# score_board_flat

Fig. 1: score_board_flat, met1 routing
(4 px per um) Supply wires on this layer in grey. Cells faint in the background.
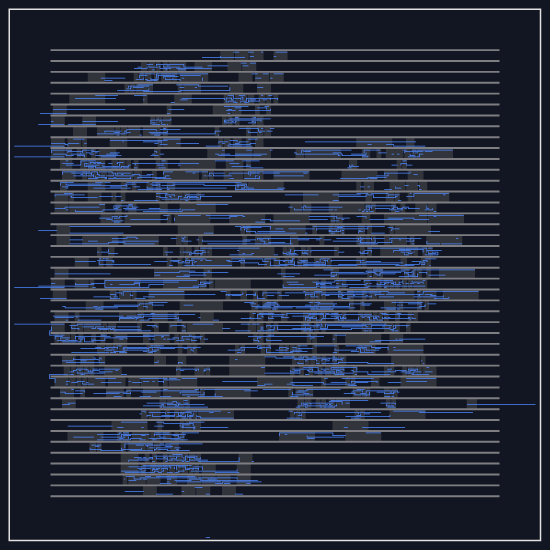

**src/rtl/pong_pkg.sv**
```systemverilog
// Shared types, constants and helpers for the score keeper: FSM state, 7-segment table,
// BCD conversion and winner-index width.
package pong_pkg;

  typedef enum logic {
    PLAY = 1'b0,
    OVER = 1'b1
  } state_e;

  // Active-low segment patterns {g,f,e,d,c,b,a}, same as the board hex decoder.
  localparam logic [6:0] SEG_DIGIT [0:9] = '{
    7'h40, 7'h79, 7'h24, 7'h30, 7'h19, 7'h12, 7'h02, 7'h78, 7'h00, 7'h10
  };
  localparam logic [6:0] SEG_BLANK = 7'h7F;

  function automatic int unsigned winner_width(int unsigned n);
    return (n > 2) ? $clog2(n) : 1;
  endfunction

  function automatic logic [6:0] bcd_to_seg(logic [3:0] d);
    if (d <= 4'd9) return SEG_DIGIT[d];
    return SEG_BLANK;
  endfunction

  function automatic int unsigned bcd_to_int(logic [15:0] bcd);
    int unsigned r;
    r = 0;
    for (int i = 3; i >= 0; i--) begin
      r = r * 10 + 32'(bcd[i*4 +: 4]);
    end
    return r;
  endfunction

endpackage

```
**src/rtl/score_board_if.sv**
```systemverilog
// Game-datapath / display side of the score keeper: point pulses and new-game request in,
// game status, packed BCD scores and active-low segment digits out.
interface score_board_if #(
  parameter int unsigned NUM_PLAYERS = 2,
  parameter int unsigned DIGITS      = 2
);
  localparam int unsigned WW = pong_pkg::winner_width(NUM_PLAYERS);

  logic [NUM_PLAYERS-1:0]          point;
  logic                            new_game;
  logic                            gameover;
  logic [WW-1:0]                   winner;
  logic [NUM_PLAYERS*DIGITS*4-1:0] scores;
  logic [NUM_PLAYERS*DIGITS*7-1:0] segments;

  modport master (
    output point, new_game,
    input  gameover, winner, scores, segments
  );

  modport slave (
    input  point, new_game,
    output gameover, winner, scores, segments
  );

endinterface

```
**src/rtl/score_bcd_counter.sv**
```systemverilog
// Per-player saturating BCD score counter; clr wins over inc.
module score_bcd_counter #(
  parameter int unsigned DIGITS = 2
) (
  input  logic                clk,
  input  logic                resetn,
  input  logic                clr,
  input  logic                inc,
  output logic [DIGITS*4-1:0] value
);

  logic [DIGITS*4-1:0] value_q, value_d;
  logic                all_nines;
  logic                carry;

  always_comb begin
    value_d   = value_q;
    all_nines = 1'b1;
    carry     = 1'b1;
    for (int d = 0; d < int'(DIGITS); d++) begin
      if (value_q[d*4 +: 4] != 4'd9) all_nines = 1'b0;
    end
    if (clr) begin
      value_d = '0;
    end else if (inc && !all_nines) begin
      // Ripple carry upward: each 9 rolls to 0 until a digit absorbs the +1.
      for (int d = 0; d < int'(DIGITS); d++) begin
        if (carry) begin
          if (value_q[d*4 +: 4] == 4'd9) begin
            value_d[d*4 +: 4] = 4'd0;
          end else begin
            value_d[d*4 +: 4] = value_q[d*4 +: 4] + 4'd1;
            carry             = 1'b0;
          end
        end
      end
    end
  end

  always_ff @(posedge clk or negedge resetn) begin
    if (!resetn) value_q <= '0;
    else         value_q <= value_d;
  end

  assign value = value_q;

endmodule

```
**src/rtl/score_board.sv**
```systemverilog
// N-player BCD score keeper: point edge detect, win detection, game-over latch with
// winner blink, and active-low 7-segment drive.
module score_board
  import pong_pkg::*;
#(
  parameter int unsigned NUM_PLAYERS = 2,
  parameter int unsigned DIGITS      = 2,
  parameter int unsigned WIN_SCORE   = 11,
  parameter int unsigned BLINK_DIV   = 25_000_000
) (
  input  logic          clk,
  input  logic          resetn,
  score_board_if.slave  sb
);

  localparam int unsigned WW = winner_width(NUM_PLAYERS);
  localparam int unsigned SW = DIGITS * 4;
  localparam int unsigned CW = $clog2(BLINK_DIV);

  if (NUM_PLAYERS < 1 || NUM_PLAYERS > 8) begin : g_bad_players
    $error("score_board: NUM_PLAYERS must be 1..8");
  end
  if (DIGITS < 1 || DIGITS > 4) begin : g_bad_digits
    $error("score_board: DIGITS must be 1..4");
  end
  if (WIN_SCORE > 10 ** DIGITS - 1) begin : g_bad_win
    $error("score_board: WIN_SCORE does not fit in DIGITS");
  end
  if (BLINK_DIV < 2) begin : g_bad_blink
    $error("score_board: BLINK_DIV must be >= 2");
  end

  state_e                 state_q, state_d;
  logic [NUM_PLAYERS-1:0] point_q;
  logic [NUM_PLAYERS-1:0] inc;
  logic [NUM_PLAYERS-1:0] cnt_inc;
  logic [NUM_PLAYERS-1:0] hit;
  logic [WW-1:0]          win_idx;
  logic [WW-1:0]          winner_q, winner_d;
  logic [CW-1:0]          blink_cnt_q, blink_cnt_d;
  logic                   blank_q, blank_d;
  logic [SW-1:0]          value [NUM_PLAYERS];

  logic [NUM_PLAYERS*SW-1:0]       scores;
  logic [NUM_PLAYERS*DIGITS*7-1:0] segs;

  always_ff @(posedge clk or negedge resetn) begin
    if (!resetn) point_q <= '0;
    else         point_q <= sb.point;
  end

  assign inc = sb.point & ~point_q;
  // Scores only move in PLAY, and a new-game request swallows any same-cycle point.
  assign cnt_inc = (state_q == PLAY && !sb.new_game) ? inc : '0;

  for (genvar g = 0; g < NUM_PLAYERS; g++) begin : g_player
    score_bcd_counter #(
      .DIGITS (DIGITS)
    ) u_counter (
      .clk    (clk),
      .resetn (resetn),
      .clr    (sb.new_game),
      .inc    (cnt_inc[g]),
      .value  (value[g])
    );
  end

  // A player wins when the point it scores this cycle lands exactly on WIN_SCORE.
  always_comb begin
    hit     = '0;
    win_idx = '0;
    for (int i = int'(NUM_PLAYERS) - 1; i >= 0; i--) begin
      if (WIN_SCORE != 0 && cnt_inc[i] && (bcd_to_int(16'(value[i])) + 1 == WIN_SCORE)) begin
        hit[i]  = 1'b1;
        win_idx = WW'(i);
      end
    end
  end

  always_comb begin
    state_d     = state_q;
    winner_d    = winner_q;
    blink_cnt_d = blink_cnt_q;
    blank_d     = blank_q;
    if (sb.new_game) begin
      state_d     = PLAY;
      winner_d    = '0;
      blink_cnt_d = '0;
      blank_d     = 1'b0;
    end else begin
      unique case (state_q)
        PLAY: begin
          blink_cnt_d = '0;
          blank_d     = 1'b0;
          if (|hit) begin
            state_d  = OVER;
            winner_d = win_idx;
          end
        end
        OVER: begin
          if (blink_cnt_q == CW'(BLINK_DIV - 1)) begin
            blink_cnt_d = '0;
            blank_d     = ~blank_q;
          end else begin
            blink_cnt_d = blink_cnt_q + CW'(1);
          end
        end
        default: state_d = PLAY;
      endcase
    end
  end

  always_ff @(posedge clk or negedge resetn) begin
    if (!resetn) begin
      state_q     <= PLAY;
      winner_q    <= '0;
      blink_cnt_q <= '0;
      blank_q     <= 1'b0;
    end else begin
      state_q     <= state_d;
      winner_q    <= winner_d;
      blink_cnt_q <= blink_cnt_d;
      blank_q     <= blank_d;
    end
  end

  always_comb begin
    scores = '0;
    segs   = '0;
    for (int p = 0; p < int'(NUM_PLAYERS); p++) begin
      scores[p*SW +: SW] = value[p];
      for (int d = 0; d < int'(DIGITS); d++) begin
        if (state_q == OVER && blank_q && winner_q == WW'(p)) begin
          segs[(p*DIGITS+d)*7 +: 7] = SEG_BLANK;
        end else begin
          segs[(p*DIGITS+d)*7 +: 7] = bcd_to_seg(value[p][d*4 +: 4]);
        end
      end
    end
  end

  assign sb.gameover = (state_q == OVER);
  assign sb.winner   = (state_q == OVER) ? winner_q : '0;
  assign sb.scores   = scores;
  assign sb.segments = segs;

endmodule

```
**src/flat_wrapper.sv**
```systemverilog
// flat-port wrapper written by rule: the top's interface ports become plain ports
module score_board_flat import pong_pkg::*;
#(
  parameter int unsigned NUM_PLAYERS = 2,
  parameter int unsigned DIGITS      = 2,
  parameter int unsigned WIN_SCORE   = 11,
  parameter int unsigned BLINK_DIV   = 25_000_000
)
  (clk, resetn, sb_point, sb_new_game, sb_gameover, sb_winner, sb_scores, sb_segments);
  score_board_if #(.NUM_PLAYERS(NUM_PLAYERS), .DIGITS(DIGITS)) sb_i ();
  input  logic clk;
  input  logic resetn;
  input wire logic [$bits(sb_i.point)-1:0] sb_point;
  input wire logic [$bits(sb_i.new_game)-1:0] sb_new_game;
  output wire logic [$bits(sb_i.gameover)-1:0] sb_gameover;
  output wire logic [$bits(sb_i.winner)-1:0] sb_winner;
  output wire logic [$bits(sb_i.scores)-1:0] sb_scores;
  output wire logic [$bits(sb_i.segments)-1:0] sb_segments;
  assign sb_i.point = sb_point;
  assign sb_i.new_game = sb_new_game;
  assign sb_gameover = sb_i.gameover;
  assign sb_winner = sb_i.winner;
  assign sb_scores = sb_i.scores;
  assign sb_segments = sb_i.segments;
  score_board #(.NUM_PLAYERS(NUM_PLAYERS), .DIGITS(DIGITS), .WIN_SCORE(WIN_SCORE), .BLINK_DIV(BLINK_DIV)) u_core (.clk(clk), .resetn(resetn), .sb(sb_i));
endmodule
```
**config.mk**
```make
export PLATFORM = sky130hd
export DESIGN_NAME = score_board_flat
export DESIGN_NICKNAME = d
export VERILOG_FILES = /design/src/rtl/pong_pkg.sv /design/src/rtl/score_board_if.sv /design/src/rtl/score_bcd_counter.sv /design/src/rtl/score_board.sv /design/src/flat_wrapper.sv
export SDC_FILE = /design/constraint.sdc
export NUM_CORES = 1
export LEC_CHECK = 0
export ABC_AREA = 1
export CAP_MARGIN = 40
export CORE_MARGIN = 10
export CORE_UTILIZATION = 30
export CTS_BUF_LIST = sky130_fd_sc_hd__clkbuf_8 sky130_fd_sc_hd__clkbuf_16
export CTS_CLUSTER_DIAMETER = 150
export DETAILED_ROUTE_END_ITERATION = 7
export PLACE_DENSITY = 0.51
export REMOVE_ABC_BUFFERS = 1
export SLEW_MARGIN = 20
export SYNTH_ARGS = -nofsm -noshare
export SYNTH_HDL_FRONTEND = slang
export SYNTH_SLANG_ARGS = --single-unit
export TNS_END_PERCENT = 20
```
**constraint.sdc**
```tcl
create_clock -name clk -period 6.14 [get_ports clk]
set_clock_uncertainty 0.1 [all_clocks]
set_input_delay 1.535 -clock clk [delete_from_list [all_inputs] [get_ports clk]]
set_output_delay 1.535 -clock clk [all_outputs]
set_load 0.05 [all_outputs]
```
# beta_elastic_pipe

### config.mk
export PLATFORM = sky130hd
export DESIGN_NAME = beta_elastic_pipe
export DESIGN_NICKNAME = d
export VERILOG_FILES = /design/src/rtl/beta_pkg.sv /design/src/rtl/beta_pipe_slot.sv /design/src/rtl/beta_elastic_pipe.sv
export SDC_FILE = /design/constraint.sdc
export NUM_CORES = 1
export LEC_CHECK = 0
export CORE_MARGIN = 8
export CORE_UTILIZATION = 42
export CTS_BUF_LIST = sky130_fd_sc_hd__clkbuf_4 sky130_fd_sc_hd__clkbuf_8
export CTS_CLUSTER_SIZE = 30
export DETAILED_ROUTE_END_ITERATION = 10
export GPL_TIMING_DRIVEN = 0
export HOLD_SLACK_MARGIN = 0.08
export PLACE_DENSITY_LB_ADDON = 0.2
export SYNTH_ARGS = -nofsm -noshare
export SYNTH_HDL_FRONTEND = slang
export SYNTH_SLANG_ARGS = --single-unit
export TNS_END_PERCENT = 30
### constraint.sdc
create_clock -name clk_i -period 2.2 [get_ports clk_i]
set_clock_uncertainty 0.15 [all_clocks]
set_input_delay 0.33 -clock clk_i [delete_from_list [all_inputs] [get_ports clk_i]]
set_output_delay 0.33 -clock clk_i [all_outputs]
set_load 0.01 [all_outputs]
### src/rtl/beta_pkg.sv
// Shared types and constants for the beta core pipeline: stage-register state,
// exception side-band layout and the occupancy decode.
package beta_pkg;

   localparam int PIPE_PAYLOAD_W = 128;
   localparam int PIPE_DATA_W    = 32;
   localparam int PIPE_CAUSE_W   = 4;

   typedef enum logic [1:0] {
      PIPE_EMPTY = 2'd0,
      PIPE_FULL  = 2'd1,
      PIPE_SKID  = 2'd2
   } pipe_state_t;

   typedef struct packed {
      logic                    exc;
      logic [PIPE_CAUSE_W-1:0] cause;
      logic [PIPE_DATA_W-1:0]  val;
   } pipe_exc_t;

   localparam logic [PIPE_CAUSE_W-1:0] PIPE_CAUSE_ILLEGAL = 4'd2;

   function automatic logic [1:0] pipe_occupancy(input pipe_state_t state);
      case (state)
         PIPE_FULL: return 2'd1;
         PIPE_SKID: return 2'd2;
         default:   return 2'd0;
      endcase
   endfunction

endpackage

### src/rtl/beta_pipe_slot.sv
// One pipeline entry register with load enable and synchronous clear.
// Clear wins over load so a flush can never be overridden by a same-cycle load.
module beta_pipe_slot #(
   parameter int Width = 8
) (
   input  logic             clk_i,
   input  logic             rstn_i,
   input  logic             i_load,
   input  logic             i_clear,
   input  logic [Width-1:0] i_data,
   output logic [Width-1:0] o_data
);

   logic [Width-1:0] r_data;

   // NOTE: the data register is reset as well as the valid bits, so the stage
   // outputs are all-zero out of reset rather than X; this costs one reset net.
   // NOTE: sequential state uses non-blocking assignments only, so every
   // register samples pre-edge values regardless of process order.
   always_ff @(posedge clk_i or negedge rstn_i) begin
      if (!rstn_i) begin
         r_data <= '0;
      end else if (i_clear) begin
         r_data <= '0;
      end else if (i_load) begin
         r_data <= i_data;
      end
   end

   assign o_data = r_data;

endmodule

### src/rtl/beta_elastic_pipe.sv
// Elastic pipeline register between beta core stages: valid/ready handshake,
// optional two-entry skid buffer, PCU stall/flush, occupancy and new-entry pulse.
module beta_elastic_pipe
   import beta_pkg::*;
#(
   parameter int PayloadWidth = PIPE_PAYLOAD_W,
   parameter int DataWidth    = PIPE_DATA_W,
   parameter int CauseWidth   = PIPE_CAUSE_W,
   parameter bit SkidEn       = 1'b1,
   parameter bit ClearOnFlush = 1'b1
) (
   input  logic                    clk_i,
   input  logic                    rstn_i,
   input  logic                    pip_valid_i,
   output logic                    pip_ready_o,
   input  logic [PayloadWidth-1:0] pip_payload_i,
   input  logic                    pip_exc_i,
   input  logic [CauseWidth-1:0]   pip_exc_cause_i,
   input  logic [DataWidth-1:0]    pip_exc_val_i,
   output logic                    pip_valid_o,
   input  logic                    pip_ready_i,
   output logic [PayloadWidth-1:0] pip_payload_o,
   output logic                    pip_exc_o,
   output logic [CauseWidth-1:0]   pip_exc_cause_o,
   output logic [DataWidth-1:0]    pip_exc_val_o,
   output logic                    pip_new_instr_o,
   output logic [1:0]              pip_occupancy_o,
   input  logic                    pip_stall_i,
   input  logic                    pip_flush_i
);

   localparam int EntryWidth = PayloadWidth + 1 + CauseWidth + DataWidth;

   pipe_state_t           r_state, w_state_nxt;
   logic                  r_new_instr, w_new_instr_nxt;
   logic                  w_valid, w_rdy_eff, w_ready, w_in_fire, w_out_fire;
   logic                  w_main_load, w_skid_load, w_clear;
   logic [EntryWidth-1:0] w_in_entry, w_main_d, w_main_q, w_skid_q;

   assign w_valid    = (r_state != PIPE_EMPTY);
   assign w_rdy_eff  = pip_ready_i & ~pip_stall_i;
   assign w_out_fire = w_valid & w_rdy_eff;
   // With the skid buffer, ready depends on registered state only.
   assign w_ready    = SkidEn ? (r_state != PIPE_SKID) : (~w_valid | w_rdy_eff);
   assign w_in_fire  = pip_valid_i & w_ready;
   assign w_clear    = pip_flush_i & ClearOnFlush;

   assign w_in_entry = {pip_payload_i, pip_exc_i, pip_exc_cause_i, pip_exc_val_i};
   assign w_main_d   = (r_state == PIPE_SKID) ? w_skid_q : w_in_entry;

   // NOTE: every signal written here gets a default first, so no path through
   // the case can leave one unassigned and infer a latch.
   always_comb begin
      w_state_nxt     = r_state;
      w_new_instr_nxt = 1'b0;
      w_main_load     = 1'b0;
      w_skid_load     = 1'b0;
      case (r_state)
         PIPE_EMPTY: begin
            if (w_in_fire) begin
               w_state_nxt     = PIPE_FULL;
               w_main_load     = 1'b1;
               w_new_instr_nxt = 1'b1;
            end
         end
         PIPE_FULL: begin
            if (w_in_fire && w_out_fire) begin
               w_main_load     = 1'b1;
               w_new_instr_nxt = 1'b1;
            end else if (w_in_fire && SkidEn) begin
               w_state_nxt = PIPE_SKID;
               w_skid_load = 1'b1;
            end else if (w_out_fire) begin
               w_state_nxt = PIPE_EMPTY;
            end
         end
         PIPE_SKID: begin
            if (w_out_fire) begin
               w_state_nxt     = PIPE_FULL;
               w_main_load     = 1'b1;
               w_new_instr_nxt = 1'b1;
            end
         end
         default: w_state_nxt = PIPE_EMPTY;
      endcase
      if (pip_flush_i) begin
         w_state_nxt     = PIPE_EMPTY;
         w_new_instr_nxt = 1'b0;
         w_main_load     = 1'b0;
         w_skid_load     = 1'b0;
      end
   end

   always_ff @(posedge clk_i or negedge rstn_i) begin
      if (!rstn_i) begin
         r_state     <= PIPE_EMPTY;
         r_new_instr <= 1'b0;
      end else begin
         r_state     <= w_state_nxt;
         r_new_instr <= w_new_instr_nxt;
      end
   end

   beta_pipe_slot #(.Width(EntryWidth)) u_main (
      .clk_i  (clk_i),
      .rstn_i (rstn_i),
      .i_load (w_main_load),
      .i_clear(w_clear),
      .i_data (w_main_d),
      .o_data (w_main_q)
   );

   if (SkidEn) begin : g_skid
      beta_pipe_slot #(.Width(EntryWidth)) u_skid (
         .clk_i  (clk_i),
         .rstn_i (rstn_i),
         .i_load (w_skid_load),
         .i_clear(w_clear),
         .i_data (w_in_entry),
         .o_data (w_skid_q)
      );
   end else begin : g_no_skid
      assign w_skid_q = '0;
   end

   assign pip_ready_o     = w_ready;
   assign pip_valid_o     = w_valid;
   assign pip_new_instr_o = r_new_instr;
   assign pip_occupancy_o = pipe_occupancy(r_state);
   assign {pip_payload_o, pip_exc_o, pip_exc_cause_o, pip_exc_val_o} = w_main_q;

endmodule

# manager_client_mux

<file path="src/rtl/manager_pkg.sv">
// manager_pkg: shared helpers for the manager-channel client mux.
//   clog2 / id_width / cnt_width : width derivations used by the mux and arbiter
//   tag_pack / tag_id / tag_payload : {id, payload} tag helpers, id in the MSBs
// Tags are handled as 64-bit vectors; callers cast to their real width.
package manager_pkg;

  localparam int unsigned TAG_MAX_W = 64;

  typedef logic [TAG_MAX_W-1:0] tag_t;

  // Ceiling log2; clog2(1) = 0.
  function automatic int unsigned clog2(input int unsigned v);
    int unsigned r;
    r = 0;
    for (int unsigned i = 0; i < 32; i++) begin
      if ((64'(1) << i) < 64'(v)) r = i + 1;
    end
    return r;
  endfunction

  // Client-id width; never narrower than one bit.
  function automatic int unsigned id_width(input int unsigned n);
    return (clog2(n) > 1) ? clog2(n) : 1;
  endfunction

  // Width able to hold 0..m inclusive.
  function automatic int unsigned cnt_width(input int unsigned m);
    return clog2(m + 1);
  endfunction

  // Low-w-bits mask.
  function automatic tag_t tag_mask(input int unsigned w);
    return (w >= TAG_MAX_W) ? '1 : ((tag_t'(1) << w) - tag_t'(1));
  endfunction

  // Build {id, payload} with a pay_w-bit payload field.
  function automatic tag_t tag_pack(input tag_t id, input tag_t payload,
                                    input int unsigned pay_w);
    return (id << pay_w) | (payload & tag_mask(pay_w));
  endfunction

  // Extract the id field sitting above a pay_w-bit payload.
  function automatic tag_t tag_id(input tag_t tag, input int unsigned pay_w,
                                  input int unsigned id_w);
    return (tag >> pay_w) & tag_mask(id_w);
  endfunction

  // Extract the pay_w-bit payload field.
  function automatic tag_t tag_payload(input tag_t tag, input int unsigned pay_w);
    return tag & tag_mask(pay_w);
  endfunction

endpackage

</file>
<file path="src/rtl/rr_arbiter.sv">
// rr_arbiter: round-robin arbiter, first requester at or after ptr wins.
//   i_clk, i_rst : clock, async active-high reset (ptr -> 0)
//   req          : per-requester request
//   en           : grant enable; ptr only advances on an enabled grant
//   grant        : one-hot grant, zero when !en or no request (combinational)
//   grant_idx    : index of the winning requester (combinational)
module rr_arbiter
  import manager_pkg::*;
#(
  parameter int unsigned N = 4
) (
  input  logic                     i_clk,
  input  logic                     i_rst,
  input  logic [N-1:0]             req,
  input  logic                     en,
  output logic [N-1:0]             grant,
  output logic [id_width(N)-1:0]   grant_idx
);

  localparam int unsigned IDX_W = id_width(N);

  logic [IDX_W-1:0] ptr;
  logic [N-1:0]     grant_raw_c;
  logic [IDX_W-1:0] idx_c;
  logic             found_c;

  // Two passes: indices at/above ptr first, then the wrapped ones below it.
  always_comb begin
    grant_raw_c = '0;
    idx_c       = '0;
    found_c     = 1'b0;
    for (int unsigned i = 0; i < N; i++) begin
      if (!found_c && req[i] && (i >= 32'(ptr))) begin
        found_c        = 1'b1;
        grant_raw_c[i] = 1'b1;
        idx_c          = IDX_W'(i);
      end
    end
    for (int unsigned i = 0; i < N; i++) begin
      if (!found_c && req[i] && (i < 32'(ptr))) begin
        found_c        = 1'b1;
        grant_raw_c[i] = 1'b1;
        idx_c          = IDX_W'(i);
      end
    end
  end

  assign grant     = en ? grant_raw_c : '0;
  assign grant_idx = idx_c;

  // Pointer moves just past the winner; holds when nothing is granted.
  always_ff @(posedge i_clk or posedge i_rst) begin
    if (i_rst) begin
      ptr <= '0;
    end else if (en && found_c) begin
      ptr <= (32'(idx_c) == (N - 1)) ? '0 : (idx_c + IDX_W'(1));
    end
  end

endmodule

</file>
<file path="src/rtl/manager_client_mux.sv">
// manager_client_mux: merges client alloc requests into one tagged stream and
// routes tagged alloc replies back to the issuing client.
//   i_clk, i_rst                    : clock, async active-high reset
//   c_req_vld/c_req_data/c_req_rdy  : per-client request ports (rdy one-hot or 0)
//   m_req_vld/m_req_data/m_req_rdy  : merged request {id, payload}, registered
//   s_rep_vld/s_rep_data/s_rep_rdy  : tagged reply {id, payload} from the channel
//   c_rep_vld/c_rep_data/c_rep_rdy  : per-client reply valid/ready, shared payload
//   o_rep_err                       : registered pulse on a bad-id or unexpected reply
module manager_client_mux
  import manager_pkg::*;
#(
  parameter int unsigned NUM_CLIENTS     = 4,
  parameter int unsigned REQ_W           = 8,
  parameter int unsigned REP_W           = 8,
  parameter int unsigned MAX_OUTSTANDING = 4
) (
  input  logic                                  i_clk,
  input  logic                                  i_rst,
  input  logic [NUM_CLIENTS-1:0]                c_req_vld,
  input  logic [NUM_CLIENTS*REQ_W-1:0]          c_req_data,
  output logic [NUM_CLIENTS-1:0]                c_req_rdy,
  output logic                                  m_req_vld,
  output logic [id_width(NUM_CLIENTS)+REQ_W-1:0] m_req_data,
  input  logic                                  m_req_rdy,
  input  logic                                  s_rep_vld,
  input  logic [id_width(NUM_CLIENTS)+REP_W-1:0] s_rep_data,
  output logic                                  s_rep_rdy,
  output logic [NUM_CLIENTS-1:0]                c_rep_vld,
  output logic [REP_W-1:0]                      c_rep_data,
  input  logic [NUM_CLIENTS-1:0]                c_rep_rdy,
  output logic                                  o_rep_err
);

  localparam int unsigned ID_W      = id_width(NUM_CLIENTS);
  localparam int unsigned CNT_W     = cnt_width(MAX_OUTSTANDING);
  localparam int unsigned TAG_REQ_W = ID_W + REQ_W;
  localparam logic [CNT_W-1:0] CNT_MAX = CNT_W'(MAX_OUTSTANDING);

  logic [CNT_W-1:0]       cnt [NUM_CLIENTS];

  logic                   load_c;
  logic [NUM_CLIENTS-1:0] elig_c;
  logic [NUM_CLIENTS-1:0] grant_c;
  logic [ID_W-1:0]        grant_idx_c;
  logic                   grant_any_c;
  logic [REQ_W-1:0]       grant_payload_c;
  logic [TAG_REQ_W-1:0]   req_tag_c;

  logic [ID_W-1:0]        rep_id_c;
  logic                   rep_id_ok_c;
  logic                   rep_cnt_zero_c;
  logic                   rep_hs_c;
  logic                   rep_err_c;
  logic [NUM_CLIENTS-1:0] cnt_inc_c;
  logic [NUM_CLIENTS-1:0] cnt_dec_c;

  // Holding register can take a new request when empty or draining this cycle.
  assign load_c = !m_req_vld || m_req_rdy;

  // A client at its outstanding limit is not offered to the arbiter.
  always_comb begin
    elig_c = '0;
    for (int unsigned i = 0; i < NUM_CLIENTS; i++) begin
      elig_c[i] = c_req_vld[i] && (cnt[i] != CNT_MAX);
    end
  end

  rr_arbiter #(
    .N (NUM_CLIENTS)
  ) u_arb (
    .i_clk     (i_clk),
    .i_rst     (i_rst),
    .req       (elig_c),
    .en        (load_c),
    .grant     (grant_c),
    .grant_idx (grant_idx_c)
  );

  assign c_req_rdy   = grant_c;
  assign grant_any_c = |grant_c;

  // Payload of the granted client (grant_c is one-hot or zero).
  always_comb begin
    grant_payload_c = '0;
    for (int unsigned i = 0; i < NUM_CLIENTS; i++) begin
      if (grant_c[i]) grant_payload_c = c_req_data[i*REQ_W +: REQ_W];
    end
  end

  assign req_tag_c = TAG_REQ_W'(tag_pack(tag_t'(grant_idx_c), tag_t'(grant_payload_c), REQ_W));

  // Request holding register; data only changes on a grant.
  always_ff @(posedge i_clk or posedge i_rst) begin
    if (i_rst) begin
      m_req_vld  <= 1'b0;
      m_req_data <= '0;
    end else if (load_c) begin
      m_req_vld <= grant_any_c;
      if (grant_any_c) m_req_data <= req_tag_c;
    end
  end

  // Reply decode; an out-of-range id is accepted and dropped.
  always_comb begin
    rep_id_c       = ID_W'(tag_id(tag_t'(s_rep_data), REP_W, ID_W));
    rep_id_ok_c    = 32'(rep_id_c) < NUM_CLIENTS;
    c_rep_vld      = '0;
    s_rep_rdy      = 1'b1;
    rep_cnt_zero_c = 1'b0;
    for (int unsigned i = 0; i < NUM_CLIENTS; i++) begin
      if (32'(rep_id_c) == i) begin
        c_rep_vld[i]   = s_rep_vld;
        s_rep_rdy      = c_rep_rdy[i];
        rep_cnt_zero_c = (cnt[i] == '0);
      end
    end
  end

  assign c_rep_data = REP_W'(tag_payload(tag_t'(s_rep_data), REP_W));
  assign rep_hs_c   = s_rep_vld && s_rep_rdy;
  assign rep_err_c  = rep_hs_c && (!rep_id_ok_c || rep_cnt_zero_c);

  // Counter deltas; a reply to an idle client never underflows.
  always_comb begin
    cnt_inc_c = grant_c;
    cnt_dec_c = '0;
    for (int unsigned i = 0; i < NUM_CLIENTS; i++) begin
      cnt_dec_c[i] = rep_hs_c && (32'(rep_id_c) == i) && (cnt[i] != '0);
    end
  end

  // Outstanding counters; simultaneous grant and reply cancel out.
  always_ff @(posedge i_clk or posedge i_rst) begin
    if (i_rst) begin
      for (int unsigned i = 0; i < NUM_CLIENTS; i++) cnt[i] <= '0;
    end else begin
      for (int unsigned i = 0; i < NUM_CLIENTS; i++) begin
        if (cnt_inc_c[i] && !cnt_dec_c[i]) begin
          cnt[i] <= cnt[i] + CNT_W'(1);
        end else if (cnt_dec_c[i] && !cnt_inc_c[i]) begin
          cnt[i] <= cnt[i] - CNT_W'(1);
        end
      end
    end
  end

  // Error pulse, one cycle after the offending reply handshake.
  always_ff @(posedge i_clk or posedge i_rst) begin
    if (i_rst) begin
      o_rep_err <= 1'b0;
    end else begin
      o_rep_err <= rep_err_c;
    end
  end

endmodule

</file>
<file path="config.mk">
export PLATFORM = sky130hd
export DESIGN_NAME = manager_client_mux
export DESIGN_NICKNAME = d
export VERILOG_FILES = /design/src/rtl/manager_pkg.sv /design/src/rtl/rr_arbiter.sv /design/src/rtl/manager_client_mux.sv
export SDC_FILE = /design/constraint.sdc
export NUM_CORES = 1
export LEC_CHECK = 0
export ABC_AREA = 0
export CAP_MARGIN = 30
export CORE_AREA = 2 2 90 92
export DETAILED_ROUTE_END_ITERATION = 10
export DIE_AREA = 0 0 92 94
export PLACE_DENSITY = 0.51
export RECOVER_POWER = 25
export REMOVE_ABC_BUFFERS = 1
export SYNTH_ARGS = -nofsm -noshare
export SYNTH_HDL_FRONTEND = slang
export SYNTH_SLANG_ARGS = --single-unit
</file>
<file path="constraint.sdc">
create_clock -name i_clk -period 3.3 [get_ports i_clk]
set_input_delay 0.66 -clock i_clk [delete_from_list [all_inputs] [get_ports i_clk]]
set_output_delay 0.66 -clock i_clk [all_outputs]
set_load 0.005 [all_outputs]
</file>
Fig. 2: score_board_flat, congestion heat map
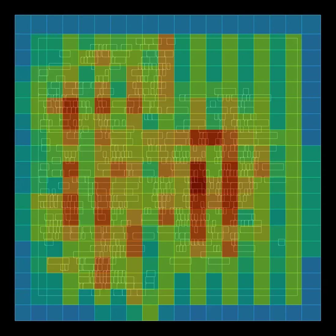
final standard cell utilization of the core: 0.3724
M3 GR Usage: 0.03369
all-layer global routing usage: 0.1202

About Fig. 1:
longest straight run	27.6 um
wire length on this layer	4730 um
share of all routed wire	47%
main direction	horizontal
nets with wire on the layer	574

==> summary.txt, score_board_flat <==
Results of the full flow below.

Run status:
- The flow ran to the end, and the final reports show no timing, DRC or antenna violations.

Critical path:
- Among all stages on the critical path, the largest delay is contributed by clkdlybuf4s50_1.
- Together, buffers and inverters on the worst path number 2.

Clocking:
- The run puts the number of buffers added by the clock tree synthesis step at 5.
- Clock tree synthesis selected as its root buffer the cell clkbuf_16.
- The run gives the post-cts hold-fix buffer tally as 0.
- The run puts the clock net sink count at 46.

Place:
- After detailed placement, the design holds a cell count of 751.
- The run gives the number of I/O port buffers as 50.

STA:
- The run gives the share of the cycle needed by the critical path after routing as 0.7024.
- The pin closest to its max-slew limit shows a slew of 0.6264 ns.
- The run puts the final hold slack at between 0.4 and 0.5 ns.

Synthesis:
- The run puts the instance tally after logic synthesis at 534.
- The run gives the synthesis-stage register bit count as 46.
- The run puts the share of synthesized cell area in and-or and or-and compound cells at 0.09601.
- The run puts the synthesized-area fraction occupied by xor and xnor cells at 0.02309.
- The run gives the async set or reset register ratio after synthesis as 1.000.
- The run puts the total number of yosys warnings at 0.
- Of the total synthesized cell area, the portion taken by full adders, half adders and majority gates is 0.1260.
- The run gives the post-synth tally of flip-flops with integrated enable as 0.
- The run puts the number of unique standard cell types used by synthesis at 41.

Layout:
- The run gives the fraction of area in non-clock buffers as 0.1068.
- The run gives the biggest cell category by area in the final layout as combinational gates.
- The run gives the share of layout cells above drive strength 1 as 0.09029.
- The run gives the register containing the most flip-flops in the final layout as u_core.blink_cnt_q.
- The run puts the total area of multi-input combinational cells at 0.002351 sq mm.
- The run puts the sequential cell area at 0.001151 sq mm.
- After routing the design area is 0.004661 sq mm.

Routing:
- The run puts the vias after detailed routing at 3524.
- Routed signal wires occupy layers up through met4.
- The run puts the detailed router's first-iteration violation count at 158.
- The run puts the detailed-route vias per instance at roughly 4.6.

Power and ir drop:
- The run gives the power spent charging and discharging nets as 387.4 uW.
- The run puts the power drawn by the combinational cells at 352 uW.
- The run gives the portion of total power attributed to sequential cells as 0.319.
- Cell internal power was estimated by the tool at 658.1 uW.

Global route:
- The run gives the most utilized layer in the global route result as met2.
- met2 track demand over resource after global routing is 0.2075.

Floorplanning:
- The run puts the number of placed I/O pins at just over 50.
- The run gives the vertical die dimension as 132.4 um.
score_board_flat: how the worst max path moves through the flow:
stage | end | cells past startpoint | slack, ns
global route | sb_segments[1] | 6 | 1.61
detailed placement | sb_segments[1] | 6 | 2.14
global placement | sb_segments[27] | 6 | 2.19
CTS | sb_segments[1] | 6 | 1.80
finish | sb_segments[1] | 6 | 1.83
floorplan | sb_segments[18] | 3 | 1.54
score_board_flat: worst min-delay path, stage by stage, from the launching register on:
cell	delay (ns)
dfrtp_1	0.34
o21ai_0	0.09
nor2_1	0.09
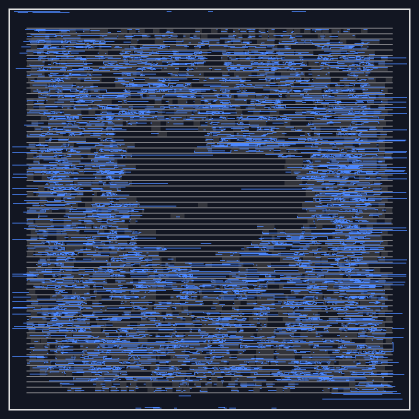
Fig. 3. Met1 routing (beta_elastic_pipe).
(2 px per um) Supply wires on this layer in grey. Cells faint in the background.
wire length on this layer	18900 um
longest straight run	58.0 um
share of all routed wire	44%
main direction	horizontal
nets with wire on the layer	1707
total detailed-routing wirelength: 42.79 mm
fraction of met1 tracks used by global routing: 0.2814
via count: 11.32k

==> summary.txt, beta_elastic_pipe <==
Results of the full flow below.

Synthesis:
- The run puts the post-synth tally of flip-flops with integrated enable at 0.
- The run puts the post-synth design cell area at 0.01414 sq mm.

Layout:
- According to the cell report, flip-flops and latches in the layout number 333.
- The run gives the final instance area as 0.01948 sq mm.
- The run puts the fraction of area in non-clock buffers at 0.2099.
- The layout has 2869 filler cells.
- Per the final layout report, the fraction of cells sized above drive strength 1 comes to 0.1078.

Critical path:
- Among cell families on the critical path, the largest total delay comes from buffers and inverters.
- The run gives the capturing element type of the critical path as a primary output.
- The longest incremental delay of any stage on the critical path is reported as 0.41 ns.
- The capture point of the worst register-to-register path is recorded as u_main.o_data[118].
- The run gives the signal arrival time at the worst endpoint as 1.69 ns.
- The run gives the maximum fanout count along the critical path as 19.

Routing:
- The run gives the mean routed wirelength per cell as 19.60 um.
- The run gives the detailed-route vias per instance as between 5 and 6.

Clocking:
- The run gives the clock latency on the worst-skew pair as 0.59 ns.
- The run gives the buffer type at the clock tree root as clkbuf_8.
- The run puts the clock net sink count at 333.
- The registers of the reported paths see a clock transition of around 0.070 ns.

Power and ir drop:
- The run gives the power spent charging and discharging nets as 3.957 mW.
- The run puts the cell leakage power at approximately 8 nW.

Global route:
- The first global-routing pass estimated 66.52 mm of wire.
- Looking at the global route congestion table, the highest-usage layer is met2.
- The run gives the number of antenna violations at the first check in global routing as 3.

Floorplanning:
- The run gives the area of the placeable core as 0.03336 sq mm.

Flow run:
- Warnings raised by the tools during the run amount to 32.

Run status:
- The run finished with clean final reports.

STA:
- The run puts the setup TNS at 0 ns.
- The run gives the maximum achievable frequency as 461.0 MHz.
- Post-route period utilization is reported as 0.9861.
- Counting I/O delays and the setup requirement, the final critical path takes 2.169 ns.
## beta_elastic_pipe: logic make-up after synthesis
kind of cell | count (synthesis) | share of synthesized area
AND/OR/NAND/NOR | 344 | 0.09323
AND-OR/OR-AND | 334 | 0.1634
flip-flops | 333 | 0.5891
multiplexers | 166 | 0.1175
buffers and inverters | 113 | 0.03680
## beta_elastic_pipe: registers in the layout, summed over array words and instances (netlist names)
signal,cells
g_skid.u_skid.o_data,165
pip_new_instr_o,1
r_state,2
u_main.o_data,165
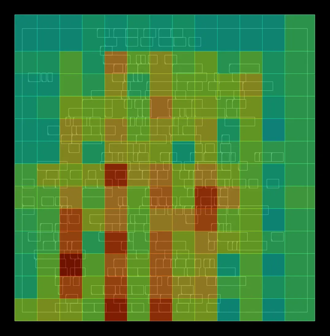
Fig. 4. Congestion heat map (manager_client_mux).
GR met2 Demand/Resource: 0.2353
most congested layer reported by global routing: met2
Routed wire per std cell: 15.22 um

==> summary.txt, manager_client_mux <==
Results of the full flow below.

Run status:
- The run finished, with violations left.
- The final reports fail on max-capacitance violations, max-slew violations.

Place:
- The run gives the cell count after placement as ~370.
- The run gives the worst slack at placement as -0.006975 ns.

Critical path:
- According to the timing report, the critical path is captured at c_req_rdy[3].
- The run puts the largest stage delay on the critical path at 0.53 ns.
- The setup path with the least slack is of type in -> out.
- The run puts the buffer-and-inverter tally for the worst setup path at 3.

Floorplanning:
- The run gives the number of placed I/O pins as slightly above 80.
- The run puts the area of the placeable core at 0.007607 sq mm.

Power and ir drop:
- Per the OpenROAD power report, switching power amounts to 774.2 uW.
- Per report_power, the Combinational row totals 1.12 mW.
- The run puts the power density over cell area at 707.9 mW/mm^2.

STA:
- The run gives the max-slew violation count as 27.
- For the final database, setup skew stands at 0.003343 ns.
- The run gives the share of the cycle needed by the critical path after routing as 0.9719.
- The run gives the count of endpoints failing setup in the final report as 0.
- The run gives the final worst-path setup slack as 0.09288 ns.

Clocking:
- The run gives the clock latency on the worst-skew pair as 0.27 ns.

Synthesis:
- The run gives the summed standard-cell area reported by yosys as about 0.0019 sq mm.
- For this run, the register share of the synthesized area comes to 0.3464.
- The synthesized design contains 26 register bits.
- Counting instances in the post-synthesis netlist gives the leading cell types as 26 x dfrtp_1, 24 x nand2_1, 14 x nor2_1.

Flow run:
- The run puts the number of maximum-capacitance violations at 1.
- The number of warnings reported in the stage logs is 25.

Layout:
- The run gives the register containing the most flip-flops in the final layout as cnt.

Global route:
- The run gives the total routing usage reported by global routing as 0.1377.
==> manager_client_mux: area by class of cell <==
type                       count  share of cell area
clock buffer                   4             0.01971
sequential                    26              0.2330
timing repair buffer          85              0.2872
inverter                       9             0.01210
multi-input combinational    151              0.4023
tap                          102             0.04570
==> manager_client_mux: what timing repair did <==
item / 4_1_cts / 5_1_grt
pin swaps: 2 / 2
resized: 2 / 3
buffers inserted: 1 / 1
setup endpoints to repair: 1 / 3
==> manager_client_mux: per-layer routing <==
metal,up-vias,track usage
met4,0,0.03731
met5,-,0
met3,4,0.02729
li1,879,-
met1,870,0.1776
met2,47,0.2353

==> gallery <==
Metal 2.
image #1
(2 px per um)
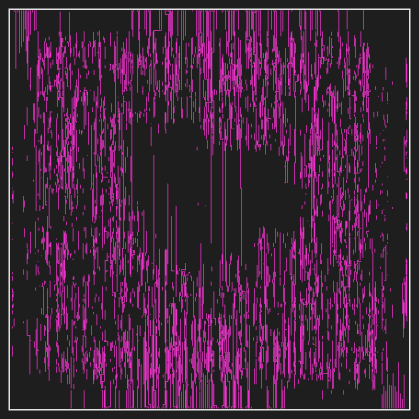
image #2
(4 px per um)
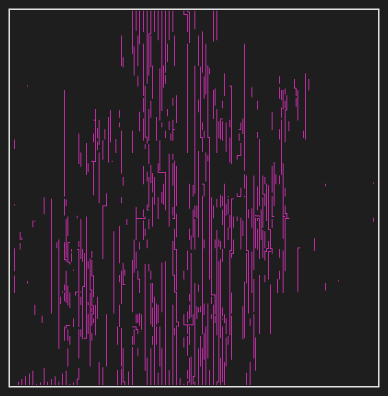
image #3
(4 px per um)
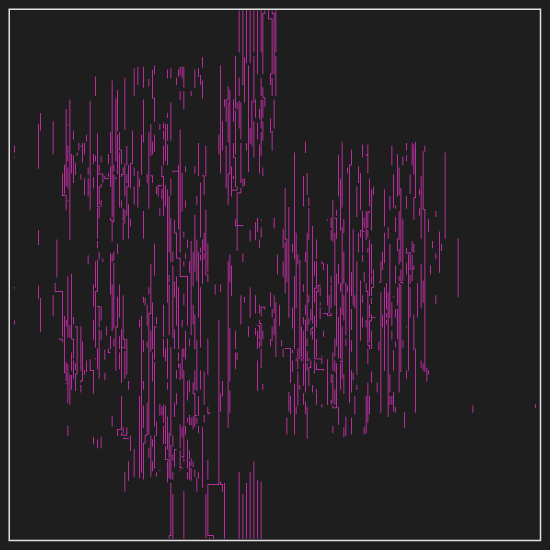
- image #3 = score_board_flat
- image #2 = manager_client_mux
- image #1 = beta_elastic_pipe

Key to image #1:
main direction	vertical
share of all routed wire	45%
longest straight run	81.1 um
nets with wire on the layer	1592
wire length on this layer	19300 um


# seq_detect_multi

### src/rtl/seq_detect_multi.sv
// ---------------------------------------------------------------------------
// seq_detect_multi
//   Serial sequence detector that checks one qualified bit stream against P
//   independent patterns. Each pattern has its own runtime length (1..N bits,
//   longer values clamp to N, 0 never matches) and its own enable. Results are
//   registered: per-pattern match pulses, their OR, the lowest matching
//   pattern index and a saturating count of match cycles.
//
//   Handshake: a bit is consumed on every rising clk edge where in_valid = 1
//   and clear = 0. There is no back-pressure, so the block is always ready.
//   Idle cycles hold history/fill and zero the match outputs.
//
// Ports
//   clk          rising-edge clock
//   reset_n      asynchronous active-low reset
//   clear        synchronous clear of history, fill, count and outputs
//   in_valid     qualifies a
//   a            serial data bit (becomes the newest history bit, LSB)
//   overlap      1 = overlapping detection, 0 = flush history on any match
//   pat_en       per-pattern enable
//   pat_seq      pattern p at [p*N +: N], newest bit in the LSB
//   pat_len      length of pattern p at [p*LW +: LW]
//   match        per-pattern one-cycle match pulse
//   match_any    OR of match
//   match_id     lowest index with match set, 0 when none
//   match_count  saturating count of cycles with match_any = 1
//   filled       fill counter has reached N
// ---------------------------------------------------------------------------
module seq_detect_multi #(
  parameter int N  = 8,
  parameter int P  = 4,
  parameter int CW = 8,
  localparam int LW = $clog2(N + 1),
  localparam int IW = (P > 1) ? $clog2(P) : 1
) (
  input  logic            clk,
  input  logic            reset_n,
  input  logic            clear,
  input  logic            in_valid,
  input  logic            a,
  input  logic            overlap,
  input  logic [P-1:0]    pat_en,
  input  logic [P*N-1:0]  pat_seq,
  input  logic [P*LW-1:0] pat_len,
  output logic [P-1:0]    match,
  output logic            match_any,
  output logic [IW-1:0]   match_id,
  output logic [CW-1:0]   match_count,
  output logic            filled
);

  // Only the N-1 most recent bits are stored: the oldest bit of an N-bit
  // history is shifted out before it could ever take part in a compare.
  logic [N-2:0]  hist_q, hist_d;
  logic [LW-1:0] fill_q, fill_d;
  logic [P-1:0]  match_q, match_d;
  logic          match_any_q, match_any_d;
  logic [IW-1:0] match_id_q, match_id_d;
  logic [CW-1:0] match_count_q, match_count_d;
  logic          filled_q, filled_d;

  // Compare-side signals for the bit presented this cycle.
  logic [N-1:0]  nh;
  logic [LW-1:0] nf;
  logic [LW-1:0] leff [P];
  logic [P-1:0]  mism;
  logic [P-1:0]  hit;
  logic          hit_any;
  logic [IW-1:0] hit_id;

  // -------------------------------------------------------------------------
  // Pattern compare: history as it would look after accepting a, checked
  // against the low leff bits of every pattern. Configuration is used live.
  // -------------------------------------------------------------------------
  always_comb begin
    nh   = {hist_q, a};
    nf   = (fill_q == LW'(N)) ? fill_q : fill_q + LW'(1);
    mism = '0;
    hit  = '0;
    for (int p = 0; p < P; p++) begin
      leff[p] = pat_len[p*LW +: LW];
      if (leff[p] > LW'(N)) begin
        leff[p] = LW'(N);
      end
      // Bits at or above leff are ignored; a mismatch below it kills the hit.
      for (int i = 0; i < N; i++) begin
        if ((LW'(i) < leff[p]) && (nh[i] != pat_seq[p*N + i])) begin
          mism[p] = 1'b1;
        end
      end
      hit[p] = pat_en[p] && (leff[p] != '0) && (nf >= leff[p]) && !mism[p];
    end
  end

  // Lowest index wins: scan from the top so lower indices overwrite.
  always_comb begin
    hit_any = |hit;
    hit_id  = '0;
    for (int p = P - 1; p >= 0; p--) begin
      if (hit[p]) begin
        hit_id = IW'(p);
      end
    end
  end

  // -------------------------------------------------------------------------
  // Next-state logic
  // -------------------------------------------------------------------------
  always_comb begin
    hist_d        = hist_q;
    fill_d        = fill_q;
    match_d       = '0;
    match_any_d   = 1'b0;
    match_id_d    = '0;
    match_count_d = match_count_q;

    if (clear) begin
      // The bit presented alongside clear is dropped.
      hist_d        = '0;
      fill_d        = '0;
      match_count_d = '0;
    end else if (in_valid) begin
      match_d     = hit;
      match_any_d = hit_any;
      match_id_d  = hit_id;
      if (hit_any && (match_count_q != {CW{1'b1}})) begin
        match_count_d = match_count_q + CW'(1);
      end
      if (overlap || !hit_any) begin
        hist_d = nh[N-2:0];
        fill_d = nf;
      end else begin
        // Non-overlap: one flush serves every pattern that hit.
        hist_d = '0;
        fill_d = '0;
      end
    end

    filled_d = (fill_d == LW'(N));
  end

  // -------------------------------------------------------------------------
  // State registers
  // -------------------------------------------------------------------------
  always_ff @(posedge clk or negedge reset_n) begin
    if (!reset_n) begin
      hist_q        <= '0;
      fill_q        <= '0;
      match_q       <= '0;
      match_any_q   <= 1'b0;
      match_id_q    <= '0;
      match_count_q <= '0;
      filled_q      <= 1'b0;
    end else begin
      hist_q        <= hist_d;
      fill_q        <= fill_d;
      match_q       <= match_d;
      match_any_q   <= match_any_d;
      match_id_q    <= match_id_d;
      match_count_q <= match_count_d;
      filled_q      <= filled_d;
    end
  end

  assign match       = match_q;
  assign match_any   = match_any_q;
  assign match_id    = match_id_q;
  assign match_count = match_count_q;
  assign filled      = filled_q;

endmodule

### config.mk
export PLATFORM = sky130hd
export DESIGN_NAME = seq_detect_multi
export DESIGN_NICKNAME = d
export VERILOG_FILES = /design/src/rtl/seq_detect_multi.sv
export SDC_FILE = /design/constraint.sdc
export NUM_CORES = 1
export LEC_CHECK = 0
export CORE_UTILIZATION = 25
export DETAILED_ROUTE_END_ITERATION = 7
export SYNTH_ARGS = -nofsm -noshare
export SYNTH_HDL_FRONTEND = slang
export SYNTH_SLANG_ARGS = --single-unit
### constraint.sdc
create_clock -name clk -period 4.12 [get_ports clk]
set_input_delay 1.03 -clock clk [delete_from_list [all_inputs] [get_ports clk]]
set_output_delay 1.03 -clock clk [all_outputs]
set_load 0.03 [all_outputs]
# decoder_strobe

$ cat src/rtl/decoder_pkg.sv
// Shared types and helpers for the timed one-hot strobe decoder.
package decoder_pkg;

  typedef enum logic [1:0] {
    IDLE  = 2'd0,
    DRIVE = 2'd1,
    GAP   = 2'd2
  } state_t;

  localparam int unsigned DEF_WIDTH     = 4;
  localparam int unsigned DEF_PULSE_LEN = 4;
  localparam int unsigned DEF_GAP_LEN   = 1;

  // Bit idx of the one-hot vector selected by code.
  function automatic logic onehot(input int unsigned code, input int unsigned idx);
    return code == idx;
  endfunction

  function automatic int unsigned cnt_width(input int unsigned pulse_len,
                                            input int unsigned gap_len);
    return $clog2(((pulse_len > gap_len) ? pulse_len : gap_len) + 1);
  endfunction

endpackage

$ cat src/rtl/strobe_buf.sv
// Single-entry holding register for the code queued behind the active strobe.
module strobe_buf
  import decoder_pkg::*;
#(
  parameter int unsigned WIDTH = DEF_WIDTH
) (
  input  logic             clk,
  input  logic             rst_n,
  input  logic             flush,
  input  logic             push,
  input  logic [WIDTH-1:0] push_code,
  input  logic             pop,
  output logic             valid,
  output logic [WIDTH-1:0] code
);

  always_ff @(posedge clk or negedge rst_n) begin
    if (!rst_n) begin
      valid <= 1'b0;
    end else if (flush) begin
      valid <= 1'b0;
    end else if (push) begin
      valid <= 1'b1;
    end else if (pop) begin
      valid <= 1'b0;
    end
  end

  // NOTE: the data word is qualified by valid, so it needs no reset and stays a plain enable flop.
  always_ff @(posedge clk) begin
    if (push) begin
      code <= push_code;
    end
  end

endmodule

$ cat src/rtl/decoder_strobe.sv
// Binary-to-one-hot decoder driving timed strobes with a one-code lookahead buffer.
module decoder_strobe
  import decoder_pkg::*;
#(
  parameter int unsigned WIDTH     = DEF_WIDTH,
  parameter int unsigned PULSE_LEN = DEF_PULSE_LEN,
  parameter int unsigned GAP_LEN   = DEF_GAP_LEN
) (
  input  logic                  clk,
  input  logic                  rst_n,
  input  logic                  enable,
  input  logic                  in_valid,
  output logic                  in_ready,
  input  logic [WIDTH-1:0]      binary_in,
  output logic [(2**WIDTH)-1:0] decoder_out,
  output logic                  busy,
  output logic                  done
);

  localparam int unsigned N     = 2 ** WIDTH;
  localparam int unsigned CNT_W = cnt_width(PULSE_LEN, GAP_LEN);
  localparam logic [CNT_W-1:0] PULSE_LD = CNT_W'(PULSE_LEN - 1);
  localparam logic [CNT_W-1:0] GAP_LD   = CNT_W'((GAP_LEN > 0) ? GAP_LEN - 1 : 0);

  state_t             state, state_d;
  logic [CNT_W-1:0]   cnt, cnt_d;
  logic [N-1:0]       out_q, out_d;
  logic               transfer, pick, load;
  logic [WIDTH-1:0]   load_code;
  logic               buf_valid, buf_push, buf_pop;
  logic [WIDTH-1:0]   buf_code;

  // Gated by rst_n so the handshake is closed for the whole reset window.
  assign in_ready = rst_n & enable & ~buf_valid;
  assign transfer = in_valid & in_ready;

  strobe_buf #(.WIDTH(WIDTH)) u_buf (
    .clk       (clk),
    .rst_n     (rst_n),
    .flush     (~enable),
    .push      (buf_push),
    .push_code (binary_in),
    .pop       (buf_pop),
    .valid     (buf_valid),
    .code      (buf_code)
  );

  // NOTE: every output of this block gets a default first, so no path can infer a latch.
  always_comb begin
    state_d   = state;
    cnt_d     = cnt;
    out_d     = out_q;
    pick      = 1'b0;
    load      = 1'b0;
    load_code = binary_in;
    buf_pop   = 1'b0;

    unique case (state)
      IDLE: load = transfer;
      DRIVE: begin
        if (cnt != '0) begin
          cnt_d = cnt - CNT_W'(1);
        end else if (GAP_LEN > 0) begin
          state_d = GAP;
          cnt_d   = GAP_LD;
          out_d   = '0;
        end else begin
          pick = 1'b1;
        end
      end
      GAP: begin
        if (cnt != '0) cnt_d = cnt - CNT_W'(1);
        else           pick  = 1'b1;
      end
      default: state_d = IDLE;
    endcase

    // End of a strobe train: the buffered code outranks a same-cycle transfer.
    if (pick) begin
      if (buf_valid) begin
        load      = 1'b1;
        load_code = buf_code;
        buf_pop   = 1'b1;
      end else if (transfer) begin
        load = 1'b1;
      end else begin
        state_d = IDLE;
        cnt_d   = '0;
        out_d   = '0;
      end
    end

    buf_push = transfer && (state != IDLE) && !pick;

    if (load) begin
      state_d = DRIVE;
      cnt_d   = PULSE_LD;
      for (int unsigned i = 0; i < N; i++) begin
        out_d[i] = onehot(32'(load_code), i);
      end
    end

    if (!enable) begin
      state_d  = IDLE;
      cnt_d    = '0;
      out_d    = '0;
      buf_push = 1'b0;
      buf_pop  = 1'b0;
    end
  end

  // NOTE: state registers use non-blocking assignments so all flops update from pre-edge values.
  always_ff @(posedge clk or negedge rst_n) begin
    if (!rst_n) begin
      state <= IDLE;
      cnt   <= '0;
      out_q <= '0;
    end else begin
      state <= state_d;
      cnt   <= cnt_d;
      out_q <= out_d;
    end
  end

  assign decoder_out = out_q;
  assign busy        = (state != IDLE) | buf_valid;
  assign done        = enable & (state == DRIVE) & (cnt == '0);

endmodule

$ cat config.mk
export PLATFORM = sky130hd
export DESIGN_NAME = decoder_strobe
export DESIGN_NICKNAME = d
export VERILOG_FILES = /design/src/rtl/decoder_pkg.sv /design/src/rtl/strobe_buf.sv /design/src/rtl/decoder_strobe.sv
export SDC_FILE = /design/constraint.sdc
export NUM_CORES = 1
export LEC_CHECK = 0
export CAP_MARGIN = 20
export CORE_MARGIN = 2
export CORE_UTILIZATION = 56
export CTS_CLUSTER_DIAMETER = 80
export CTS_CLUSTER_SIZE = 20
export DETAILED_ROUTE_END_ITERATION = 8
export PLACE_DENSITY = 0.84
export SYNTH_ARGS = -nofsm -noshare
export SYNTH_HDL_FRONTEND = slang
export SYNTH_SLANG_ARGS = --single-unit
export TNS_END_PERCENT = 50
$ cat constraint.sdc
create_clock -name clk -period 3.15 [get_ports clk]
set_clock_uncertainty 0.2 [all_clocks]
set_input_delay 0.63 -clock clk [delete_from_list [all_inputs] [get_ports clk]]
set_output_delay 0.63 -clock clk [all_outputs]
set_load 0.005 [all_outputs]
# rx_fifo_circ

==> src/rtl/rx_fifo_circ.sv <==
// Circular first-word-fall-through receive FIFO between the UART receiver and the interface logic.
// It provides flags decoded from the registered count and a sticky overflow flag for dropped writes.
module rx_fifo_circ #(
  parameter int unsigned NB_DATA   = 8,
  parameter int unsigned NB_ADDR   = 4,
  parameter int unsigned AFULL_LVL = 12
) (
  input  logic               clk,
  input  logic               reset,
  input  logic               wr,
  input  logic [NB_DATA-1:0] data_in,
  input  logic               rd,
  output logic [NB_DATA-1:0] data_out,
  output logic               empty,
  output logic               full,
  output logic               almost_full,
  output logic [NB_ADDR:0]   count,
  output logic               overflow,
  input  logic               clr_ovf
);

  localparam int unsigned       DEPTH     = 1 << NB_ADDR;
  localparam logic [NB_ADDR:0] DEPTH_CNT = {1'b1, {NB_ADDR{1'b0}}};
  localparam logic [NB_ADDR:0] AFULL_CNT = (NB_ADDR+1)'(AFULL_LVL);

  logic [NB_DATA-1:0] mem [DEPTH];
  logic [NB_ADDR-1:0] wr_ptr;
  logic [NB_ADDR-1:0] rd_ptr;
  logic               rd_acc;
  logic               wr_acc;
  logic               drop;

  assign empty       = (count == '0);
  assign full        = (count == DEPTH_CNT);
  assign almost_full = (count >= AFULL_CNT);
  assign data_out    = mem[rd_ptr];

  // When the FIFO is full, a simultaneous pop frees the slot that the incoming word takes.
  assign rd_acc = rd & ~empty;
  assign wr_acc = wr & (~full | rd_acc);
  assign drop   = wr & full & ~rd;

  always_ff @(posedge clk) begin
    if (wr_acc) mem[wr_ptr] <= data_in;
  end

  always_ff @(posedge clk) begin
    if (reset) begin
      wr_ptr   <= '0;
      rd_ptr   <= '0;
      count    <= '0;
      overflow <= 1'b0;
    end else begin
      if (wr_acc) wr_ptr <= wr_ptr + NB_ADDR'(1);
      if (rd_acc) rd_ptr <= rd_ptr + NB_ADDR'(1);
      if (wr_acc && !rd_acc)      count <= count + (NB_ADDR+1)'(1);
      else if (rd_acc && !wr_acc) count <= count - (NB_ADDR+1)'(1);
      if (drop)         overflow <= 1'b1;
      else if (clr_ovf) overflow <= 1'b0;
    end
  end

endmodule

==> config.mk <==
export PLATFORM = sky130hd
export DESIGN_NAME = rx_fifo_circ
export DESIGN_NICKNAME = d
export VERILOG_FILES = /design/src/rtl/rx_fifo_circ.sv
export SDC_FILE = /design/constraint.sdc
export NUM_CORES = 1
export LEC_CHECK = 0
export ABC_AREA = 1
export CAP_MARGIN = 20
export CORE_MARGIN = 5
export CORE_UTILIZATION = 40
export CTS_BUF_LIST = sky130_fd_sc_hd__clkbuf_8
export CTS_CLUSTER_DIAMETER = 30
export DETAILED_ROUTE_END_ITERATION = 12
export GPL_ROUTABILITY_DRIVEN = 0
export HOLD_SLACK_MARGIN = 0.05
export SETUP_SLACK_MARGIN = 0.2
export SYNTH_ARGS = -nofsm -noshare
export SYNTH_HDL_FRONTEND = slang
export SYNTH_SLANG_ARGS = --single-unit
export TNS_END_PERCENT = 100
==> constraint.sdc <==
create_clock -name clk -period 4.27 [get_ports clk]
set_input_delay 1.0675 -clock clk [delete_from_list [all_inputs] [get_ports clk]]
set_output_delay 1.0675 -clock clk [all_outputs]
set_load 0.01 [all_outputs]
Fig. 5: decoder_strobe, metal 2
(8 px per um)
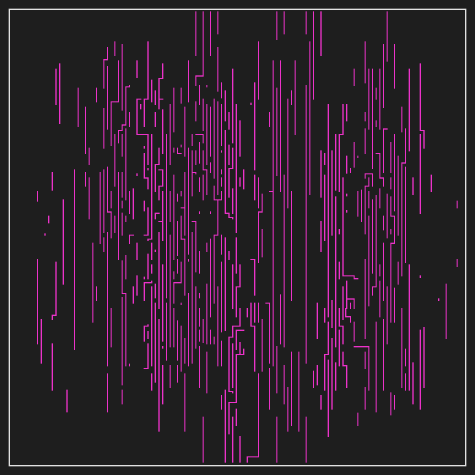
longest straight run	38.1 um
share of all routed wire	49%
GR met2 Demand/Resource: 0.4186
total detailed-routing wirelength: 3.900 mm
via count: 1520

==> summary.txt, decoder_strobe <==
Results of the full flow below.

Run status:
- The flow ran to the end, and the final reports show no timing, DRC or antenna violations.

Clocking:
- Buffers inserted to repair hold after CTS numbered 0.
- In this run the number of H-tree levels came out at 1.

Critical path:
- On the critical path, the stage with the largest delay is an instance of clkdlybuf4s50_1.
- The run gives the critical path class as reg -> out.
- STA classifies the critical path endpoint as a primary output.

Synthesis:
- The run puts the async set or reset register ratio after synthesis at 0.8462.
- Yosys shows that the main logic family after synthesis is AND-OR/OR-AND gates.
- Of the post-synthesis cell area, the dominant cell type holds 0.3517.
- Warnings reported by Yosys during synthesis add up to 0.
- Once synthesis finished, the tally of register bits stood at 26.
- The run gives the mux cell area share after synthesis as 0.01279.

Power and ir drop:
- The run gives the power density over cell area as just under 500 mW/mm^2.
- Summed over all combinational cells, the power is 368 uW.
- The run gives the power spent charging and discharging nets as 323.4 uW.
- The run gives the overall power as 927.0 uW.

Routing:
- Per the detail_route report, routed wire per instance is ~16 um.

Layout:
- The run gives the number of clock buffers in the layout as 3.
- The run gives the number of inserted diodes as 0.
- The run puts the combinational share of cell area at 0.4356.

Floorplanning:
- The run gives the number of well taps as 31.

Global route:
- The run gives the first-pass GRT wire length as 6.327 mm.
-- decoder_strobe: state kept, by name, indices dropped and copies added (netlist names) --
signal and flops:
u_buf.code 4, decoder_out 16, u_buf.valid 1, cnt 3
state 2
-- decoder_strobe: per-layer routing --
| layer | part of all wire | track usage | up-vias |
|---|---|---|---|
| met3 | 0.059 | 0.02304 | 18 |
| met1 | 0.41 | 0.3085 | 712 |
| li1 | - | - | 708 |
| met2 | 0.49 | 0.4186 | 82 |
| met5 | 0 | 0 | - |
| met4 | 0.037 | 0.1329 | 0 |
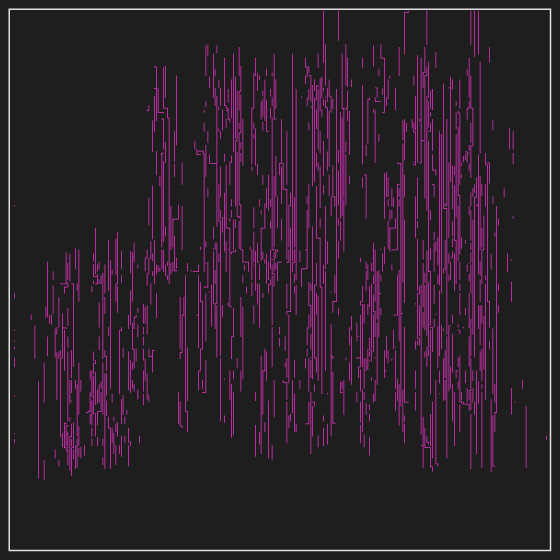
Fig. 6. Metal 2 (rx_fifo_circ).
(4 px per um)
nets with wire on the layer	473
main direction	vertical
wire length on this layer	6300 um

==> summary.txt, rx_fifo_circ <==
Results of the full flow below.

Run status:
- The run finished with clean final reports.

Critical path:
- The run gives the terminus of the critical flop-to-flop path as count[4].
- STA lists the maximum fanout along the critical path as 41.

Synthesis:
- The run puts the summed standard-cell area reported by yosys at 0.006242 sq mm.
- The run puts the total number of yosys warnings at 0.
- The commonest cells after synthesis are 129 x nand2_1, 128 x edfxtp_1, 81 x nor2_1.

Global route:
- met3 track demand over resource after global routing is 0.04806.

Worst hold path:
- The report gives the cell count of the worst hold path as 2.

Clocking:
- The run gives the cell resize tally after clock tree synthesis as 0.

Power and ir drop:
- The power report lists cell-internal power as 2.378 mW.
- The run puts the overall power at between 3 and 4 mW.

Layout:
- The run puts the area growth from synthesis to final layout at 11.10%.
- The run puts the final instance area at 0.006935 sq mm.

STA:
- For the pin with the worst max-slew slack, the measured transition is between 0.9 and 1 ns.

Routing:
- The run puts the remaining antenna violation count after routing at 0.
- After detailed routing, no signal wire sits above met4.
rx_fifo_circ: critical path, cell delays in order (launching register included):
cell and delay [ns]:
dfxtp_2 0.68, inv_2 0.43, o21ai_0 0.30, nand3_1 0.17, nand3_1 0.14, nand2_1 0.07
clkdlybuf4s50_1 0.48
rx_fifo_circ: kinds of logic (layout without fill, tap and decap cells):
logic type      count (synthesis)  in the layout  synth area share
simple gates                  269            269            0.1742
flops                         146            146            0.6735
buf+inv                        77            112           0.05993
compound gates                 69             69           0.06494
fa+ha+maj                      11             11           0.02325
xor+xnor                        3              3          0.004210
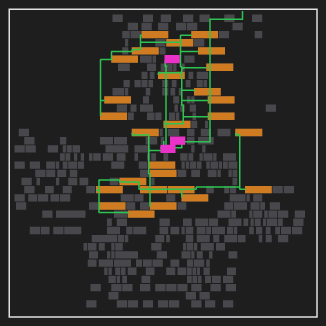
Fig. 7. Routed clock nets over the placement (seq_detect_multi).
(3 px per um)
[orange] flip-flops | count: 27
[green] clock wires | length: 386 um
[magenta] clock drivers | count: 3
routed clock nets	4

==> summary.txt, seq_detect_multi <==
Results of the full flow below.

Run status:
- The flow ran to the end, and the final reports show no timing, DRC or antenna violations.

Synthesis:
- The main area contributors are dfrtp_1 27%, ha_1 9.0%, xnor2_1 8.8%.
- The portion of synthesized area spent on multiplexers is 0.03950.
- The synthesis report gives the async set-or-reset register share as 1.000.

Clocking:
- TritonCTS built the clock tree.

Global route:
- The run gives the global-route met2 utilization as 0.2364.
- The run puts the first-pass GRT wire length at roughly 11 mm.

Layout:
- The run gives the highest-count logic cell in the final layout as clkdlybuf4s50_1.

Worst hold path:
- For the worst min-delay path, the startpoint reported by OpenROAD is fill_q[2].

Routing:
- The run gives the count of TritonRoute iterations in the first routing pass as 4.
- The run puts the detailed router's first-iteration violation count at around 130.

Power and ir drop:
- The largest share of the power goes to sequential cells.
- The run puts the sequential-cell power consumption at around 290 uW.

Critical path:
- The run puts the number of cells on the critical path at 13.
- On the critical path the data arrives at around 3.8 ns.
==> seq_detect_multi: area by class of cell <==
type                            count  area [sq um]  share of cell area
Clock buffer                        4         45.04             0.01338
Inverter                           15         56.30             0.01673
Multi-Input combinational cell    220          1662              0.4937
Sequential cell                    27         675.6              0.2007
Tap cell                          133         166.4             0.04944
Timing Repair Buffer               77         760.7              0.2260

# ex_stage_mc

Fig. 8: ex_stage_mc, congestion heat map
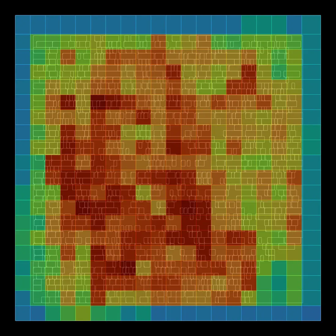

`src/rtl/ex_pkg.sv`:
```
// Shared definitions for the execute stage: opcodes, flag bit positions,
// control FSM states and the ADD/SUB overflow helper.
package ex_pkg;

  localparam logic [3:0] OP_ADD  = 4'd0;
  localparam logic [3:0] OP_SUB  = 4'd1;
  localparam logic [3:0] OP_XOR  = 4'd2;
  localparam logic [3:0] OP_AND  = 4'd3;
  localparam logic [3:0] OP_OR   = 4'd4;
  localparam logic [3:0] OP_SLL  = 4'd5;
  localparam logic [3:0] OP_SRA  = 4'd6;
  localparam logic [3:0] OP_ROR  = 4'd7;
  localparam logic [3:0] OP_MUL  = 4'd8;
  localparam logic [3:0] OP_PASS = 4'd9;

  localparam int FLAG_N = 2;
  localparam int FLAG_V = 1;
  localparam int FLAG_Z = 0;

  typedef enum logic {
    IDLE = 1'b0,
    MUL  = 1'b1
  } ex_state_e;

  // Signed overflow from the operand and result sign bits. For SUB the second
  // operand's sign is inverted so the same "like signs in, other sign out" rule applies.
  function automatic logic add_sub_ovf(input logic a_msb, input logic b_msb,
                                       input logic r_msb, input logic is_sub);
    logic b_eff;
    b_eff = b_msb ^ is_sub;
    return (a_msb == b_eff) && (r_msb != a_msb);
  endfunction

endpackage

```
`src/rtl/ex_stage_mc_mul_iter.sv`:
```
// Iterative shift-add multiplier. i_start loads the operands and sets the
// counter to WIDTH; each i_step adds the shifted multiplicand when the current
// multiplier bit is set. o_result is the accumulator including the step in
// progress, so it is the final product during the step where o_last is high.
module mul_iter #(
  parameter int WIDTH = 16
) (
  input  logic             clk,
  input  logic             rst,
  input  logic             i_clear,
  input  logic             i_start,
  input  logic             i_step,
  input  logic [WIDTH-1:0] i_a,
  input  logic [WIDTH-1:0] i_b,
  output logic             o_last,
  output logic [WIDTH-1:0] o_result
);

  localparam int CW = $clog2(WIDTH) + 1;

  logic [CW-1:0]    r_cnt;
  logic [WIDTH-1:0] r_a;
  logic [WIDTH-1:0] r_b;
  logic [WIDTH-1:0] r_acc;
  logic [WIDTH-1:0] w_acc_next;

  assign w_acc_next = r_acc + (r_b[0] ? r_a : '0);
  assign o_result   = w_acc_next;
  assign o_last     = (r_cnt == CW'(1));

  // Operand load, one shift-add step per enabled cycle, clear on flush.
  always_ff @(posedge clk) begin
    if (rst) begin
      r_cnt <= '0;
      r_a   <= '0;
      r_b   <= '0;
      r_acc <= '0;
    end else if (i_clear) begin
      r_cnt <= '0;
    end else if (i_start) begin
      r_a   <= i_a;
      r_b   <= i_b;
      r_acc <= '0;
      r_cnt <= CW'(WIDTH);
    end else if (i_step && (r_cnt != '0)) begin
      r_acc <= w_acc_next;
      r_a   <= r_a << 1;
      r_b   <= r_b >> 1;
      r_cnt <= r_cnt - CW'(1);
    end
  end

endmodule

```
`src/rtl/ex_stage_mc.sv`:
```
// Registered execute stage: operand select, single-cycle ALU, iterative
// multiply, NVZ flag register and the EX/MEM result registers.
//
// Handshake: an op is taken on a rising edge where in_valid & in_ready & ~freeze
// & ~flush. in_ready depends on state alone (high in IDLE). Decode holds its op
// while not taken. out_valid is a one-cycle pulse per committed result, held
// (together with aluout) while freeze is asserted. busy mirrors the MUL state.
module ex_stage_mc
  import ex_pkg::*;
#(
  parameter int WIDTH  = 16,
  parameter bit MUL_EN = 1'b1
) (
  input  logic             clk,
  input  logic             rst,
  input  logic             freeze,
  input  logic             flush,
  input  logic             in_valid,
  output logic             in_ready,
  input  logic             alusrc,
  input  logic             memenable,
  input  logic             pcread,
  input  logic [1:0]       branch,
  input  logic [3:0]       aluop,
  input  logic [WIDTH-1:0] src1,
  input  logic [WIDTH-1:0] src2,
  input  logic [WIDTH-1:0] imm,
  output logic             out_valid,
  output logic [WIDTH-1:0] aluout,
  output logic [2:0]       flag_out,
  output logic             busy
);

  localparam int SHW = $clog2(WIDTH);

  ex_state_e        r_state;
  ex_state_e        w_state_next;
  logic [WIDTH-1:0] w_op1;
  logic [WIDTH-1:0] w_op2;
  logic [SHW-1:0]   w_shamt;
  logic [WIDTH-1:0] w_alu_res;
  logic [WIDTH-1:0] w_mul_res;
  logic [WIDTH-1:0] w_commit_res;
  logic [3:0]       w_commit_op;
  logic             w_commit_keep;
  logic             w_commit;
  logic             w_accept;
  logic             w_is_mul;
  logic             w_keep_now;
  logic             r_keep_flag;
  logic             w_mul_start;
  logic             w_mul_step;
  logic             w_mul_last;
  logic             w_ovf;
  logic             w_z;
  logic [2:0]       r_flags;
  logic [2:0]       w_flags_next;
  logic [WIDTH-1:0] r_aluout;
  logic             r_out_valid;

  assign in_ready  = (r_state == IDLE);
  assign busy      = (r_state == MUL);
  assign out_valid = r_out_valid;
  assign aluout    = r_aluout;
  assign flag_out  = r_flags;

  // Address mode forces a halfword-aligned base and a scaled offset.
  assign w_op1   = memenable ? {src1[WIDTH-1:1], 1'b0} : src1;
  assign w_op2   = alusrc ? (memenable ? (imm << 1) : imm) : src2;
  assign w_shamt = w_op2[SHW-1:0];

  assign w_accept   = in_valid & in_ready & ~freeze & ~flush;
  assign w_is_mul   = MUL_EN && (aluop == OP_MUL);
  assign w_keep_now = (|branch) | pcread;

  // Single-cycle ALU; unsupported opcodes (and MUL here) produce zero.
  always_comb begin
    w_alu_res = '0;
    case (aluop)
      OP_ADD:  w_alu_res = w_op1 + w_op2;
      OP_SUB:  w_alu_res = w_op1 - w_op2;
      OP_XOR:  w_alu_res = w_op1 ^ w_op2;
      OP_AND:  w_alu_res = w_op1 & w_op2;
      OP_OR:   w_alu_res = w_op1 | w_op2;
      OP_SLL:  w_alu_res = w_op1 << w_shamt;
      OP_SRA:  w_alu_res = WIDTH'($signed(w_op1) >>> w_shamt);
      OP_ROR:  w_alu_res = WIDTH'({w_op1, w_op1} >> w_shamt);
      OP_PASS: w_alu_res = w_op2;
      default: w_alu_res = '0;
    endcase
  end

  generate
    if (MUL_EN) begin : g_mul
      mul_iter #(.WIDTH(WIDTH)) u_mul (
        .clk      (clk),
        .rst      (rst),
        .i_clear  (flush),
        .i_start  (w_mul_start),
        .i_step   (w_mul_step),
        .i_a      (w_op1),
        .i_b      (w_op2),
        .o_last   (w_mul_last),
        .o_result (w_mul_res)
      );
    end else begin : g_no_mul
      assign w_mul_last = 1'b0;
      assign w_mul_res  = '0;
    end
  endgenerate

  // Next-state logic: start a multiply on acceptance, step while unfrozen,
  // return to IDLE on the final step or on flush.
  always_comb begin
    w_state_next = r_state;
    w_mul_start  = 1'b0;
    w_mul_step   = 1'b0;
    case (r_state)
      IDLE: begin
        if (w_accept && w_is_mul) begin
          w_state_next = MUL;
          w_mul_start  = 1'b1;
        end
      end
      MUL: begin
        if (!freeze && !flush) begin
          w_mul_step = 1'b1;
          if (w_mul_last) w_state_next = IDLE;
        end
      end
      default: w_state_next = IDLE;
    endcase
    if (flush) w_state_next = IDLE;
  end

  // Select what commits this cycle and compute the flag update for it.
  always_comb begin
    w_commit      = (w_accept && !w_is_mul) || (w_mul_step && w_mul_last);
    w_commit_res  = busy ? w_mul_res : w_alu_res;
    w_commit_op   = busy ? OP_MUL : aluop;
    w_commit_keep = busy ? r_keep_flag : w_keep_now;
    w_ovf         = add_sub_ovf(w_op1[WIDTH-1], w_op2[WIDTH-1], w_alu_res[WIDTH-1],
                                (aluop == OP_SUB));
    w_z           = (w_commit_res == '0);
    w_flags_next  = r_flags;
    if (!w_commit_keep) begin
      case (w_commit_op)
        OP_ADD, OP_SUB: begin
          w_flags_next[FLAG_N] = w_commit_res[WIDTH-1];
          w_flags_next[FLAG_V] = w_ovf;
          w_flags_next[FLAG_Z] = w_z;
        end
        OP_XOR, OP_AND, OP_OR, OP_SLL, OP_SRA, OP_ROR: begin
          w_flags_next[FLAG_Z] = w_z;
        end
        OP_MUL: begin
          if (MUL_EN) w_flags_next[FLAG_Z] = w_z;
        end
        default: w_flags_next = r_flags;
      endcase
    end
  end

  // State register: flush overrides freeze, freeze holds.
  always_ff @(posedge clk) begin
    if (rst) begin
      r_state <= IDLE;
    end else if (flush || !freeze) begin
      r_state <= w_state_next;
    end
  end

  // Flag-update suppression is latched with the multiply operands.
  always_ff @(posedge clk) begin
    if (rst) begin
      r_keep_flag <= 1'b0;
    end else if (w_mul_start) begin
      r_keep_flag <= w_keep_now;
    end
  end

  // Result and flag registers; out_valid pulses on commit, holds under freeze.
  always_ff @(posedge clk) begin
    if (rst) begin
      r_aluout    <= '0;
      r_out_valid <= 1'b0;
      r_flags     <= 3'b000;
    end else if (flush) begin
      r_out_valid <= 1'b0;
    end else if (!freeze) begin
      r_out_valid <= w_commit;
      if (w_commit) begin
        r_aluout <= w_commit_res;
        r_flags  <= w_flags_next;
      end
    end
  end

endmodule

```
`config.mk`:
```
export PLATFORM = sky130hd
export DESIGN_NAME = ex_stage_mc
export DESIGN_NICKNAME = d
export VERILOG_FILES = /design/src/rtl/ex_pkg.sv /design/src/rtl/ex_stage_mc_mul_iter.sv /design/src/rtl/ex_stage_mc.sv
export SDC_FILE = /design/constraint.sdc
export NUM_CORES = 1
export LEC_CHECK = 0
export CORE_MARGIN = 8
export CORE_UTILIZATION = 55
export CTS_CLUSTER_SIZE = 12
export DETAILED_ROUTE_END_ITERATION = 10
export PLACE_DENSITY = 0.77
export SYNTH_ARGS = -nofsm -noshare
export SYNTH_HDL_FRONTEND = slang
export SYNTH_SLANG_ARGS = --single-unit
```
`constraint.sdc`:
```
create_clock -name clk -period 10.34 [get_ports clk]
set_input_delay 2.068 -clock clk [delete_from_list [all_inputs] [get_ports clk]]
set_output_delay 2.068 -clock clk [all_outputs]
set_load 0.05 [all_outputs]
```
# programmable_clock_source

[src/rtl/programmable_clock_source.sv]
// programmable_clock_source: multi-channel clock generator whose configuration is shadowed and applied only at period boundaries
module programmable_clock_source #(
   parameter  int NUM_CHANNELS = 4,
   parameter  int CNT_WIDTH    = 16,
   localparam int CH_W         = (NUM_CHANNELS > 1) ? $clog2(NUM_CHANNELS) : 1
) (
   input  logic                    clock,
   input  logic                    reset,
   input  logic                    cfg_valid,
   output logic                    cfg_ready,
   input  logic [CH_W-1:0]         cfg_channel,
   input  logic [CNT_WIDTH-1:0]    cfg_period,
   input  logic [CNT_WIDTH-1:0]    cfg_high,
   input  logic                    cfg_init,
   input  logic                    cfg_enable,
   output logic                    cfg_err,
   output logic [NUM_CHANNELS-1:0] clk_out,
   output logic [NUM_CHANNELS-1:0] rise_pulse,
   output logic [NUM_CHANNELS-1:0] running
);
   typedef enum logic {IDLE, RUN} state_t;
   logic [NUM_CHANNELS-1:0] w_pend;
   logic                    w_fire, w_bad, w_pend_sel, w_in_range;
   logic                    r_err;
   assign w_in_range = 32'(cfg_channel) < NUM_CHANNELS;
   always_comb begin
      w_pend_sel = 1'b0;
      for (int i = 0; i < NUM_CHANNELS; i++)
         if (cfg_channel == CH_W'(i)) w_pend_sel = w_pend[i];
   end
   assign cfg_ready = !reset && w_in_range && !w_pend_sel;
   assign w_fire    = cfg_valid && cfg_ready;
   assign w_bad     = cfg_enable && (cfg_period < CNT_WIDTH'(2) || cfg_high == '0 || cfg_high >= cfg_period);
   assign cfg_err   = r_err;
   always_ff @(posedge clock) begin
      if (reset) r_err <= 1'b0;
      else       r_err <= w_fire && w_bad;
   end
   for (genvar g = 0; g < NUM_CHANNELS; g++) begin : g_ch
      state_t               r_state;
      logic [CNT_WIDTH-1:0] r_cnt, r_per, r_high, r_s_per, r_s_high;
      logic                 r_init, r_s_init, r_s_en, r_pend, r_clk, r_rise;
      logic                 w_hit, w_wrap, w_ld_cfg, w_ld_sh, w_en_n, w_init_n, w_clk_n;
      logic [CNT_WIDTH-1:0] w_cnt_n, w_per_n, w_high_n;
      assign w_hit    = w_fire && !w_bad && cfg_channel == CH_W'(g);
      assign w_wrap   = r_state == RUN && r_cnt == r_per - 1'b1;
      // an idle channel takes a write straight away; a running one waits for its wrap
      assign w_ld_cfg = r_state == IDLE && w_hit;
      assign w_ld_sh  = w_wrap && r_pend;
      assign w_en_n   = w_ld_cfg ? cfg_enable : w_ld_sh ? r_s_en   : r_state == RUN;
      assign w_per_n  = w_ld_cfg ? cfg_period : w_ld_sh ? r_s_per  : r_per;
      assign w_high_n = w_ld_cfg ? cfg_high   : w_ld_sh ? r_s_high : r_high;
      assign w_init_n = w_ld_cfg ? cfg_init   : w_ld_sh ? r_s_init : r_init;
      assign w_cnt_n  = (r_state == IDLE || w_wrap) ? '0 : r_cnt + 1'b1;
      assign w_clk_n  = w_en_n && (w_init_n ? w_cnt_n < w_high_n : w_cnt_n >= w_per_n - w_high_n);
      always_ff @(posedge clock) begin
         if (reset) begin
            r_state  <= IDLE;
            r_cnt    <= '0;
            r_per    <= '0;
            r_high   <= '0;
            r_init   <= 1'b0;
            r_s_per  <= '0;
            r_s_high <= '0;
            r_s_init <= 1'b0;
            r_s_en   <= 1'b0;
            r_pend   <= 1'b0;
            r_clk    <= 1'b0;
            r_rise   <= 1'b0;
         end else begin
            r_state <= w_en_n ? RUN : IDLE;
            r_cnt   <= w_cnt_n;
            r_per   <= w_per_n;
            r_high  <= w_high_n;
            r_init  <= w_init_n;
            r_clk   <= w_clk_n;
            r_rise  <= w_clk_n && !r_clk;
            r_pend  <= w_ld_sh ? 1'b0 : r_pend || (w_hit && r_state == RUN);
            if (w_hit) begin
               r_s_per  <= cfg_period;
               r_s_high <= cfg_high;
               r_s_init <= cfg_init;
               r_s_en   <= cfg_enable;
            end
         end
      end
      assign clk_out[g]    = r_clk;
      assign rise_pulse[g] = r_rise;
      assign running[g]    = r_state == RUN;
      assign w_pend[g]     = r_pend;
   end
endmodule

[config.mk]
export PLATFORM = sky130hd
export DESIGN_NAME = programmable_clock_source
export DESIGN_NICKNAME = d
export VERILOG_FILES = /design/src/rtl/programmable_clock_source.sv
export SDC_FILE = /design/constraint.sdc
export NUM_CORES = 1
export LEC_CHECK = 0
export CORE_AREA = 2 2 279 281
export DETAILED_ROUTE_END_ITERATION = 10
export DIE_AREA = 0 0 281 283
export PLACE_DENSITY = 0.55
export SLEW_MARGIN = 30
export SYNTH_ARGS = -nofsm -noshare
export SYNTH_HDL_FRONTEND = slang
export SYNTH_SLANG_ARGS = --single-unit
[constraint.sdc]
create_clock -name clock -period 9.3 [get_ports clock]
set_clock_uncertainty 0.2 [all_clocks]
set_input_delay 2.325 -clock clock [delete_from_list [all_inputs] [get_ports clock]]
set_output_delay 2.325 -clock clock [all_outputs]
set_load 0.03 [all_outputs]
# encrypt_pipe_shift_multi

===== config.mk =====
export PLATFORM = sky130hd
export DESIGN_NAME = encrypt_pipe_shift_multi
export DESIGN_NICKNAME = d
export VERILOG_FILES = /design/src/rtl/enc_pipe_pkg.sv /design/src/rtl/enc_lane_rotate.sv /design/src/rtl/encrypt_pipe_shift_multi.sv
export SDC_FILE = /design/constraint.sdc
export NUM_CORES = 1
export LEC_CHECK = 0
export CORE_ASPECT_RATIO = 1.75
export CORE_MARGIN = 2
export CORE_UTILIZATION = 62
export DETAILED_ROUTE_END_ITERATION = 10
export HOLD_SLACK_MARGIN = 0.02
export PLACE_DENSITY = 0.87
export SLEW_MARGIN = 20
export SYNTH_ARGS = -nofsm -noshare
export SYNTH_HDL_FRONTEND = slang
export SYNTH_SLANG_ARGS = --single-unit

===== constraint.sdc =====
create_clock -name clk -period 5.8 [get_ports clk]
set_clock_uncertainty 0.2 [all_clocks]
set_input_delay 1.74 -clock clk [delete_from_list [all_inputs] [get_ports clk]]
set_output_delay 1.74 -clock clk [all_outputs]
set_load 0.02 [all_outputs]

===== src/rtl/enc_pipe_pkg.sv =====
// Shared constants, character classes and mod-26 helper for the shift pipeline.
// Used by encrypt_pipe_shift_multi and enc_lane_rotate.
package enc_pipe_pkg;

    localparam int ALPHA_N = 26;
    localparam logic [7:0] ASCII_UPPER_A = 8'h41;
    localparam logic [7:0] ASCII_LOWER_A = 8'h61;

    typedef enum logic [1:0] {
        CLS_OTHER = 2'd0,
        CLS_UPPER = 2'd1,
        CLS_LOWER = 2'd2
    } char_class_t;

    // Operands up to 31 are accepted; the single subtract is exact when a+b < 52.
    function automatic logic [4:0] mod26_add(input logic [4:0] a, input logic [4:0] b);
        logic [5:0] s;
        s = {1'b0, a} + {1'b0, b};
        if (s >= 6'(ALPHA_N)) begin
            s = s - 6'(ALPHA_N);
        end
        return s[4:0];
    endfunction

endpackage


===== src/rtl/enc_lane_rotate.sv =====
// Combinational single-lane Caesar rotation from a pre-classified character.
// Non-alphabetic lanes pass the raw character through.
module enc_lane_rotate
    import enc_pipe_pkg::*;
(
    input  logic        [7:0] ch,
    input  char_class_t       cls,
    input  logic        [4:0] off,
    input  logic        [4:0] shift,
    input  logic              encrypt,
    output logic        [7:0] ch_out,
    output logic              alpha
);

    logic [5:0] sum;
    logic [4:0] rot;

    always_comb begin
        // Decrypt adds 26-s so both directions share one conditional subtract.
        sum = {1'b0, off} + (encrypt ? {1'b0, shift} : (6'(ALPHA_N) - {1'b0, shift}));
        if (sum >= 6'(ALPHA_N)) begin
            sum = sum - 6'(ALPHA_N);
        end
        rot = sum[4:0];

        ch_out = ch;
        alpha  = 1'b0;
        case (cls)
            CLS_UPPER: begin
                ch_out = ASCII_UPPER_A + {3'b000, rot};
                alpha  = 1'b1;
            end
            CLS_LOWER: begin
                ch_out = ASCII_LOWER_A + {3'b000, rot};
                alpha  = 1'b1;
            end
            default: begin
                ch_out = ch;
                alpha  = 1'b0;
            end
        endcase
    end

endmodule


===== src/rtl/encrypt_pipe_shift_multi.sv =====
// Two-stage multi-lane Caesar shift pipeline with rotor key schedule and valid/ready flow.
// Build option ENC_PIPE_LANE_STAGGER_EN: lane i uses (cur_shift + i) mod 26.
module encrypt_pipe_shift_multi
    import enc_pipe_pkg::*;
#(
    parameter int LANES = 4,
    parameter int CNT_W = 3
) (
    input  logic                 clk,
    input  logic                 rst,
    input  logic                 cfg_load,
    input  logic [4:0]           shift_base,
    input  logic [4:0]           step_amt,
    input  logic [CNT_W-1:0]     rot_freq,
    input  logic                 in_valid,
    output logic                 in_ready,
    input  logic [8*LANES-1:0]   in_data,
    input  logic                 in_mode,
    output logic                 out_valid,
    input  logic                 out_ready,
    output logic [8*LANES-1:0]   out_data,
    output logic [LANES-1:0]     out_alpha_mask
);

    // Handshake: a beat transfers on any cycle where valid && ready; both
    // stages advance together whenever the output register is empty or drained.
    logic adv;
    logic accept;

    assign adv      = !out_valid || out_ready;
    assign in_ready = adv;
    assign accept   = in_valid && adv;

    logic [4:0]       cur_shift;
    logic [4:0]       step;
    logic [CNT_W-1:0] freq;
    logic [CNT_W-1:0] beat_cnt;
    logic [CNT_W-1:0] freq_m1;

    assign freq_m1 = freq - {{(CNT_W-1){1'b0}}, 1'b1};

    char_class_t cls_d   [LANES];
    logic [4:0]  off_d   [LANES];
    logic [4:0]  shift_d [LANES];

    always_comb begin
        for (int i = 0; i < LANES; i++) begin
            logic [7:0] c;
            c = in_data[8*i +: 8];
            cls_d[i] = CLS_OTHER;
            off_d[i] = 5'd0;
            if (c >= ASCII_UPPER_A && c <= ASCII_UPPER_A + 8'd25) begin
                cls_d[i] = CLS_UPPER;
                off_d[i] = 5'(c - ASCII_UPPER_A);
            end else if (c >= ASCII_LOWER_A && c <= ASCII_LOWER_A + 8'd25) begin
                cls_d[i] = CLS_LOWER;
                off_d[i] = 5'(c - ASCII_LOWER_A);
            end
`ifdef ENC_PIPE_LANE_STAGGER_EN
            shift_d[i] = mod26_add(cur_shift, 5'(i));
`else
            shift_d[i] = cur_shift;
`endif
        end
    end

    // Key schedule; cfg_load takes priority over a coincident rotor step.
    always_ff @(posedge clk or negedge rst) begin
        if (!rst) begin
            cur_shift <= 5'd0;
            step      <= 5'd0;
            freq      <= '0;
            beat_cnt  <= '0;
        end else if (cfg_load) begin
            cur_shift <= mod26_add(shift_base, 5'd0);
            step      <= mod26_add(step_amt, 5'd0);
            freq      <= rot_freq;
            beat_cnt  <= '0;
        end else if (accept && freq != '0) begin
            if (beat_cnt == freq_m1) begin
                beat_cnt  <= '0;
                cur_shift <= mod26_add(cur_shift, step);
            end else begin
                beat_cnt <= beat_cnt + {{(CNT_W-1){1'b0}}, 1'b1};
            end
        end
    end

    logic               s1_valid;
    logic               s1_mode;
    logic [8*LANES-1:0] s1_char;
    char_class_t        s1_cls   [LANES];
    logic [4:0]         s1_off   [LANES];
    logic [4:0]         s1_shift [LANES];

    always_ff @(posedge clk or negedge rst) begin
        if (!rst) begin
            s1_valid <= 1'b0;
            s1_mode  <= 1'b0;
            s1_char  <= '0;
            for (int i = 0; i < LANES; i++) begin
                s1_cls[i]   <= CLS_OTHER;
                s1_off[i]   <= 5'd0;
                s1_shift[i] <= 5'd0;
            end
        end else if (adv) begin
            s1_valid <= in_valid;
            if (in_valid) begin
                s1_mode <= in_mode;
                s1_char <= in_data;
                for (int i = 0; i < LANES; i++) begin
                    s1_cls[i]   <= cls_d[i];
                    s1_off[i]   <= off_d[i];
                    s1_shift[i] <= shift_d[i];
                end
            end
        end
    end

    logic [7:0] rot_char  [LANES];
    logic       rot_alpha [LANES];

    for (genvar g = 0; g < LANES; g++) begin : g_lane
        enc_lane_rotate u_rot (
            .ch      (s1_char[8*g +: 8]),
            .cls     (s1_cls[g]),
            .off     (s1_off[g]),
            .shift   (s1_shift[g]),
            .encrypt (s1_mode),
            .ch_out  (rot_char[g]),
            .alpha   (rot_alpha[g])
        );
    end

    logic [8*LANES-1:0] rot_data;
    logic [LANES-1:0]   rot_mask;

    always_comb begin
        rot_data = '0;
        rot_mask = '0;
        for (int i = 0; i < LANES; i++) begin
            rot_data[8*i +: 8] = rot_char[i];
            rot_mask[i]        = rot_alpha[i];
        end
    end

    always_ff @(posedge clk or negedge rst) begin
        if (!rst) begin
            out_valid      <= 1'b0;
            out_data       <= '0;
            out_alpha_mask <= '0;
        end else if (adv) begin
            out_valid <= s1_valid;
            if (s1_valid) begin
                out_data       <= rot_data;
                out_alpha_mask <= rot_mask;
            end
        end
    end

endmodule



==> gallery <==
The metal 3 layer.
shot_01.png
(2 px per um) Cells faint in the background.
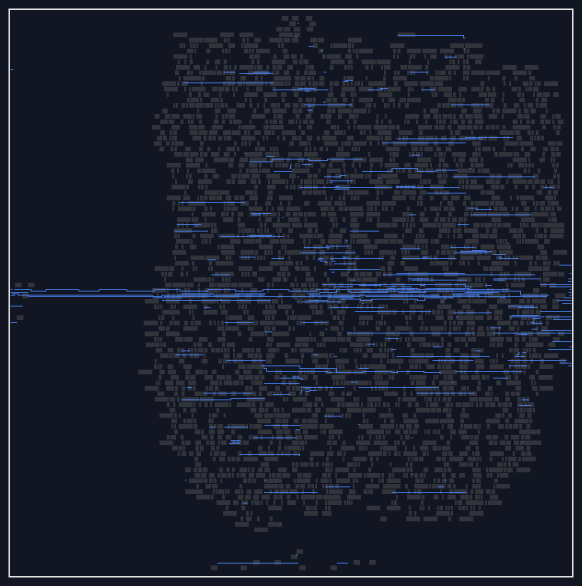
shot_02.png
(4 px per um) Cells faint in the background.
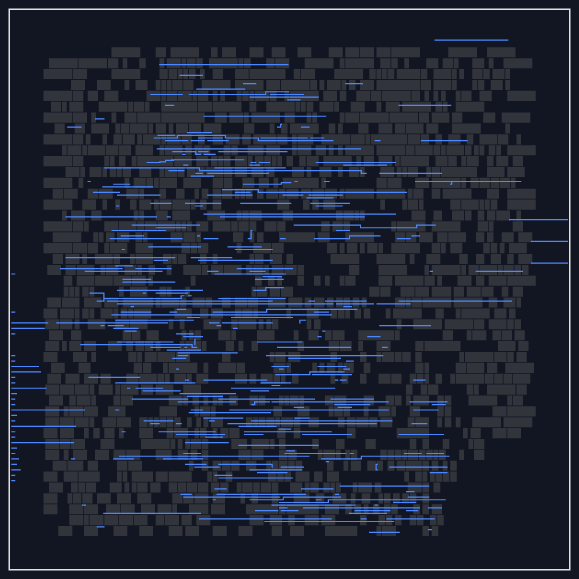
shot_03.png
(4 px per um) Cells faint in the background.
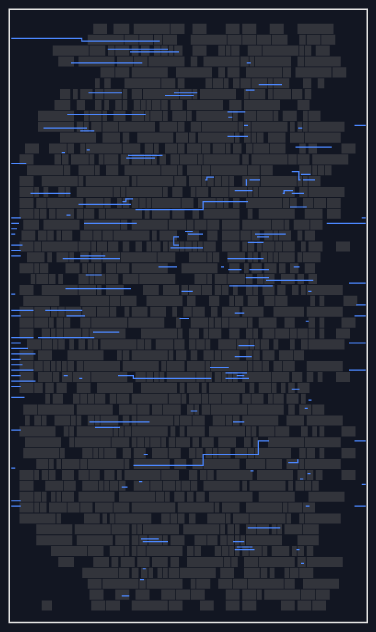
| picture | from |
|---|---|
| shot_01.png | programmable_clock_source |
| shot_03.png | encrypt_pipe_shift_multi |
| shot_02.png | ex_stage_mc |
- largest die: shot_01.png

Key to shot_01.png:
wire length on this layer	3790 um
longest straight run	98.0 um
share of all routed wire	5.2%
nets with wire on the layer	158

Fig. 9: encrypt_pipe_shift_multi, congestion heat map
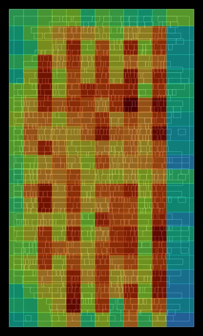
Routed wire per std cell: 16.61 um
GR met2 Demand/Resource: 0.5076
M3 GR Usage: 0.05508

==> summary.txt, encrypt_pipe_shift_multi <==
Results of the full flow below.

Run status:
- The run finished with clean final reports.

STA:
- The run gives the maximum achievable frequency as 201.1 MHz.
- The run puts the share of the cycle needed by the critical path after routing at 0.8574.
- The run puts the final worst-path setup slack at slightly above 0.8 ns.
- The run puts the setup TNS at 0 ns.

Clocking:
- The run gives the clock latency on the worst-skew pair as 0.42 ns.
- The run gives the post-cts hold-fix buffer tally as 0.
- The run gives the count of buffers added by post-CTS timing repair for setup as 0.

Place:
- RePlAce ended its routability-driven mode at a weighted congestion of 0.9199.

Global route:
- Summed over all routing layers, the global router reports a total usage of 0.2915.
- Entering global routing, the biggest net connects around 71 pins.

Power and ir drop:
- The run puts the cell leakage power at 4.222 nW.
- Overall power consumption after layout is estimated at 5.290 mW.
- The run gives the largest voltage drop on the vdd net as 0.0003068 V.

Synthesis:
- The run puts the instance tally after logic synthesis at 862.
- The run gives the top cell type by instance count after synthesis as dfrtp_1.
- The run puts the net count after synthesis at 978.
- The run puts the part of the Yosys area used for sequential elements at 0.3820.
- The run puts the total number of yosys warnings at 0.

Worst hold path:
- The worst hold path terminates at out_data[0].
- The launch point of the worst min-delay path is recorded as out_data[0].

Critical path:
- STA classifies the critical path startpoint as an input pin.
- The worst setup path is of the in -> out kind.

Floorplanning:
- The run gives the vertical die dimension as approximately 150 um.
- The run puts the die boundary width at 89.12 um.

Routing:
- The run gives the highest routed metal layer as met4.

Layout:
- Once layout is complete, the utilization of the core stands at 0.7645.
encrypt_pipe_shift_multi: worst max-delay path: stages:
cell and delay (ns):
clkdlybuf4s50_1 0.44, nand2b_1 0.20, clkdlybuf4s50_1 0.65
encrypt_pipe_shift_multi: power by group:
part	total (mW)	switching [mW]	internal [mW]
clock network	1.09	0.398	0.688
registers	1.18	0.153	1.03
logic	3.02	1.70	1.32
encrypt_pipe_shift_multi: layout make-up:
cell class                 count  share of cell area
sequential                   120              0.3160
multi-input combinational    664              0.4805
timing repair buffer          95             0.09795
clock buffer                  18             0.04621
tap                          168             0.02212
clock inverter                14             0.01830
inverter                      48             0.01896
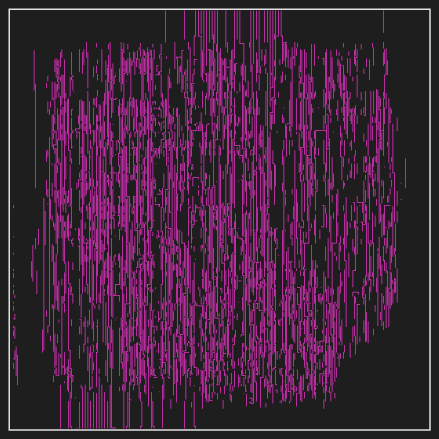
Fig. 10. Metal 2 (ex_stage_mc).
(3 px per um)
main direction	vertical
share of all routed wire	43%
wire length on this layer	13700 um
longest straight run	63.9 um
GR met2 Demand/Resource: 0.4796
via count: 9182
total detailed-routing wirelength: 31.47 mm

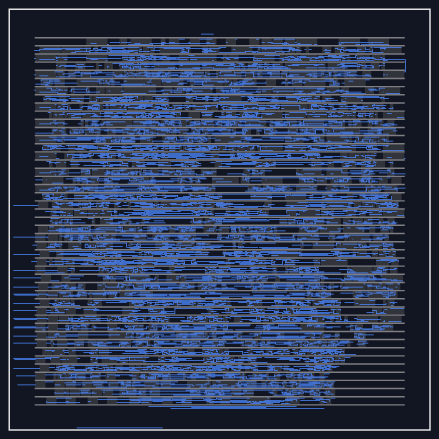
Fig. 11. Met1 routing (ex_stage_mc).
(3 px per um) Supply wires on this layer in grey. Cells faint in the background.
longest straight run	51.1 um
wire length on this layer	13000 um
share of all routed wire	41%
main direction	horizontal

## Picture notes: Fig. 8
final standard cell utilization of the core: 0.6325
most congested layer reported by global routing: met2
fraction of met1 tracks used by global routing: 0.4188

==> summary.txt, ex_stage_mc <==
Results of the full flow below.

Layout:
- The run gives the fraction of area in non-clock buffers as 0.09754.
- The run puts the share of layout cells above drive strength 1 at 0.05772.
- The run puts the count of multi-input gates at 948.
- The run puts the final instance area at 0.009544 sq mm.

Floorplanning:
- The run gives the vertical die dimension as 139.8 um.
- The run puts the die boundary width at 139.8 um.
- The run gives the number of placed I/O pins as ~84.

Synthesis:
- The run puts the post-synth design cell area at 0.008427 sq mm.
- The run gives the total number of yosys warnings as 0.
- Synthesis produced a netlist whose cell count is roughly 1.1k.

Critical path:
- The timing report notes that buffer and inverter cells on the critical path total 4.
- The critical path starts at memenable.
- The worst setup path is of the in -> reg kind.
- The worst register-to-register path begins at g_mul.u_mul.r_b[0].

Power and ir drop:
- The run puts the proportion of total power due to net switching at 0.3615.
- The run gives the largest voltage drop on the vdd net as 0.00009009 V.

Global route:
- The run puts the total routing usage reported by global routing at 0.3149.
- The run gives the total global routing overflow as 0.

Run status:
- The run finished with clean final reports.

Place:
- The run puts the number of I/O port buffers at about 83.

Clocking:
- Buffers inserted to repair hold after CTS numbered 0.
- Looking at the post-CTS report, the setup buffer insertion count equals 0.
- The run puts the clock slew seen by the registers of the worst setup and hold paths at around 0.06 ns.
ex_stage_mc: through the flow:
stage / setup WS [ns] / utilization / hold slack [ns] / total power, mW
3_3_place_gp: 2.530 / 0.6103 / 0.4490 / 0.6563
2_1_floorplan: 4.341 / - / 0.4611 / 0.5502
6_report: 2.519 / 0.6325 / 0.4625 / 1.019
5_1_grt: 2.229 / 0.6325 / 0.4787 / 1.059
4_1_cts: 2.668 / 0.6325 / 0.4615 / 1.010
3_5_place_dp: 2.371 / 0.6103 / 0.4539 / 0.6579
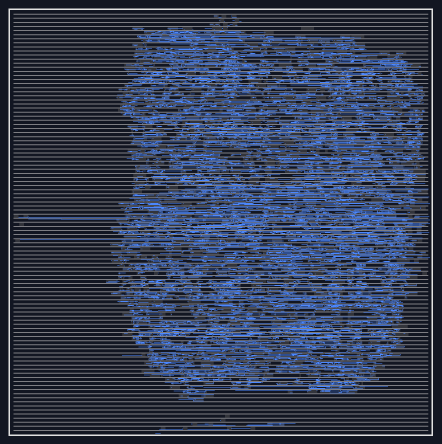
Fig. 12. Met1 routing (programmable_clock_source).
(1.5 px per um) Supply wires on this layer in grey. Cells faint in the background.
longest straight run	111 um
wire length on this layer	34.0 mm
nets with wire on the layer	3040
main direction	horizontal

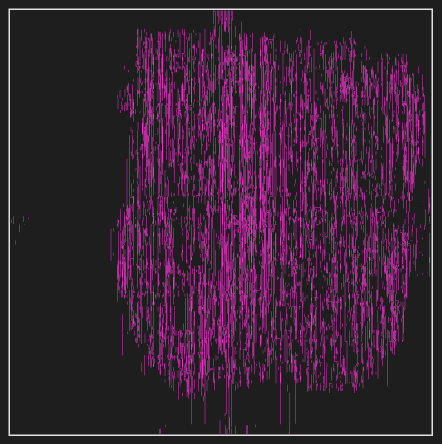
Fig. 13. Metal 2 (programmable_clock_source).
(1.5 px per um)
nets with wire on the layer	2458
wire length on this layer	32.2 mm
share of all routed wire	44%
longest straight run	106 um
total detailed-routing wirelength: 72.40 mm
via count: 20.16k
GR met2 Demand/Resource: 0.2865

==> summary.txt, programmable_clock_source <==
Results of the full flow below.

Layout:
- The finished layout holds ~4.0k standard cells, fillers aside.
- The area taken by sequential standard cells is reported as 0.006987 sq mm.
- The run puts the number of clock buffers in the layout at 61.
- The run puts the final instance area at 0.02624 sq mm.
- The area taken by multi-input combinational cells is reported as 0.01484 sq mm.
- The run puts the combinational share of cell area at 0.5656.
- In the final layout, the share of cells above drive strength 1 is 0.07945.
- The run gives the count of multi-input gates as approximately 2.3k.
- The run puts the number of inserted diodes at 0.
- In the layout the commonest cells are 456 x nand2_1, 349 x dfxtp_1, 283 x a21oi_1.
- The run puts the number of filler instances in the final layout at ~8.1k.
- The run puts the number of signal-net inverters in the final layout at 75.
- The run gives the highest-count logic cell in the final layout as nand2_1.

STA:
- The run gives the count of endpoints failing setup in the final report as 0.
- Setup repair after global routing left no endpoint under its margin.

Clocking:
- The run puts the deepest clock path buffer count at 3.
- The run gives the clock net sink count as about 350.

Synthesis:
- For this run the top cell type by instance count after synthesis was nand2_1.
- Counting flops with an async set or reset pin after synthesis yields a share of 0.
- The run puts the area fraction in and, or, nand and nor cells at 0.2422.
- The run gives the number of unique standard cell types used by synthesis as 91.
- In the synthesis report, Yosys lists the chip area as 0.02279 sq mm.
- The run puts the area share of the largest cell type after synthesis at 0.3066.
- Looking at area per cell type in the netlist, the leader is dfxtp_1.
- The run gives the instance tally after logic synthesis as 2930.
- The run puts the part of the Yosys area used for sequential elements at 0.3066.

Routing:
- The run gives the final routed DRC violation total as 0.
- The run puts the detailed router's first-iteration violation count at 1522.

Power and ir drop:
- Power comes to 4.127 mW.
- Per report_power, the Clock row totals about 1.7 mW.
- The script computed a power per unit cell area of 157.3 mW/mm^2.
- The run gives the proportion of total power due to net switching as 0.2934.

Place:
- The run gives the cell count after placement as between 3k and 4k.
- The run puts the weighted congestion reported at the end of routability-driven placement at 0.8944.

Critical path:
- The largest individual stage delay along the critical path comes from the cell clkdlybuf4s50_1.
- STA puts the critical path data arrival time at 9.14 ns.

Floorplanning:
- The design received a total of 1040 well taps at floorplan.

Flow run:
- The run gives the number of maximum-capacitance violations as 0.

Run status:
- The run finished with clean final reports.

Global route:
- The run gives the total global routing overflow as 0.
- The run gives the pin count of the biggest net entering global routing as 163.

Worst hold path:
- The run puts the cell count of the worst hold path at 1.
programmable_clock_source: worst max-delay path: cells and delay by family:
family / cells / cell delay, ns
fa+ha+maj: 5 / 1.39
buf+inv: 3 / 0.93
mux: 2 / 0.22
xor+xnor: 1 / 0.18
compound gates: 13 / 2.71
simple gates: 6 / 1.40
programmable_clock_source: metal layers:
layer,up-vias,part of all wire
li1,10194,-
met1,9423,0.47
met2,443,0.44
met3,97,0.052
met4,0,0.034
met5,-,0

# cook_timer_fsm

Fig. 14: cook_timer_fsm, met1 routing
(8 px per um) Supply wires on this layer in grey. Cells faint in the background.
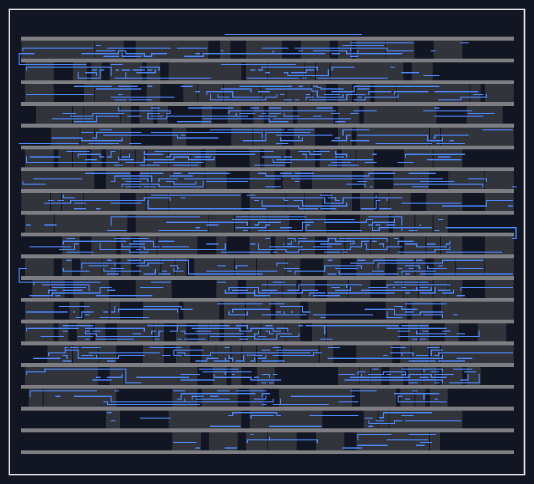

$ cat config.mk
export PLATFORM = sky130hd
export DESIGN_NAME = cook_timer_fsm
export DESIGN_NICKNAME = d
export VERILOG_FILES = /design/src/rtl/cook_timer_fsm.sv
export SDC_FILE = /design/constraint.sdc
export NUM_CORES = 1
export LEC_CHECK = 0
export CORE_ASPECT_RATIO = 0.9
export CORE_UTILIZATION = 55
export CTS_CLUSTER_DIAMETER = 50
export CTS_CLUSTER_SIZE = 14
export DETAILED_ROUTE_END_ITERATION = 12
export PLACE_DENSITY = 0.81
export SLEW_MARGIN = 15
export SYNTH_ARGS = -nofsm -noshare
export SYNTH_HDL_FRONTEND = slang
export SYNTH_SLANG_ARGS = --single-unit
$ cat constraint.sdc
create_clock -name clk -period 2.8 [get_ports clk]
set_input_delay 0.7 -clock clk [delete_from_list [all_inputs] [get_ports clk]]
set_output_delay 0.7 -clock clk [all_outputs]
set_load 0.005 [all_outputs]
$ cat src/rtl/cook_timer_fsm.sv
`default_nettype none
// ============================================================================
//  Module      : cook_timer_fsm
//  Description : Kitchen-timer controller. The user sets MM:SS with button
//                pulses, then the time counts down in BCD on each 1 s strobe.
//                An alarm is raised at 00:00 and cleared automatically after
//                ALARM_SEC strobes, or at once by any button.
//  Ports       : clk, reset_p (async, active-high)
//                tick_sec                 - one-clk 1 s strobe
//                btn_start/inc_min/inc_sec/clear - one-clk button pulses
//                min10, min1, sec10, sec1 - BCD time digits
//                state                    - 0=IDLE 1=RUN 2=PAUSE 3=ALARM
//                alarm                    - high while in ALARM
//  Revision    : 1.0 - initial release
// ============================================================================
module cook_timer_fsm #(
    parameter int ALARM_SEC = 10,
    parameter int MAX_MIN   = 59
) (
    input  logic       clk,
    input  logic       reset_p,
    input  logic       tick_sec,
    input  logic       btn_start,
    input  logic       btn_inc_min,
    input  logic       btn_inc_sec,
    input  logic       btn_clear,
    output logic [3:0] min10,
    output logic [3:0] min1,
    output logic [3:0] sec10,
    output logic [3:0] sec1,
    output logic [1:0] state,
    output logic       alarm
);

    localparam logic [1:0] c_ST_IDLE  = 2'd0;
    localparam logic [1:0] c_ST_RUN   = 2'd1;
    localparam logic [1:0] c_ST_PAUSE = 2'd2;
    localparam logic [1:0] c_ST_ALARM = 2'd3;

    localparam int               c_CNT_W      = $clog2(ALARM_SEC + 1);
    localparam logic [c_CNT_W-1:0] c_CNT_LAST = c_CNT_W'(ALARM_SEC - 1);
    localparam logic [c_CNT_W-1:0] c_CNT_ONE  = c_CNT_W'(1);
    localparam logic [3:0]       c_MAX_MIN10  = 4'(MAX_MIN / 10);
    localparam logic [3:0]       c_MAX_MIN1   = 4'(MAX_MIN % 10);

    // Registered state
    logic [3:0]         r_min10, r_min1, r_sec10, r_sec1;
    logic [1:0]         r_state;
    logic               r_alarm;
    logic [c_CNT_W-1:0] r_cnt;

    // Next-state values
    logic [3:0]         w_nxt_min10, w_nxt_min1, w_nxt_sec10, w_nxt_sec1;
    logic [1:0]         w_nxt_state;
    logic               w_nxt_alarm;
    logic [c_CNT_W-1:0] w_nxt_cnt;

    // Digit arithmetic results
    logic [3:0] w_inc_min10, w_inc_min1, w_inc_sec10, w_inc_sec1;
    logic [3:0] w_dec_min10, w_dec_min1, w_dec_sec10, w_dec_sec1;
    logic       w_time_nz;
    logic       w_is_one;
    logic       w_any_btn;

    assign w_time_nz = |{r_min10, r_min1, r_sec10, r_sec1};
    // 00:01 is the only value whose decrement lands on 00:00
    assign w_is_one  = ({r_min10, r_min1, r_sec10, r_sec1} == 16'h0001);
    assign w_any_btn = btn_start | btn_inc_min | btn_inc_sec | btn_clear;

    // Seconds increment: 59 wraps to 00 with no carry into minutes
    always_comb begin
        w_inc_sec10 = r_sec10;
        w_inc_sec1  = r_sec1;
        if (r_sec10 == 4'd5 && r_sec1 == 4'd9) begin
            w_inc_sec10 = 4'd0;
            w_inc_sec1  = 4'd0;
        end else if (r_sec1 == 4'd9) begin
            w_inc_sec10 = r_sec10 + 4'd1;
            w_inc_sec1  = 4'd0;
        end else begin
            w_inc_sec1  = r_sec1 + 4'd1;
        end
    end

    // Minutes increment: MAX_MIN wraps to 00
    always_comb begin
        w_inc_min10 = r_min10;
        w_inc_min1  = r_min1;
        if (r_min10 == c_MAX_MIN10 && r_min1 == c_MAX_MIN1) begin
            w_inc_min10 = 4'd0;
            w_inc_min1  = 4'd0;
        end else if (r_min1 == 4'd9) begin
            w_inc_min10 = r_min10 + 4'd1;
            w_inc_min1  = 4'd0;
        end else begin
            w_inc_min1  = r_min1 + 4'd1;
        end
    end

    // One-second BCD decrement with a borrow chain across all four digits.
    // Never applied at 00:00, since RUN always leaves on reaching zero.
    always_comb begin
        w_dec_min10 = r_min10;
        w_dec_min1  = r_min1;
        w_dec_sec10 = r_sec10;
        w_dec_sec1  = r_sec1;
        if (r_sec1 != 4'd0) begin
            w_dec_sec1 = r_sec1 - 4'd1;
        end else begin
            w_dec_sec1 = 4'd9;
            if (r_sec10 != 4'd0) begin
                w_dec_sec10 = r_sec10 - 4'd1;
            end else begin
                w_dec_sec10 = 4'd5;
                if (r_min1 != 4'd0) begin
                    w_dec_min1 = r_min1 - 4'd1;
                end else begin
                    w_dec_min1  = 4'd9;
                    w_dec_min10 = r_min10 - 4'd1;
                end
            end
        end
    end

    // Controller: one action per cycle, priority clear > start > tick > inc
    always_comb begin
        w_nxt_min10 = r_min10;
        w_nxt_min1  = r_min1;
        w_nxt_sec10 = r_sec10;
        w_nxt_sec1  = r_sec1;
        w_nxt_state = r_state;
        w_nxt_alarm = r_alarm;
        w_nxt_cnt   = r_cnt;
        case (r_state)
            c_ST_IDLE: begin
                if (btn_clear) begin
                    w_nxt_min10 = 4'd0;
                    w_nxt_min1  = 4'd0;
                    w_nxt_sec10 = 4'd0;
                    w_nxt_sec1  = 4'd0;
                end else if (btn_start) begin
                    if (w_time_nz) begin
                        w_nxt_state = c_ST_RUN;
                    end
                end else begin
                    // tick_sec has no effect in IDLE, so it does not block the inc buttons
                    if (btn_inc_sec) begin
                        w_nxt_sec10 = w_inc_sec10;
                        w_nxt_sec1  = w_inc_sec1;
                    end
                    if (btn_inc_min) begin
                        w_nxt_min10 = w_inc_min10;
                        w_nxt_min1  = w_inc_min1;
                    end
                end
            end
            c_ST_RUN: begin
                if (btn_clear) begin
                    w_nxt_state = c_ST_IDLE;
                    w_nxt_min10 = 4'd0;
                    w_nxt_min1  = 4'd0;
                    w_nxt_sec10 = 4'd0;
                    w_nxt_sec1  = 4'd0;
                end else if (btn_start) begin
                    w_nxt_state = c_ST_PAUSE;
                end else if (tick_sec) begin
                    w_nxt_min10 = w_dec_min10;
                    w_nxt_min1  = w_dec_min1;
                    w_nxt_sec10 = w_dec_sec10;
                    w_nxt_sec1  = w_dec_sec1;
                    if (w_is_one) begin
                        w_nxt_state = c_ST_ALARM;
                        w_nxt_alarm = 1'b1;
                        w_nxt_cnt   = '0;
                    end
                end
            end
            c_ST_PAUSE: begin
                if (btn_clear) begin
                    w_nxt_state = c_ST_IDLE;
                    w_nxt_min10 = 4'd0;
                    w_nxt_min1  = 4'd0;
                    w_nxt_sec10 = 4'd0;
                    w_nxt_sec1  = 4'd0;
                end else if (btn_start) begin
                    w_nxt_state = c_ST_RUN;
                end
            end
            c_ST_ALARM: begin
                if (w_any_btn) begin
                    w_nxt_state = c_ST_IDLE;
                    w_nxt_alarm = 1'b0;
                    w_nxt_cnt   = '0;
                end else if (tick_sec) begin
                    if (r_cnt == c_CNT_LAST) begin
                        w_nxt_state = c_ST_IDLE;
                        w_nxt_alarm = 1'b0;
                        w_nxt_cnt   = '0;
                    end else begin
                        w_nxt_cnt = r_cnt + c_CNT_ONE;
                    end
                end
            end
            default: begin
                w_nxt_state = c_ST_IDLE;
                w_nxt_alarm = 1'b0;
                w_nxt_cnt   = '0;
            end
        endcase
    end

    always_ff @(posedge clk or posedge reset_p) begin
        if (reset_p) begin
            r_min10 <= 4'd0;
            r_min1  <= 4'd0;
            r_sec10 <= 4'd0;
            r_sec1  <= 4'd0;
            r_state <= c_ST_IDLE;
            r_alarm <= 1'b0;
            r_cnt   <= '0;
        end else begin
            r_min10 <= w_nxt_min10;
            r_min1  <= w_nxt_min1;
            r_sec10 <= w_nxt_sec10;
            r_sec1  <= w_nxt_sec1;
            r_state <= w_nxt_state;
            r_alarm <= w_nxt_alarm;
            r_cnt   <= w_nxt_cnt;
        end
    end

    assign min10 = r_min10;
    assign min1  = r_min1;
    assign sec10 = r_sec10;
    assign sec1  = r_sec1;
    assign state = r_state;
    assign alarm = r_alarm;

endmodule
`default_nettype wire

# uart_tx_fifo

$ cat config.mk
export PLATFORM = sky130hd
export DESIGN_NAME = uart_tx_fifo
export DESIGN_NICKNAME = d
export VERILOG_FILES = /design/src/rtl/uart_tx_fifo.sv
export SDC_FILE = /design/constraint.sdc
export NUM_CORES = 1
export LEC_CHECK = 0
export ABC_CLOCK_PERIOD_IN_PS = 6400
export CORE_ASPECT_RATIO = 1.25
export CORE_MARGIN = 5
export CORE_UTILIZATION = 50
export CTS_CLUSTER_DIAMETER = 120
export DETAILED_ROUTE_END_ITERATION = 8
export PLACE_DENSITY = 0.68
export SLEW_MARGIN = 10
export SYNTH_ARGS = -nofsm -noshare
export SYNTH_HDL_FRONTEND = slang
export SYNTH_SLANG_ARGS = --single-unit
$ cat constraint.sdc
create_clock -name clk -period 6.4 [get_ports clk]
set_input_delay 1.28 -clock clk [delete_from_list [all_inputs] [get_ports clk]]
set_output_delay 1.28 -clock clk [all_outputs]
set_load 0.02 [all_outputs]
$ cat src/rtl/uart_tx_fifo.sv
// Transmit buffer in front of a UART transmitter: a circular FIFO filled at
// full clock rate, drained one frame at a time using the transmitter's idle flag.
module uart_tx_fifo #(
    parameter int unsigned DATA_WIDTH = 8,
    parameter int unsigned DEPTH      = 16,
    localparam int unsigned ADDR_WIDTH = $clog2(DEPTH)
) (
    input  logic                  clk,
    input  logic                  rst_n,
    input  logic                  wr_en,
    input  logic [DATA_WIDTH-1:0] wr_data,
    output logic                  full,
    output logic                  empty,
    output logic [ADDR_WIDTH:0]   count,
    output logic                  overflow,
    input  logic                  tx_idle,
    output logic                  tx_start,
    output logic [DATA_WIDTH-1:0] tx_data,
    output logic                  busy
);

    localparam logic [ADDR_WIDTH:0] FullCount = DEPTH[ADDR_WIDTH:0];

    typedef enum logic [1:0] {
        StIdle,
        StWaitAck,
        StWaitDone
    } state_e;

    state_e                state_q, state_d;
    logic [DATA_WIDTH-1:0] mem_q [DEPTH];
    logic [ADDR_WIDTH-1:0] wr_ptr_q, rd_ptr_q;
    logic [ADDR_WIDTH:0]   count_q, count_d;
    logic                  overflow_q;
    logic                  tx_start_q;
    logic [DATA_WIDTH-1:0] tx_data_q;
    logic                  wr_accept;
    logic                  wr_drop;
    logic                  pop;

    // Status flags decode the registered count, so they lag by one edge.
    assign full      = (count_q == FullCount);
    assign empty     = (count_q == '0);
    assign count     = count_q;
    assign overflow  = overflow_q;
    assign tx_start  = tx_start_q;
    assign tx_data   = tx_data_q;
    assign busy      = (state_q != StIdle);

    assign wr_accept = wr_en && !full;
    assign wr_drop   = wr_en && full;
    assign pop       = (state_q == StIdle) && !empty && tx_idle;

    // Occupancy: a simultaneous write and pop leaves the count unchanged.
    always_comb begin
        count_d = count_q;
        unique case ({wr_accept, pop})
            2'b10:   count_d = count_q + 1'b1;
            2'b01:   count_d = count_q - 1'b1;
            default: ;
        endcase
    end

    // Handshake: wait for the transmitter to go busy, then to return idle.
    always_comb begin
        state_d = state_q;
        unique case (state_q)
            StIdle:     if (pop)      state_d = StWaitAck;
            StWaitAck:  if (!tx_idle) state_d = StWaitDone;
            StWaitDone: if (tx_idle)  state_d = StIdle;
            default:                  state_d = StIdle;
        endcase
    end

    // Storage array; contents need no reset since the pointers define validity.
    always_ff @(posedge clk) begin
        if (wr_accept) begin
            mem_q[wr_ptr_q] <= wr_data;
        end
    end

    // Pointers, count, FSM state and registered outputs.
    always_ff @(posedge clk or negedge rst_n) begin
        if (!rst_n) begin
            wr_ptr_q   <= '0;
            rd_ptr_q   <= '0;
            count_q    <= '0;
            state_q    <= StIdle;
            overflow_q <= 1'b0;
            tx_start_q <= 1'b0;
            tx_data_q  <= '0;
        end else begin
            count_q    <= count_d;
            state_q    <= state_d;
            overflow_q <= wr_drop;
            tx_start_q <= pop;
            if (wr_accept) begin
                wr_ptr_q <= wr_ptr_q + 1'b1;
            end
            if (pop) begin
                rd_ptr_q  <= rd_ptr_q + 1'b1;
                tx_data_q <= mem_q[rd_ptr_q];
            end
        end
    end

endmodule

# ws2812_frame_scheduler

==> src/rtl/ws2812_frame_scheduler.sv <==
`default_nettype none
// +----------------------------------------------------------------------------+
// | Module   : ws2812_frame_scheduler                                          |
// | Brief    : Framebuffer plus frame sequencer feeding a byte-serial WS2812   |
// |            shifter (G,R,B per LED, LED 0 first), with refresh timer and    |
// |            post-frame latch guard. Optional macro:                         |
// |            WS2812_SCHED_BRIGHTNESS_EN adds a global brightness scale.      |
// | Revision : 1.0  initial release                                            |
// +----------------------------------------------------------------------------+
module ws2812_frame_scheduler #(
    parameter int NUM_LEDS     = 8,
    parameter int INPUT_CLOCK  = 12_000_000,
    parameter int REFRESH_HZ   = 100,
    parameter int GUARD_CYCLES = $rtoi(60e-6 * INPUT_CLOCK) + 2
) (
    input  logic                                                clk,
    input  logic                                                rst,
    input  logic                                                wr_en,
    input  logic [((NUM_LEDS > 1) ? $clog2(NUM_LEDS) : 1)-1:0] wr_addr,
    input  logic [23:0]                                         wr_data,
    input  logic                                                frame_start,
    input  logic                                                auto_en,
`ifdef WS2812_SCHED_BRIGHTNESS_EN
    input  logic [7:0]                                          brightness,
`endif
    output logic                                                sh_trigger,
    output logic [7:0]                                          sh_data,
    output logic                                                sh_data_valid,
    input  logic                                                sh_data_request,
    output logic                                                busy,
    output logic                                                frame_done
);

    localparam int              c_aw          = (NUM_LEDS > 1) ? $clog2(NUM_LEDS) : 1;
    localparam logic [c_aw-1:0] c_last_led    = c_aw'(NUM_LEDS - 1);
    localparam logic [c_aw:0]   c_num_leds    = (c_aw + 1)'(NUM_LEDS);
    localparam logic [31:0]     c_period_last = 32'((INPUT_CLOCK / REFRESH_HZ) - 1);
    localparam logic [31:0]     c_guard_load  = 32'(GUARD_CYCLES - 1);

    typedef enum logic [2:0] {
        S_IDLE   = 3'd0,
        S_FETCH  = 3'd1,
        S_LATCH  = 3'd2,
        S_STREAM = 3'd3,
        S_DRAIN  = 3'd4,
        S_GUARD  = 3'd5
    } state_t;

    state_t          r_state;
    state_t          w_next_state;
    logic [23:0]     r_mem [NUM_LEDS];
    logic [23:0]     r_rd_data;
    logic [7:0]      r_pix_g;
    logic [7:0]      r_pix_r;
    logic [7:0]      r_pix_b;
    logic [c_aw-1:0] r_led_idx;
    logic [1:0]      r_byte_sel;
    logic [31:0]     r_refresh;
    logic [31:0]     r_guard;
    logic            r_busy;
    logic            r_done;
    logic            w_timer_hit;
    logic            w_start;
    logic            w_valid;
    logic            w_trigger;

    assign w_timer_hit = auto_en && (r_refresh == c_period_last);
    assign w_start     = (r_state == S_IDLE) && (frame_start || w_timer_hit);

`ifdef WS2812_SCHED_BRIGHTNESS_EN
    // (c * (brightness + 1)) >> 8 keeps 255 as identity and 0 as black
    function automatic logic [7:0] f_scale(input logic [7:0] c, input logic [7:0] b);
        logic [15:0] prod;
        prod = {8'd0, c} * ({8'd0, b} + 16'd1);
        return prod[15:8];
    endfunction
`endif

    // Read is issued every cycle; the value captured at the end of FETCH is the pixel
    always_ff @(posedge clk) begin
        if (wr_en && ({1'b0, wr_addr} < c_num_leds)) begin
            r_mem[wr_addr] <= wr_data;
        end
        r_rd_data <= r_mem[r_led_idx];
    end

    always_ff @(posedge clk) begin
        if (r_state == S_LATCH) begin
`ifdef WS2812_SCHED_BRIGHTNESS_EN
            r_pix_r <= f_scale(r_rd_data[23:16], brightness);
            r_pix_g <= f_scale(r_rd_data[15:8],  brightness);
            r_pix_b <= f_scale(r_rd_data[7:0],   brightness);
`else
            r_pix_r <= r_rd_data[23:16];
            r_pix_g <= r_rd_data[15:8];
            r_pix_b <= r_rd_data[7:0];
`endif
        end
    end

    always_ff @(posedge clk) begin
        if (rst) begin
            r_state <= S_IDLE;
        end else begin
            r_state <= w_next_state;
        end
    end

    always_comb begin
        w_next_state = r_state;
        w_valid      = 1'b0;
        w_trigger    = 1'b0;
        case (r_state)
            S_IDLE: begin
                if (w_start) begin
                    w_next_state = S_FETCH;
                end
            end
            S_FETCH: begin
                w_next_state = S_LATCH;
            end
            S_LATCH: begin
                w_trigger    = (r_led_idx == '0);
                w_next_state = S_STREAM;
            end
            S_STREAM: begin
                w_valid = 1'b1;
                if (sh_data_request && (r_byte_sel == 2'd2)) begin
                    w_next_state = (r_led_idx == c_last_led) ? S_DRAIN : S_FETCH;
                end
            end
            S_DRAIN: begin
                if (sh_data_request) begin
                    w_next_state = S_GUARD;
                end
            end
            S_GUARD: begin
                if (r_guard == '0) begin
                    w_next_state = S_IDLE;
                end
            end
            default: begin
                w_next_state = S_IDLE;
            end
        endcase
    end

    always_ff @(posedge clk) begin
        if (rst) begin
            r_led_idx  <= '0;
            r_byte_sel <= '0;
            r_refresh  <= '0;
            r_guard    <= '0;
            r_busy     <= 1'b0;
            r_done     <= 1'b0;
        end else begin
            r_done <= 1'b0;
            // Timer only runs while idle and enabled; a hit restarts it from zero
            if ((r_state == S_IDLE) && auto_en && !w_timer_hit) begin
                r_refresh <= r_refresh + 32'd1;
            end else begin
                r_refresh <= '0;
            end
            case (r_state)
                S_IDLE: begin
                    if (w_start) begin
                        r_led_idx  <= '0;
                        r_byte_sel <= '0;
                        r_busy     <= 1'b1;
                    end
                end
                S_STREAM: begin
                    if (sh_data_request) begin
                        if (r_byte_sel == 2'd2) begin
                            r_byte_sel <= '0;
                            if (r_led_idx != c_last_led) begin
                                r_led_idx <= r_led_idx + 1'b1;
                            end
                        end else begin
                            r_byte_sel <= r_byte_sel + 2'd1;
                        end
                    end
                end
                S_DRAIN: begin
                    if (sh_data_request) begin
                        r_guard <= c_guard_load;
                    end
                end
                S_GUARD: begin
                    if (r_guard == '0) begin
                        r_busy <= 1'b0;
                        r_done <= 1'b1;
                    end else begin
                        r_guard <= r_guard - 32'd1;
                    end
                end
                default: begin
                end
            endcase
        end
    end

    always_comb begin
        case (r_byte_sel)
            2'd0:    sh_data = r_pix_g;
            2'd1:    sh_data = r_pix_r;
            default: sh_data = r_pix_b;
        endcase
    end

    assign sh_trigger    = w_trigger;
    assign sh_data_valid = w_valid;
    assign busy          = r_busy;
    assign frame_done    = r_done;

endmodule
`default_nettype wire
==> config.mk <==
export PLATFORM = sky130hd
export DESIGN_NAME = ws2812_frame_scheduler
export DESIGN_NICKNAME = d
export VERILOG_FILES = /design/src/rtl/ws2812_frame_scheduler.sv
export SDC_FILE = /design/constraint.sdc
export NUM_CORES = 1
export LEC_CHECK = 0
export ABC_AREA = 1
export ABC_CLOCK_PERIOD_IN_PS = 3700
export CAP_MARGIN = 0
export CORE_UTILIZATION = 35
export CTS_BUF_LIST = sky130_fd_sc_hd__clkbuf_8
export CTS_CLUSTER_DIAMETER = 100
export DETAILED_ROUTE_END_ITERATION = 10
export MAX_ROUTING_LAYER = met4
export PLACE_DENSITY = 0.53
export SETUP_SLACK_MARGIN = 0.4
export SLEW_MARGIN = 10
export SYNTH_ARGS = -nofsm -noshare
export SYNTH_HDL_FRONTEND = slang
export SYNTH_SLANG_ARGS = --single-unit
==> constraint.sdc <==
create_clock -name clk -period 3.7 [get_ports clk]
set_clock_uncertainty 0.15 [all_clocks]
set_input_delay 0.74 -clock clk [delete_from_list [all_inputs] [get_ports clk]]
set_output_delay 0.74 -clock clk [all_outputs]
set_load 0.005 [all_outputs]
# mux_select_sequencer

## src/rtl/mux_select_sequencer.sv

```systemverilog
// Frame sequencer feeding an external 8:1 single-bit mux: latches a word plus a channel mask,
// walks mux_sel through the enabled channels and forwards the mux output as a serial stream.
module mux_select_sequencer #(
  parameter bit          MSB_FIRST  = 1'b0,
  parameter int unsigned GAP_CYCLES = 0
) (
  input  logic       clk,
  input  logic       rst,
  input  logic       in_valid,
  output logic       in_ready,
  input  logic [7:0] in_data,
  input  logic [7:0] in_mask,
  output logic [7:0] mux_data,
  output logic [2:0] mux_sel,
  input  logic       mux_bit,
  output logic       ser_valid,
  input  logic       ser_ready,
  output logic       ser_bit,
  output logic [2:0] ser_chan,
  output logic       ser_last,
  output logic       frame_done
);

  typedef enum logic [1:0] {IDLE, SHIFT, GAP} state_t;

  localparam logic [3:0] GAP_LOAD    = (GAP_CYCLES > 0) ? 4'(GAP_CYCLES - 1) : 4'd0;
  localparam state_t     AFTER_FRAME = (GAP_CYCLES > 0) ? GAP : IDLE;

  state_t     state, stateNext;
  logic [7:0] chanMask, chanMaskNext;
  logic [7:0] muxDataNext;
  logic [2:0] muxSelNext;
  logic [3:0] gapCnt, gapCntNext;
  logic       frameDoneNext;
  logic       firstFound, nextFound;
  logic [2:0] firstChan, nextChan;

  // Priority search in scan order; walking positions backwards lets the earliest hit win.
  // With fromStart clear, only channels strictly beyond cur (no wrap-around) qualify.
  function automatic logic [3:0] scanSearch(input logic [7:0] mask, input logic [2:0] cur,
                                            input logic fromStart);
    logic [3:0] result;
    logic [2:0] chIdx;
    int         ch;
    logic       beyond;
    result = 4'b0;
    for (int s = 7; s >= 0; s--) begin
      ch     = MSB_FIRST ? (7 - s) : s;
      chIdx  = ch[2:0];
      beyond = MSB_FIRST ? (ch < int'(cur)) : (ch > int'(cur));
      if (mask[chIdx] && (fromStart || beyond)) result = {1'b1, chIdx};
    end
    return result;
  endfunction

  assign {firstFound, firstChan} = scanSearch(in_mask, 3'd0, 1'b1);
  assign {nextFound, nextChan}   = scanSearch(chanMask, mux_sel, 1'b0);

  assign in_ready  = (state == IDLE);
  assign ser_valid = (state == SHIFT);
  assign ser_bit   = mux_bit;
  assign ser_chan  = mux_sel;
  assign ser_last  = ser_valid && !nextFound;

  always_comb begin
    // NOTE: every signal gets a default before the case so no path leaves one unassigned (no latches).
    stateNext     = state;
    muxDataNext   = mux_data;
    chanMaskNext  = chanMask;
    muxSelNext    = mux_sel;
    gapCntNext    = gapCnt;
    frameDoneNext = 1'b0;
    case (state)
      IDLE: begin
        if (in_valid) begin
          muxDataNext  = in_data;
          chanMaskNext = in_mask;
          if (firstFound) begin
            muxSelNext = firstChan;
            stateNext  = SHIFT;
          end else begin
            frameDoneNext = 1'b1;
            gapCntNext    = GAP_LOAD;
            stateNext     = AFTER_FRAME;
          end
        end
      end
      SHIFT: begin
        if (ser_ready) begin
          if (nextFound) begin
            muxSelNext = nextChan;
          end else begin
            frameDoneNext = 1'b1;
            gapCntNext    = GAP_LOAD;
            stateNext     = AFTER_FRAME;
          end
        end
      end
      GAP: begin
        if (gapCnt == 4'd0) stateNext = IDLE;
        else                gapCntNext = gapCnt - 4'd1;
      end
      default: stateNext = IDLE;
    endcase
  end

  // NOTE: sequential state uses non-blocking assignments so every register samples pre-edge values.
  always_ff @(posedge clk) begin
    if (rst) begin
      state      <= IDLE;
      mux_data   <= '0;
      mux_sel    <= '0;
      chanMask   <= '0;
      gapCnt     <= '0;
      frame_done <= 1'b0;
    end else begin
      state      <= stateNext;
      mux_data   <= muxDataNext;
      mux_sel    <= muxSelNext;
      chanMask   <= chanMaskNext;
      gapCnt     <= gapCntNext;
      frame_done <= frameDoneNext;
    end
  end

endmodule

```

## config.mk

```make
export PLATFORM = sky130hd
export DESIGN_NAME = mux_select_sequencer
export DESIGN_NICKNAME = d
export VERILOG_FILES = /design/src/rtl/mux_select_sequencer.sv
export SDC_FILE = /design/constraint.sdc
export NUM_CORES = 1
export LEC_CHECK = 0
export CELL_PAD_IN_SITES_DETAIL_PLACEMENT = 2
export CELL_PAD_IN_SITES_GLOBAL_PLACEMENT = 2
export CORE_MARGIN = 8
export CORE_UTILIZATION = 25
export DETAILED_ROUTE_END_ITERATION = 12
export PLACE_DENSITY = 0.92
export RECOVER_POWER = 100
export SYNTH_ARGS = -nofsm -noshare
export SYNTH_HDL_FRONTEND = slang
export SYNTH_SLANG_ARGS = --single-unit
```

## constraint.sdc

```tcl
create_clock -name clk -period 3.3 [get_ports clk]
set_input_delay 0.33 -clock clk [delete_from_list [all_inputs] [get_ports clk]]
set_output_delay 0.33 -clock clk [all_outputs]
set_load 0.02 [all_outputs]
```

# env_vca

## src/rtl/env_vca_pkg.sv

```systemverilog
// env_vca_pkg: shared envelope-interface constants and VCA state encodings.
package env_vca_pkg;
  typedef enum logic [1:0] {
    VCA_IDLE = 2'd0,
    VCA_MUL  = 2'd1
  } vca_state_t;
  localparam int ENV_W = 8;
  localparam logic [ENV_W-1:0] ENV_UNITY = 8'hFF;
  localparam logic [ENV_W-1:0] ENV_MUTE = 8'h00;
  localparam int MUL_STEPS = 8;
endpackage

```

## src/rtl/env_vca.sv

```systemverilog
// env_vca: applies an 8-bit envelope as gain to a signed sample using a bit-serial shift-add multiplier.
module env_vca
  import env_vca_pkg::*;
#(
  parameter int SAMPLE_W = 8
) (
  input  logic                clk,
  input  logic                rstn,
  input  logic [ENV_W-1:0]    envelope,
  input  logic [SAMPLE_W-1:0] sample_in,
  input  logic                in_valid,
  output logic                in_ready,
  output logic [SAMPLE_W-1:0] sample_out,
  output logic                out_valid
);
  localparam int AW = SAMPLE_W + ENV_W + 1;
  localparam logic [2:0] LAST = 3'(MUL_STEPS - 1);
  vca_state_t state, state_n;
  logic [SAMPLE_W:0] mag, mag_in, sext, res_mag;
  logic [SAMPLE_W-1:0] res;
  logic [ENV_W-1:0] env;
  logic neg, done;
  logic [AW-1:0] acc, acc_n;
  logic [2:0] cnt;
  assign in_ready = state == VCA_IDLE;
  assign sext = {sample_in[SAMPLE_W-1], sample_in};
  assign mag_in = sample_in[SAMPLE_W-1] ? -sext : sext;
  always_comb begin
    done = state == VCA_MUL && cnt == LAST;
    state_n = state == VCA_IDLE ? (in_valid ? VCA_MUL : VCA_IDLE) : (done ? VCA_IDLE : VCA_MUL);
    acc_n = acc + (env[cnt] ? AW'(mag) << cnt : '0);
    // unity bypasses the >>8 so full scale (incl. most negative) passes exactly
    res_mag = env == ENV_UNITY ? mag : acc_n[AW-1:ENV_W];
    res = neg ? SAMPLE_W'(-res_mag) : res_mag[SAMPLE_W-1:0];
  end
  always_ff @(posedge clk)
    if (!rstn) state <= VCA_IDLE;
    else state <= state_n;
  always_ff @(posedge clk) begin
    if (!rstn) begin
      sample_out <= '0;
      out_valid <= 1'b0;
      acc <= '0;
      cnt <= '0;
      mag <= '0;
      neg <= 1'b0;
      env <= ENV_MUTE;
    end else begin
      out_valid <= done;
      if (in_ready && in_valid) begin
        mag <= mag_in;
        neg <= sample_in[SAMPLE_W-1];
        env <= envelope;
        acc <= '0;
        cnt <= '0;
      end else if (state == VCA_MUL) begin
        acc <= acc_n;
        cnt <= cnt + 1'b1;
      end
      if (done) sample_out <= res;
    end
  end
endmodule
```

## config.mk

```make
export PLATFORM = sky130hd
export DESIGN_NAME = env_vca
export DESIGN_NICKNAME = d
export VERILOG_FILES = /design/src/rtl/env_vca_pkg.sv /design/src/rtl/env_vca.sv
export SDC_FILE = /design/constraint.sdc
export NUM_CORES = 1
export LEC_CHECK = 0
export CAP_MARGIN = 10
export CORE_ASPECT_RATIO = 0.8
export CORE_MARGIN = 2
export CORE_UTILIZATION = 40
export CTS_BUF_LIST = sky130_fd_sc_hd__clkbuf_16
export DETAILED_ROUTE_END_ITERATION = 8
export GPL_ROUTABILITY_DRIVEN = 0
export GPL_TIMING_DRIVEN = 0
export PLACE_DENSITY = 0.65
export SKIP_CTS_REPAIR_TIMING = 1
export SYNTH_ARGS = -nofsm -noshare
export SYNTH_HDL_FRONTEND = slang
export SYNTH_SLANG_ARGS = --single-unit
```

## constraint.sdc

```tcl
create_clock -name clk -period 5.8 [get_ports clk]
set_clock_uncertainty 0.1 [all_clocks]
set_input_delay 0.87 -clock clk [delete_from_list [all_inputs] [get_ports clk]]
set_output_delay 0.87 -clock clk [all_outputs]
set_load 0.1 [all_outputs]
```

Fig. 15: ws2812_frame_scheduler, congestion heat map
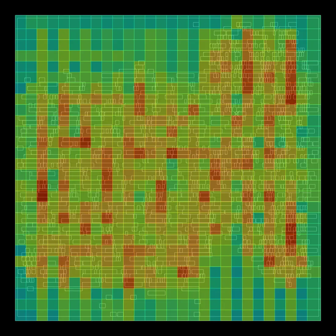
all-layer global routing usage: 0.1686
final standard cell utilization of the core: 0.4131
GR met2 Demand/Resource: 0.2710
M3 GR Usage: 0.03002

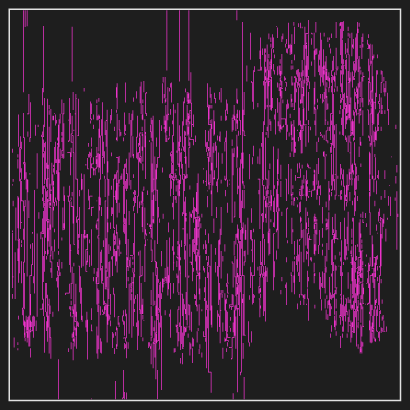
Fig. 16. Metal 2 (ws2812_frame_scheduler).
(2 px per um)
share of all routed wire	47%
longest straight run	80.6 um
via count: 9214
total detailed-routing wirelength: 30.73 mm

==> summary.txt, ws2812_frame_scheduler <==
Results of the full flow below.

Run status:
- The run finished, with violations left.
- The checks that failed: design-rule violations.

Layout:
- In this run the layout overhead on the synthesized area is reported as 16.11%.

Power and ir drop:
- In this run the power spent charging and discharging nets is 2.006 mW.
- The run gives the power attributed to the clock group as 3.14 mW.
- The design draws 8.030 mW.

Critical path:
- The run gives the largest stage delay on the critical path as 0.52 ns.
- The critical path crosses 4 cells after its start point.
- The run gives the capturing element type of the critical path as a primary output.
- The capture point of the worst register-to-register path is recorded as r_led_idx[0].
- On the critical path the largest part of the delay comes from simple AND/OR/NAND/NOR gates.
- The run puts the depth of the worst register-to-register path at 9.
- The worst setup path is launched from a flip-flop.

Flow run:
- The run gives the warning total across the stage logs as 27.
- The run gives the number of maximum-capacitance violations as 0.

STA:
- The run gives the maximum achievable frequency as roughly 330 MHz.
- The run gives the worst slew margin relative to its limit as 0.2589.

Synthesis:
- The run gives the net count after synthesis as 1358.
- Measured against the total synthesized area, the mux share comes to 0.
- The share of synthesized area in the top cell type comes to 0.4979.
- The run gives the most used flip-flop cell as edfxtp_1.

Global route:
- After global routing the overflow that remains totals 0.

Floorplanning:
- Measured along the x axis, the die boundary spans between 150 and 200 um.

Routing:
- After detailed routing, the number of remaining DRC violations is 1.
- The run puts the routed length on met1 at 14.48 mm.

Worst hold path:
- Hold analysis lists the worst path endpoint as r_pix_b[7].
ws2812_frame_scheduler: cells in the final DEF (no fill, tap or decap), types with 16 or more instances in the layout:
master,netlist,routed
nor2_1,326,316
o21ai_0,121,121
nor3_1,24,23
nand3_1,38,38
edfxtp_1,216,216
clkdlybuf4s50_1,0,44
clkbuf_8,0,69
buf_4,1,16
nand2_1,188,188
dfxtp_1,98,96
nand4_1,18,18
o22ai_1,25,25
nor2_2,7,17
inv_1,83,101
a31oi_1,25,25
a21oi_1,38,38
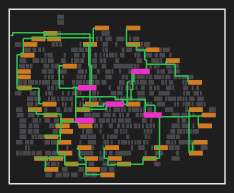
Fig. 17. Routed clock nets over the placement (env_vca).
(2 px per um)
[magenta] clock drivers | count: 5
[orange] flip-flops | count: 47
[green] clock wires | length: 707 um
flops lie	spread over the die
routed clock nets	6

==> summary.txt, env_vca <==
Results of the full flow below.

Power and ir drop:
- After layout, the design draws a total of 745.3 uW.

Global route:
- The run gives the number of global-route vias before repair as 2981.
- The run gives the met3 demand-to-capacity share in global routing as 0.02857.

Synthesis:
- In the synthesized netlist, the dominant kind of combinational cell is AND-OR/OR-AND gates.
- The biggest area contributor in the post-synthesis netlist is dfxtp_1.
- The run gives the count of instantiated cells in the yosys netlist as about 420.

Floorplanning:
- The run gives the number of placed I/O pins as 29.

Routing:
- In this run, the number of DRC markers left after iteration 0 of detailed routing was between 200 and 250.
- The run gives the sum of met2 wire segment lengths after detailed routing as 3.720 mm.

Layout:
- In the final layout, the fill cell count is roughly 830.
- The run puts the count of multi-input gates at 332.

Run status:
- The flow ran to the end, and the final reports show no timing, DRC or antenna violations.

Flow run:
- Across the run, the number of max-cap violations was 0.

Critical path:
- The run gives the critical path startpoint category as a flip-flop.

Worst hold path:
- The run gives the critical hold path startpoint as sample_out[3].
[env_vca: flip-flops by register name (all words and copies together), names as in the netlist]
| name | count |
|---|---|
| acc | 16 |
| cnt | 3 |
| env | 8 |
| mag | 9 |
| neg | 1 |
| out_valid | 1 |
| sample_out | 8 |
| state | 1 |
[env_vca: where the power goes]
part | switching, mW | internal (mW) | total [mW] | leakage (nW)
Combinational | 0.0525 | 0.0421 | 0.0947 | 1.09
Sequential | 0.0123 | 0.333 | 0.345 | 0.382
Clock | 0.141 | 0.165 | 0.306 | 0.0723
Total | 0.206 | 0.539 | 0.745 | 1.54
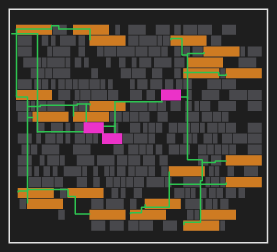
Fig. 18. Routed clock nets over the placement (cook_timer_fsm).
(4 px per um)
[magenta] clock drivers | count: 3
[green] clock wires | length: 325 um
[orange] flip-flops | count: 23
routed clock nets	4

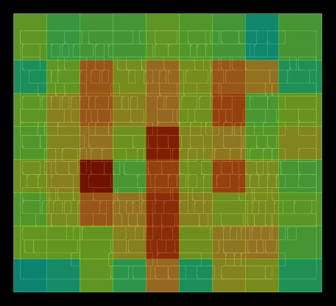
Fig. 19. Congestion heat map (cook_timer_fsm).
all-layer global routing usage: 0.2500
GR met2 Demand/Resource: 0.3891

About Fig. 14:
share of all routed wire	51%
longest straight run	20.2 um

==> summary.txt, cook_timer_fsm <==
Results of the full flow below.

Run status:
- The run finished with clean final reports.

Routing:
- The highest layer touched by signal routing is met4.
- The detailed router reports a met2 wire length of about 1.9 mm.
- After detailed routing, the number of vias per cell comes to 6.134.

Place:
- The run puts the HPWL reported at the end of detailed placement at 3.305 mm.

Global route:
- The number of global-route vias before repair is 1609.
- The run gives the met1 usage in global routing as 0.3624.
- The run puts the total global routing overflow at 0.
- The run gives the first-pass GRT wire length as 7.286 mm.

Floorplanning:
- The run puts the number of placed I/O pins at 26.
- According to the floorplan log, the row count is 19.
- The run puts the area of the chip at 0.003723 sq mm.
- Across the placement rows, the number of tap cells is 42.
- The run puts the area of the placeable core at 0.003186 sq mm.

Layout:
- The finished layout holds about 310 standard cells, fillers aside.
- The run gives the area growth from synthesis to final layout as 21.29%.
- The run gives the number of non-clock buffers as 39.
- The biggest slice of the area belongs to combinational gates.
- The run puts the final instance area at 0.002323 sq mm.
- The run puts the number of filler instances in the final layout at 263.

Power and ir drop:
- The run puts the power share of the combinational group at 0.635.
- Of the total power, the share spent switching nets is 0.4566.
- The run gives the total internal power as 1.222 mW.
- The script extracted a total leakage power of 1.003 nW.
- The run gives the power spent charging and discharging nets as 1.026 mW.
- The run puts the overall power at 2.248 mW.
- The run puts the power drawn by the combinational cells at 1.43 mW.

Clocking:
- Hold repair after CTS inserted 0 buffers.
- Per the CTS log, the root buffer master is clkbuf_8.
- The run gives the total number of H-tree levels as 1.
- The run puts the clock slew seen by the registers of the worst setup and hold paths at 0.08 ns.

STA:
- The run gives the largest clock skew in the final design as 0.003371 ns.
- The run gives the count of endpoints failing setup in the final report as 0.
- The run puts the measured slew at the worst slew-check pin at 0.5892 ns.
- The run puts the final worst-path setup slack at 0.2945 ns.
- The run gives the final hold slack as 0.5139 ns.
- The run gives the max-slew violation count as 0.
- The run gives the maximum achievable frequency as about 400 MHz.

Synthesis:
- The synthesis stats list as the most numerous cell dfrtp_1.
- The synthesis run shows the most used standard cells to be 23 x dfrtp_1, 22 x o21ai_0, 21 x ha_1.
- The run puts the mux cell area share after synthesis at 0.01568.
- The run puts the synthesized area per cell at about 8.3 sq um.
- The run puts the adder-cell share of the synthesized area at 0.1372.
- Per the synthesis report, the number of distinct cell types is 47.
- Sorting the synthesized cells by area gives the leading types as dfrtp_1 30%, ha_1 14%, o21ai_0 5.7%.

Critical path:
- The run gives the standard cell with the maximum stage delay on the critical path as or3_1.

Flow run:
- The number of maximum-capacitance violations recorded for the run is 0.
==> cook_timer_fsm: worst max path at each step <==
| stage | slack, ns | to | cells after the start | from |
|---|---|---|---|---|
| floorplan | 0.53 | min10[3] | 9 | state[1] |
| global placement | 0.07 | min10[3] | 6 | btn_start |
| detailed placement | 0.03 | min10[3] | 6 | btn_start |
| CTS | 0.31 | min10[3] | 6 | btn_start |
| global route | 0.17 | r_cnt[3] | 8 | min1[0] |
| finish | 0.29 | min10[3] | 6 | btn_start |
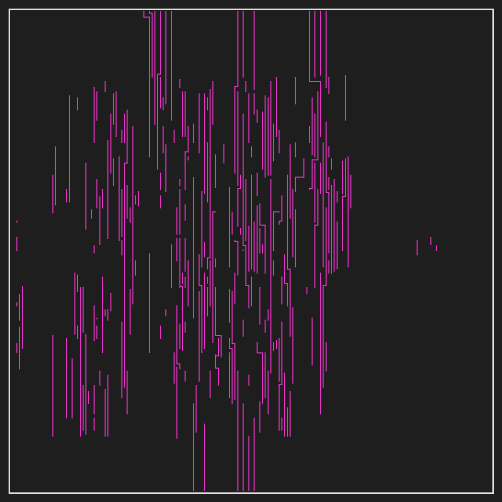
Fig. 20. Metal 2 (mux_select_sequencer).
(6 px per um)
main direction	vertical
wire length on this layer	2010 um
nets with wire on the layer	170
longest straight run	37.4 um
GR met2 Demand/Resource: 0.2109
via count: 1068

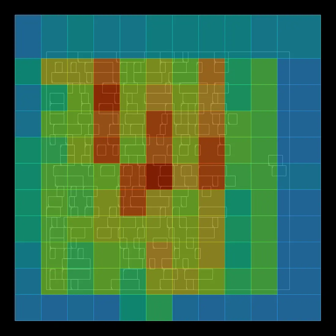
Fig. 21. Congestion heat map (mux_select_sequencer).
Routed wire per std cell: 17.63 um
fraction of met1 tracks used by global routing: 0.1297
final standard cell utilization of the core: 0.3585
all-layer global routing usage: 0.1176
M3 GR Usage: 0.03125

==> summary.txt, mux_select_sequencer <==
Results of the full flow below.

Synthesis:
- The run puts the summed standard-cell area reported by yosys at 0.001037 sq mm.
- For this run, the register share of the synthesized area comes to 0.3860.
- The run puts the net count after synthesis at around 150.
- The commonest cells after synthesis are 34 x nand2_1, 20 x dfxtp_1, 19 x a21oi_1.
- The run gives the total number of yosys warnings as 0.
- The run gives the top cell type by instance count after synthesis as nand2_1.
- Summed over all instances, the cell type with the most area after synthesis is dfxtp_1.
- The run gives the area share of the largest cell type after synthesis as 0.3860.

Routing:
- The detailed router used layers up to and including met4.
- In the routed design, unresolved DRC markers number 0.
- For this block, wires on met1 add up to 1.513 mm.

Place:
- The run gives the number of I/O port buffers as 37.
- The run puts the HPWL reported at the end of detailed placement at approximately 2.9 mm.

Layout:
- The run puts the final non-filler cell total at 212.
- The registers reported with the highest flop counts are mux_data (8), chanMask (7), mux_sel (3).
- The multi-input combinational cells in the finished layout cover a total of 540.5 sq um.
- Measured on the final layout, the clock distribution area share stands at 0.02880.
- The design has 20 sequential cells.
- The run puts the fraction of area in registers at 0.2792.
- The run puts the number of filler instances in the final layout at 444.
- In the final layout, the share of cells above drive strength 1 is 0.06790.
- The run puts the area growth from synthesis to final layout at 38.24%.

Run status:
- The run finished with clean final reports.

Critical path:
- The run gives the maximum fanout count along the critical path as 10.
- The run puts the largest stage delay on the critical path at 0.76 ns.
- The run gives the depth of the worst register-to-register path as 5.
- The run gives the terminus of the critical flop-to-flop path as mux_sel[2].
- The critical path ends at ser_last.
- The run gives the number of cells on the critical path as 4.

Clocking:
- The run puts the clock slew seen by the registers of the worst setup and hold paths at 0.08 ns.
- CTS built an H-tree with a depth of 1.
- Post-CTS repair changed the size of 0 cells.
- The run gives the post-cts hold-fix buffer tally as 0.
- In this run the clock root is driven by a clkbuf_8.

STA:
- The run puts the measured slew at the worst slew-check pin at 1.041 ns.
- Setup repair after global routing left no endpoint under its margin.
- The run puts the maximum achievable frequency at 374.6 MHz.
- The run puts the final worst-path setup slack at 0.6307 ns.
- The run puts the count of endpoints failing setup in the final report at 0.

Floorplanning:
- The flow inserted 50 tap cells.

Global route:
- The run puts the number of antenna violations at the first check in global routing at 0.

Power and ir drop:
- Total power for the finished layout comes to between 600 and 700 uW.
- The run gives the power density over cell area as 433.5 mW/mm^2.

Flow run:
- The run puts the warning total across the stage logs at 26.
mux_select_sequencer: cells in the final DEF (no fill, tap or decap), types with 2 or more instances in the layout:
master           instances
dlygate4sd3_1           19
a211oi_1                 2
nor2_1                   8
a31oi_1                  2
nor3_1                   3
o32a_2                   2
nand2b_1                 6
clkdlybuf4s50_1         18
dfxtp_1                 20
clkbuf_8                 3
inv_1                    5
nand2_1                 34
nor4_1                   2
a21oi_1                 19
mux_select_sequencer: power breakdown:
group          switching (mW)  internal, mW  total (mW)
sequential             0.0242         0.259       0.283
clock                  0.0859        0.0814       0.167
combinational          0.0928        0.0788       0.172
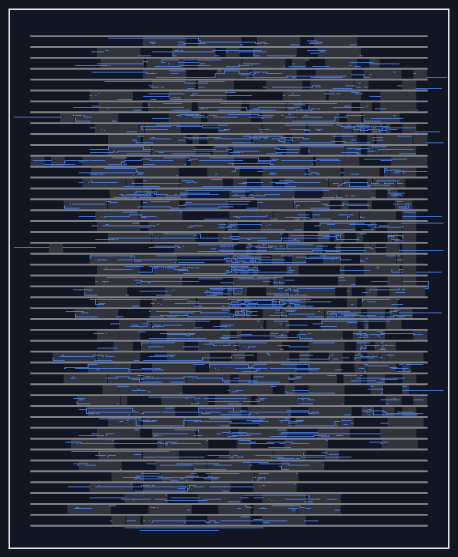
Fig. 22. Met1 routing (uart_tx_fifo).
(4 px per um) Supply wires on this layer in grey. Cells faint in the background.
main direction	horizontal
nets with wire on the layer	356
wire length on this layer	4590 um
longest straight run	36.8 um
share of all routed wire	41%
fraction of met1 tracks used by global routing: 0.2252
via count: 2950
total detailed-routing wirelength: 11.32 mm

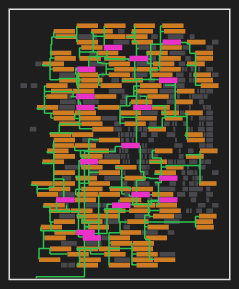
Fig. 23. Routed clock nets over the placement (uart_tx_fifo).
(2 px per um)
[green] clock wires | length: 1620 um
[magenta] clock drivers | count: 17
[orange] flip-flops | count: 153
routed clock nets	18
final setup skew: 0.007916 ns
power dissipated in the clock network: 954 uW

==> summary.txt, uart_tx_fifo <==
Results of the full flow below.

Run status:
- The run finished with clean final reports.

Routing:
- Signal nets in the final route climb as high as met4.
- Detailed routing placed a total of 459 um of wire on met3.
- Before antenna repair, the detailed router went through 4 iterations.

Layout:
- The run gives the fraction of area in non-clock buffers as 0.04700.
- The run gives the clock network contribution to total cell area as 0.08007.
- The run gives the fraction of area in registers as 0.6219.
- Counting only logic cells after layout, the most numerous master is edfxtp_1.
- The run puts the final instance area at slightly above 0.007 sq mm.
- Once layout is complete, the utilization of the core stands at 0.5910.

Floorplanning:
- The run gives the vertical die dimension as 134.4 um.

Critical path:
- The worst setup path is launched from an input pin.
- The run puts the worst endpoint required time at around 6.7 ns.
- The worst setup path is captured at a flip-flop.
- STA lists the maximum fanout along the critical path as 19.

Clocking:
- The root buffer cell chosen for the clock tree is clkbuf_16.
- The run gives the count of buffers added by post-CTS timing repair for setup as 0.
- The run gives the deepest clock path buffer count as 2.

Flow run:
- The tool flagged a number of max-cap violations equal to 0.

STA:
- Across all checked pins, the minimum headroom to the slew limit is 0.3855.
- The run puts the final hold slack at 0.4804 ns.
- The run puts the measured slew at the worst slew-check pin at 0.9184 ns.

Global route:
- The run gives the total global routing overflow as 0.
- The run gives the total routing usage reported by global routing as 0.1720.

Power and ir drop:
- The run puts the overall power at between 3 and 4 mW.
- The run gives the sequential-cell power consumption as 1.34 mW.

Synthesis:
- The share of the Yosys chip area taken by registers is 0.7223.
- Yosys shows that the main logic family after synthesis is multiplexers.
- Yosys reported that registers with async set or reset make up 0.1634.

Place:
- Input and output buffers added on the ports amount to 29.
-- uart_tx_fifo: final timing paths --
check | startpoint | endpoint | slack (ns) | depth (start not counted)
max | tx_idle | count[4] | 2.92 | 10
min | tx_data[3] | tx_data[3] | 0.48 | 2
max reg2reg | count[1] | count[4] | 3.29 | 9
min reg2reg | tx_data[3] | tx_data[3] | 0.48 | 2
max in group asynchronous | rst_n | rd_ptr_q[0] | 5.16 | 1
min in group asynchronous | rst_n | count[0] | 0.84 | 1

# cmd_tx_sequencer

Fig. 24: cmd_tx_sequencer, routed clock nets over the placement
(2 px per um)
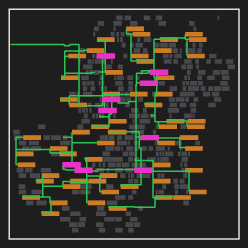

===== src/rtl/cmd_tx_sequencer.sv =====
// cmd_tx_sequencer: arbitrates two requesters and streams a BRAM packet template as a byte stream
module cmd_tx_sequencer #(
  parameter logic [10:0] BASE0 = 11'd0,
  parameter logic [10:0] BASE1 = 11'd1024,
  parameter int MAX_LEN = 1024,
  parameter int IFG = 12
) (
  input  logic        clk,
  input  logic        reset,
  input  logic [1:0]  req,
  output logic [1:0]  ack,
  output logic        busy,
  output logic [10:0] mem_adb,
  output logic        mem_ceb,
  output logic        mem_oce,
  input  logic [8:0]  mem_dout,
  output logic [7:0]  tx_data,
  output logic        tx_valid,
  output logic        tx_last,
  input  logic        tx_ready,
  output logic        len_err
);
  typedef enum logic [1:0] {IDLE, STREAM, GAP} state_t;
  state_t state, state_nx;
  logic ptr, inflight, stop, head, gnt, gsel, push, pop, issue, forced, flag_in, last_xfer;
  logic [10:0] rd_addr, pcnt;
  logic [7:0] gap_cnt;
  logic [1:0] count;
  logic [2:0] room;
  logic [8:0] fifo [2];
  assign gnt = state == IDLE && req != 2'b00;
  assign gsel = (req == 2'b11) ? ptr : req[1];
  assign push = state == STREAM && inflight && !stop;
  assign forced = push && pcnt == 11'(MAX_LEN - 1);
  assign flag_in = mem_dout[8] || forced;
  assign len_err = forced && !mem_dout[8];
  assign tx_valid = count != 2'd0;
  assign pop = tx_valid && tx_ready;
  assign tx_data = fifo[head][7:0];
  assign tx_last = tx_valid && fifo[head][8];
  assign last_xfer = pop && fifo[head][8];
  // occupancy after this cycle's pop, counting the read still in flight
  assign room = {1'b0, count} + {2'b0, inflight} - {2'b0, pop};
  assign issue = state == STREAM && !stop && room < 3'd2;
  assign mem_ceb = issue;
  assign mem_adb = issue ? rd_addr : 11'd0;
  assign mem_oce = 1'b1;
  assign busy = state != IDLE;
  always_comb begin
    state_nx = state;
    state_nx = gnt ? STREAM :
               (state == STREAM && last_xfer) ? ((IFG == 0) ? IDLE : GAP) :
               (state == GAP && gap_cnt == 8'd0) ? IDLE : state;
  end
  always_ff @(posedge clk or posedge reset) begin
    if (reset) state <= IDLE;
    else state <= state_nx;
  end
  always_ff @(posedge clk or posedge reset) begin
    if (reset) begin
      ack <= 2'b00;
      ptr <= 1'b0;
      inflight <= 1'b0;
      stop <= 1'b0;
      rd_addr <= 11'd0;
      pcnt <= 11'd0;
      gap_cnt <= 8'd0;
      count <= 2'd0;
      head <= 1'b0;
      fifo[0] <= 9'd0;
      fifo[1] <= 9'd0;
    end else begin
      ack <= gnt ? (gsel ? 2'b10 : 2'b01) : 2'b00;
      inflight <= issue;
      if (gnt) begin
        ptr <= ~gsel;
        rd_addr <= gsel ? BASE1 : BASE0;
        pcnt <= 11'd0;
        stop <= 1'b0;
      end else if (issue) rd_addr <= rd_addr + 11'd1;
      if (push) begin
        fifo[head ^ count[0]] <= {flag_in, mem_dout[7:0]};
        pcnt <= pcnt + 11'd1;
        if (flag_in) stop <= 1'b1;
      end
      count <= count + {1'b0, push} - {1'b0, pop};
      if (pop) head <= ~head;
      if (last_xfer) gap_cnt <= 8'(IFG - 1);
      else if (state == GAP) gap_cnt <= gap_cnt - 8'd1;
    end
  end
endmodule


===== config.mk =====
export PLATFORM = sky130hd
export DESIGN_NAME = cmd_tx_sequencer
export DESIGN_NICKNAME = d
export VERILOG_FILES = /design/src/rtl/cmd_tx_sequencer.sv
export SDC_FILE = /design/constraint.sdc
export NUM_CORES = 1
export LEC_CHECK = 0
export CORE_UTILIZATION = 23
export DETAILED_ROUTE_END_ITERATION = 8
export PLACE_DENSITY = 0.46
export SETUP_SLACK_MARGIN = 0.5
export SYNTH_ARGS = -nofsm -noshare
export SYNTH_HDL_FRONTEND = slang
export SYNTH_SLANG_ARGS = --single-unit

===== constraint.sdc =====
create_clock -name clk -period 2.17 [get_ports clk]
set_input_delay 0.3255 -clock clk [delete_from_list [all_inputs] [get_ports clk]]
set_output_delay 0.3255 -clock clk [all_outputs]
set_load 0.02 [all_outputs]

# eprisc_mem_arbiter

$ cat config.mk
export PLATFORM = sky130hd
export DESIGN_NAME = eprisc_mem_arbiter
export DESIGN_NICKNAME = d
export VERILOG_FILES = /design/src/rtl/eprisc_mem_pkg.sv /design/src/rtl/eprisc_arb_pick.sv /design/src/rtl/eprisc_mem_arbiter.sv
export SDC_FILE = /design/constraint.sdc
export NUM_CORES = 1
export LEC_CHECK = 0
export CORE_AREA = 2 2 97 99
export CTS_CLUSTER_DIAMETER = 60
export DETAILED_ROUTE_END_ITERATION = 16
export DIE_AREA = 0 0 99 101
export PLACE_DENSITY = 0.92
export SYNTH_ARGS = -nofsm -noshare
export SYNTH_HDL_FRONTEND = slang
export SYNTH_HIERARCHICAL = 1
export SYNTH_SLANG_ARGS = --single-unit
$ cat constraint.sdc
create_clock -name iClk -period 5.4 [get_ports iClk]
set_clock_uncertainty 0.15 [all_clocks]
set_input_delay 0.81 -clock iClk [delete_from_list [all_inputs] [get_ports iClk]]
set_output_delay 0.81 -clock iClk [all_outputs]
set_load 0.005 [all_outputs]
$ cat src/rtl/eprisc_mem_pkg.sv
// eprisc_mem_pkg: owner encoding and default widths shared by the RAM arbiter files
package eprisc_mem_pkg;
  localparam int ADDR_W_DEF = 8;
  localparam int DATA_W_DEF = 32;
  typedef enum logic [1:0] {
    OWN_NONE = 2'd0,
    OWN_A    = 2'd1,
    OWN_B    = 2'd2
  } owner_e;
endpackage

$ cat src/rtl/eprisc_arb_pick.sv
// eprisc_arb_pick: combinational two-way picker with owner/burst round-robin or fixed A priority
module eprisc_arb_pick
  import eprisc_mem_pkg::*;
#(
  parameter int FIXED_PRIO = 0
) (
  input  logic       req_a_i,
  input  logic       req_b_i,
  input  owner_e     owner_i,
  input  logic       burst_max_i,
  input  logic       last_b_i,
  output logic [1:0] gnt_o
);
  logic pref_a;
  // pref_a only matters when both sides request
  always_comb begin
    pref_a = (FIXED_PRIO != 0) ? 1'b1 :
             (owner_i == OWN_NONE) ? last_b_i :
             (owner_i == OWN_A) ? ~burst_max_i : burst_max_i;
    gnt_o[0] = req_a_i & (~req_b_i | pref_a);
    gnt_o[1] = req_b_i & ~gnt_o[0];
  end
endmodule

$ cat src/rtl/eprisc_mem_arbiter.sv
// eprisc_mem_arbiter: shares one single-port registered-read RAM between CPU (A) and loader (B),
// one access per cycle, read data routed back to its issuer one cycle after the ack
module eprisc_mem_arbiter
  import eprisc_mem_pkg::*;
#(
  parameter int ADDR_W     = ADDR_W_DEF,
  parameter int DATA_W     = DATA_W_DEF,
  parameter int MAX_BURST  = 4,
  parameter int FIXED_PRIO = 0
) (
  input  logic              iClk,
  input  logic              iReset,
  input  logic              iReqA,
  input  logic              iWriteA,
  input  logic [ADDR_W-1:0] iAddrA,
  input  logic [DATA_W-1:0] iDataA,
  output logic              oAckA,
  output logic              oValidA,
  output logic [DATA_W-1:0] oDataA,
  input  logic              iReqB,
  input  logic              iWriteB,
  input  logic [ADDR_W-1:0] iAddrB,
  input  logic [DATA_W-1:0] iDataB,
  output logic              oAckB,
  output logic              oValidB,
  output logic [DATA_W-1:0] oDataB,
  output logic [ADDR_W-1:0] oMemAddr,
  output logic [DATA_W-1:0] oMemData,
  output logic              oMemWrite,
  input  logic [DATA_W-1:0] iMemData
);
  localparam int BW = $clog2(MAX_BURST + 1);
  localparam logic [BW-1:0] BMAX = BW'(MAX_BURST);
  owner_e owner_q, owner_d;
  logic [BW-1:0] burst_q, burst_d;
  logic last_b_q, last_b_d;
  logic pend_a_q, pend_b_q;
  logic [DATA_W-1:0] data_a_q, data_b_q;
  logic [1:0] gnt_raw, gnt;
  eprisc_arb_pick #(.FIXED_PRIO(FIXED_PRIO)) u_pick (
    .req_a_i    (iReqA),
    .req_b_i    (iReqB),
    .owner_i    (owner_q),
    .burst_max_i(burst_q == BMAX),
    .last_b_i   (last_b_q),
    .gnt_o      (gnt_raw)
  );
  // reset forces every output to its idle value, including the combinational ones
  always_comb begin
    gnt       = iReset ? 2'b00 : gnt_raw;
    oAckA     = gnt[0];
    oAckB     = gnt[1];
    oMemAddr  = gnt[0] ? iAddrA : gnt[1] ? iAddrB : '0;
    oMemData  = gnt[0] ? iDataA : gnt[1] ? iDataB : '0;
    oMemWrite = gnt[0] ? iWriteA : gnt[1] & iWriteB;
    oValidA   = pend_a_q & ~iReset;
    oValidB   = pend_b_q & ~iReset;
    oDataA    = iReset ? '0 : oValidA ? iMemData : data_a_q;
    oDataB    = iReset ? '0 : oValidB ? iMemData : data_b_q;
    owner_d   = gnt[0] ? OWN_A : gnt[1] ? OWN_B : OWN_NONE;
    burst_d   = ~|gnt ? '0 : (owner_d != owner_q) ? BW'(1) :
                (burst_q == BMAX) ? BMAX : burst_q + BW'(1);
    last_b_d  = |gnt ? gnt[1] : last_b_q;
  end
  always_ff @(posedge iClk) begin
    if (iReset) begin
      owner_q  <= OWN_NONE;
      burst_q  <= '0;
      last_b_q <= 1'b1;
      pend_a_q <= 1'b0;
      pend_b_q <= 1'b0;
      data_a_q <= '0;
      data_b_q <= '0;
    end else begin
      owner_q  <= owner_d;
      burst_q  <= burst_d;
      last_b_q <= last_b_d;
      pend_a_q <= gnt[0] & ~iWriteA;
      pend_b_q <= gnt[1] & ~iWriteB;
      data_a_q <= oDataA;
      data_b_q <= oDataB;
    end
  end
endmodule

# segment_transition_ctl_flat

<file path="config.mk">
export PLATFORM = sky130hd
export DESIGN_NAME = segment_transition_ctl_flat
export DESIGN_NICKNAME = d
export VERILOG_FILES = /design/src/rtl/segment_transition_ctl_pkg.sv /design/src/rtl/segment_transition_ctl_if.sv /design/src/rtl/segment_transition_ctl_transition_trigger.sv /design/src/rtl/segment_transition_ctl.sv /design/src/flat_wrapper.sv
export SDC_FILE = /design/constraint.sdc
export NUM_CORES = 1
export LEC_CHECK = 0
export ABC_AREA = 0
export CORE_MARGIN = 4
export CORE_UTILIZATION = 45
export DETAILED_ROUTE_END_ITERATION = 12
export PLACE_DENSITY_LB_ADDON = 0.08
export SLEW_MARGIN = 20
export SYNTH_ARGS = -nofsm -noshare
export SYNTH_HDL_FRONTEND = slang
export SYNTH_SLANG_ARGS = --single-unit
</file>
<file path="constraint.sdc">
create_clock -name clk -period 3.7 [get_ports clk]
set_input_delay 0.74 -clock clk [delete_from_list [all_inputs] [get_ports clk]]
set_output_delay 0.74 -clock clk [all_outputs]
set_load 0.005 [all_outputs]
</file>
<file path="src/rtl/segment_transition_ctl_pkg.sv">
// Shared types and constants for the segment transition controller.
// Mode codes match the register decoder's transition_mode field.
package segment_transition_ctl_pkg;

    localparam int NumSegment          = 2;
    localparam int SysTimeWidthDefault = 56;
    localparam int RepWidthDefault     = 16;

    // A REP register holding all-ones means the segment loops forever.
    localparam logic [RepWidthDefault-1:0] RepInfinite = '1;

    typedef enum logic [7:0] {
        TRANS_SYNC_IDX = 8'h00,
        TRANS_SYS_TIME = 8'h01,
        TRANS_GPIO     = 8'h02,
        TRANS_EXT      = 8'hf0
    } transition_mode_t;

    typedef logic [1:0] seg_state_t;
    localparam seg_state_t PLAY      = 2'd0;
    localparam seg_state_t WAIT_TRIG = 2'd1;
    localparam seg_state_t STOPPED   = 2'd2;

endpackage

</file>
<file path="src/rtl/segment_transition_ctl_if.sv">
// Settings, timing inputs and segment status between decoder/counters and the controller.
// master drives settings and timing; slave is the controller.
interface segment_transition_ctl_if
    import segment_transition_ctl_pkg::*;
#(
    parameter int SysTimeWidth = SysTimeWidthDefault,
    parameter int RepWidth     = RepWidthDefault
);
    logic                    update_settings;
    logic                    req_rd_segment;
    logic [7:0]              transition_mode;
    logic [63:0]             transition_value;
    logic [RepWidth-1:0]     rep0;
    logic [RepWidth-1:0]     rep1;
    logic [SysTimeWidth-1:0] sys_time;
    logic [3:0]              gpio_in;
    logic                    loop_end;
    logic                    segment;
    logic                    stop;
    logic                    swapped;

    modport master (
        output update_settings, req_rd_segment, transition_mode, transition_value,
               rep0, rep1, sys_time, gpio_in, loop_end,
        input  segment, stop, swapped
    );

    modport slave (
        input  update_settings, req_rd_segment, transition_mode, transition_value,
               rep0, rep1, sys_time, gpio_in, loop_end,
        output segment, stop, swapped
    );
endinterface

</file>
<file path="src/rtl/segment_transition_ctl_transition_trigger.sv">
// Purpose: evaluates the latched transition mode into a single-cycle fire flag.
// Latency: combinational fire; only the GPIO edge detector holds state.
// Backpressure: none; caller decides when fire is honoured.
module transition_trigger
    import segment_transition_ctl_pkg::*;
#(
    parameter int SysTimeWidth = SysTimeWidthDefault
) (
    input  logic                    clk,
    input  logic                    rst_n,
    input  logic [7:0]              mode,
    input  logic [SysTimeWidth-1:0] value,
    input  logic [SysTimeWidth-1:0] sys_time,
    input  logic [3:0]              gpio_in,
    input  logic                    loop_end,
    output logic                    fire,
    output logic                    mode_valid
);
    logic [3:0] gpio_prev;
    logic       gpio_rise;

    // Tracks every cycle so a level held before the wait never looks like an edge.
    always_ff @(posedge clk or negedge rst_n) begin
        if (!rst_n) gpio_prev <= '0;
        else        gpio_prev <= gpio_in;
    end

    assign gpio_rise = gpio_in[value[1:0]] & ~gpio_prev[value[1:0]];

    always_comb begin
        fire       = 1'b0;
        mode_valid = 1'b1;
        case (mode)
            TRANS_SYNC_IDX, TRANS_EXT: fire = loop_end;
            TRANS_SYS_TIME:            fire = (sys_time >= value);
            TRANS_GPIO:                fire = gpio_rise;
            default:                   mode_valid = 1'b0;
        endcase
    end
endmodule

</file>
<file path="src/rtl/segment_transition_ctl.sv">
// Purpose: picks the active mod/STM segment, swaps on trigger, stops when finite repeats expire.
// Latency: SEGMENT/SWAPPED/STOP update one cycle after the trigger or LOOP_END that causes them.
// Backpressure: none; UPDATE_SETTINGS is always accepted and overwrites any pending request.
module segment_transition_ctl
    import segment_transition_ctl_pkg::*;
#(
    parameter int SysTimeWidth = SysTimeWidthDefault,
    parameter int RepWidth     = RepWidthDefault
) (
    input  logic                     clk,
    input  logic                     rst_n,
    segment_transition_ctl_if.slave  bus
);
    seg_state_t              state, prev_state;
    logic                    req_seg;
    logic [7:0]              mode_q;
    logic [SysTimeWidth-1:0] value_q;
    logic [RepWidth-1:0]     rep0_q, rep1_q, rep_cnt, rep_active;
    logic                    ext_auto;
    logic                    seg_q, stop_q, swapped_q;
    logic                    fire, mode_valid, rep_inf;

    transition_trigger #(.SysTimeWidth(SysTimeWidth)) u_trigger (
        .clk        (clk),
        .rst_n      (rst_n),
        .mode       (mode_q),
        .value      (value_q),
        .sys_time   (bus.sys_time),
        .gpio_in    (bus.gpio_in),
        .loop_end   (bus.loop_end),
        .fire       (fire),
        .mode_valid (mode_valid)
    );

    assign rep_active = seg_q ? rep1_q : rep0_q;
    assign rep_inf    = &rep_active;

    always_ff @(posedge clk or negedge rst_n) begin
        if (!rst_n) begin
            state      <= PLAY;
            prev_state <= PLAY;
            req_seg    <= 1'b0;
            mode_q     <= '0;
            value_q    <= '0;
            rep0_q     <= '1;
            rep1_q     <= '1;
            rep_cnt    <= '0;
            ext_auto   <= 1'b0;
            seg_q      <= 1'b0;
            stop_q     <= 1'b0;
            swapped_q  <= 1'b0;
        end else begin
            swapped_q <= 1'b0;
            if (bus.update_settings) begin
                // A fresh request always beats whatever the old one was waiting for.
                req_seg  <= bus.req_rd_segment;
                mode_q   <= bus.transition_mode;
                value_q  <= bus.transition_value[SysTimeWidth-1:0];
                rep0_q   <= bus.rep0;
                rep1_q   <= bus.rep1;
                ext_auto <= (bus.transition_mode == TRANS_EXT);
                if (state != WAIT_TRIG) prev_state <= state;
                state <= WAIT_TRIG;
            end else begin
                case (state)
                    WAIT_TRIG: begin
                        if (!mode_valid) begin
                            state <= prev_state;
                        end else if (fire) begin
                            seg_q     <= req_seg;
                            swapped_q <= 1'b1;
                            rep_cnt   <= '0;
                            stop_q    <= 1'b0;
                            state     <= PLAY;
                        end
                    end
                    PLAY: begin
                        if (bus.loop_end && !rep_inf) begin
                            if (rep_cnt == rep_active) begin
                                if (ext_auto) begin
                                    seg_q     <= ~seg_q;
                                    swapped_q <= 1'b1;
                                    rep_cnt   <= '0;
                                end else begin
                                    stop_q <= 1'b1;
                                    state  <= STOPPED;
                                end
                            end else begin
                                rep_cnt <= rep_cnt + RepWidth'(1);
                            end
                        end
                    end
                    STOPPED: ;
                    default: state <= PLAY;
                endcase
            end
        end
    end

    assign bus.segment = seg_q;
    assign bus.stop    = stop_q;
    assign bus.swapped = swapped_q;

    if (SysTimeWidth < 64) begin : g_value_hi
        logic unused_value_hi;
        assign unused_value_hi = ^bus.transition_value[63:SysTimeWidth];
    end
endmodule

</file>
<file path="src/flat_wrapper.sv">
// flat-port wrapper written by rule: the top's interface ports become plain ports
module segment_transition_ctl_flat import segment_transition_ctl_pkg::*;
#(
    parameter int SysTimeWidth = SysTimeWidthDefault,
    parameter int RepWidth     = RepWidthDefault
)
  (clk, rst_n, bus_update_settings, bus_req_rd_segment, bus_transition_mode, bus_transition_value, bus_rep0, bus_rep1, bus_sys_time, bus_gpio_in, bus_loop_end, bus_segment, bus_stop, bus_swapped);
  segment_transition_ctl_if #(.SysTimeWidth(SysTimeWidth), .RepWidth(RepWidth)) bus_i ();
  input  logic clk;
  input  logic rst_n;
  input wire logic [$bits(bus_i.update_settings)-1:0] bus_update_settings;
  input wire logic [$bits(bus_i.req_rd_segment)-1:0] bus_req_rd_segment;
  input wire logic [$bits(bus_i.transition_mode)-1:0] bus_transition_mode;
  input wire logic [$bits(bus_i.transition_value)-1:0] bus_transition_value;
  input wire logic [$bits(bus_i.rep0)-1:0] bus_rep0;
  input wire logic [$bits(bus_i.rep1)-1:0] bus_rep1;
  input wire logic [$bits(bus_i.sys_time)-1:0] bus_sys_time;
  input wire logic [$bits(bus_i.gpio_in)-1:0] bus_gpio_in;
  input wire logic [$bits(bus_i.loop_end)-1:0] bus_loop_end;
  output wire logic [$bits(bus_i.segment)-1:0] bus_segment;
  output wire logic [$bits(bus_i.stop)-1:0] bus_stop;
  output wire logic [$bits(bus_i.swapped)-1:0] bus_swapped;
  assign bus_i.update_settings = bus_update_settings;
  assign bus_i.req_rd_segment = bus_req_rd_segment;
  assign bus_i.transition_mode = bus_transition_mode;
  assign bus_i.transition_value = bus_transition_value;
  assign bus_i.rep0 = bus_rep0;
  assign bus_i.rep1 = bus_rep1;
  assign bus_i.sys_time = bus_sys_time;
  assign bus_i.gpio_in = bus_gpio_in;
  assign bus_i.loop_end = bus_loop_end;
  assign bus_segment = bus_i.segment;
  assign bus_stop = bus_i.stop;
  assign bus_swapped = bus_i.swapped;
  segment_transition_ctl #(.SysTimeWidth(SysTimeWidth), .RepWidth(RepWidth)) u_core (.clk(clk), .rst_n(rst_n), .bus(bus_i));
endmodule
</file>
# muldiv_unit_flat

**config.mk**
```make
export PLATFORM = sky130hd
export DESIGN_NAME = muldiv_unit_flat
export DESIGN_NICKNAME = d
export VERILOG_FILES = /design/src/rtl/muldiv_if.sv /design/src/rtl/muldiv_unit.sv /design/src/flat_wrapper.sv
export SDC_FILE = /design/constraint.sdc
export NUM_CORES = 1
export LEC_CHECK = 0
export ABC_AREA = 1
export ABC_CLOCK_PERIOD_IN_PS = 4100
export CAP_MARGIN = 20
export CORE_AREA = 3 3 178 180
export CTS_CLUSTER_SIZE = 20
export DETAILED_ROUTE_END_ITERATION = 8
export DIE_AREA = 0 0 181 183
export MAX_ROUTING_LAYER = met4
export PLACE_DENSITY = 0.77
export REMOVE_ABC_BUFFERS = 1
export SLEW_MARGIN = 40
export SYNTH_ARGS = -nofsm -noshare
export SYNTH_HDL_FRONTEND = slang
export SYNTH_SLANG_ARGS = --single-unit
export TNS_END_PERCENT = 10
```
**constraint.sdc**
```tcl
create_clock -name clk -period 4.1 [get_ports clk]
set_input_delay 0.41 -clock clk [delete_from_list [all_inputs] [get_ports clk]]
set_output_delay 0.41 -clock clk [all_outputs]
set_load 0.03 [all_outputs]
```
**src/rtl/muldiv_if.sv**
```systemverilog
// Handshake and result bundle between the issuing core and muldiv_unit.
// master: core side (issues operations); slave: muldiv_unit side.
interface muldiv_if #(
  parameter int WIDTH = 32
);
  logic             start;
  logic [1:0]       op;
  logic [WIDTH-1:0] a;
  logic [WIDTH-1:0] b;
  logic [4:0]       lo_dst;
  logic [4:0]       hi_dst;
  logic             busy;
  logic             done;
  logic             we;
  logic [4:0]       w1_out;
  logic [4:0]       w2_out;
  logic [WIDTH-1:0] dout1;
  logic [WIDTH-1:0] dout2;
  logic             div_by_zero;

  modport master (
    output start, op, a, b, lo_dst, hi_dst,
    input  busy, done, we, w1_out, w2_out, dout1, dout2, div_by_zero
  );

  modport slave (
    input  start, op, a, b, lo_dst, hi_dst,
    output busy, done, we, w1_out, w2_out, dout1, dout2, div_by_zero
  );
endinterface

```
**src/rtl/muldiv_unit.sv**
```systemverilog
// Iterative multiply/divide unit: one shift-add or restoring-subtract step per cycle.
// Define MULDIV_DIV_EN to build the divider; otherwise DIV/DIVU complete with zero results.
module muldiv_unit #(
  parameter int WIDTH = 32
) (
  input  logic      clk,
  input  logic      rst_n,
  muldiv_if.slave   bus
);

  localparam int CNT_W = $clog2(WIDTH + 1);
  localparam logic [CNT_W-1:0] LAST_STEP = CNT_W'(WIDTH - 1);

  typedef enum logic [1:0] {IDLE, RUN, DONE} state_t;

  state_t           state;
  logic [CNT_W-1:0] cnt;

  logic             is_div_q;
  logic             neg_lo_q;
  logic [WIDTH-1:0] md_q;
  logic [WIDTH-1:0] hi_q;
  logic [WIDTH-1:0] lo_q;
  logic [4:0]       lo_dst_q;
  logic [4:0]       hi_dst_q;
`ifdef MULDIV_DIV_EN
  logic             neg_hi_q;
  logic             dz_q;
  logic [WIDTH-1:0] a_q;
`endif

  logic             is_signed;
  logic             sign_a;
  logic             sign_b;
  logic [WIDTH:0]   mul_sum;
  logic [WIDTH-1:0] res_lo;
  logic [WIDTH-1:0] res_hi;
  logic             res_dz;

  function automatic logic [WIDTH-1:0] magnitude(input logic signed [WIDTH-1:0] v,
                                                 input logic is_neg);
    return is_neg ? (~v + 1'b1) : v;
  endfunction

  function automatic logic [WIDTH-1:0] cond_neg(input logic [WIDTH-1:0] v, input logic n);
    return n ? (~v + 1'b1) : v;
  endfunction

  function automatic logic [2*WIDTH-1:0] cond_neg2(input logic [2*WIDTH-1:0] v, input logic n);
    return n ? (~v + 1'b1) : v;
  endfunction

  assign is_signed = ~bus.op[0];
  assign sign_a    = is_signed & bus.a[WIDTH-1];
  assign sign_b    = is_signed & bus.b[WIDTH-1];

  // hi_q accumulates the product's upper half while lo_q shifts the multiplier out
  assign mul_sum = {1'b0, hi_q} + {1'b0, (lo_q[0] ? md_q : {WIDTH{1'b0}})};

`ifdef MULDIV_DIV_EN
  logic [WIDTH:0]   div_shift;
  logic [WIDTH+1:0] div_diff;
  logic             div_borrow;

  // hi_q is the partial remainder, lo_q shifts the dividend out and the quotient in
  assign div_shift  = {hi_q, lo_q[WIDTH-1]};
  assign div_diff   = {1'b0, div_shift} - {2'b00, md_q};
  assign div_borrow = div_diff[WIDTH+1];
`endif

  always_comb begin
    res_lo = '0;
    res_hi = '0;
    res_dz = 1'b0;
    if (!is_div_q) begin
      {res_hi, res_lo} = cond_neg2({hi_q, lo_q}, neg_lo_q);
    end else begin
`ifdef MULDIV_DIV_EN
      if (dz_q) begin
        res_lo = '1;
        res_hi = a_q;
        res_dz = 1'b1;
      end else begin
        res_lo = cond_neg(lo_q, neg_lo_q);
        res_hi = cond_neg(hi_q, neg_hi_q);
      end
`endif
    end
  end

  always_ff @(posedge clk) begin
    if (state == IDLE && bus.start) begin
      is_div_q <= bus.op[1];
      neg_lo_q <= sign_a ^ sign_b;
      hi_q     <= '0;
      lo_q     <= magnitude(bus.a, sign_a);
      md_q     <= magnitude(bus.b, sign_b);
      lo_dst_q <= bus.lo_dst;
      hi_dst_q <= bus.hi_dst;
`ifdef MULDIV_DIV_EN
      neg_hi_q <= sign_a;
      dz_q     <= (bus.b == '0);
      a_q      <= bus.a;
`endif
    end else if (state == RUN) begin
      if (!is_div_q) begin
        {hi_q, lo_q} <= {mul_sum, lo_q[WIDTH-1:1]};
      end
`ifdef MULDIV_DIV_EN
      else begin
        hi_q <= div_borrow ? div_shift[WIDTH-1:0] : div_diff[WIDTH-1:0];
        lo_q <= {lo_q[WIDTH-2:0], ~div_borrow};
      end
`endif
    end
  end

  always_ff @(posedge clk or negedge rst_n) begin
    if (!rst_n) begin
      state           <= IDLE;
      cnt             <= '0;
      bus.busy        <= 1'b0;
      bus.done        <= 1'b0;
      bus.we          <= 1'b0;
      bus.div_by_zero <= 1'b0;
      bus.dout1       <= '0;
      bus.dout2       <= '0;
      bus.w1_out      <= '0;
      bus.w2_out      <= '0;
    end else begin
      bus.done <= 1'b0;
      bus.we   <= 1'b0;
      case (state)
        IDLE: begin
          if (bus.start) begin
            state    <= RUN;
            cnt      <= '0;
            bus.busy <= 1'b1;
          end
        end
        RUN: begin
          cnt <= cnt + 1'b1;
          if (cnt == LAST_STEP) state <= DONE;
        end
        DONE: begin
          // signs are applied here, on the accumulated magnitudes
          state           <= IDLE;
          bus.busy        <= 1'b0;
          bus.done        <= 1'b1;
          bus.we          <= 1'b1;
          bus.dout1       <= res_lo;
          bus.dout2       <= res_hi;
          bus.div_by_zero <= res_dz;
          bus.w1_out      <= lo_dst_q;
          bus.w2_out      <= hi_dst_q;
        end
        default: state <= IDLE;
      endcase
    end
  end

endmodule

```
**src/flat_wrapper.sv**
```systemverilog
// flat-port wrapper written by rule: the top's interface ports become plain ports
module muldiv_unit_flat 
#(
  parameter int WIDTH = 32
)
  (clk, rst_n, bus_start, bus_op, bus_a, bus_b, bus_lo_dst, bus_hi_dst, bus_busy, bus_done, bus_we, bus_w1_out, bus_w2_out, bus_dout1, bus_dout2, bus_div_by_zero);
  muldiv_if #(.WIDTH(WIDTH)) bus_i ();
  input  logic clk;
  input  logic rst_n;
  input wire logic [$bits(bus_i.start)-1:0] bus_start;
  input wire logic [$bits(bus_i.op)-1:0] bus_op;
  input wire logic [$bits(bus_i.a)-1:0] bus_a;
  input wire logic [$bits(bus_i.b)-1:0] bus_b;
  input wire logic [$bits(bus_i.lo_dst)-1:0] bus_lo_dst;
  input wire logic [$bits(bus_i.hi_dst)-1:0] bus_hi_dst;
  output wire logic [$bits(bus_i.busy)-1:0] bus_busy;
  output wire logic [$bits(bus_i.done)-1:0] bus_done;
  output wire logic [$bits(bus_i.we)-1:0] bus_we;
  output wire logic [$bits(bus_i.w1_out)-1:0] bus_w1_out;
  output wire logic [$bits(bus_i.w2_out)-1:0] bus_w2_out;
  output wire logic [$bits(bus_i.dout1)-1:0] bus_dout1;
  output wire logic [$bits(bus_i.dout2)-1:0] bus_dout2;
  output wire logic [$bits(bus_i.div_by_zero)-1:0] bus_div_by_zero;
  assign bus_i.start = bus_start;
  assign bus_i.op = bus_op;
  assign bus_i.a = bus_a;
  assign bus_i.b = bus_b;
  assign bus_i.lo_dst = bus_lo_dst;
  assign bus_i.hi_dst = bus_hi_dst;
  assign bus_busy = bus_i.busy;
  assign bus_done = bus_i.done;
  assign bus_we = bus_i.we;
  assign bus_w1_out = bus_i.w1_out;
  assign bus_w2_out = bus_i.w2_out;
  assign bus_dout1 = bus_i.dout1;
  assign bus_dout2 = bus_i.dout2;
  assign bus_div_by_zero = bus_i.div_by_zero;
  muldiv_unit #(.WIDTH(WIDTH)) u_core (.clk(clk), .rst_n(rst_n), .bus(bus_i));
endmodule
```
Fig. 25: eprisc_mem_arbiter, congestion heat map
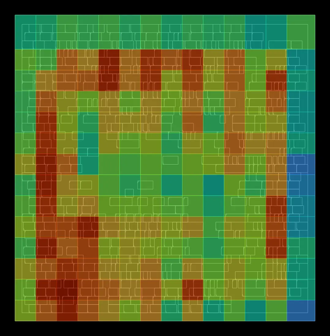
fraction of met1 tracks used by global routing: 0.2112
final standard cell utilization of the core: 0.6439
most congested layer reported by global routing: met2

==> summary.txt, eprisc_mem_arbiter <==
Results of the full flow below.

Synthesis:
- In this run the mean area of a mapped cell was between 8 and 9 sq um.
- The synthesis report lists the most area-consuming cells as dfxtp_1 43%, mux2i_1 19%, nor2_1 15%.
- Sorting the synthesized cells by how often they occur yields 131 x nor2_1, 72 x dfxtp_1, 64 x mux2i_1.
- The run puts the part of the Yosys area used for sequential elements at 0.4324.

Routing:
- The run gives the detailed-route vias per instance as 4.876.
- After detailed routing, the average wire length per cell comes to 16.33 um.

Power and ir drop:
- The largest share of the power goes to sequential cells.
- The share of total power dissipated in combinational logic is 0.225.

STA:
- Dividing the final minimum period by the clock period gives 0.7913.

Floorplanning:
- The run puts the number of placed I/O pins at 227.
- The run gives the vertical die dimension as roughly 100 um.

Clocking:
- Post-CTS repair ended up resizing 0 cells.

Flow run:
- The tool warning count for the run is 27.

Critical path:
- The critical path crosses 11 cells after its start point.
- The run puts the depth of the worst register-to-register path at 10.

Run status:
- The flow ran to the end, and the final reports show no timing, DRC or antenna violations.

Place:
- The run gives the cell count after placement as slightly below 700.
eprisc_mem_arbiter: final cells by class:
cell class,count,area [sq um]
clock buffers,10,137.6
clock inverters,5,56.30
fillers,740,3197
inverters,7,26.28
multi-input cells,263,1703
flip-flops and latches,72,1444
well taps,111,138.9
repair buffers,228,2275
eprisc_mem_arbiter: cells by family (layout without fill, tap and decap cells):
logic type,count (synthesis),count (layout),share of synthesized area
adder cells (fa/ha/maj),2,2,0.007506
AND/OR/NAND/NOR,149,149,0.1877
flip-flops,72,72,0.4324
AND-OR/OR-AND,48,48,0.1227
multiplexers,64,64,0.1922
buffers and inverters,39,250,0.05743
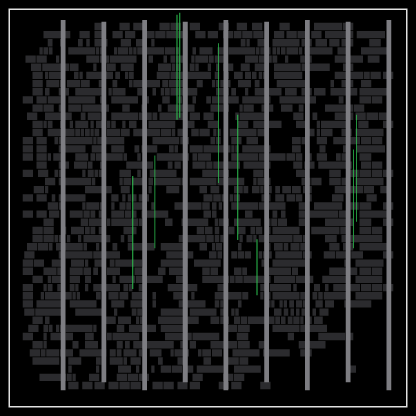
Fig. 26. The metal 4 layer (segment_transition_ctl_flat).
(3 px per um) Supply wires on this layer in grey. Cells faint in the background.
nets with wire on the layer	7
share of all routed wire	1.8%
wire length on this layer	311 um
main direction	vertical
longest straight run	46.2 um

==> summary.txt, segment_transition_ctl_flat <==
Results of the full flow below.

Power and ir drop:
- The run gives the power spent charging and discharging nets as 1.053 mW.
- The run puts the power drawn by the combinational cells at 774 uW.
- Per the OpenROAD power report, leakage power amounts to around 4.2 nW.

Worst hold path:
- The run gives the path type of the worst min-delay path as in -> async.

Layout:
- The run puts the sequential cell area at 0.003168 sq mm.
- The register with the most flip-flops in the layout has 56 of them.
- The run gives the number of nets in the layout as 1071.
- The repair_antennas step left the layout with diodes totalling 0.
- The run gives the combinational share of cell area as 0.3651.
- The run gives the highest-count logic cell in the final layout as clkdlybuf4s50_1.

Synthesis:
- The number of nets handed over by synthesis was 906.
- Among the non-sequential cells, simple AND/OR/NAND/NOR gates take the most area.
- The run gives the summed standard-cell area reported by yosys as between 0.006 and 0.007 sq mm.
- Sorting the synthesized cells by how often they occur yields 93 x dfrtp_1, 87 x nand2_1, 64 x inv_1.
- The synthesis report lists the most area-consuming cells as dfrtp_1 34%, dfstp_2 12%, ha_1 10%.
- The run gives the synthesized-area fraction occupied by xor and xnor cells as 0.02026.

Routing:
- The run puts the sum of met2 wire segment lengths after detailed routing at 8.384 mm.
- The run gives the routed length on met3 as 842 um.
- After detailed routing, the number of vias per cell comes to 5.273.
- The run gives the vias after detailed routing as 5516.

Place:
- The run gives the cell count after placement as 1014.

Critical path:
- The run gives the largest stage delay on the critical path as 0.96 ns.
- Setup slack on the worst reg-to-reg path comes out at ~0.49 ns.
- The run gives the worst endpoint required time as 4.00 ns.
- All stages included, the depth of the critical timing path comes to 9.
- The critical path maximum fanout is 21.

Floorplanning:
- The run puts the area of the placeable core at 0.01515 sq mm.
- The run puts the starting density of the core at 0.4566.
- The run gives the floorplan row count as 45.

Clocking:
- Looking at the clock tree report, the root buffer type is clkbuf_16.

STA:
- The run puts the largest clock skew in the final design at 0.01068 ns.
- The run puts the max-slew violation count at 0.

Run status:
- The run finished with clean final reports.
## segment_transition_ctl_flat: through the flow
| stage | hold slack [ns] | power (mW) |
|---|---|---|
| finish | 0.3371 | 4.019 |
| global route | 0.3633 | 4.257 |
| CTS | 0.3439 | 4.070 |
| detailed placement | 0.5105 | 2.476 |
| global placement | 0.4996 | 2.443 |
| floorplan | 0.4444 | 2.127 |
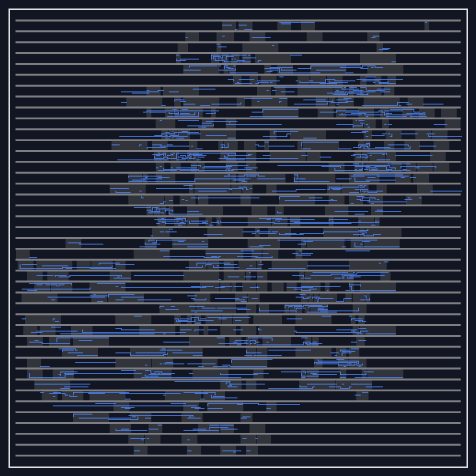
Fig. 27. Met1 routing (cmd_tx_sequencer).
(4 px per um) Supply wires on this layer in grey. Cells faint in the background.
longest straight run	35.9 um
wire length on this layer	3190 um

About Fig. 24:
[magenta] clock drivers | count: 9
[orange] flip-flops | count: 58
[green] clock wires | length: 894 um
routed clock nets	10

==> summary.txt, cmd_tx_sequencer <==
Results of the full flow below.

Run status:
- The flow ran to the end, but the final reports show violations.
- The checks that failed: negative setup slack.

Critical path:
- The report puts the cell count of the worst reg-to-reg path at 11.
- The worst setup path is captured at a flip-flop.
- The cell that appears most often on the critical path is buf_6.
- STA puts the critical path data required time at 2.42 ns.
- The run gives the launching instance or port of the critical path as count[0].
- For reference, the critical path cell chain is inv_2, nand3_2, o21ai_2, nand2_1, fa_2, and4bb_4, buf_6, buf_6, nand4_1, or3_4, a21oi_2.
- The run puts the largest stage delay on the critical path at 0.56 ns.
- The run gives the standard cell with the maximum stage delay on the critical path as fa_2.

Floorplanning:
- The run gives the area of the chip as 0.01302 sq mm.

Place:
- After detailed placement, the total cell area comes to 0.003650 sq mm.
- The run gives the worst slack at placement as -0.9782 ns.

Layout:
- The run puts the number of filler instances in the final layout at 1238.
- The run puts the share of the core filled with cells at 0.3648.

STA:
- The run puts the count of endpoints failing setup in the final report at 20.
- The run gives the final worst-path setup slack as -0.3486 ns.
- The run puts the final count of hold timing violations at 0.

Synthesis:
- The portion of synthesized area spent on multiplexers is 0.1186.
- Sorting the synthesized cells by how often they occur yields 58 x dfrtp_1, 26 x mux2_2, 25 x nand2_1.
- Per the synthesis report, the dominant area consumer among library cells is dfrtp_1.
- The run gives the post-synth tally of flip-flops with integrated enable as 0.

Power and ir drop:
- The run puts the sequential-cell power consumption at 1.47 mW.
- The run puts the total internal power at 3.056 mW.
- The run puts the power density over cell area at 1033 mW/mm^2.
- The run gives the power spent charging and discharging nets as around 1.5 mW.

Global route:
- Looking at the global route congestion table, the highest-usage layer is met2.
- The run puts the total routing usage reported by global routing at 0.1166.

Routing:
- The run puts the routed length on met3 at roughly 190 um.
- Per the detail_route report, routed wire per instance is 13.31 um.
- The run puts the remaining antenna violation count after routing at 0.

Flow run:
- In this run the maximum-capacitance check reported violations numbering 0.

Clocking:
- In this run the clock root is driven by a clkbuf_16.
==> cmd_tx_sequencer: repair_timing <==
item,in CTS,in global routing
gates cloned,2,0
hold buffers,0,0
setup buffers,11,5
pin swaps,10,8
endpoints found under the setup margin,58,57
resized,185,32
==> cmd_tx_sequencer: registers in the layout (all words and copies together), names as in the netlist <==
register and cells:
rd_addr 11, stop 1, gap_cnt 8, inflight 1, ack 2, count 2
pcnt 11, fifo 18, ptr 1, state 2, head 1
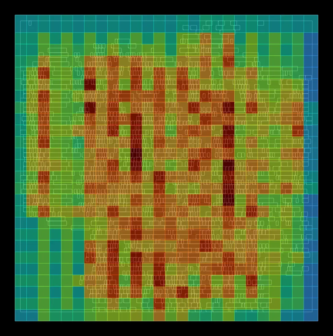
Fig. 28. Congestion heat map (muldiv_unit_flat).
fraction of met1 tracks used by global routing: 0.3451
GR met2 Demand/Resource: 0.3811
Routed wire per std cell: 15.63 um
all-layer global routing usage: 0.2477

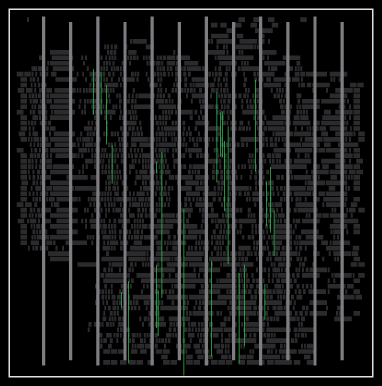
Fig. 29. The metal 4 layer (muldiv_unit_flat).
(2 px per um) Supply wires on this layer in grey. Cells faint in the background.
share of all routed wire	2.1%
nets with wire on the layer	23
wire length on this layer	820 um
total detailed-routing wirelength: 40.08 mm
via count: 13.53k

==> summary.txt, muldiv_unit_flat <==
Results of the full flow below.

Global route:
- The run puts the number of global-route vias before repair at 12.61k.
- The run puts the pin count of the biggest net entering global routing at 74.

STA:
- Setup repair after global routing left no endpoint under its margin.
- The final timing report lists a hold violation count of 0.
- The run puts the count of endpoints failing setup in the final report at 0.

Floorplanning:
- The run puts the number of placed I/O pins at about 160.
- The run puts the area of the chip at 0.03312 sq mm.
- The run puts the number of well taps at 396.

Routing:
- The run puts the count of TritonRoute iterations in the first routing pass at 6.
- The run puts the detailed-route vias per instance at 5.275.
- The run puts the detailed router's first-iteration violation count at 1337.
- The run gives the routed length on met3 as 3.237 mm.

Critical path:
- For reference, the critical path cell chain is buf_4, nand2_1, inv_1, ha_1, nand2_1, inv_1, nand2_1, nand2_1, inv_1, nand3_1, nand2_1, nand2_1, nand2_1, nand2_1, o21ai_0, inv_1.
- The run puts the largest stage delay on the critical path at 0.54 ns.
- The timing report notes that buffer and inverter cells on the critical path total 5.

Synthesis:
- The run puts the total number of yosys warnings at 0.
- The run gives the count of instantiated cells in the yosys netlist as 2021.
- The run gives the part of the Yosys area used for sequential elements as 0.3716.
- The run puts the adder-cell share of the synthesized area at 0.03480.
- The run gives the mux cell area share after synthesis as 0.
- By count the netlist is led by 670 x nand2_1, 301 x inv_1, 205 x nor2_1.

Layout:
- The final layout report lists a filler cell count of ~2.9k.
- The fraction of cell area in multi-input combinational cells is reported as 0.4435.

Power and ir drop:
- The run gives the power share of the combinational group as 0.508.
- The run gives the power attributed to the clock group as 1.68 mW.

Place:
- The run gives the post-detailed-placement cell area as between 0.015 and 0.02 sq mm.
- The run puts the cell count after placement at 2533.

Run status:
- The flow ran to the end, and the final reports show no timing, DRC or antenna violations.
[muldiv_unit_flat: how the worst max path moves through the flow]
stage,to,cells after the start,from,slack [ns]
CTS,u_core.hi_q[18],16,u_core.lo_q[0],1.55
global route,u_core.hi_q[30],16,u_core.lo_q[0],1.27
global placement,u_core.lo_q[20],12,bus_a[0],1.49
floorplan,u_core.cnt[3],5,bus_start,0.21
finish,u_core.hi_q[18],16,u_core.lo_q[0],1.52
detailed placement,u_core.lo_q[20],12,bus_a[0],1.43

==> notes/layouts.md <==
Pictures saved along the way, in no particular order.

The metal 3 layer.
Plate I
(4 px per um) Cells faint in the background.
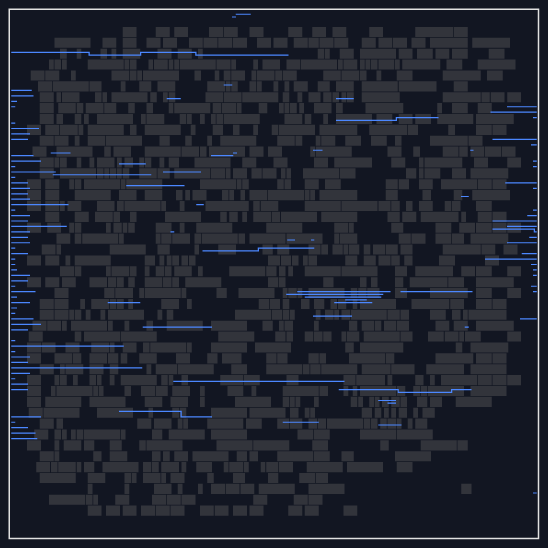
Plate II
(3 px per um) Cells faint in the background.
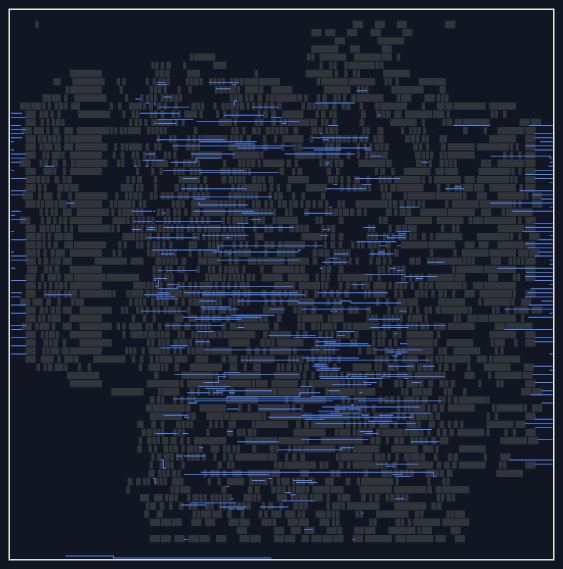
Plate III
(6 px per um) Cells faint in the background.
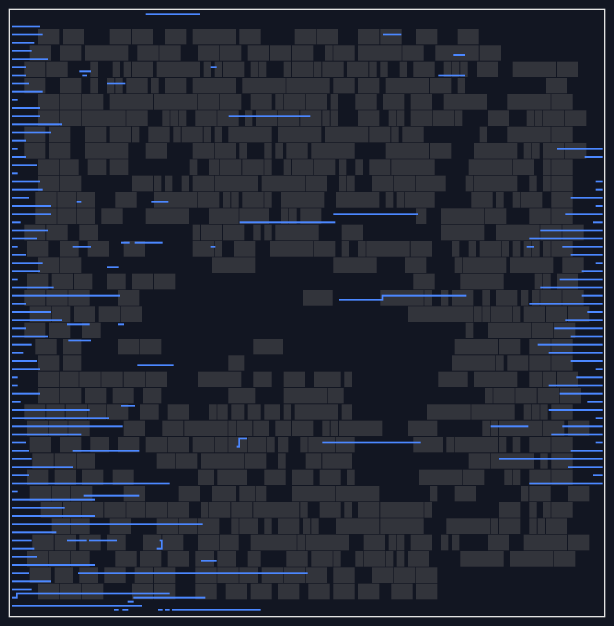
Plate IV
(4 px per um) Cells faint in the background.
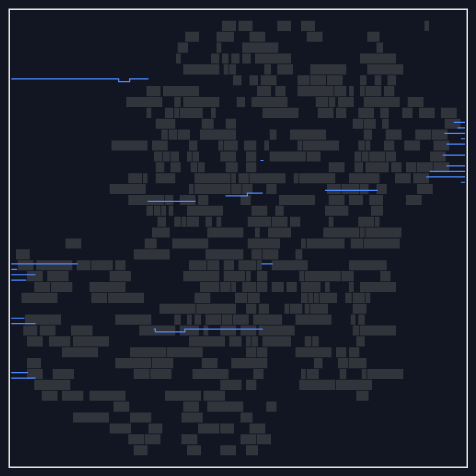
| picture | from |
|---|---|
| Plate III | eprisc_mem_arbiter |
| Plate I | segment_transition_ctl_flat |
| Plate II | muldiv_unit_flat |
| Plate IV | cmd_tx_sequencer |
Of these, largest die: Plate II
Of these, smallest die: Plate III

Key to Plate III:
main direction	horizontal
longest straight run	38.0 um
wire length on this layer	911 um
nets with wire on the layer	137


# bcd_serial_adder_ctrl

Fig. 30: bcd_serial_adder_ctrl, the metal 3 layer
(8 px per um) Cells faint in the background.
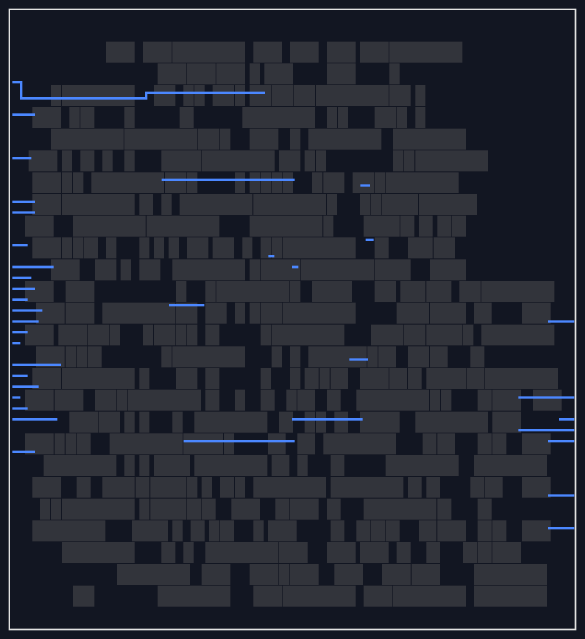

### src/rtl/bcd_serial_adder_ctrl.sv
// bcd_serial_adder_ctrl: multi-digit packed-BCD adder that reuses one digit step, LSD first
module bcd_serial_adder_ctrl #(
    parameter int DIGITS = 4
) (
    input  logic                  clk,
    input  logic                  rst_n,
    input  logic                  i_in_valid,
    output logic                  o_in_ready,
    input  logic [4*DIGITS-1:0]   i_a,
    input  logic [4*DIGITS-1:0]   i_b,
    input  logic                  i_cin,
    output logic                  o_out_valid,
    input  logic                  i_out_ready,
    output logic [4*DIGITS-1:0]   o_sum,
    output logic                  o_cout,
    output logic                  o_err
);
    localparam int W  = 4 * DIGITS;
    localparam int IW = (DIGITS > 1) ? $clog2(DIGITS) : 1;

    typedef enum logic [1:0] {IDLE, RUN, DONE} state_t;

    state_t          r_state, w_next;
    logic [W-1:0]    r_a, r_b, r_sum, w_sum_nxt;
    logic [IW-1:0]   r_idx;
    logic            r_carry, r_err;
    logic [4:0]      w_t;
    logic            w_gt9, w_last, w_bad;
    logic [3:0]      w_digit;

    // State register; reset aborts any operation in flight
    always_ff @(posedge clk or negedge rst_n) begin
        if (!rst_n) r_state <= IDLE;
        else        r_state <= w_next;
    end

    // Next state and handshake outputs
    always_comb begin
        w_next      = r_state;
        o_in_ready  = (r_state == IDLE);
        o_out_valid = (r_state == DONE);
        case (r_state)
            IDLE:    w_next = i_in_valid ? RUN : IDLE;
            RUN:     w_next = w_last ? DONE : RUN;
            DONE:    w_next = i_out_ready ? IDLE : DONE;
            default: w_next = IDLE;
        endcase
    end

    // Single-digit BCD step; operands are shifted so the current digit is always at [3:0]
    always_comb begin
        w_t       = {1'b0, r_a[3:0]} + {1'b0, r_b[3:0]} + {4'b0, r_carry};
        w_gt9     = (w_t > 5'd9);
        w_digit   = w_gt9 ? (w_t[3:0] + 4'd6) : w_t[3:0];
        w_bad     = (r_a[3:0] > 4'd9) | (r_b[3:0] > 4'd9);
        w_last    = (int'(r_idx) == DIGITS - 1);
        w_sum_nxt = r_sum;
        for (int i = 0; i < DIGITS; i++)
            w_sum_nxt[4*i +: 4] = (int'(r_idx) == i) ? w_digit : r_sum[4*i +: 4];
    end

    // Operand capture on accept, one digit per cycle while running
    always_ff @(posedge clk or negedge rst_n) begin
        if (!rst_n) begin
            r_a     <= '0;
            r_b     <= '0;
            r_sum   <= '0;
            r_idx   <= '0;
            r_carry <= 1'b0;
            r_err   <= 1'b0;
        end else if (r_state == IDLE && i_in_valid) begin
            r_a     <= i_a;
            r_b     <= i_b;
            r_sum   <= '0;
            r_idx   <= '0;
            r_carry <= i_cin;
            r_err   <= 1'b0;
        end else if (r_state == RUN) begin
            r_a     <= r_a >> 4;
            r_b     <= r_b >> 4;
            r_sum   <= w_sum_nxt;
            r_carry <= w_gt9;
            r_err   <= r_err | w_bad;
            r_idx   <= w_last ? r_idx : r_idx + IW'(1);
        end
    end

    assign o_sum  = r_sum;
    assign o_cout = r_carry;
    assign o_err  = r_err;
endmodule

### config.mk
export PLATFORM = sky130hd
export DESIGN_NAME = bcd_serial_adder_ctrl
export DESIGN_NICKNAME = d
export VERILOG_FILES = /design/src/rtl/bcd_serial_adder_ctrl.sv
export SDC_FILE = /design/constraint.sdc
export NUM_CORES = 1
export LEC_CHECK = 0
export CAP_MARGIN = 20
export CORE_ASPECT_RATIO = 1.1
export CORE_MARGIN = 1.5
export CORE_UTILIZATION = 50
export CTS_CLUSTER_SIZE = 16
export DETAILED_ROUTE_END_ITERATION = 10
export GPL_TIMING_DRIVEN = 0
export PLACE_DENSITY = 0.8
export SLEW_MARGIN = 20
export SYNTH_ARGS = -nofsm -noshare
export SYNTH_HDL_FRONTEND = slang
export SYNTH_SLANG_ARGS = --single-unit
### constraint.sdc
create_clock -name clk -period 3.12 [get_ports clk]
set_input_delay 0.624 -clock clk [delete_from_list [all_inputs] [get_ports clk]]
set_output_delay 0.624 -clock clk [all_outputs]
set_load 0.02 [all_outputs]
# nibble_serial_adder

**config.mk**
```make
export PLATFORM = sky130hd
export DESIGN_NAME = nibble_serial_adder
export DESIGN_NICKNAME = d
export VERILOG_FILES = /design/src/rtl/nibble_serial_adder.sv
export SDC_FILE = /design/constraint.sdc
export NUM_CORES = 1
export LEC_CHECK = 0
export ABC_AREA = 1
export CORE_MARGIN = 3
export CORE_UTILIZATION = 51
export CTS_CLUSTER_DIAMETER = 50
export DETAILED_ROUTE_END_ITERATION = 10
export PLACE_DENSITY = 0.91
export SETUP_SLACK_MARGIN = 0.15
export SYNTH_ARGS = -nofsm -noshare
export SYNTH_HDL_FRONTEND = slang
export SYNTH_SLANG_ARGS = --single-unit
```
**constraint.sdc**
```tcl
create_clock -name clk -period 2.6 [get_ports clk]
set_clock_uncertainty 0.2 [all_clocks]
set_input_delay 0.52 -clock clk [delete_from_list [all_inputs] [get_ports clk]]
set_output_delay 0.52 -clock clk [all_outputs]
set_load 0.02 [all_outputs]
```
**src/rtl/nibble_serial_adder.sv**
```systemverilog
`default_nettype none
// ============================================================================
//  Module      : nibble_serial_adder
//  Description : Nibble-serial adder/subtractor. An operand set is accepted
//                in IDLE. One 4-bit carry-lookahead slice is then processed
//                per clock, LSB nibble first. The result is presented with a
//                valid/ready handshake and held until the consumer takes it.
//  Revision    : 1.0  initial release
// ============================================================================
module nibble_serial_adder #(
    parameter int NIBBLES = 4
) (
    input  logic                   clk,
    input  logic                   rst_n,
    input  logic                   in_valid,
    output logic                   in_ready,
    input  logic [4*NIBBLES-1:0]   A,
    input  logic [4*NIBBLES-1:0]   B,
    input  logic                   Cin,
    input  logic                   Sub,
    output logic                   out_valid,
    input  logic                   out_ready,
    output logic [4*NIBBLES-1:0]   Sum,
    output logic                   Cout,
    output logic                   Ovf
);

    localparam int W  = 4 * NIBBLES;
    localparam int KW = (NIBBLES > 1) ? $clog2(NIBBLES) : 1;

    localparam logic [KW-1:0] K_LAST = KW'(NIBBLES - 1);
    localparam logic [KW-1:0] K_ONE  = KW'(1);

    typedef enum logic [1:0] {
        IDLE = 2'd0,
        ADD  = 2'd1,
        DONE = 2'd2
    } state_t;

    state_t          state_q, state_d;
    logic [W-1:0]    a_q, a_d;
    logic [W-1:0]    b_q, b_d;      // holds ~B when subtracting
    logic            carry_q, carry_d;
    logic [KW-1:0]   k_q, k_d;
    logic [W-1:0]    sum_q, sum_d;
    logic            cout_q, cout_d;
    logic            ovf_q, ovf_d;

    // Nibble slice signals
    logic [KW+1:0]   w_base;
    logic [3:0]      w_a_nib;
    logic [3:0]      w_b_nib;
    logic [3:0]      w_g;
    logic [3:0]      w_p;
    logic [4:0]      w_c;           // w_c[0] is the incoming carry
    logic [3:0]      w_nib_sum;

    assign in_ready  = (state_q == IDLE);
    assign out_valid = (state_q == DONE);
    assign Sum       = sum_q;
    assign Cout      = cout_q;
    assign Ovf       = ovf_q;

    // 4-bit carry-lookahead slice on the nibble currently selected by k
    always_comb begin
        w_base    = {k_q, 2'b00};
        w_a_nib   = a_q[w_base +: 4];
        w_b_nib   = b_q[w_base +: 4];
        w_g       = w_a_nib & w_b_nib;
        w_p       = w_a_nib ^ w_b_nib;
        w_c[0]    = carry_q;
        w_c[1]    = w_g[0] | (w_p[0] & carry_q);
        w_c[2]    = w_g[1] | (w_p[1] & w_g[0]) | (w_p[1] & w_p[0] & carry_q);
        w_c[3]    = w_g[2] | (w_p[2] & w_g[1]) | (w_p[2] & w_p[1] & w_g[0])
                  | (w_p[2] & w_p[1] & w_p[0] & carry_q);
        w_c[4]    = w_g[3] | (w_p[3] & w_g[2]) | (w_p[3] & w_p[2] & w_g[1])
                  | (w_p[3] & w_p[2] & w_p[1] & w_g[0])
                  | (w_p[3] & w_p[2] & w_p[1] & w_p[0] & carry_q);
        w_nib_sum = w_p ^ w_c[3:0];
    end

    // Next-state and datapath update; inputs are only looked at in IDLE
    always_comb begin
        state_d = state_q;
        a_d     = a_q;
        b_d     = b_q;
        carry_d = carry_q;
        k_d     = k_q;
        sum_d   = sum_q;
        cout_d  = cout_q;
        ovf_d   = ovf_q;

        case (state_q)
            IDLE: begin
                if (in_valid) begin
                    a_d     = A;
                    b_d     = Sub ? ~B : B;
                    carry_d = Sub ? 1'b1 : Cin;
                    k_d     = '0;
                    state_d = ADD;
                end
            end
            ADD: begin
                sum_d[w_base +: 4] = w_nib_sum;
                carry_d            = w_c[4];
                k_d                = k_q + K_ONE;
                if (k_q == K_LAST) begin
                    cout_d  = w_c[4];
                    // carry into the MSB versus carry out of it
                    ovf_d   = w_c[3] ^ w_c[4];
                    k_d     = '0;
                    state_d = DONE;
                end
            end
            DONE: begin
                if (out_ready) begin
                    state_d = IDLE;
                end
            end
            default: begin
                state_d = IDLE;
            end
        endcase
    end

    // State and datapath registers; reset aborts any operation in flight
    always_ff @(posedge clk or negedge rst_n) begin
        if (!rst_n) begin
            state_q <= IDLE;
            a_q     <= '0;
            b_q     <= '0;
            carry_q <= 1'b0;
            k_q     <= '0;
            sum_q   <= '0;
            cout_q  <= 1'b0;
            ovf_q   <= 1'b0;
        end else begin
            state_q <= state_d;
            a_q     <= a_d;
            b_q     <= b_d;
            carry_q <= carry_d;
            k_q     <= k_d;
            sum_q   <= sum_d;
            cout_q  <= cout_d;
            ovf_q   <= ovf_d;
        end
    end

endmodule
`default_nettype wire

```
# prg_port_ctrl

==> src/rtl/prg_port_ctrl.sv <==
// Byte-command sequencer driving the monitor (prg_*) port of the program/data RAM from a host byte link.
// Latency: write data byte -> prg_we +1 clk -> ack tx_valid +2 clk; reads wait RD_LATENCY+1 clks in RD_WAIT.
// Backpressure: rx_ready only while collecting bytes; tx_valid/tx_data held until tx_ready, stalling the command.
module prg_port_ctrl #(
    parameter int         RD_LATENCY = 1,
    parameter logic [7:0] ACK_BYTE   = 8'h2E,
    parameter logic [7:0] ERR_BYTE   = 8'h3F
) (
    input  logic       clock,
    input  logic       reset,
    input  logic [7:0] rx_data,
    input  logic       rx_valid,
    output logic       rx_ready,
    output logic [7:0] tx_data,
    output logic       tx_valid,
    input  logic       tx_ready,
    output logic       prg_we,
    output logic [7:0] prg_MA,
    output logic [7:0] prg_WD,
    input  logic [7:0] prg_RD,
    output logic       busy
);

    typedef enum logic [2:0] {IDLE, GET_ADDR, GET_ARG, WRITE, RD_WAIT, SEND} state_t;
    typedef enum logic [1:0] {CMD_W, CMD_R, CMD_D, CMD_E} cmd_t;

    localparam logic [1:0] LAT = 2'(RD_LATENCY);

    state_t     state, state_nxt;
    cmd_t       cmd;
    logic [8:0] remaining;
    logic [1:0] wait_cnt;
    logic       rx_fire, tx_fire, is_cmd;

    assign rx_fire = rx_valid & rx_ready;
    assign tx_fire = tx_valid & tx_ready;
    assign is_cmd  = (rx_data == 8'h57) || (rx_data == 8'h52) || (rx_data == 8'h44);

    always_ff @(posedge clock) begin
        if (reset) state <= IDLE;
        else       state <= state_nxt;
    end

    always_comb begin
        state_nxt = state;
        case (state)
            IDLE:     if (rx_fire) state_nxt = is_cmd ? GET_ADDR : SEND;
            GET_ADDR: if (rx_fire) state_nxt = (cmd == CMD_R) ? RD_WAIT : GET_ARG;
            GET_ARG:  if (rx_fire) state_nxt = (cmd == CMD_W) ? WRITE : RD_WAIT;
            WRITE:    state_nxt = SEND;
            // RAM samples prg_MA in the first RD_WAIT cycle; data is valid LAT cycles later
            RD_WAIT:  if (wait_cnt == LAT) state_nxt = SEND;
            SEND: begin
                if (tx_fire) state_nxt = (cmd == CMD_D && remaining != 9'd1) ? RD_WAIT : IDLE;
            end
            default:  state_nxt = IDLE;
        endcase
    end

    always_comb begin
        rx_ready = 1'b0;
        tx_valid = 1'b0;
        prg_we   = 1'b0;
        busy     = 1'b1;
        case (state)
            IDLE: begin
                rx_ready = ~reset;
                busy     = 1'b0;
            end
            GET_ADDR, GET_ARG: rx_ready = ~reset;
            WRITE:             prg_we   = 1'b1;
            SEND:              tx_valid = 1'b1;
            default: ;
        endcase
    end

    always_ff @(posedge clock) begin
        if (reset) begin
            cmd       <= CMD_E;
            tx_data   <= 8'h00;
            prg_MA    <= 8'h00;
            prg_WD    <= 8'h00;
            remaining <= 9'd0;
            wait_cnt  <= 2'd0;
        end else begin
            wait_cnt <= (state == RD_WAIT) ? wait_cnt + 2'd1 : 2'd0;
            case (state)
                IDLE: if (rx_fire) begin
                    case (rx_data)
                        8'h57:   cmd <= CMD_W;
                        8'h52:   cmd <= CMD_R;
                        8'h44:   cmd <= CMD_D;
                        default: begin
                            cmd     <= CMD_E;
                            tx_data <= ERR_BYTE;
                        end
                    endcase
                end
                GET_ADDR: if (rx_fire) prg_MA <= rx_data;
                GET_ARG: if (rx_fire) begin
                    if (cmd == CMD_W) prg_WD <= rx_data;
                    else remaining <= (rx_data == 8'h00) ? 9'd256 : {1'b0, rx_data};
                end
                WRITE: tx_data <= ACK_BYTE;
                RD_WAIT: if (wait_cnt == LAT) tx_data <= prg_RD;
                SEND: if (tx_fire && cmd == CMD_D) begin
                    remaining <= remaining - 9'd1;
                    if (remaining != 9'd1) prg_MA <= prg_MA + 8'd1;
                end
                default: ;
            endcase
        end
    end

endmodule
==> config.mk <==
export PLATFORM = sky130hd
export DESIGN_NAME = prg_port_ctrl
export DESIGN_NICKNAME = d
export VERILOG_FILES = /design/src/rtl/prg_port_ctrl.sv
export SDC_FILE = /design/constraint.sdc
export NUM_CORES = 1
export LEC_CHECK = 0
export CORE_MARGIN = 2
export CORE_UTILIZATION = 44
export DETAILED_ROUTE_END_ITERATION = 12
export PLACE_DENSITY = 0.81
export SLEW_MARGIN = 20
export SYNTH_ARGS = -nofsm -noshare
export SYNTH_HDL_FRONTEND = slang
export SYNTH_SLANG_ARGS = --single-unit
==> constraint.sdc <==
create_clock -name clock -period 3.35 [get_ports clock]
set_input_delay 0.67 -clock clock [delete_from_list [all_inputs] [get_ports clock]]
set_output_delay 0.67 -clock clock [all_outputs]
set_load 0.01 [all_outputs]
# note_index_encoder

$ cat src/rtl/note_index_encoder.sv
// note_index_encoder
// Packs octave + note-within-octave (+ signed transpose) into a 6-bit linear
// note index: index = oct*12 + note + transpose. Multi-cycle, one request in
// flight at a time, valid/ready on both sides. Out-of-range requests are
// flagged with out_err and a zero index instead of wrapping.
module note_index_encoder (
    input  logic       clk,
    input  logic       rst,
    input  logic       in_valid,
    output logic       in_ready,
    input  logic [2:0] in_oct,
    input  logic [3:0] in_note,
    input  logic [4:0] in_transpose,
    output logic       out_valid,
    input  logic       out_ready,
    output logic [5:0] out_index,
    output logic       out_err,
    output logic       busy
);

    typedef enum logic [2:0] {
        IDLE = 3'd0,
        MUL8 = 3'd1,
        ADD4 = 3'd2,
        FIN  = 3'd3,
        OUT  = 3'd4
    } state_t;

    state_t            state_reg;
    logic [2:0]        oct_reg;
    logic [3:0]        note_reg;
    logic [4:0]        transpose_reg;
    // Range is -16..+114, so 9 signed bits never overflow.
    logic signed [8:0] acc_reg;

    logic signed [8:0] sum_next;
    logic              err_next;

    // Handshake-side status: in_ready is forced low during reset so no
    // request can appear accepted on a reset edge.
    assign in_ready = (state_reg == IDLE) && !rst;
    assign busy     = (state_reg != IDLE);

    // Final sum and range check used in FIN.
    always_comb begin
        sum_next = acc_reg
                 + $signed({5'b00000, note_reg})
                 + $signed({{4{transpose_reg[4]}}, transpose_reg});
        err_next = (note_reg > 4'd11) || (sum_next < 9'sd0) || (sum_next > 9'sd63);
    end

    // Control FSM and datapath; x12 is built as x8 then +x4 over two cycles.
    always_ff @(posedge clk) begin
        if (rst) begin
            state_reg     <= IDLE;
            oct_reg       <= 3'd0;
            note_reg      <= 4'd0;
            transpose_reg <= 5'd0;
            acc_reg       <= 9'sd0;
            out_valid     <= 1'b0;
            out_index     <= 6'd0;
            out_err       <= 1'b0;
        end else begin
            case (state_reg)
                IDLE: begin
                    if (in_valid) begin
                        oct_reg       <= in_oct;
                        note_reg      <= in_note;
                        transpose_reg <= in_transpose;
                        state_reg     <= MUL8;
                    end
                end
                MUL8: begin
                    acc_reg   <= $signed({3'b000, oct_reg, 3'b000});
                    state_reg <= ADD4;
                end
                ADD4: begin
                    acc_reg   <= acc_reg + $signed({4'b0000, oct_reg, 2'b00});
                    state_reg <= FIN;
                end
                FIN: begin
                    if (err_next) begin
                        out_err   <= 1'b1;
                        out_index <= 6'd0;
                    end else begin
                        out_err   <= 1'b0;
                        out_index <= sum_next[5:0];
                    end
                    out_valid <= 1'b1;
                    state_reg <= OUT;
                end
                OUT: begin
                    // Result is held until accepted; index/err persist afterwards.
                    if (out_ready) begin
                        out_valid <= 1'b0;
                        state_reg <= IDLE;
                    end
                end
                default: begin
                    state_reg <= IDLE;
                    out_valid <= 1'b0;
                end
            endcase
        end
    end

endmodule

$ cat config.mk
export PLATFORM = sky130hd
export DESIGN_NAME = note_index_encoder
export DESIGN_NICKNAME = d
export VERILOG_FILES = /design/src/rtl/note_index_encoder.sv
export SDC_FILE = /design/constraint.sdc
export NUM_CORES = 1
export LEC_CHECK = 0
export ABC_AREA = 1
export CORE_ASPECT_RATIO = 1.25
export CORE_MARGIN = 4
export CORE_UTILIZATION = 58
export CTS_CLUSTER_SIZE = 40
export DETAILED_ROUTE_END_ITERATION = 10
export PLACE_DENSITY_LB_ADDON = 0.2
export SYNTH_ARGS = -nofsm -noshare
export SYNTH_HDL_FRONTEND = slang
export SYNTH_SLANG_ARGS = --single-unit
$ cat constraint.sdc
create_clock -name clk -period 4.1 [get_ports clk]
set_clock_uncertainty 0.1 [all_clocks]
set_input_delay 0.41 -clock clk [delete_from_list [all_inputs] [get_ports clk]]
set_output_delay 0.41 -clock clk [all_outputs]
set_load 0.05 [all_outputs]
Fig. 31: prg_port_ctrl, met1 routing
(6 px per um) Supply wires on this layer in grey. Cells faint in the background.
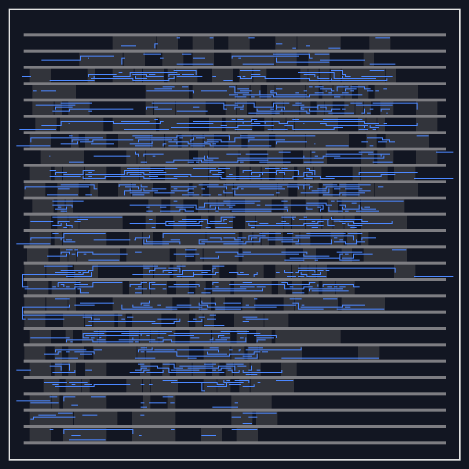
main direction	horizontal
share of all routed wire	46%
longest straight run	16.6 um
nets with wire on the layer	306

==> summary.txt, prg_port_ctrl <==
Results of the full flow below.

Layout:
- The final layout contains ~340 nets.
- The run puts the number of clock buffers in the layout at 7.
- Leaving out fill and tap cells, the most frequent cells in the layout are 47 x clkdlybuf4s50_1, 40 x dfxtp_1, 37 x nor2_1.
- The run gives the share of the core filled with cells as 0.5929.
- The run gives the fraction of area in non-clock buffers as 0.1737.
- The run gives the clock network contribution to total cell area as 0.04453.
- The run puts the fraction of area in registers at 0.2822.

Place:
- Timing analysis after detailed placement gives a worst setup slack of 0.6987 ns.
- The run puts the cell count after placement at 376.

Clocking:
- The run gives the clock net sink count as 40.
- The run gives the deepest clock path buffer count as 2.
- The run gives the number of buffers added by the clock tree synthesis step as 5.

Critical path:
- The run puts the worst endpoint required time at between 2 and 3 ns.
- The worst setup path is launched from an input pin.
- The run puts the buffer-and-inverter tally for the worst setup path at 2.
- The critical path goes through clkdlybuf4s50_1, nor3_1, clkdlybuf4s50_1.
- Per the OpenROAD timing report, the critical path contains 3 cells.
- OpenSTA lists the critical path startpoint as reset.
- For this run, the slowest stage of the critical path takes approximately 0.56 ns.
- Logic depth along the worst register-to-register path is recorded as 6.

Floorplanning:
- The run puts the vertical die dimension at between 70 and 80 um.

Synthesis:
- The run puts the synthesized area per cell at 8.089 sq um.
- The synthesized netlist contains 52 unique library cells.
- The run gives the net count after synthesis as roughly 300.
- The run puts the share of synthesized cell area in and-or and or-and compound cells at 0.2533.
- The run gives the synthesized-area fraction occupied by xor and xnor cells as 0.003966.
- The run puts the synthesis-stage register bit count at about 40.
- The run puts the post-synth design cell area at 0.002208 sq mm.

Power and ir drop:
- The run puts the power density over cell area at 386.9 mW/mm^2.

Routing:
- The run puts the mean routed wirelength per cell at approximately 14 um.

Global route:
- The run puts the met1 usage in global routing at 0.2745.
- The number of global-route vias before repair is 1855.

STA:
- The run gives the setup TNS as 0 ns.
- The run gives the worst slew margin relative to its limit as 0.6568.
- The run puts the max-slew violation count at 0.

Run status:
- The run finished with clean final reports.
==> prg_port_ctrl: flip-flops by register name (all words and copies together) (netlist names) <==
signal,flops
cmd,2
prg_MA,8
prg_WD,8
remaining,9
state,3
tx_data,8
wait_cnt,2
==> prg_port_ctrl: power groups by stage <==
stage | logic, mW | registers (mW) | clock network (mW)
floorplan | 0.0928 | 0.512 | 0
global placement | 0.160 | 0.514 | 0
detailed placement | 0.162 | 0.514 | 0
CTS | 0.163 | 0.503 | 0.439
global route | 0.178 | 0.506 | 0.454
finish | 0.163 | 0.504 | 0.431
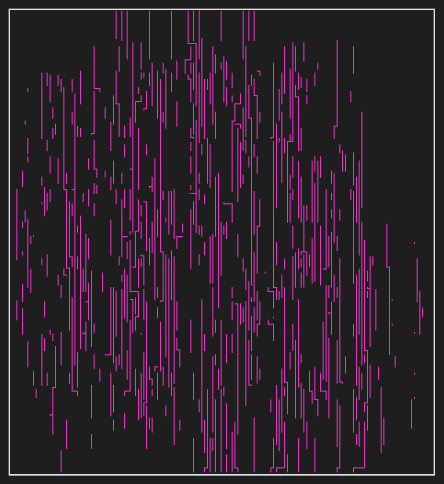
Fig. 32. Metal 2 (bcd_serial_adder_ctrl).
(6 px per um)
longest straight run	45.2 um
share of all routed wire	49%

Notes on Fig. 30 above:
nets with wire on the layer	32
main direction	horizontal
wire length on this layer	159 um
share of all routed wire	2.9%
longest straight run	16.3 um

==> summary.txt, bcd_serial_adder_ctrl <==
Results of the full flow below.

Layout:
- In the final layout, the share of cells above drive strength 1 is 0.05231.
- The library cell used most frequently in the layout, excluding fill and tap cells, is nand2_1.
- The run gives the share of the core filled with cells as 0.6773.
- For this run, the number of standard cells in the final layout without fillers is 381.
- Registers represent a cell area share of 0.4201.
- The run gives the sequential cell area as 0.001351 sq mm.

Critical path:
- The setup path with the least slack is of type reg -> reg.
- The run gives the reg-to-reg startpoint as o_cout.
- The worst setup path is launched from a flip-flop.
- The run puts the setup slack on the worst flop-to-flop path at 0.29 ns.
- The worst setup path is captured at a flip-flop.
- For the worst setup path, the data required time is 3.30 ns.

Synthesis:
- The run puts the summed standard-cell area reported by yosys at 0.002512 sq mm.
- Yosys stat counts 262 cells in the synthesized netlist.
- For this run, the leading register cell type out of synthesis is dfrtp_1.
- Measured against the total synthesized area, the mux share comes to 0.009960.
- The run puts the post-synth design cell area at 0.002512 sq mm.
- The run gives the number of unique standard cell types used by synthesis as 35.
- The share of the Yosys chip area taken by registers is 0.5378.

Flow run:
- The run gives the number of maximum-capacitance violations as 0.

Power and ir drop:
- The run puts the largest voltage drop on the vdd net at 0.0005609 V.

Place:
- The placement report lists the number of port buffers as 56.
- The run puts the cell count after placement at around 370.
- STA on the placed design reports a worst setup slack of 0.3283 ns.

Global route:
- The first global-routing pass estimated 9.377 mm of wire.
- For this run the aggregate overflow at the end of global routing stands at 0.
- The number of global-route vias before repair came to 2036.
- Entering global routing, the biggest net connects ~55 pins.

STA:
- The run puts the final hold slack at 0.3409 ns.
- The run puts the measured slew at the worst slew-check pin at just under 0.7 ns.

Routing:
- The run puts the vias after detailed routing at 2108.
- In the post-route report, total wirelength is listed as 5.586 mm.

Floorplanning:
- The horizontal die dimension reported for this design is 70.59 um.
- The run gives the floorplan row count as 26.

Run status:
- The flow ran to the end, and the final reports show no timing, DRC or antenna violations.
==> bcd_serial_adder_ctrl: routing by layer <==
layer | part of all wire | up-vias
met4 | 0.012 | 0
met3 | 0.028 | 8
li1 | - | 1041
met1 | 0.47 | 1021
met5 | 0 | -
met2 | 0.49 | 38
==> bcd_serial_adder_ctrl: where the power goes <==
part,total [mW],internal (mW),leakage (nW),switching (mW)
Combinational,2.27,0.939,0.775,1.34
Sequential,1.19,1.00,0.695,0.185
Clock,0.371,0.155,0.0383,0.216
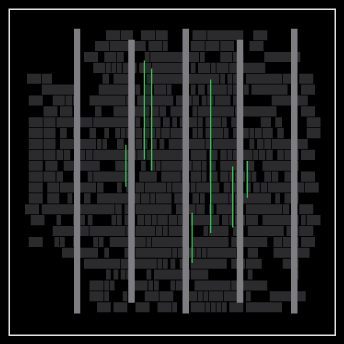
Fig. 33. The metal 4 layer (nibble_serial_adder).
(4 px per um) Supply wires on this layer in grey. Cells faint in the background.
wire length on this layer	134 um
main direction	vertical
nets with wire on the layer	7

==> summary.txt, nibble_serial_adder <==
Results of the full flow below.

Run status:
- The flow ran to the end, and the final reports show no timing, DRC or antenna violations.

Layout:
- The run gives the sequential cell area as 0.001376 sq mm.
- The run gives the area growth from synthesis to final layout as 26.10%.
- Sequential cells placed in the final layout were counted as ~55.
- The run puts the number of inserted diodes at 0.
- The run puts the total area of multi-input combinational cells at roughly 0.0014 sq mm.
- The most common logic cells in the final layout are 97 x nand2_1, 56 x clkdlybuf4s50_1, 55 x dfrtp_1.

STA:
- The run gives the share of the cycle needed by the critical path after routing as 0.8900.
- In the final report, the number of pins over their slew limit comes to 0.

Global route:
- The run gives the met1 usage in global routing as 0.2518.
- The run puts the number of antenna violations at the first check in global routing at 0.
- Summed over all layers, the global routing overflow is 0.
- The number of global-route vias before repair is 2215.

Synthesis:
- The run gives the synthesized-area fraction occupied by xor and xnor cells as 0.05785.
- The run gives the share of synthesized cell area in and-or and or-and compound cells as 0.1283.
- After synthesis, the largest family of logic cells by area is simple AND/OR/NAND/NOR gates.
- Synthesis inferred 55 register bits.
- In the post-synthesis netlist, the cell with the most instances is nand2_1.
- For this run, the chip area from Yosys synthesis comes to between 0.002 and 0.003 sq mm.
- By count the netlist is led by 97 x nand2_1, 55 x dfrtp_1, 51 x o21ai_0.
- The run puts the part of the Yosys area used for sequential elements at 0.4785.

Critical path:
- Looking at the critical path, the single cell with the biggest stage delay is dfrtp_1.
- STA classifies the critical path startpoint as a flip-flop.
- The run gives the largest stage delay on the critical path as 0.44 ns.
- The run gives the terminus of the critical flop-to-flop path as Sum[10].
- Data on the critical path is required at its endpoint by ~2.6 ns.
- The setup path with the least slack is of type reg -> reg.
- The run puts the depth of the worst register-to-register path at 9.
- The worst register-to-register path has a setup slack of 0.29 ns.
- The run gives the launching instance or port of the critical path as k_q[0].

Floorplanning:
- The region available for standard cell placement spans 0.005270 sq mm.
- The run puts the die boundary width at 81.10 um.
- During I/O placement, the number of pins put on the boundary was between 50 and 60.
- The run puts the floorplan row count at 26.
- From bottom edge to top edge, the die measures 81.10 um.

Flow run:
- The logs give a warning total of 32.

Power and ir drop:
- The run puts the clock network power share at 0.094.
- The run puts the power density over cell area at 1347 mW/mm^2.
- The run puts the cell leakage power at 1.684 nW.
- The run puts the overall power at a little under 5 mW.
- The run puts the power drawn by the combinational cells at 2.97 mW.

Place:
- The run puts the worst slack at placement at 0.2161 ns.

Routing:
- The run gives the detailed-route vias per instance as 5.192.
- The run puts the routed length on met3 at between 300 and 400 um.

Clocking:
- The run gives the total number of H-tree levels as 2.
- The run puts the clock net sink count at roughly 55.
[nibble_serial_adder: timing repair]
action / 4_1_cts / 5_1_grt
setup buffers: 0 / 1
gates resized: 0 / 11
setup endpoints to repair: 0 / 13
hold buffers: 0 / 0
[nibble_serial_adder: registers in the layout (all words and copies together), names as in the netlist]
signal,flops
Ovf,1
state_q,2
Cout,1
a_q,16
carry_q,1
Sum,16
k_q,2
b_q,16
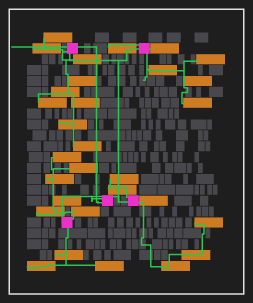
Fig. 34. Routed clock nets over the placement (note_index_encoder).
(4 px per um)
[orange] flip-flops | count: 30
[magenta] clock drivers | count: 5
[green] clock wires | length: 380 um
flops lie	spread over the die
power dissipated in the clock network: 158 uW
clock share of power: 0.231

==> summary.txt, note_index_encoder <==
Results of the full flow below.

Global route:
- The run puts the global-route met2 utilization at 0.3003.
- The first global-routing pass estimated 6.051 mm of wire.

Synthesis:
- The post-synth count of flops with an enable pin is 0.
- The run puts the net count after synthesis at 284.
- Grouping non-sequential cells by family puts the most area in simple AND/OR/NAND/NOR gates.

Critical path:
- By instance count, the cell type seen most on the critical path is clkdlybuf4s50_1.
- The run gives the gate family responsible for the most delay along the worst path as buffers and inverters.
- The run gives the standard cell with the maximum stage delay on the critical path as clkdlybuf4s50_1.

Run status:
- The run finished with clean final reports.

Place:
- Timing analysis after detailed placement gives a worst setup slack of 1.671 ns.

Routing:
- The run gives the final routed DRC violation total as 0.
- The run gives the highest routed metal layer as met4.

Clocking:
- In this run the deepest clock path goes through 2 buffers.
- After clock tree synthesis, the setup repair step added 0 buffers.

Floorplanning:
- The run puts the number of placed I/O pins at 26.

STA:
- The run gives the final hold slack as 0.3611 ns.
- Summed over all failing endpoints, the final setup total negative slack is 0 ns.
note_index_encoder: cell type report:
type / instances / area [sq um]
clock buffers: 5 / 37.54
clock inverters: 2 / 10.01
flip-flops and latches: 30 / 600.6
inverters: 39 / 146.4
multi-input cells: 173 / 1050
repair buffers: 26 / 257.7
well taps: 36 / 45.04
fillers: 270 / 825.8
note_index_encoder: worst paths after layout:
path / start / to / slack, ns
setup / recovery: rst / in_ready / 1.67
hold / removal: note_reg[0] / note_reg[0] / 0.36
setup reg to reg: note_reg[2] / out_err / 1.78
hold reg to reg: note_reg[0] / note_reg[0] / 0.36

# parking_occupancy_ctrl_flat

### config.mk
export PLATFORM = sky130hd
export DESIGN_NAME = parking_occupancy_ctrl_flat
export DESIGN_NICKNAME = d
export VERILOG_FILES = /design/src/rtl/parking_occupancy_ctrl_if.sv /design/src/rtl/parking_occupancy_ctrl.sv /design/src/flat_wrapper.sv
export SDC_FILE = /design/constraint.sdc
export NUM_CORES = 1
export LEC_CHECK = 0
export ABC_CLOCK_PERIOD_IN_PS = 6300
export CELL_PAD_IN_SITES_DETAIL_PLACEMENT = 0
export CELL_PAD_IN_SITES_GLOBAL_PLACEMENT = 1
export CORE_MARGIN = 3
export CORE_UTILIZATION = 42
export CTS_BUF_LIST = sky130_fd_sc_hd__clkbuf_4 sky130_fd_sc_hd__clkbuf_8
export DETAILED_ROUTE_END_ITERATION = 8
export PLACE_DENSITY_LB_ADDON = 0.12
export SYNTH_ARGS = -nofsm -noshare
export SYNTH_HDL_FRONTEND = slang
export SYNTH_SLANG_ARGS = --single-unit
### constraint.sdc
create_clock -name clk -period 6.3 [get_ports clk]
set_input_delay 0.63 -clock clk [delete_from_list [all_inputs] [get_ports clk]]
set_output_delay 0.63 -clock clk [all_outputs]
set_load 0.03 [all_outputs]
### src/rtl/parking_occupancy_ctrl_if.sv
// ----------------------------------------------------------------------------
// parking_occupancy_ctrl_if
// Bundles the sensor-decoder inputs and the occupancy/display outputs of the
// parking occupancy controller.
//
// Signals:
//   increment_i / decrement_i     car-entered / car-left levels (into the ctrl)
//   occupancy_o / free_spots_o    occupied and free spot counts (CNT_W bits)
//   full_o / empty_o              count at CAPACITY / at zero
//   lamp_green_o/yellow_o/red_o   one-hot availability sign
//   bcd_tens_o / bcd_ones_o       decimal digits of the free-spot count
//   overflow_err_o/underflow_err_o sticky rejected-event flags
//   total_entries_o/total_exits_o traffic counters (PARK_TRAFFIC_STATS_EN only)
//
// Modports: master = sensor side / observer, slave = controller.
// Optional macro: PARK_TRAFFIC_STATS_EN adds the traffic counter signals.
// ----------------------------------------------------------------------------
interface parking_occupancy_ctrl_if #(
    parameter int CNT_W = 7
);
    logic             increment_i;
    logic             decrement_i;
    logic [CNT_W-1:0] occupancy_o;
    logic [CNT_W-1:0] free_spots_o;
    logic             full_o;
    logic             empty_o;
    logic             lamp_green_o;
    logic             lamp_yellow_o;
    logic             lamp_red_o;
    logic [3:0]       bcd_tens_o;
    logic [3:0]       bcd_ones_o;
    logic             overflow_err_o;
    logic             underflow_err_o;
`ifdef PARK_TRAFFIC_STATS_EN
    logic [15:0]      total_entries_o;
    logic [15:0]      total_exits_o;
`endif

    modport master (
        output increment_i, decrement_i,
        input  occupancy_o, free_spots_o, full_o, empty_o,
        input  lamp_green_o, lamp_yellow_o, lamp_red_o,
        input  bcd_tens_o, bcd_ones_o, overflow_err_o, underflow_err_o
`ifdef PARK_TRAFFIC_STATS_EN
        , input total_entries_o, total_exits_o
`endif
    );

    modport slave (
        input  increment_i, decrement_i,
        output occupancy_o, free_spots_o, full_o, empty_o,
        output lamp_green_o, lamp_yellow_o, lamp_red_o,
        output bcd_tens_o, bcd_ones_o, overflow_err_o, underflow_err_o
`ifdef PARK_TRAFFIC_STATS_EN
        , output total_entries_o, total_exits_o
`endif
    );
endinterface

### src/rtl/parking_occupancy_ctrl.sv
// ----------------------------------------------------------------------------
// parking_occupancy_ctrl
// Keeps the occupied-spot count of a car park from the entry/exit sensor
// decoder levels, saturating at CAPACITY, and drives the free-spot count,
// full/empty flags, a green/yellow/red availability lamp, two BCD digits for
// the entrance display and sticky overflow/underflow error flags.
//
// Ports:
//   clk    system clock
//   reset  synchronous, active-high reset
//   bus    parking_occupancy_ctrl_if.slave (see interface for signal list)
//
// Parameters: CAPACITY (1..99), ALMOST_TH (< CAPACITY), CNT_W (2^CNT_W > CAPACITY)
// Optional macro: PARK_TRAFFIC_STATS_EN adds 16-bit wrapping counters of
// accepted entries and exits.
// ----------------------------------------------------------------------------
module parking_occupancy_ctrl #(
    parameter int CAPACITY  = 20,
    parameter int ALMOST_TH = 3,
    parameter int CNT_W     = 7
) (
    input  logic                    clk,
    input  logic                    reset,
    parking_occupancy_ctrl_if.slave bus
);
    localparam logic [CNT_W-1:0] CAP      = CNT_W'(CAPACITY);
    localparam logic [CNT_W-1:0] TH       = CNT_W'(ALMOST_TH);
    localparam logic [CNT_W-1:0] TEN      = CNT_W'(10);
    localparam logic [3:0]       CAP_TENS = 4'(CAPACITY / 10);
    localparam logic [3:0]       CAP_ONES = 4'(CAPACITY % 10);

    // One-hot encoding so each lamp is a state bit straight out of a flop.
    typedef enum logic [2:0] {
        GREEN  = 3'b001,
        YELLOW = 3'b010,
        RED    = 3'b100
    } lamp_state_t;

    lamp_state_t      state_q, state_d;
    logic             inc_q, dec_q;
    logic [CNT_W-1:0] occ_q, occ_d;
    logic [CNT_W-1:0] free_q, free_d;
    logic             full_q, full_d;
    logic             empty_q, empty_d;
    logic             ovf_q, ovf_d;
    logic             unf_q, unf_d;
    logic [3:0]       tens_q, ones_q;

    logic inc_ev, dec_ev;
    logic accept_inc, accept_dec;

    // Rising-edge events; simultaneous events cancel out entirely.
    assign inc_ev     = bus.increment_i & ~inc_q;
    assign dec_ev     = bus.decrement_i & ~dec_q;
    assign accept_inc = inc_ev & ~dec_ev & ~full_q;
    assign accept_dec = dec_ev & ~inc_ev & ~empty_q;

    always_comb begin
        occ_d = occ_q;
        ovf_d = ovf_q;
        unf_d = unf_q;
        if (accept_inc) begin
            occ_d = occ_q + CNT_W'(1);
        end else if (accept_dec) begin
            occ_d = occ_q - CNT_W'(1);
        end
        if (inc_ev && !dec_ev && full_q) begin
            ovf_d = 1'b1;
        end
        if (dec_ev && !inc_ev && empty_q) begin
            unf_d = 1'b1;
        end
        // Derived flags use the next count so they move with occupancy.
        free_d  = CAP - occ_d;
        full_d  = (occ_d == CAP);
        empty_d = (occ_d == '0);
        state_d = GREEN;
        if (free_d == '0) begin
            state_d = RED;
        end else if (free_d <= TH) begin
            state_d = YELLOW;
        end
    end

    always_ff @(posedge clk) begin
        if (reset) begin
            state_q <= GREEN;
            inc_q   <= 1'b0;
            dec_q   <= 1'b0;
            occ_q   <= '0;
            free_q  <= CAP;
            full_q  <= 1'b0;
            empty_q <= 1'b1;
            ovf_q   <= 1'b0;
            unf_q   <= 1'b0;
            tens_q  <= CAP_TENS;
            ones_q  <= CAP_ONES;
        end else begin
            state_q <= state_d;
            inc_q   <= bus.increment_i;
            dec_q   <= bus.decrement_i;
            occ_q   <= occ_d;
            free_q  <= free_d;
            full_q  <= full_d;
            empty_q <= empty_d;
            ovf_q   <= ovf_d;
            unf_q   <= unf_d;
            // Digits trail free_spots by one cycle; free_q never exceeds 99.
            tens_q  <= 4'(free_q / TEN);
            ones_q  <= 4'(free_q % TEN);
        end
    end

`ifdef PARK_TRAFFIC_STATS_EN
    logic [15:0] entries_q, exits_q;

    always_ff @(posedge clk) begin
        if (reset) begin
            entries_q <= '0;
            exits_q   <= '0;
        end else begin
            if (accept_inc) entries_q <= entries_q + 16'd1;
            if (accept_dec) exits_q   <= exits_q + 16'd1;
        end
    end

    assign bus.total_entries_o = entries_q;
    assign bus.total_exits_o   = exits_q;
`endif

    assign bus.occupancy_o     = occ_q;
    assign bus.free_spots_o    = free_q;
    assign bus.full_o          = full_q;
    assign bus.empty_o         = empty_q;
    assign bus.lamp_green_o    = state_q[0];
    assign bus.lamp_yellow_o   = state_q[1];
    assign bus.lamp_red_o      = state_q[2];
    assign bus.bcd_tens_o      = tens_q;
    assign bus.bcd_ones_o      = ones_q;
    assign bus.overflow_err_o  = ovf_q;
    assign bus.underflow_err_o = unf_q;
endmodule
### src/flat_wrapper.sv
// flat-port wrapper written by rule: the top's interface ports become plain ports
module parking_occupancy_ctrl_flat 
#(
    parameter int CAPACITY  = 20,
    parameter int ALMOST_TH = 3,
    parameter int CNT_W     = 7
)
  (clk, reset, bus_increment_i, bus_decrement_i, bus_occupancy_o, bus_free_spots_o, bus_full_o, bus_empty_o, bus_lamp_green_o, bus_lamp_yellow_o, bus_lamp_red_o, bus_bcd_tens_o, bus_bcd_ones_o, bus_overflow_err_o, bus_underflow_err_o);
  parking_occupancy_ctrl_if #(.CNT_W(CNT_W)) bus_i ();
  input  logic clk;
  input  logic reset;
  input wire logic [$bits(bus_i.increment_i)-1:0] bus_increment_i;
  input wire logic [$bits(bus_i.decrement_i)-1:0] bus_decrement_i;
  output wire logic [$bits(bus_i.occupancy_o)-1:0] bus_occupancy_o;
  output wire logic [$bits(bus_i.free_spots_o)-1:0] bus_free_spots_o;
  output wire logic [$bits(bus_i.full_o)-1:0] bus_full_o;
  output wire logic [$bits(bus_i.empty_o)-1:0] bus_empty_o;
  output wire logic [$bits(bus_i.lamp_green_o)-1:0] bus_lamp_green_o;
  output wire logic [$bits(bus_i.lamp_yellow_o)-1:0] bus_lamp_yellow_o;
  output wire logic [$bits(bus_i.lamp_red_o)-1:0] bus_lamp_red_o;
  output wire logic [$bits(bus_i.bcd_tens_o)-1:0] bus_bcd_tens_o;
  output wire logic [$bits(bus_i.bcd_ones_o)-1:0] bus_bcd_ones_o;
  output wire logic [$bits(bus_i.overflow_err_o)-1:0] bus_overflow_err_o;
  output wire logic [$bits(bus_i.underflow_err_o)-1:0] bus_underflow_err_o;
  assign bus_i.increment_i = bus_increment_i;
  assign bus_i.decrement_i = bus_decrement_i;
  assign bus_occupancy_o = bus_i.occupancy_o;
  assign bus_free_spots_o = bus_i.free_spots_o;
  assign bus_full_o = bus_i.full_o;
  assign bus_empty_o = bus_i.empty_o;
  assign bus_lamp_green_o = bus_i.lamp_green_o;
  assign bus_lamp_yellow_o = bus_i.lamp_yellow_o;
  assign bus_lamp_red_o = bus_i.lamp_red_o;
  assign bus_bcd_tens_o = bus_i.bcd_tens_o;
  assign bus_bcd_ones_o = bus_i.bcd_ones_o;
  assign bus_overflow_err_o = bus_i.overflow_err_o;
  assign bus_underflow_err_o = bus_i.underflow_err_o;
  parking_occupancy_ctrl #(.CAPACITY(CAPACITY), .ALMOST_TH(ALMOST_TH), .CNT_W(CNT_W)) u_core (.clk(clk), .reset(reset), .bus(bus_i));
endmodule
# prg_ram_writer

$ cat config.mk
export PLATFORM = sky130hd
export DESIGN_NAME = prg_ram_writer
export DESIGN_NICKNAME = d
export VERILOG_FILES = /design/src/rtl/prg_ram_writer.sv
export SDC_FILE = /design/constraint.sdc
export NUM_CORES = 1
export LEC_CHECK = 0
export CAP_MARGIN = 0
export CORE_ASPECT_RATIO = 1.2
export CORE_MARGIN = 2
export CORE_UTILIZATION = 40
export DETAILED_ROUTE_END_ITERATION = 7
export GPL_TIMING_DRIVEN = 1
export HOLD_SLACK_MARGIN = 0.06
export PLACE_DENSITY = 0.58
export SLEW_MARGIN = 5
export SYNTH_ARGS = -nofsm -noshare
export SYNTH_HDL_FRONTEND = slang
export SYNTH_SLANG_ARGS = --single-unit
$ cat constraint.sdc
create_clock -name clk -period 3.5 [get_ports clk]
set_clock_uncertainty 0.15 [all_clocks]
set_input_delay 0.875 -clock clk [delete_from_list [all_inputs] [get_ports clk]]
set_output_delay 0.875 -clock clk [all_outputs]
set_load 0.05 [all_outputs]
$ cat src/rtl/prg_ram_writer.sv
// prg_ram_writer
// Captures NES CPU byte writes into the cartridge PRG-RAM window and replays
// them, in CPU order, as single masked 16-bit write requests on the SDRAM
// request port. The CPU strobe is asynchronous to clk and is synchronised here.
// A small FIFO decouples the CPU from SDRAM latency. At most one SDRAM request
// is outstanding at any time.

module prg_ram_writer #(
    parameter int ADDR_BITS  = 23,
    parameter int FIFO_DEPTH = 4
) (
    input  logic                 clk,
    input  logic                 rst_n,
    input  logic                 we,
    input  logic [ADDR_BITS-1:0] addr,
    input  logic [7:0]           data_in,
    output logic                 ram_req,
    output logic                 ram_we,
    output logic [ADDR_BITS-2:0] ram_address,
    output logic [15:0]          ram_data_write,
    output logic [1:0]           ram_wm,
    input  logic                 ram_ack,
    output logic                 busy,
    output logic                 overflow
);

    localparam int PTR_W = $clog2(FIFO_DEPTH);
    // Entry layout: {word address, byte select (addr[0]), data byte}
    localparam int ENT_W = ADDR_BITS + 8;

    typedef enum logic [1:0] {
        IDLE     = 2'd0,
        ISSUE    = 2'd1,
        WAIT_ACK = 2'd2
    } state_t;

    // Byte lane mask for a given byte select; a set bit means "do not write".
    function automatic logic [1:0] lane_mask(input logic byte_sel);
        return byte_sel ? 2'b01 : 2'b10;
    endfunction

    // A CPU byte goes to both lanes; the mask picks the lane actually written.
    function automatic logic [15:0] lane_data(input logic [7:0] d);
        return {d, d};
    endfunction

    logic [1:0]           r_we_sync;
    logic                 r_we_prev;
    logic [ENT_W-1:0]     r_fifo [FIFO_DEPTH];
    logic [PTR_W:0]       r_wr_ptr;
    logic [PTR_W:0]       r_rd_ptr;
    logic                 r_overflow;
    state_t               r_state;
    logic                 r_ram_we;
    logic [ADDR_BITS-2:0] r_ram_address;
    logic [15:0]          r_ram_data;
    logic [1:0]           r_ram_wm;

    logic                 w_write_evt;
    logic                 w_empty;
    logic                 w_full;
    logic                 w_pop;
    logic                 w_push;
    logic                 w_drop;
    logic [ENT_W-1:0]     w_head;
    state_t               w_next_state;
    logic                 w_ram_req;

    // Two-flop synchroniser on the CPU strobe plus a delayed copy for edge detection.
    always_ff @(posedge clk or negedge rst_n) begin
        if (!rst_n) begin
            r_we_sync <= 2'b00;
            r_we_prev <= 1'b0;
        end else begin
            r_we_sync <= {r_we_sync[0], we};
            r_we_prev <= r_we_sync[1];
        end
    end

    // One write event per strobe pulse, however long the CPU holds it high.
    assign w_write_evt = r_we_sync[1] & ~r_we_prev;

    assign w_empty = (r_wr_ptr == r_rd_ptr);
    assign w_full  = (r_wr_ptr[PTR_W] != r_rd_ptr[PTR_W]) &&
                     (r_wr_ptr[PTR_W-1:0] == r_rd_ptr[PTR_W-1:0]);

    // A pop in the same cycle frees a slot, so a push onto a full FIFO is still taken.
    assign w_push = w_write_evt & (~w_full | w_pop);
    assign w_drop = w_write_evt & w_full & ~w_pop;

    assign w_head = r_fifo[r_rd_ptr[PTR_W-1:0]];

    // FIFO storage; address and data are stable while the strobe is high.
    always_ff @(posedge clk) begin
        if (w_push) begin
            r_fifo[r_wr_ptr[PTR_W-1:0]] <= {addr, data_in};
        end
    end

    // FIFO pointers; the extra MSB distinguishes full from empty.
    always_ff @(posedge clk or negedge rst_n) begin
        if (!rst_n) begin
            r_wr_ptr <= '0;
            r_rd_ptr <= '0;
        end else begin
            if (w_push) begin
                r_wr_ptr <= r_wr_ptr + (PTR_W+1)'(1);
            end
            if (w_pop) begin
                r_rd_ptr <= r_rd_ptr + (PTR_W+1)'(1);
            end
        end
    end

    // Sticky record that at least one CPU write was lost to a full FIFO.
    always_ff @(posedge clk or negedge rst_n) begin
        if (!rst_n) begin
            r_overflow <= 1'b0;
        end else if (w_drop) begin
            r_overflow <= 1'b1;
        end
    end

    // Request sequencer state register.
    always_ff @(posedge clk or negedge rst_n) begin
        if (!rst_n) begin
            r_state <= IDLE;
        end else begin
            r_state <= w_next_state;
        end
    end

    // Next state and per-state strobes; an ack outside WAIT_ACK is ignored.
    always_comb begin
        w_next_state = r_state;
        w_ram_req    = 1'b0;
        w_pop        = 1'b0;
        unique case (r_state)
            IDLE: begin
                if (!w_empty) begin
                    w_pop        = 1'b1;
                    w_next_state = ISSUE;
                end
            end
            ISSUE: begin
                w_ram_req    = 1'b1;
                w_next_state = WAIT_ACK;
            end
            WAIT_ACK: begin
                if (ram_ack) begin
                    w_next_state = IDLE;
                end
            end
            default: begin
                w_next_state = IDLE;
            end
        endcase
    end

    // Request fields load from the FIFO head on pop and hold until the next pop.
    always_ff @(posedge clk or negedge rst_n) begin
        if (!rst_n) begin
            r_ram_we      <= 1'b0;
            r_ram_address <= '0;
            r_ram_data    <= 16'h0000;
            r_ram_wm      <= 2'b11;
        end else if (w_pop) begin
            r_ram_we      <= 1'b1;
            r_ram_address <= w_head[ENT_W-1:9];
            r_ram_data    <= lane_data(w_head[7:0]);
            r_ram_wm      <= lane_mask(w_head[8]);
        end
    end

    assign ram_req        = w_ram_req;
    assign ram_we         = r_ram_we;
    assign ram_address    = r_ram_address;
    assign ram_data_write = r_ram_data;
    assign ram_wm         = r_ram_wm;
    assign busy           = ~w_empty | (r_state != IDLE);
    assign overflow       = r_overflow;

endmodule

# onehot_to_binary_rs

===== src/rtl/onehot_to_binary_rs_pkg.sv =====
// Shared project constants for reservation-station index encoding.
package onehot_to_binary_rs_pkg;

  localparam int RS_SIZE = 32;

  localparam int RS_IDX_W = $clog2(RS_SIZE);

endpackage


===== src/rtl/onehot_to_binary_comb.sv =====
// Combinational one-hot to binary encoder with any / multi-hot detection.
// Pure logic, no state; the wrapper registers every output.
module onehot_to_binary_comb #(
  parameter int N = 32
) (
  input  logic [N-1:0]         oh,
  output logic [$clog2(N)-1:0] bin,
  output logic                 any,
  output logic                 multi
);

  localparam int W = $clog2(N);
  localparam int P = 1 << W;

  // Heap-ordered tree: node k has children 2k and 2k+1, leaves at P..2P-1.
  logic [2*P-1:1] tree_any;
  logic [2*P-1:1] tree_multi;

  always_comb begin
    bin = '0;
    for (int k = 0; k < W; k++) begin
      for (int i = 0; i < N; i++) begin
        if (((i >> k) & 1) == 1) begin
          bin[k] = bin[k] | oh[i];
        end
      end
    end
  end

  always_comb begin
    tree_any   = '0;
    tree_multi = '0;
    for (int i = 0; i < N; i++) begin
      tree_any[P+i] = oh[i];
    end
    for (int k = P - 1; k >= 1; k--) begin
      tree_any[k]   = tree_any[2*k] | tree_any[2*k+1];
      tree_multi[k] = tree_multi[2*k] | tree_multi[2*k+1]
                    | (tree_any[2*k] & tree_any[2*k+1]);
    end
  end

  assign any   = tree_any[1];
  assign multi = tree_multi[1];

endmodule


===== src/rtl/onehot_to_binary_rs.sv =====
// Registered reservation-station one-hot encoder: one-cycle latency, new input every cycle.
// No handshake; synchronous active-high reset clears all outputs and wins over oh.
module onehot_to_binary_rs
  import onehot_to_binary_rs_pkg::*;
#(
  parameter int N = RS_SIZE
) (
  input  logic                 clock,
  input  logic                 reset,
  input  logic [N-1:0]         oh,
  output logic [$clog2(N)-1:0] bin,
  output logic                 valid,
  output logic                 multi_hot
);

  localparam int W = $clog2(N);

  logic [W-1:0] enc_bin;
  logic         enc_any;
  logic         enc_multi;

  logic [W-1:0] bin_d, bin_q;
  logic         valid_d, valid_q;
  logic         multi_hot_d, multi_hot_q;

  onehot_to_binary_comb #(.N(N)) u_comb (
    .oh    (oh),
    .bin   (enc_bin),
    .any   (enc_any),
    .multi (enc_multi)
  );

  always_comb begin
    bin_d       = enc_bin;
    valid_d     = enc_any;
    multi_hot_d = enc_multi;
  end

  always_ff @(posedge clock) begin
    if (reset) begin
      bin_q       <= '0;
      valid_q     <= 1'b0;
      multi_hot_q <= 1'b0;
    end else begin
      bin_q       <= bin_d;
      valid_q     <= valid_d;
      multi_hot_q <= multi_hot_d;
    end
  end

  assign bin       = bin_q;
  assign valid     = valid_q;
  assign multi_hot = multi_hot_q;

endmodule


===== config.mk =====
export PLATFORM = sky130hd
export DESIGN_NAME = onehot_to_binary_rs
export DESIGN_NICKNAME = d
export VERILOG_FILES = /design/src/rtl/onehot_to_binary_rs_pkg.sv /design/src/rtl/onehot_to_binary_comb.sv /design/src/rtl/onehot_to_binary_rs.sv
export SDC_FILE = /design/constraint.sdc
export NUM_CORES = 1
export LEC_CHECK = 0
export CAP_MARGIN = 20
export CORE_MARGIN = 2
export CORE_UTILIZATION = 37
export DETAILED_ROUTE_END_ITERATION = 12
export PLACE_DENSITY = 0.89
export SLEW_MARGIN = 15
export SYNTH_ARGS = -nofsm -noshare
export SYNTH_HDL_FRONTEND = slang
export SYNTH_HIERARCHICAL = 1
export SYNTH_SLANG_ARGS = --single-unit

===== constraint.sdc =====
create_clock -name clock -period 2.1 [get_ports clock]
set_input_delay 0.42 -clock clock [delete_from_list [all_inputs] [get_ports clock]]
set_output_delay 0.42 -clock clock [all_outputs]
set_load 0.05 [all_outputs]


==> layout pictures side by side <==
The metal 3 layer.
(a)
(12 px per um) Cells faint in the background.
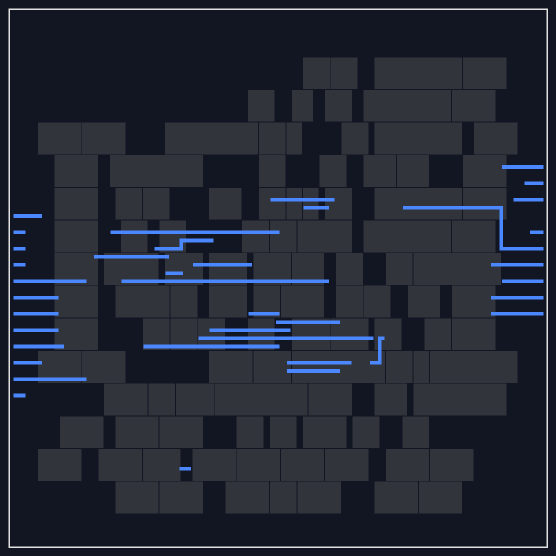
(b)
(8 px per um) Cells faint in the background.
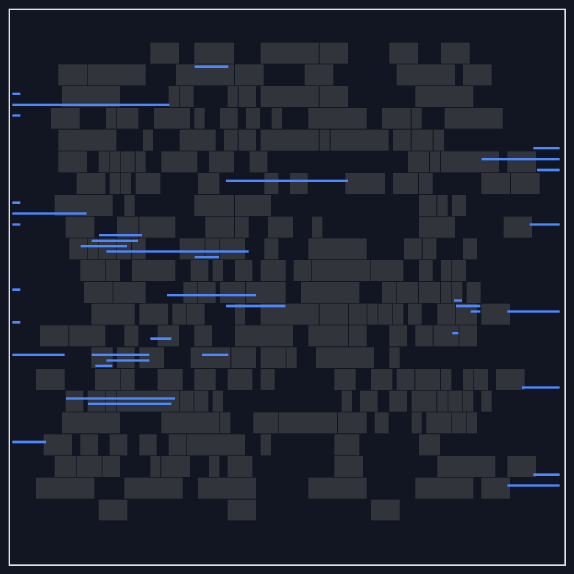
(c)
(4 px per um) Cells faint in the background.
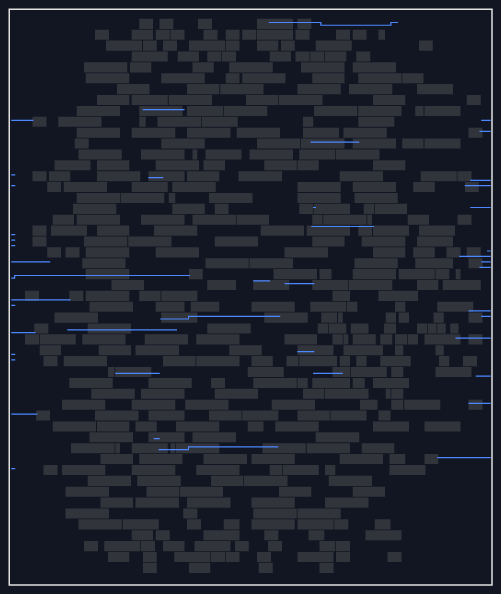
Of these, largest die: (c)
Of these, smallest die: (a)
| from | picture |
|---|---|
| prg_ram_writer | (c) |
| onehot_to_binary_rs | (a) |
| parking_occupancy_ctrl_flat | (b) |

Key to (a):
wire length on this layer	177 um
main direction	horizontal
share of all routed wire	8.7%

Fig. 35: prg_ram_writer, metal 2
(3 px per um)
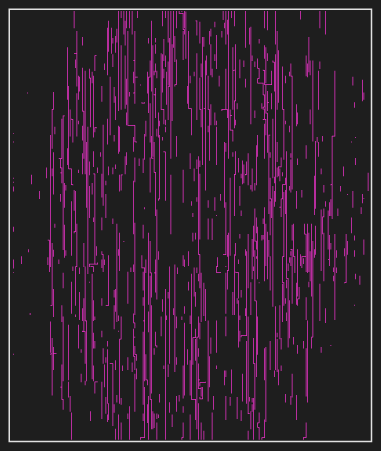
longest straight run	50.1 um
share of all routed wire	53%
nets with wire on the layer	395
wire length on this layer	6010 um

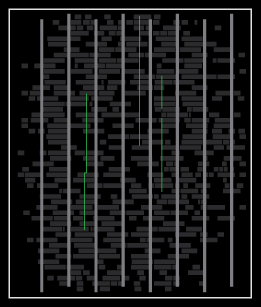
Fig. 36. The metal 4 layer (prg_ram_writer).
(2 px per um) Supply wires on this layer in grey. Cells faint in the background.
share of all routed wire	1.6%
main direction	vertical
wire length on this layer	187 um
nets with wire on the layer	2

==> summary.txt, prg_ram_writer <==
Results of the full flow below.

Routing:
- Detailed-route iteration 0 reported a violation count of 137.

Layout:
- Counting the clock-network buffers in the layout gives 19.

Power and ir drop:
- The script computed a power per unit cell area of 993.5 mW/mm^2.
- The run gives the overall power as ~8 mW.

Critical path:
- The run gives the largest stage delay on the critical path as 0.82 ns.
- The run gives the capturing element of the worst setup path as ram_req.
- The critical path goes through nor2b_1, clkdlybuf4s50_1.
- The run puts the number of cells on the critical path at 2.

STA:
- The run puts the count of endpoints failing setup in the final report at 0.

Clocking:
- The tree is rooted in a clkbuf_16.
- Once the clock tree was built, the resizer swapped 0 gates to a different size.
- The run puts the total number of H-tree levels at 4.

Global route:
- The number of antenna violations at the first check in global routing is 0.

Run status:
- The run finished with clean final reports.

Synthesis:
- Among all flip-flop cells after synthesis, the most frequent one is edfxtp_1.

Place:
- The placement summary gives the final routability congestion estimate as 0.6704.
==> prg_ram_writer: placed cells by master, fill, tap and decap left out, drive strengths merged <==
master / instances
and2: 3
dfrtp: 43
clkdlybuf4s50: 76
nand3b: 1
mux4: 31
ha: 5
buf: 11
inv: 4
nand4b: 1
clkinv: 7
mux2i: 1
a31oi: 1
clkinvlp: 4
nor3b: 1
mux2: 33
nand2b: 1
bufinv: 2
nand4: 1
a311oi: 1
a41oi: 2
clkbuf: 19
xnor2: 4
nor2b: 1
or2: 3
edfxtp: 124
dfstp: 2
xor2: 4
o21bai: 1
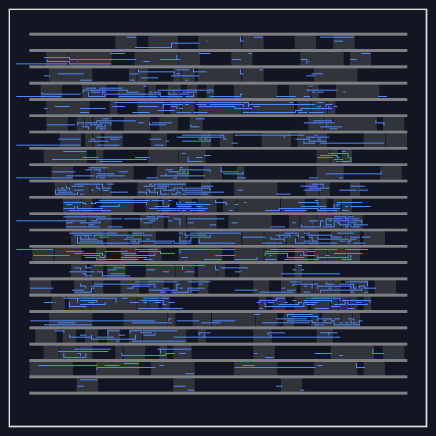
Fig. 37. Met1 routing (parking_occupancy_ctrl_flat).
(6 px per um) Supply wires on this layer in grey. Cells faint in the background.
main direction	horizontal
longest straight run	27.6 um
nets with wire on the layer	215
wire length on this layer	1660 um
share of all routed wire	44%
via count: 1546
total detailed-routing wirelength: 3.819 mm
fraction of met1 tracks used by global routing: 0.1831

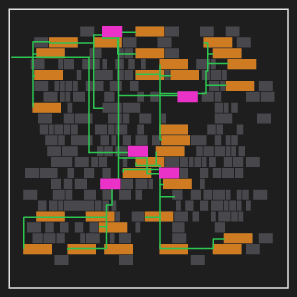
Fig. 38. Routed clock nets over the placement (parking_occupancy_ctrl_flat).
(4 px per um)
[orange] flip-flops | count: 30
[green] clock wires | length: 403 um
[magenta] clock drivers | count: 5
routed clock nets	6
insertion delay of the later-clocked pin in the worst-skew pair: 0.28 ns
final setup skew: 0.002673 ns
power dissipated in the clock network: 161 uW

==> summary.txt, parking_occupancy_ctrl_flat <==
Results of the full flow below.

STA:
- The run puts the setup TNS at 0 ns.
- The final timing summary puts the cycle share of the worst path at 0.5326.
- In the final report, the number of endpoints failing setup comes to 0.

Synthesis:
- The run puts the area fraction in and, or, nand and nor cells at 0.3249.
- The run gives the number of unique standard cell types used by synthesis as 51.
- The run puts the total number of yosys warnings at 0.
- The stat command in Yosys gives a chip area of 0.001683 sq mm.
- The run puts the post-synth tally of flip-flops with integrated enable at 0.
- The run puts the net count after synthesis at 210.

Power and ir drop:
- The run gives the largest voltage drop on the vdd net as 0.0002015 V.
- The run puts the total internal power at 543.4 uW.
- The run gives the cell leakage power as 0.7891 nW.
- Looking at the group totals, the largest power group turns out to be combinational cells.

Place:
- The run gives the number of I/O port buffers as 32.

Clocking:
- The run puts the post-cts hold-fix buffer tally at 0.
- The run gives the buffer type at the clock tree root as clkbuf_8.

Critical path:
- The critical path starts at bus_decrement_i.
- According to the timing report, the data required time at the worst endpoint equals 6.52 ns.
- The run gives the terminus of the critical flop-to-flop path as u_core.bus.bcd_ones_o[2].
- The critical path maximum fanout is 7.
- The worst setup path is of the in -> reg kind.
- STA classifies the critical path endpoint as a flip-flop.

Worst hold path:
- The run gives the worst min-delay path endpoint as u_core.bus.overflow_err_o.

Global route:
- Global route summary, busiest routing layer listed as met2.
- The number of antenna violations at the first check in global routing is 0.

Floorplanning:
- The run puts the die boundary width at between 60 and 70 um.
- The run gives the vertical die dimension as 69.30 um.
- The run puts the number of well taps at approximately 48.
- The run gives the number of placed I/O pins as 33.

Flow run:
- The run puts the number of maximum-capacitance violations at 0.

Layout:
- Of all the cell area in the finished design, non-clock buffers hold 0.1530.
- The run gives the share of layout cells above drive strength 1 as 0.07895.

Routing:
- The highest metal layer carrying signal wires in the routed design is met4.
- The run gives the count of TritonRoute iterations in the first routing pass as 4.

Run status:
- The run finished with clean final reports.
## parking_occupancy_ctrl_flat: cells in the final DEF, fill, tap and decap left out, types with 2 or more instances in the layout
cell and instances:
nor2b_1 6, xnor2_1 8, a21oi_1 11, nor2_1 26, or4_1 2, o31ai_1 3, nor4_1 4, clkbuf_8 6
nand3_1 3, a31oi_1 4, inv_1 5, nor3_1 11, nand2_1 11, a32oi_1 2, nand4b_1 2, nor4b_2 2
or3_1 5, xor2_1 3, clkdlybuf4s50_1 32, o21ai_0 6, o21a_1 2, and3_1 4, a21o_1 2, nand2b_1 7
ha_1 6, dfxtp_1 30
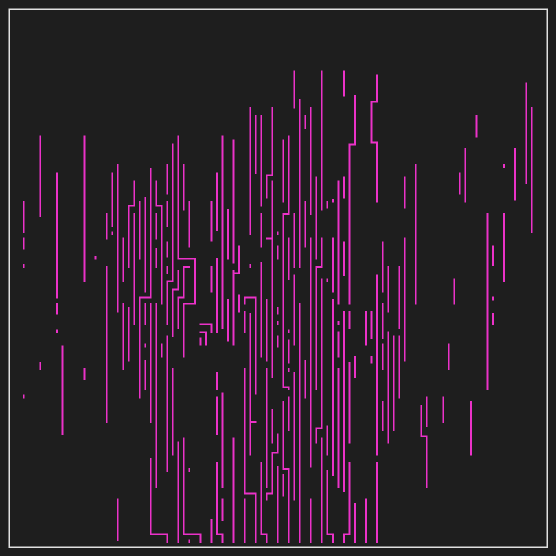
Fig. 39. Metal 2 (onehot_to_binary_rs).
(12 px per um)
main direction	vertical
share of all routed wire	50%
total detailed-routing wirelength: 2.036 mm
GR met2 Demand/Resource: 0.3942
via count: 793

==> summary.txt, onehot_to_binary_rs <==
Results of the full flow below.

Run status:
- The flow ran to the end, and the final reports show no timing, DRC or antenna violations.

Global route:
- The run gives the most utilized layer in the global route result as met2.
- The number of global-route vias before repair is 745.

Critical path:
- The run gives the largest stage delay on the critical path as around 0.52 ns.
- The run gives the worst endpoint required time as about 2.2 ns.
- STA classifies the critical path startpoint as an input pin.
- The slowest stage of the critical path is the clkdlybuf4s50_1 cell.
- The worst setup path is captured at a flip-flop.

Power and ir drop:
- The run gives the overall power as 438.1 uW.
- The run puts the power spent charging and discharging nets at 135.3 uW.
- The run puts the power density over cell area at slightly above 400 mW/mm^2.
- Summed over the clock group, the power is ~110 uW.
- The run puts the portion of total power attributed to sequential cells at 0.324.

Routing:
- After detailed routing, the wire length on met1 is 821 um.
- The detailed router finished its first iteration with 21 violations.

STA:
- Setup repair after global routing left no endpoint under its margin.
- The run gives the count of endpoints failing setup in the final report as 0.
- The run puts the final worst-path setup slack at 0.2543 ns.
- The run puts the final hold slack at 0.8849 ns.

Layout:
- The run gives the share of the core filled with cells as 0.7003.
- Per the cell usage report, the commonest logic cell in the layout is clkdlybuf4s50_1.

Clocking:
- The run puts the deepest clock path buffer count at 2.
- Per the CTS log, the maximum H-tree level is 1.
- TritonCTS built the clock tree.

Synthesis:
- The run gives the instance tally after logic synthesis as 65.
- The run gives the dominant combinational cell family by area after synthesis as simple AND/OR/NAND/NOR gates.
- The run gives the synthesized-area fraction occupied by xor and xnor cells as 0.
- The run puts the mux cell area share after synthesis at 0.
- The net count after synthesis is 99.
- The warning tally printed by Yosys for this design is 6.

Floorplanning:
- The run puts the floorplan row count at 14.

Worst hold path:
- The run gives the path type of the worst min-delay path as in -> reg.
## onehot_to_binary_rs: final cells by class
cell class              instances  area [sq um]
multi-input cells              58         473.0
fillers                       128         456.7
repair buffers                 41         407.9
flip-flops and latches          7         140.1
clock buffers                   4         26.28
well taps                      16         20.02
## onehot_to_binary_rs: worst paths after layout
path	startpoint	to	slack, ns	cells past startpoint
worst max-delay path	oh[5]	multi_hot	0.25	6
worst min-delay path	reset	bin[0]	0.88	2
## onehot_to_binary_rs: cell families (layout without fill, tap and decap cells)
group / after synthesis / after routing
simple gates: 37 / 37
compound gates: 21 / 21
flops: 7 / 7
buf+inv: 0 / 45


==> screenshots <==
The metal 3 layer.
panel A
(10 px per um) Cells faint in the background.
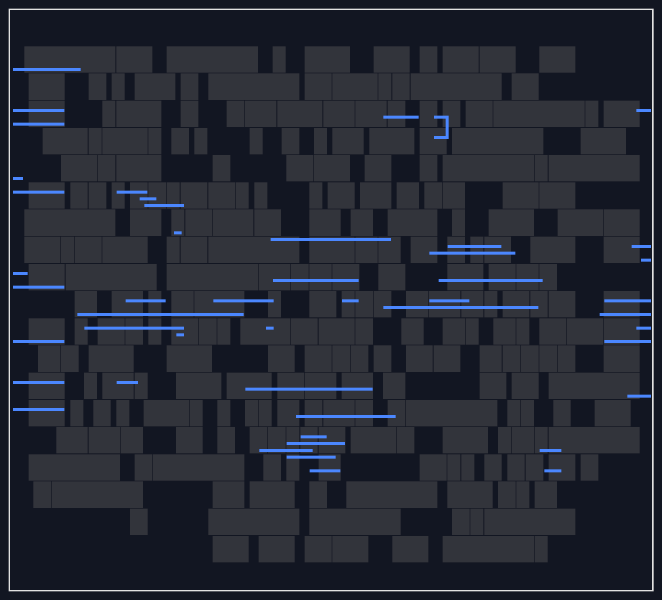
panel B
(6 px per um) Cells faint in the background.
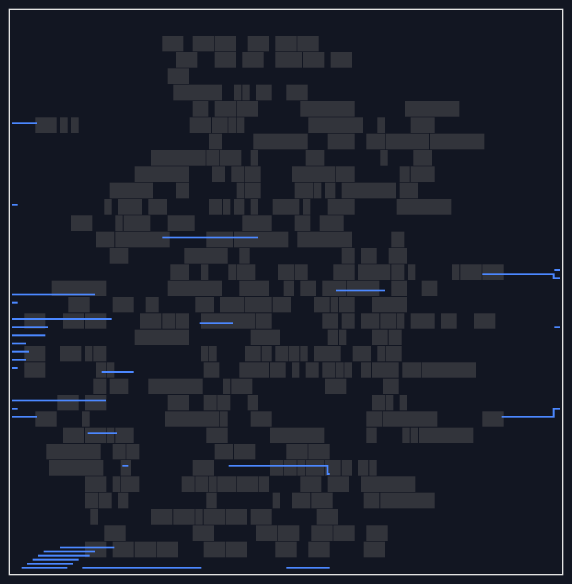
panel C
(3 px per um) Cells faint in the background.
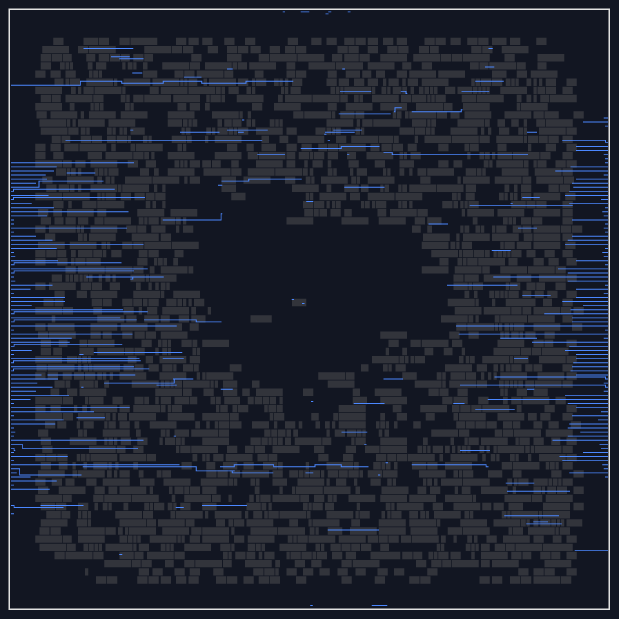
panel D
(8 px per um) Cells faint in the background.
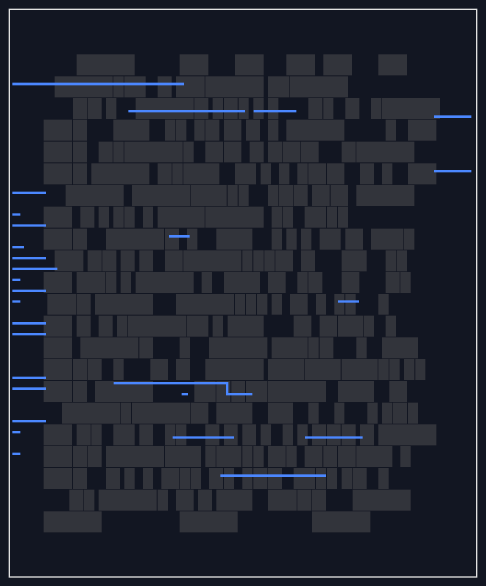
panel E
(4 px per um) Cells faint in the background.
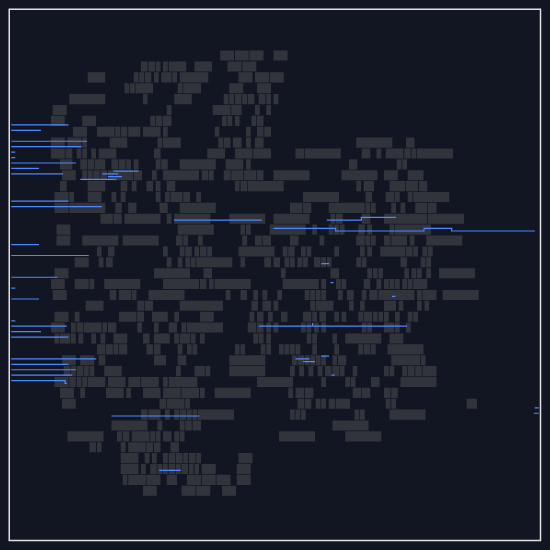
panel F
(8 px per um) Cells faint in the background.
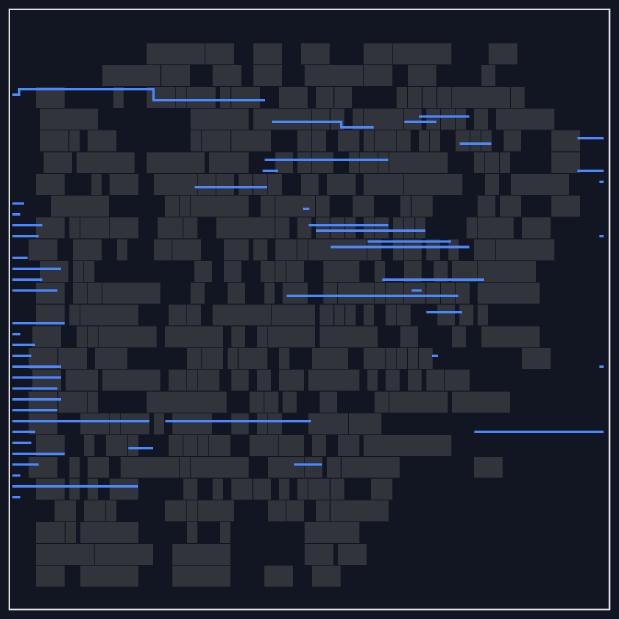
- largest die: panel C
manager_client_mux -> panel B
score_board_flat -> panel E
cook_timer_fsm -> panel A
beta_elastic_pipe -> panel C
prg_port_ctrl -> panel F
note_index_encoder -> panel D


==> screenshots <==
The metal 3 layer.
picture 1
(6 px per um) Cells faint in the background.
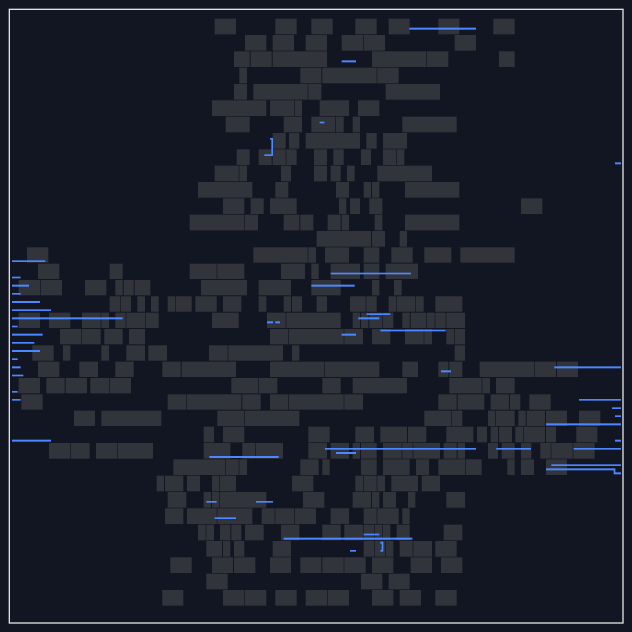
picture 2
(4 px per um) Cells faint in the background.
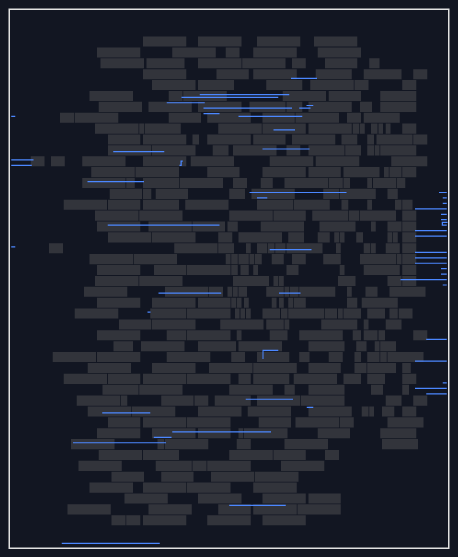
picture 3
(6 px per um) Cells faint in the background.
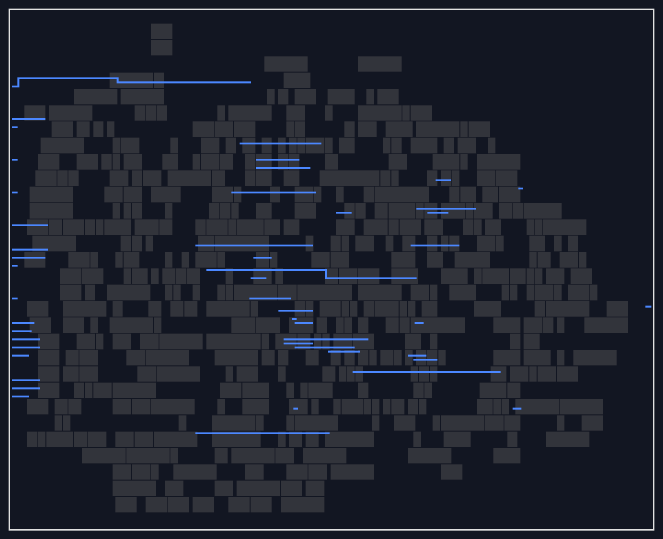
picture 4
(4 px per um) Cells faint in the background.
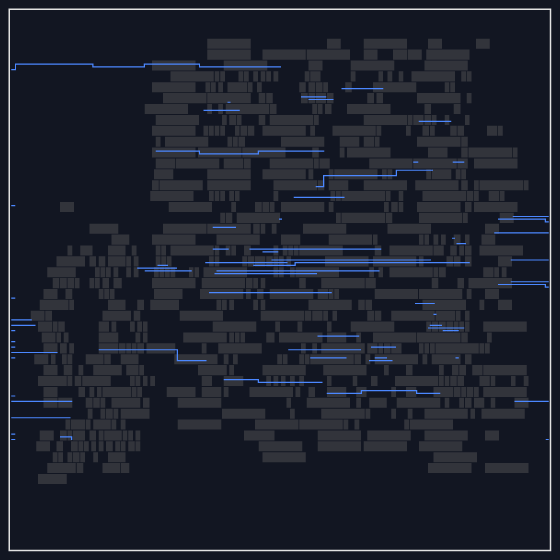
picture 5
(3 px per um) Cells faint in the background.
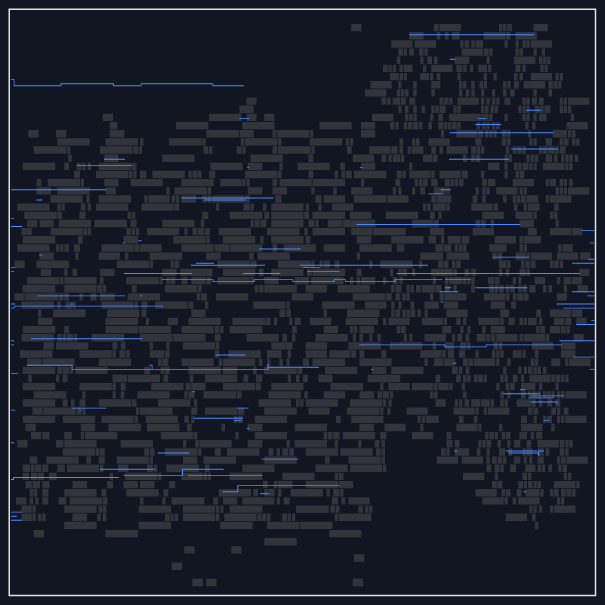
- largest die: picture 5
| from | picture |
|---|---|
| seq_detect_multi | picture 1 |
| uart_tx_fifo | picture 2 |
| env_vca | picture 3 |
| ws2812_frame_scheduler | picture 5 |
| rx_fifo_circ | picture 4 |

Power and IR drop assume default switching activity.
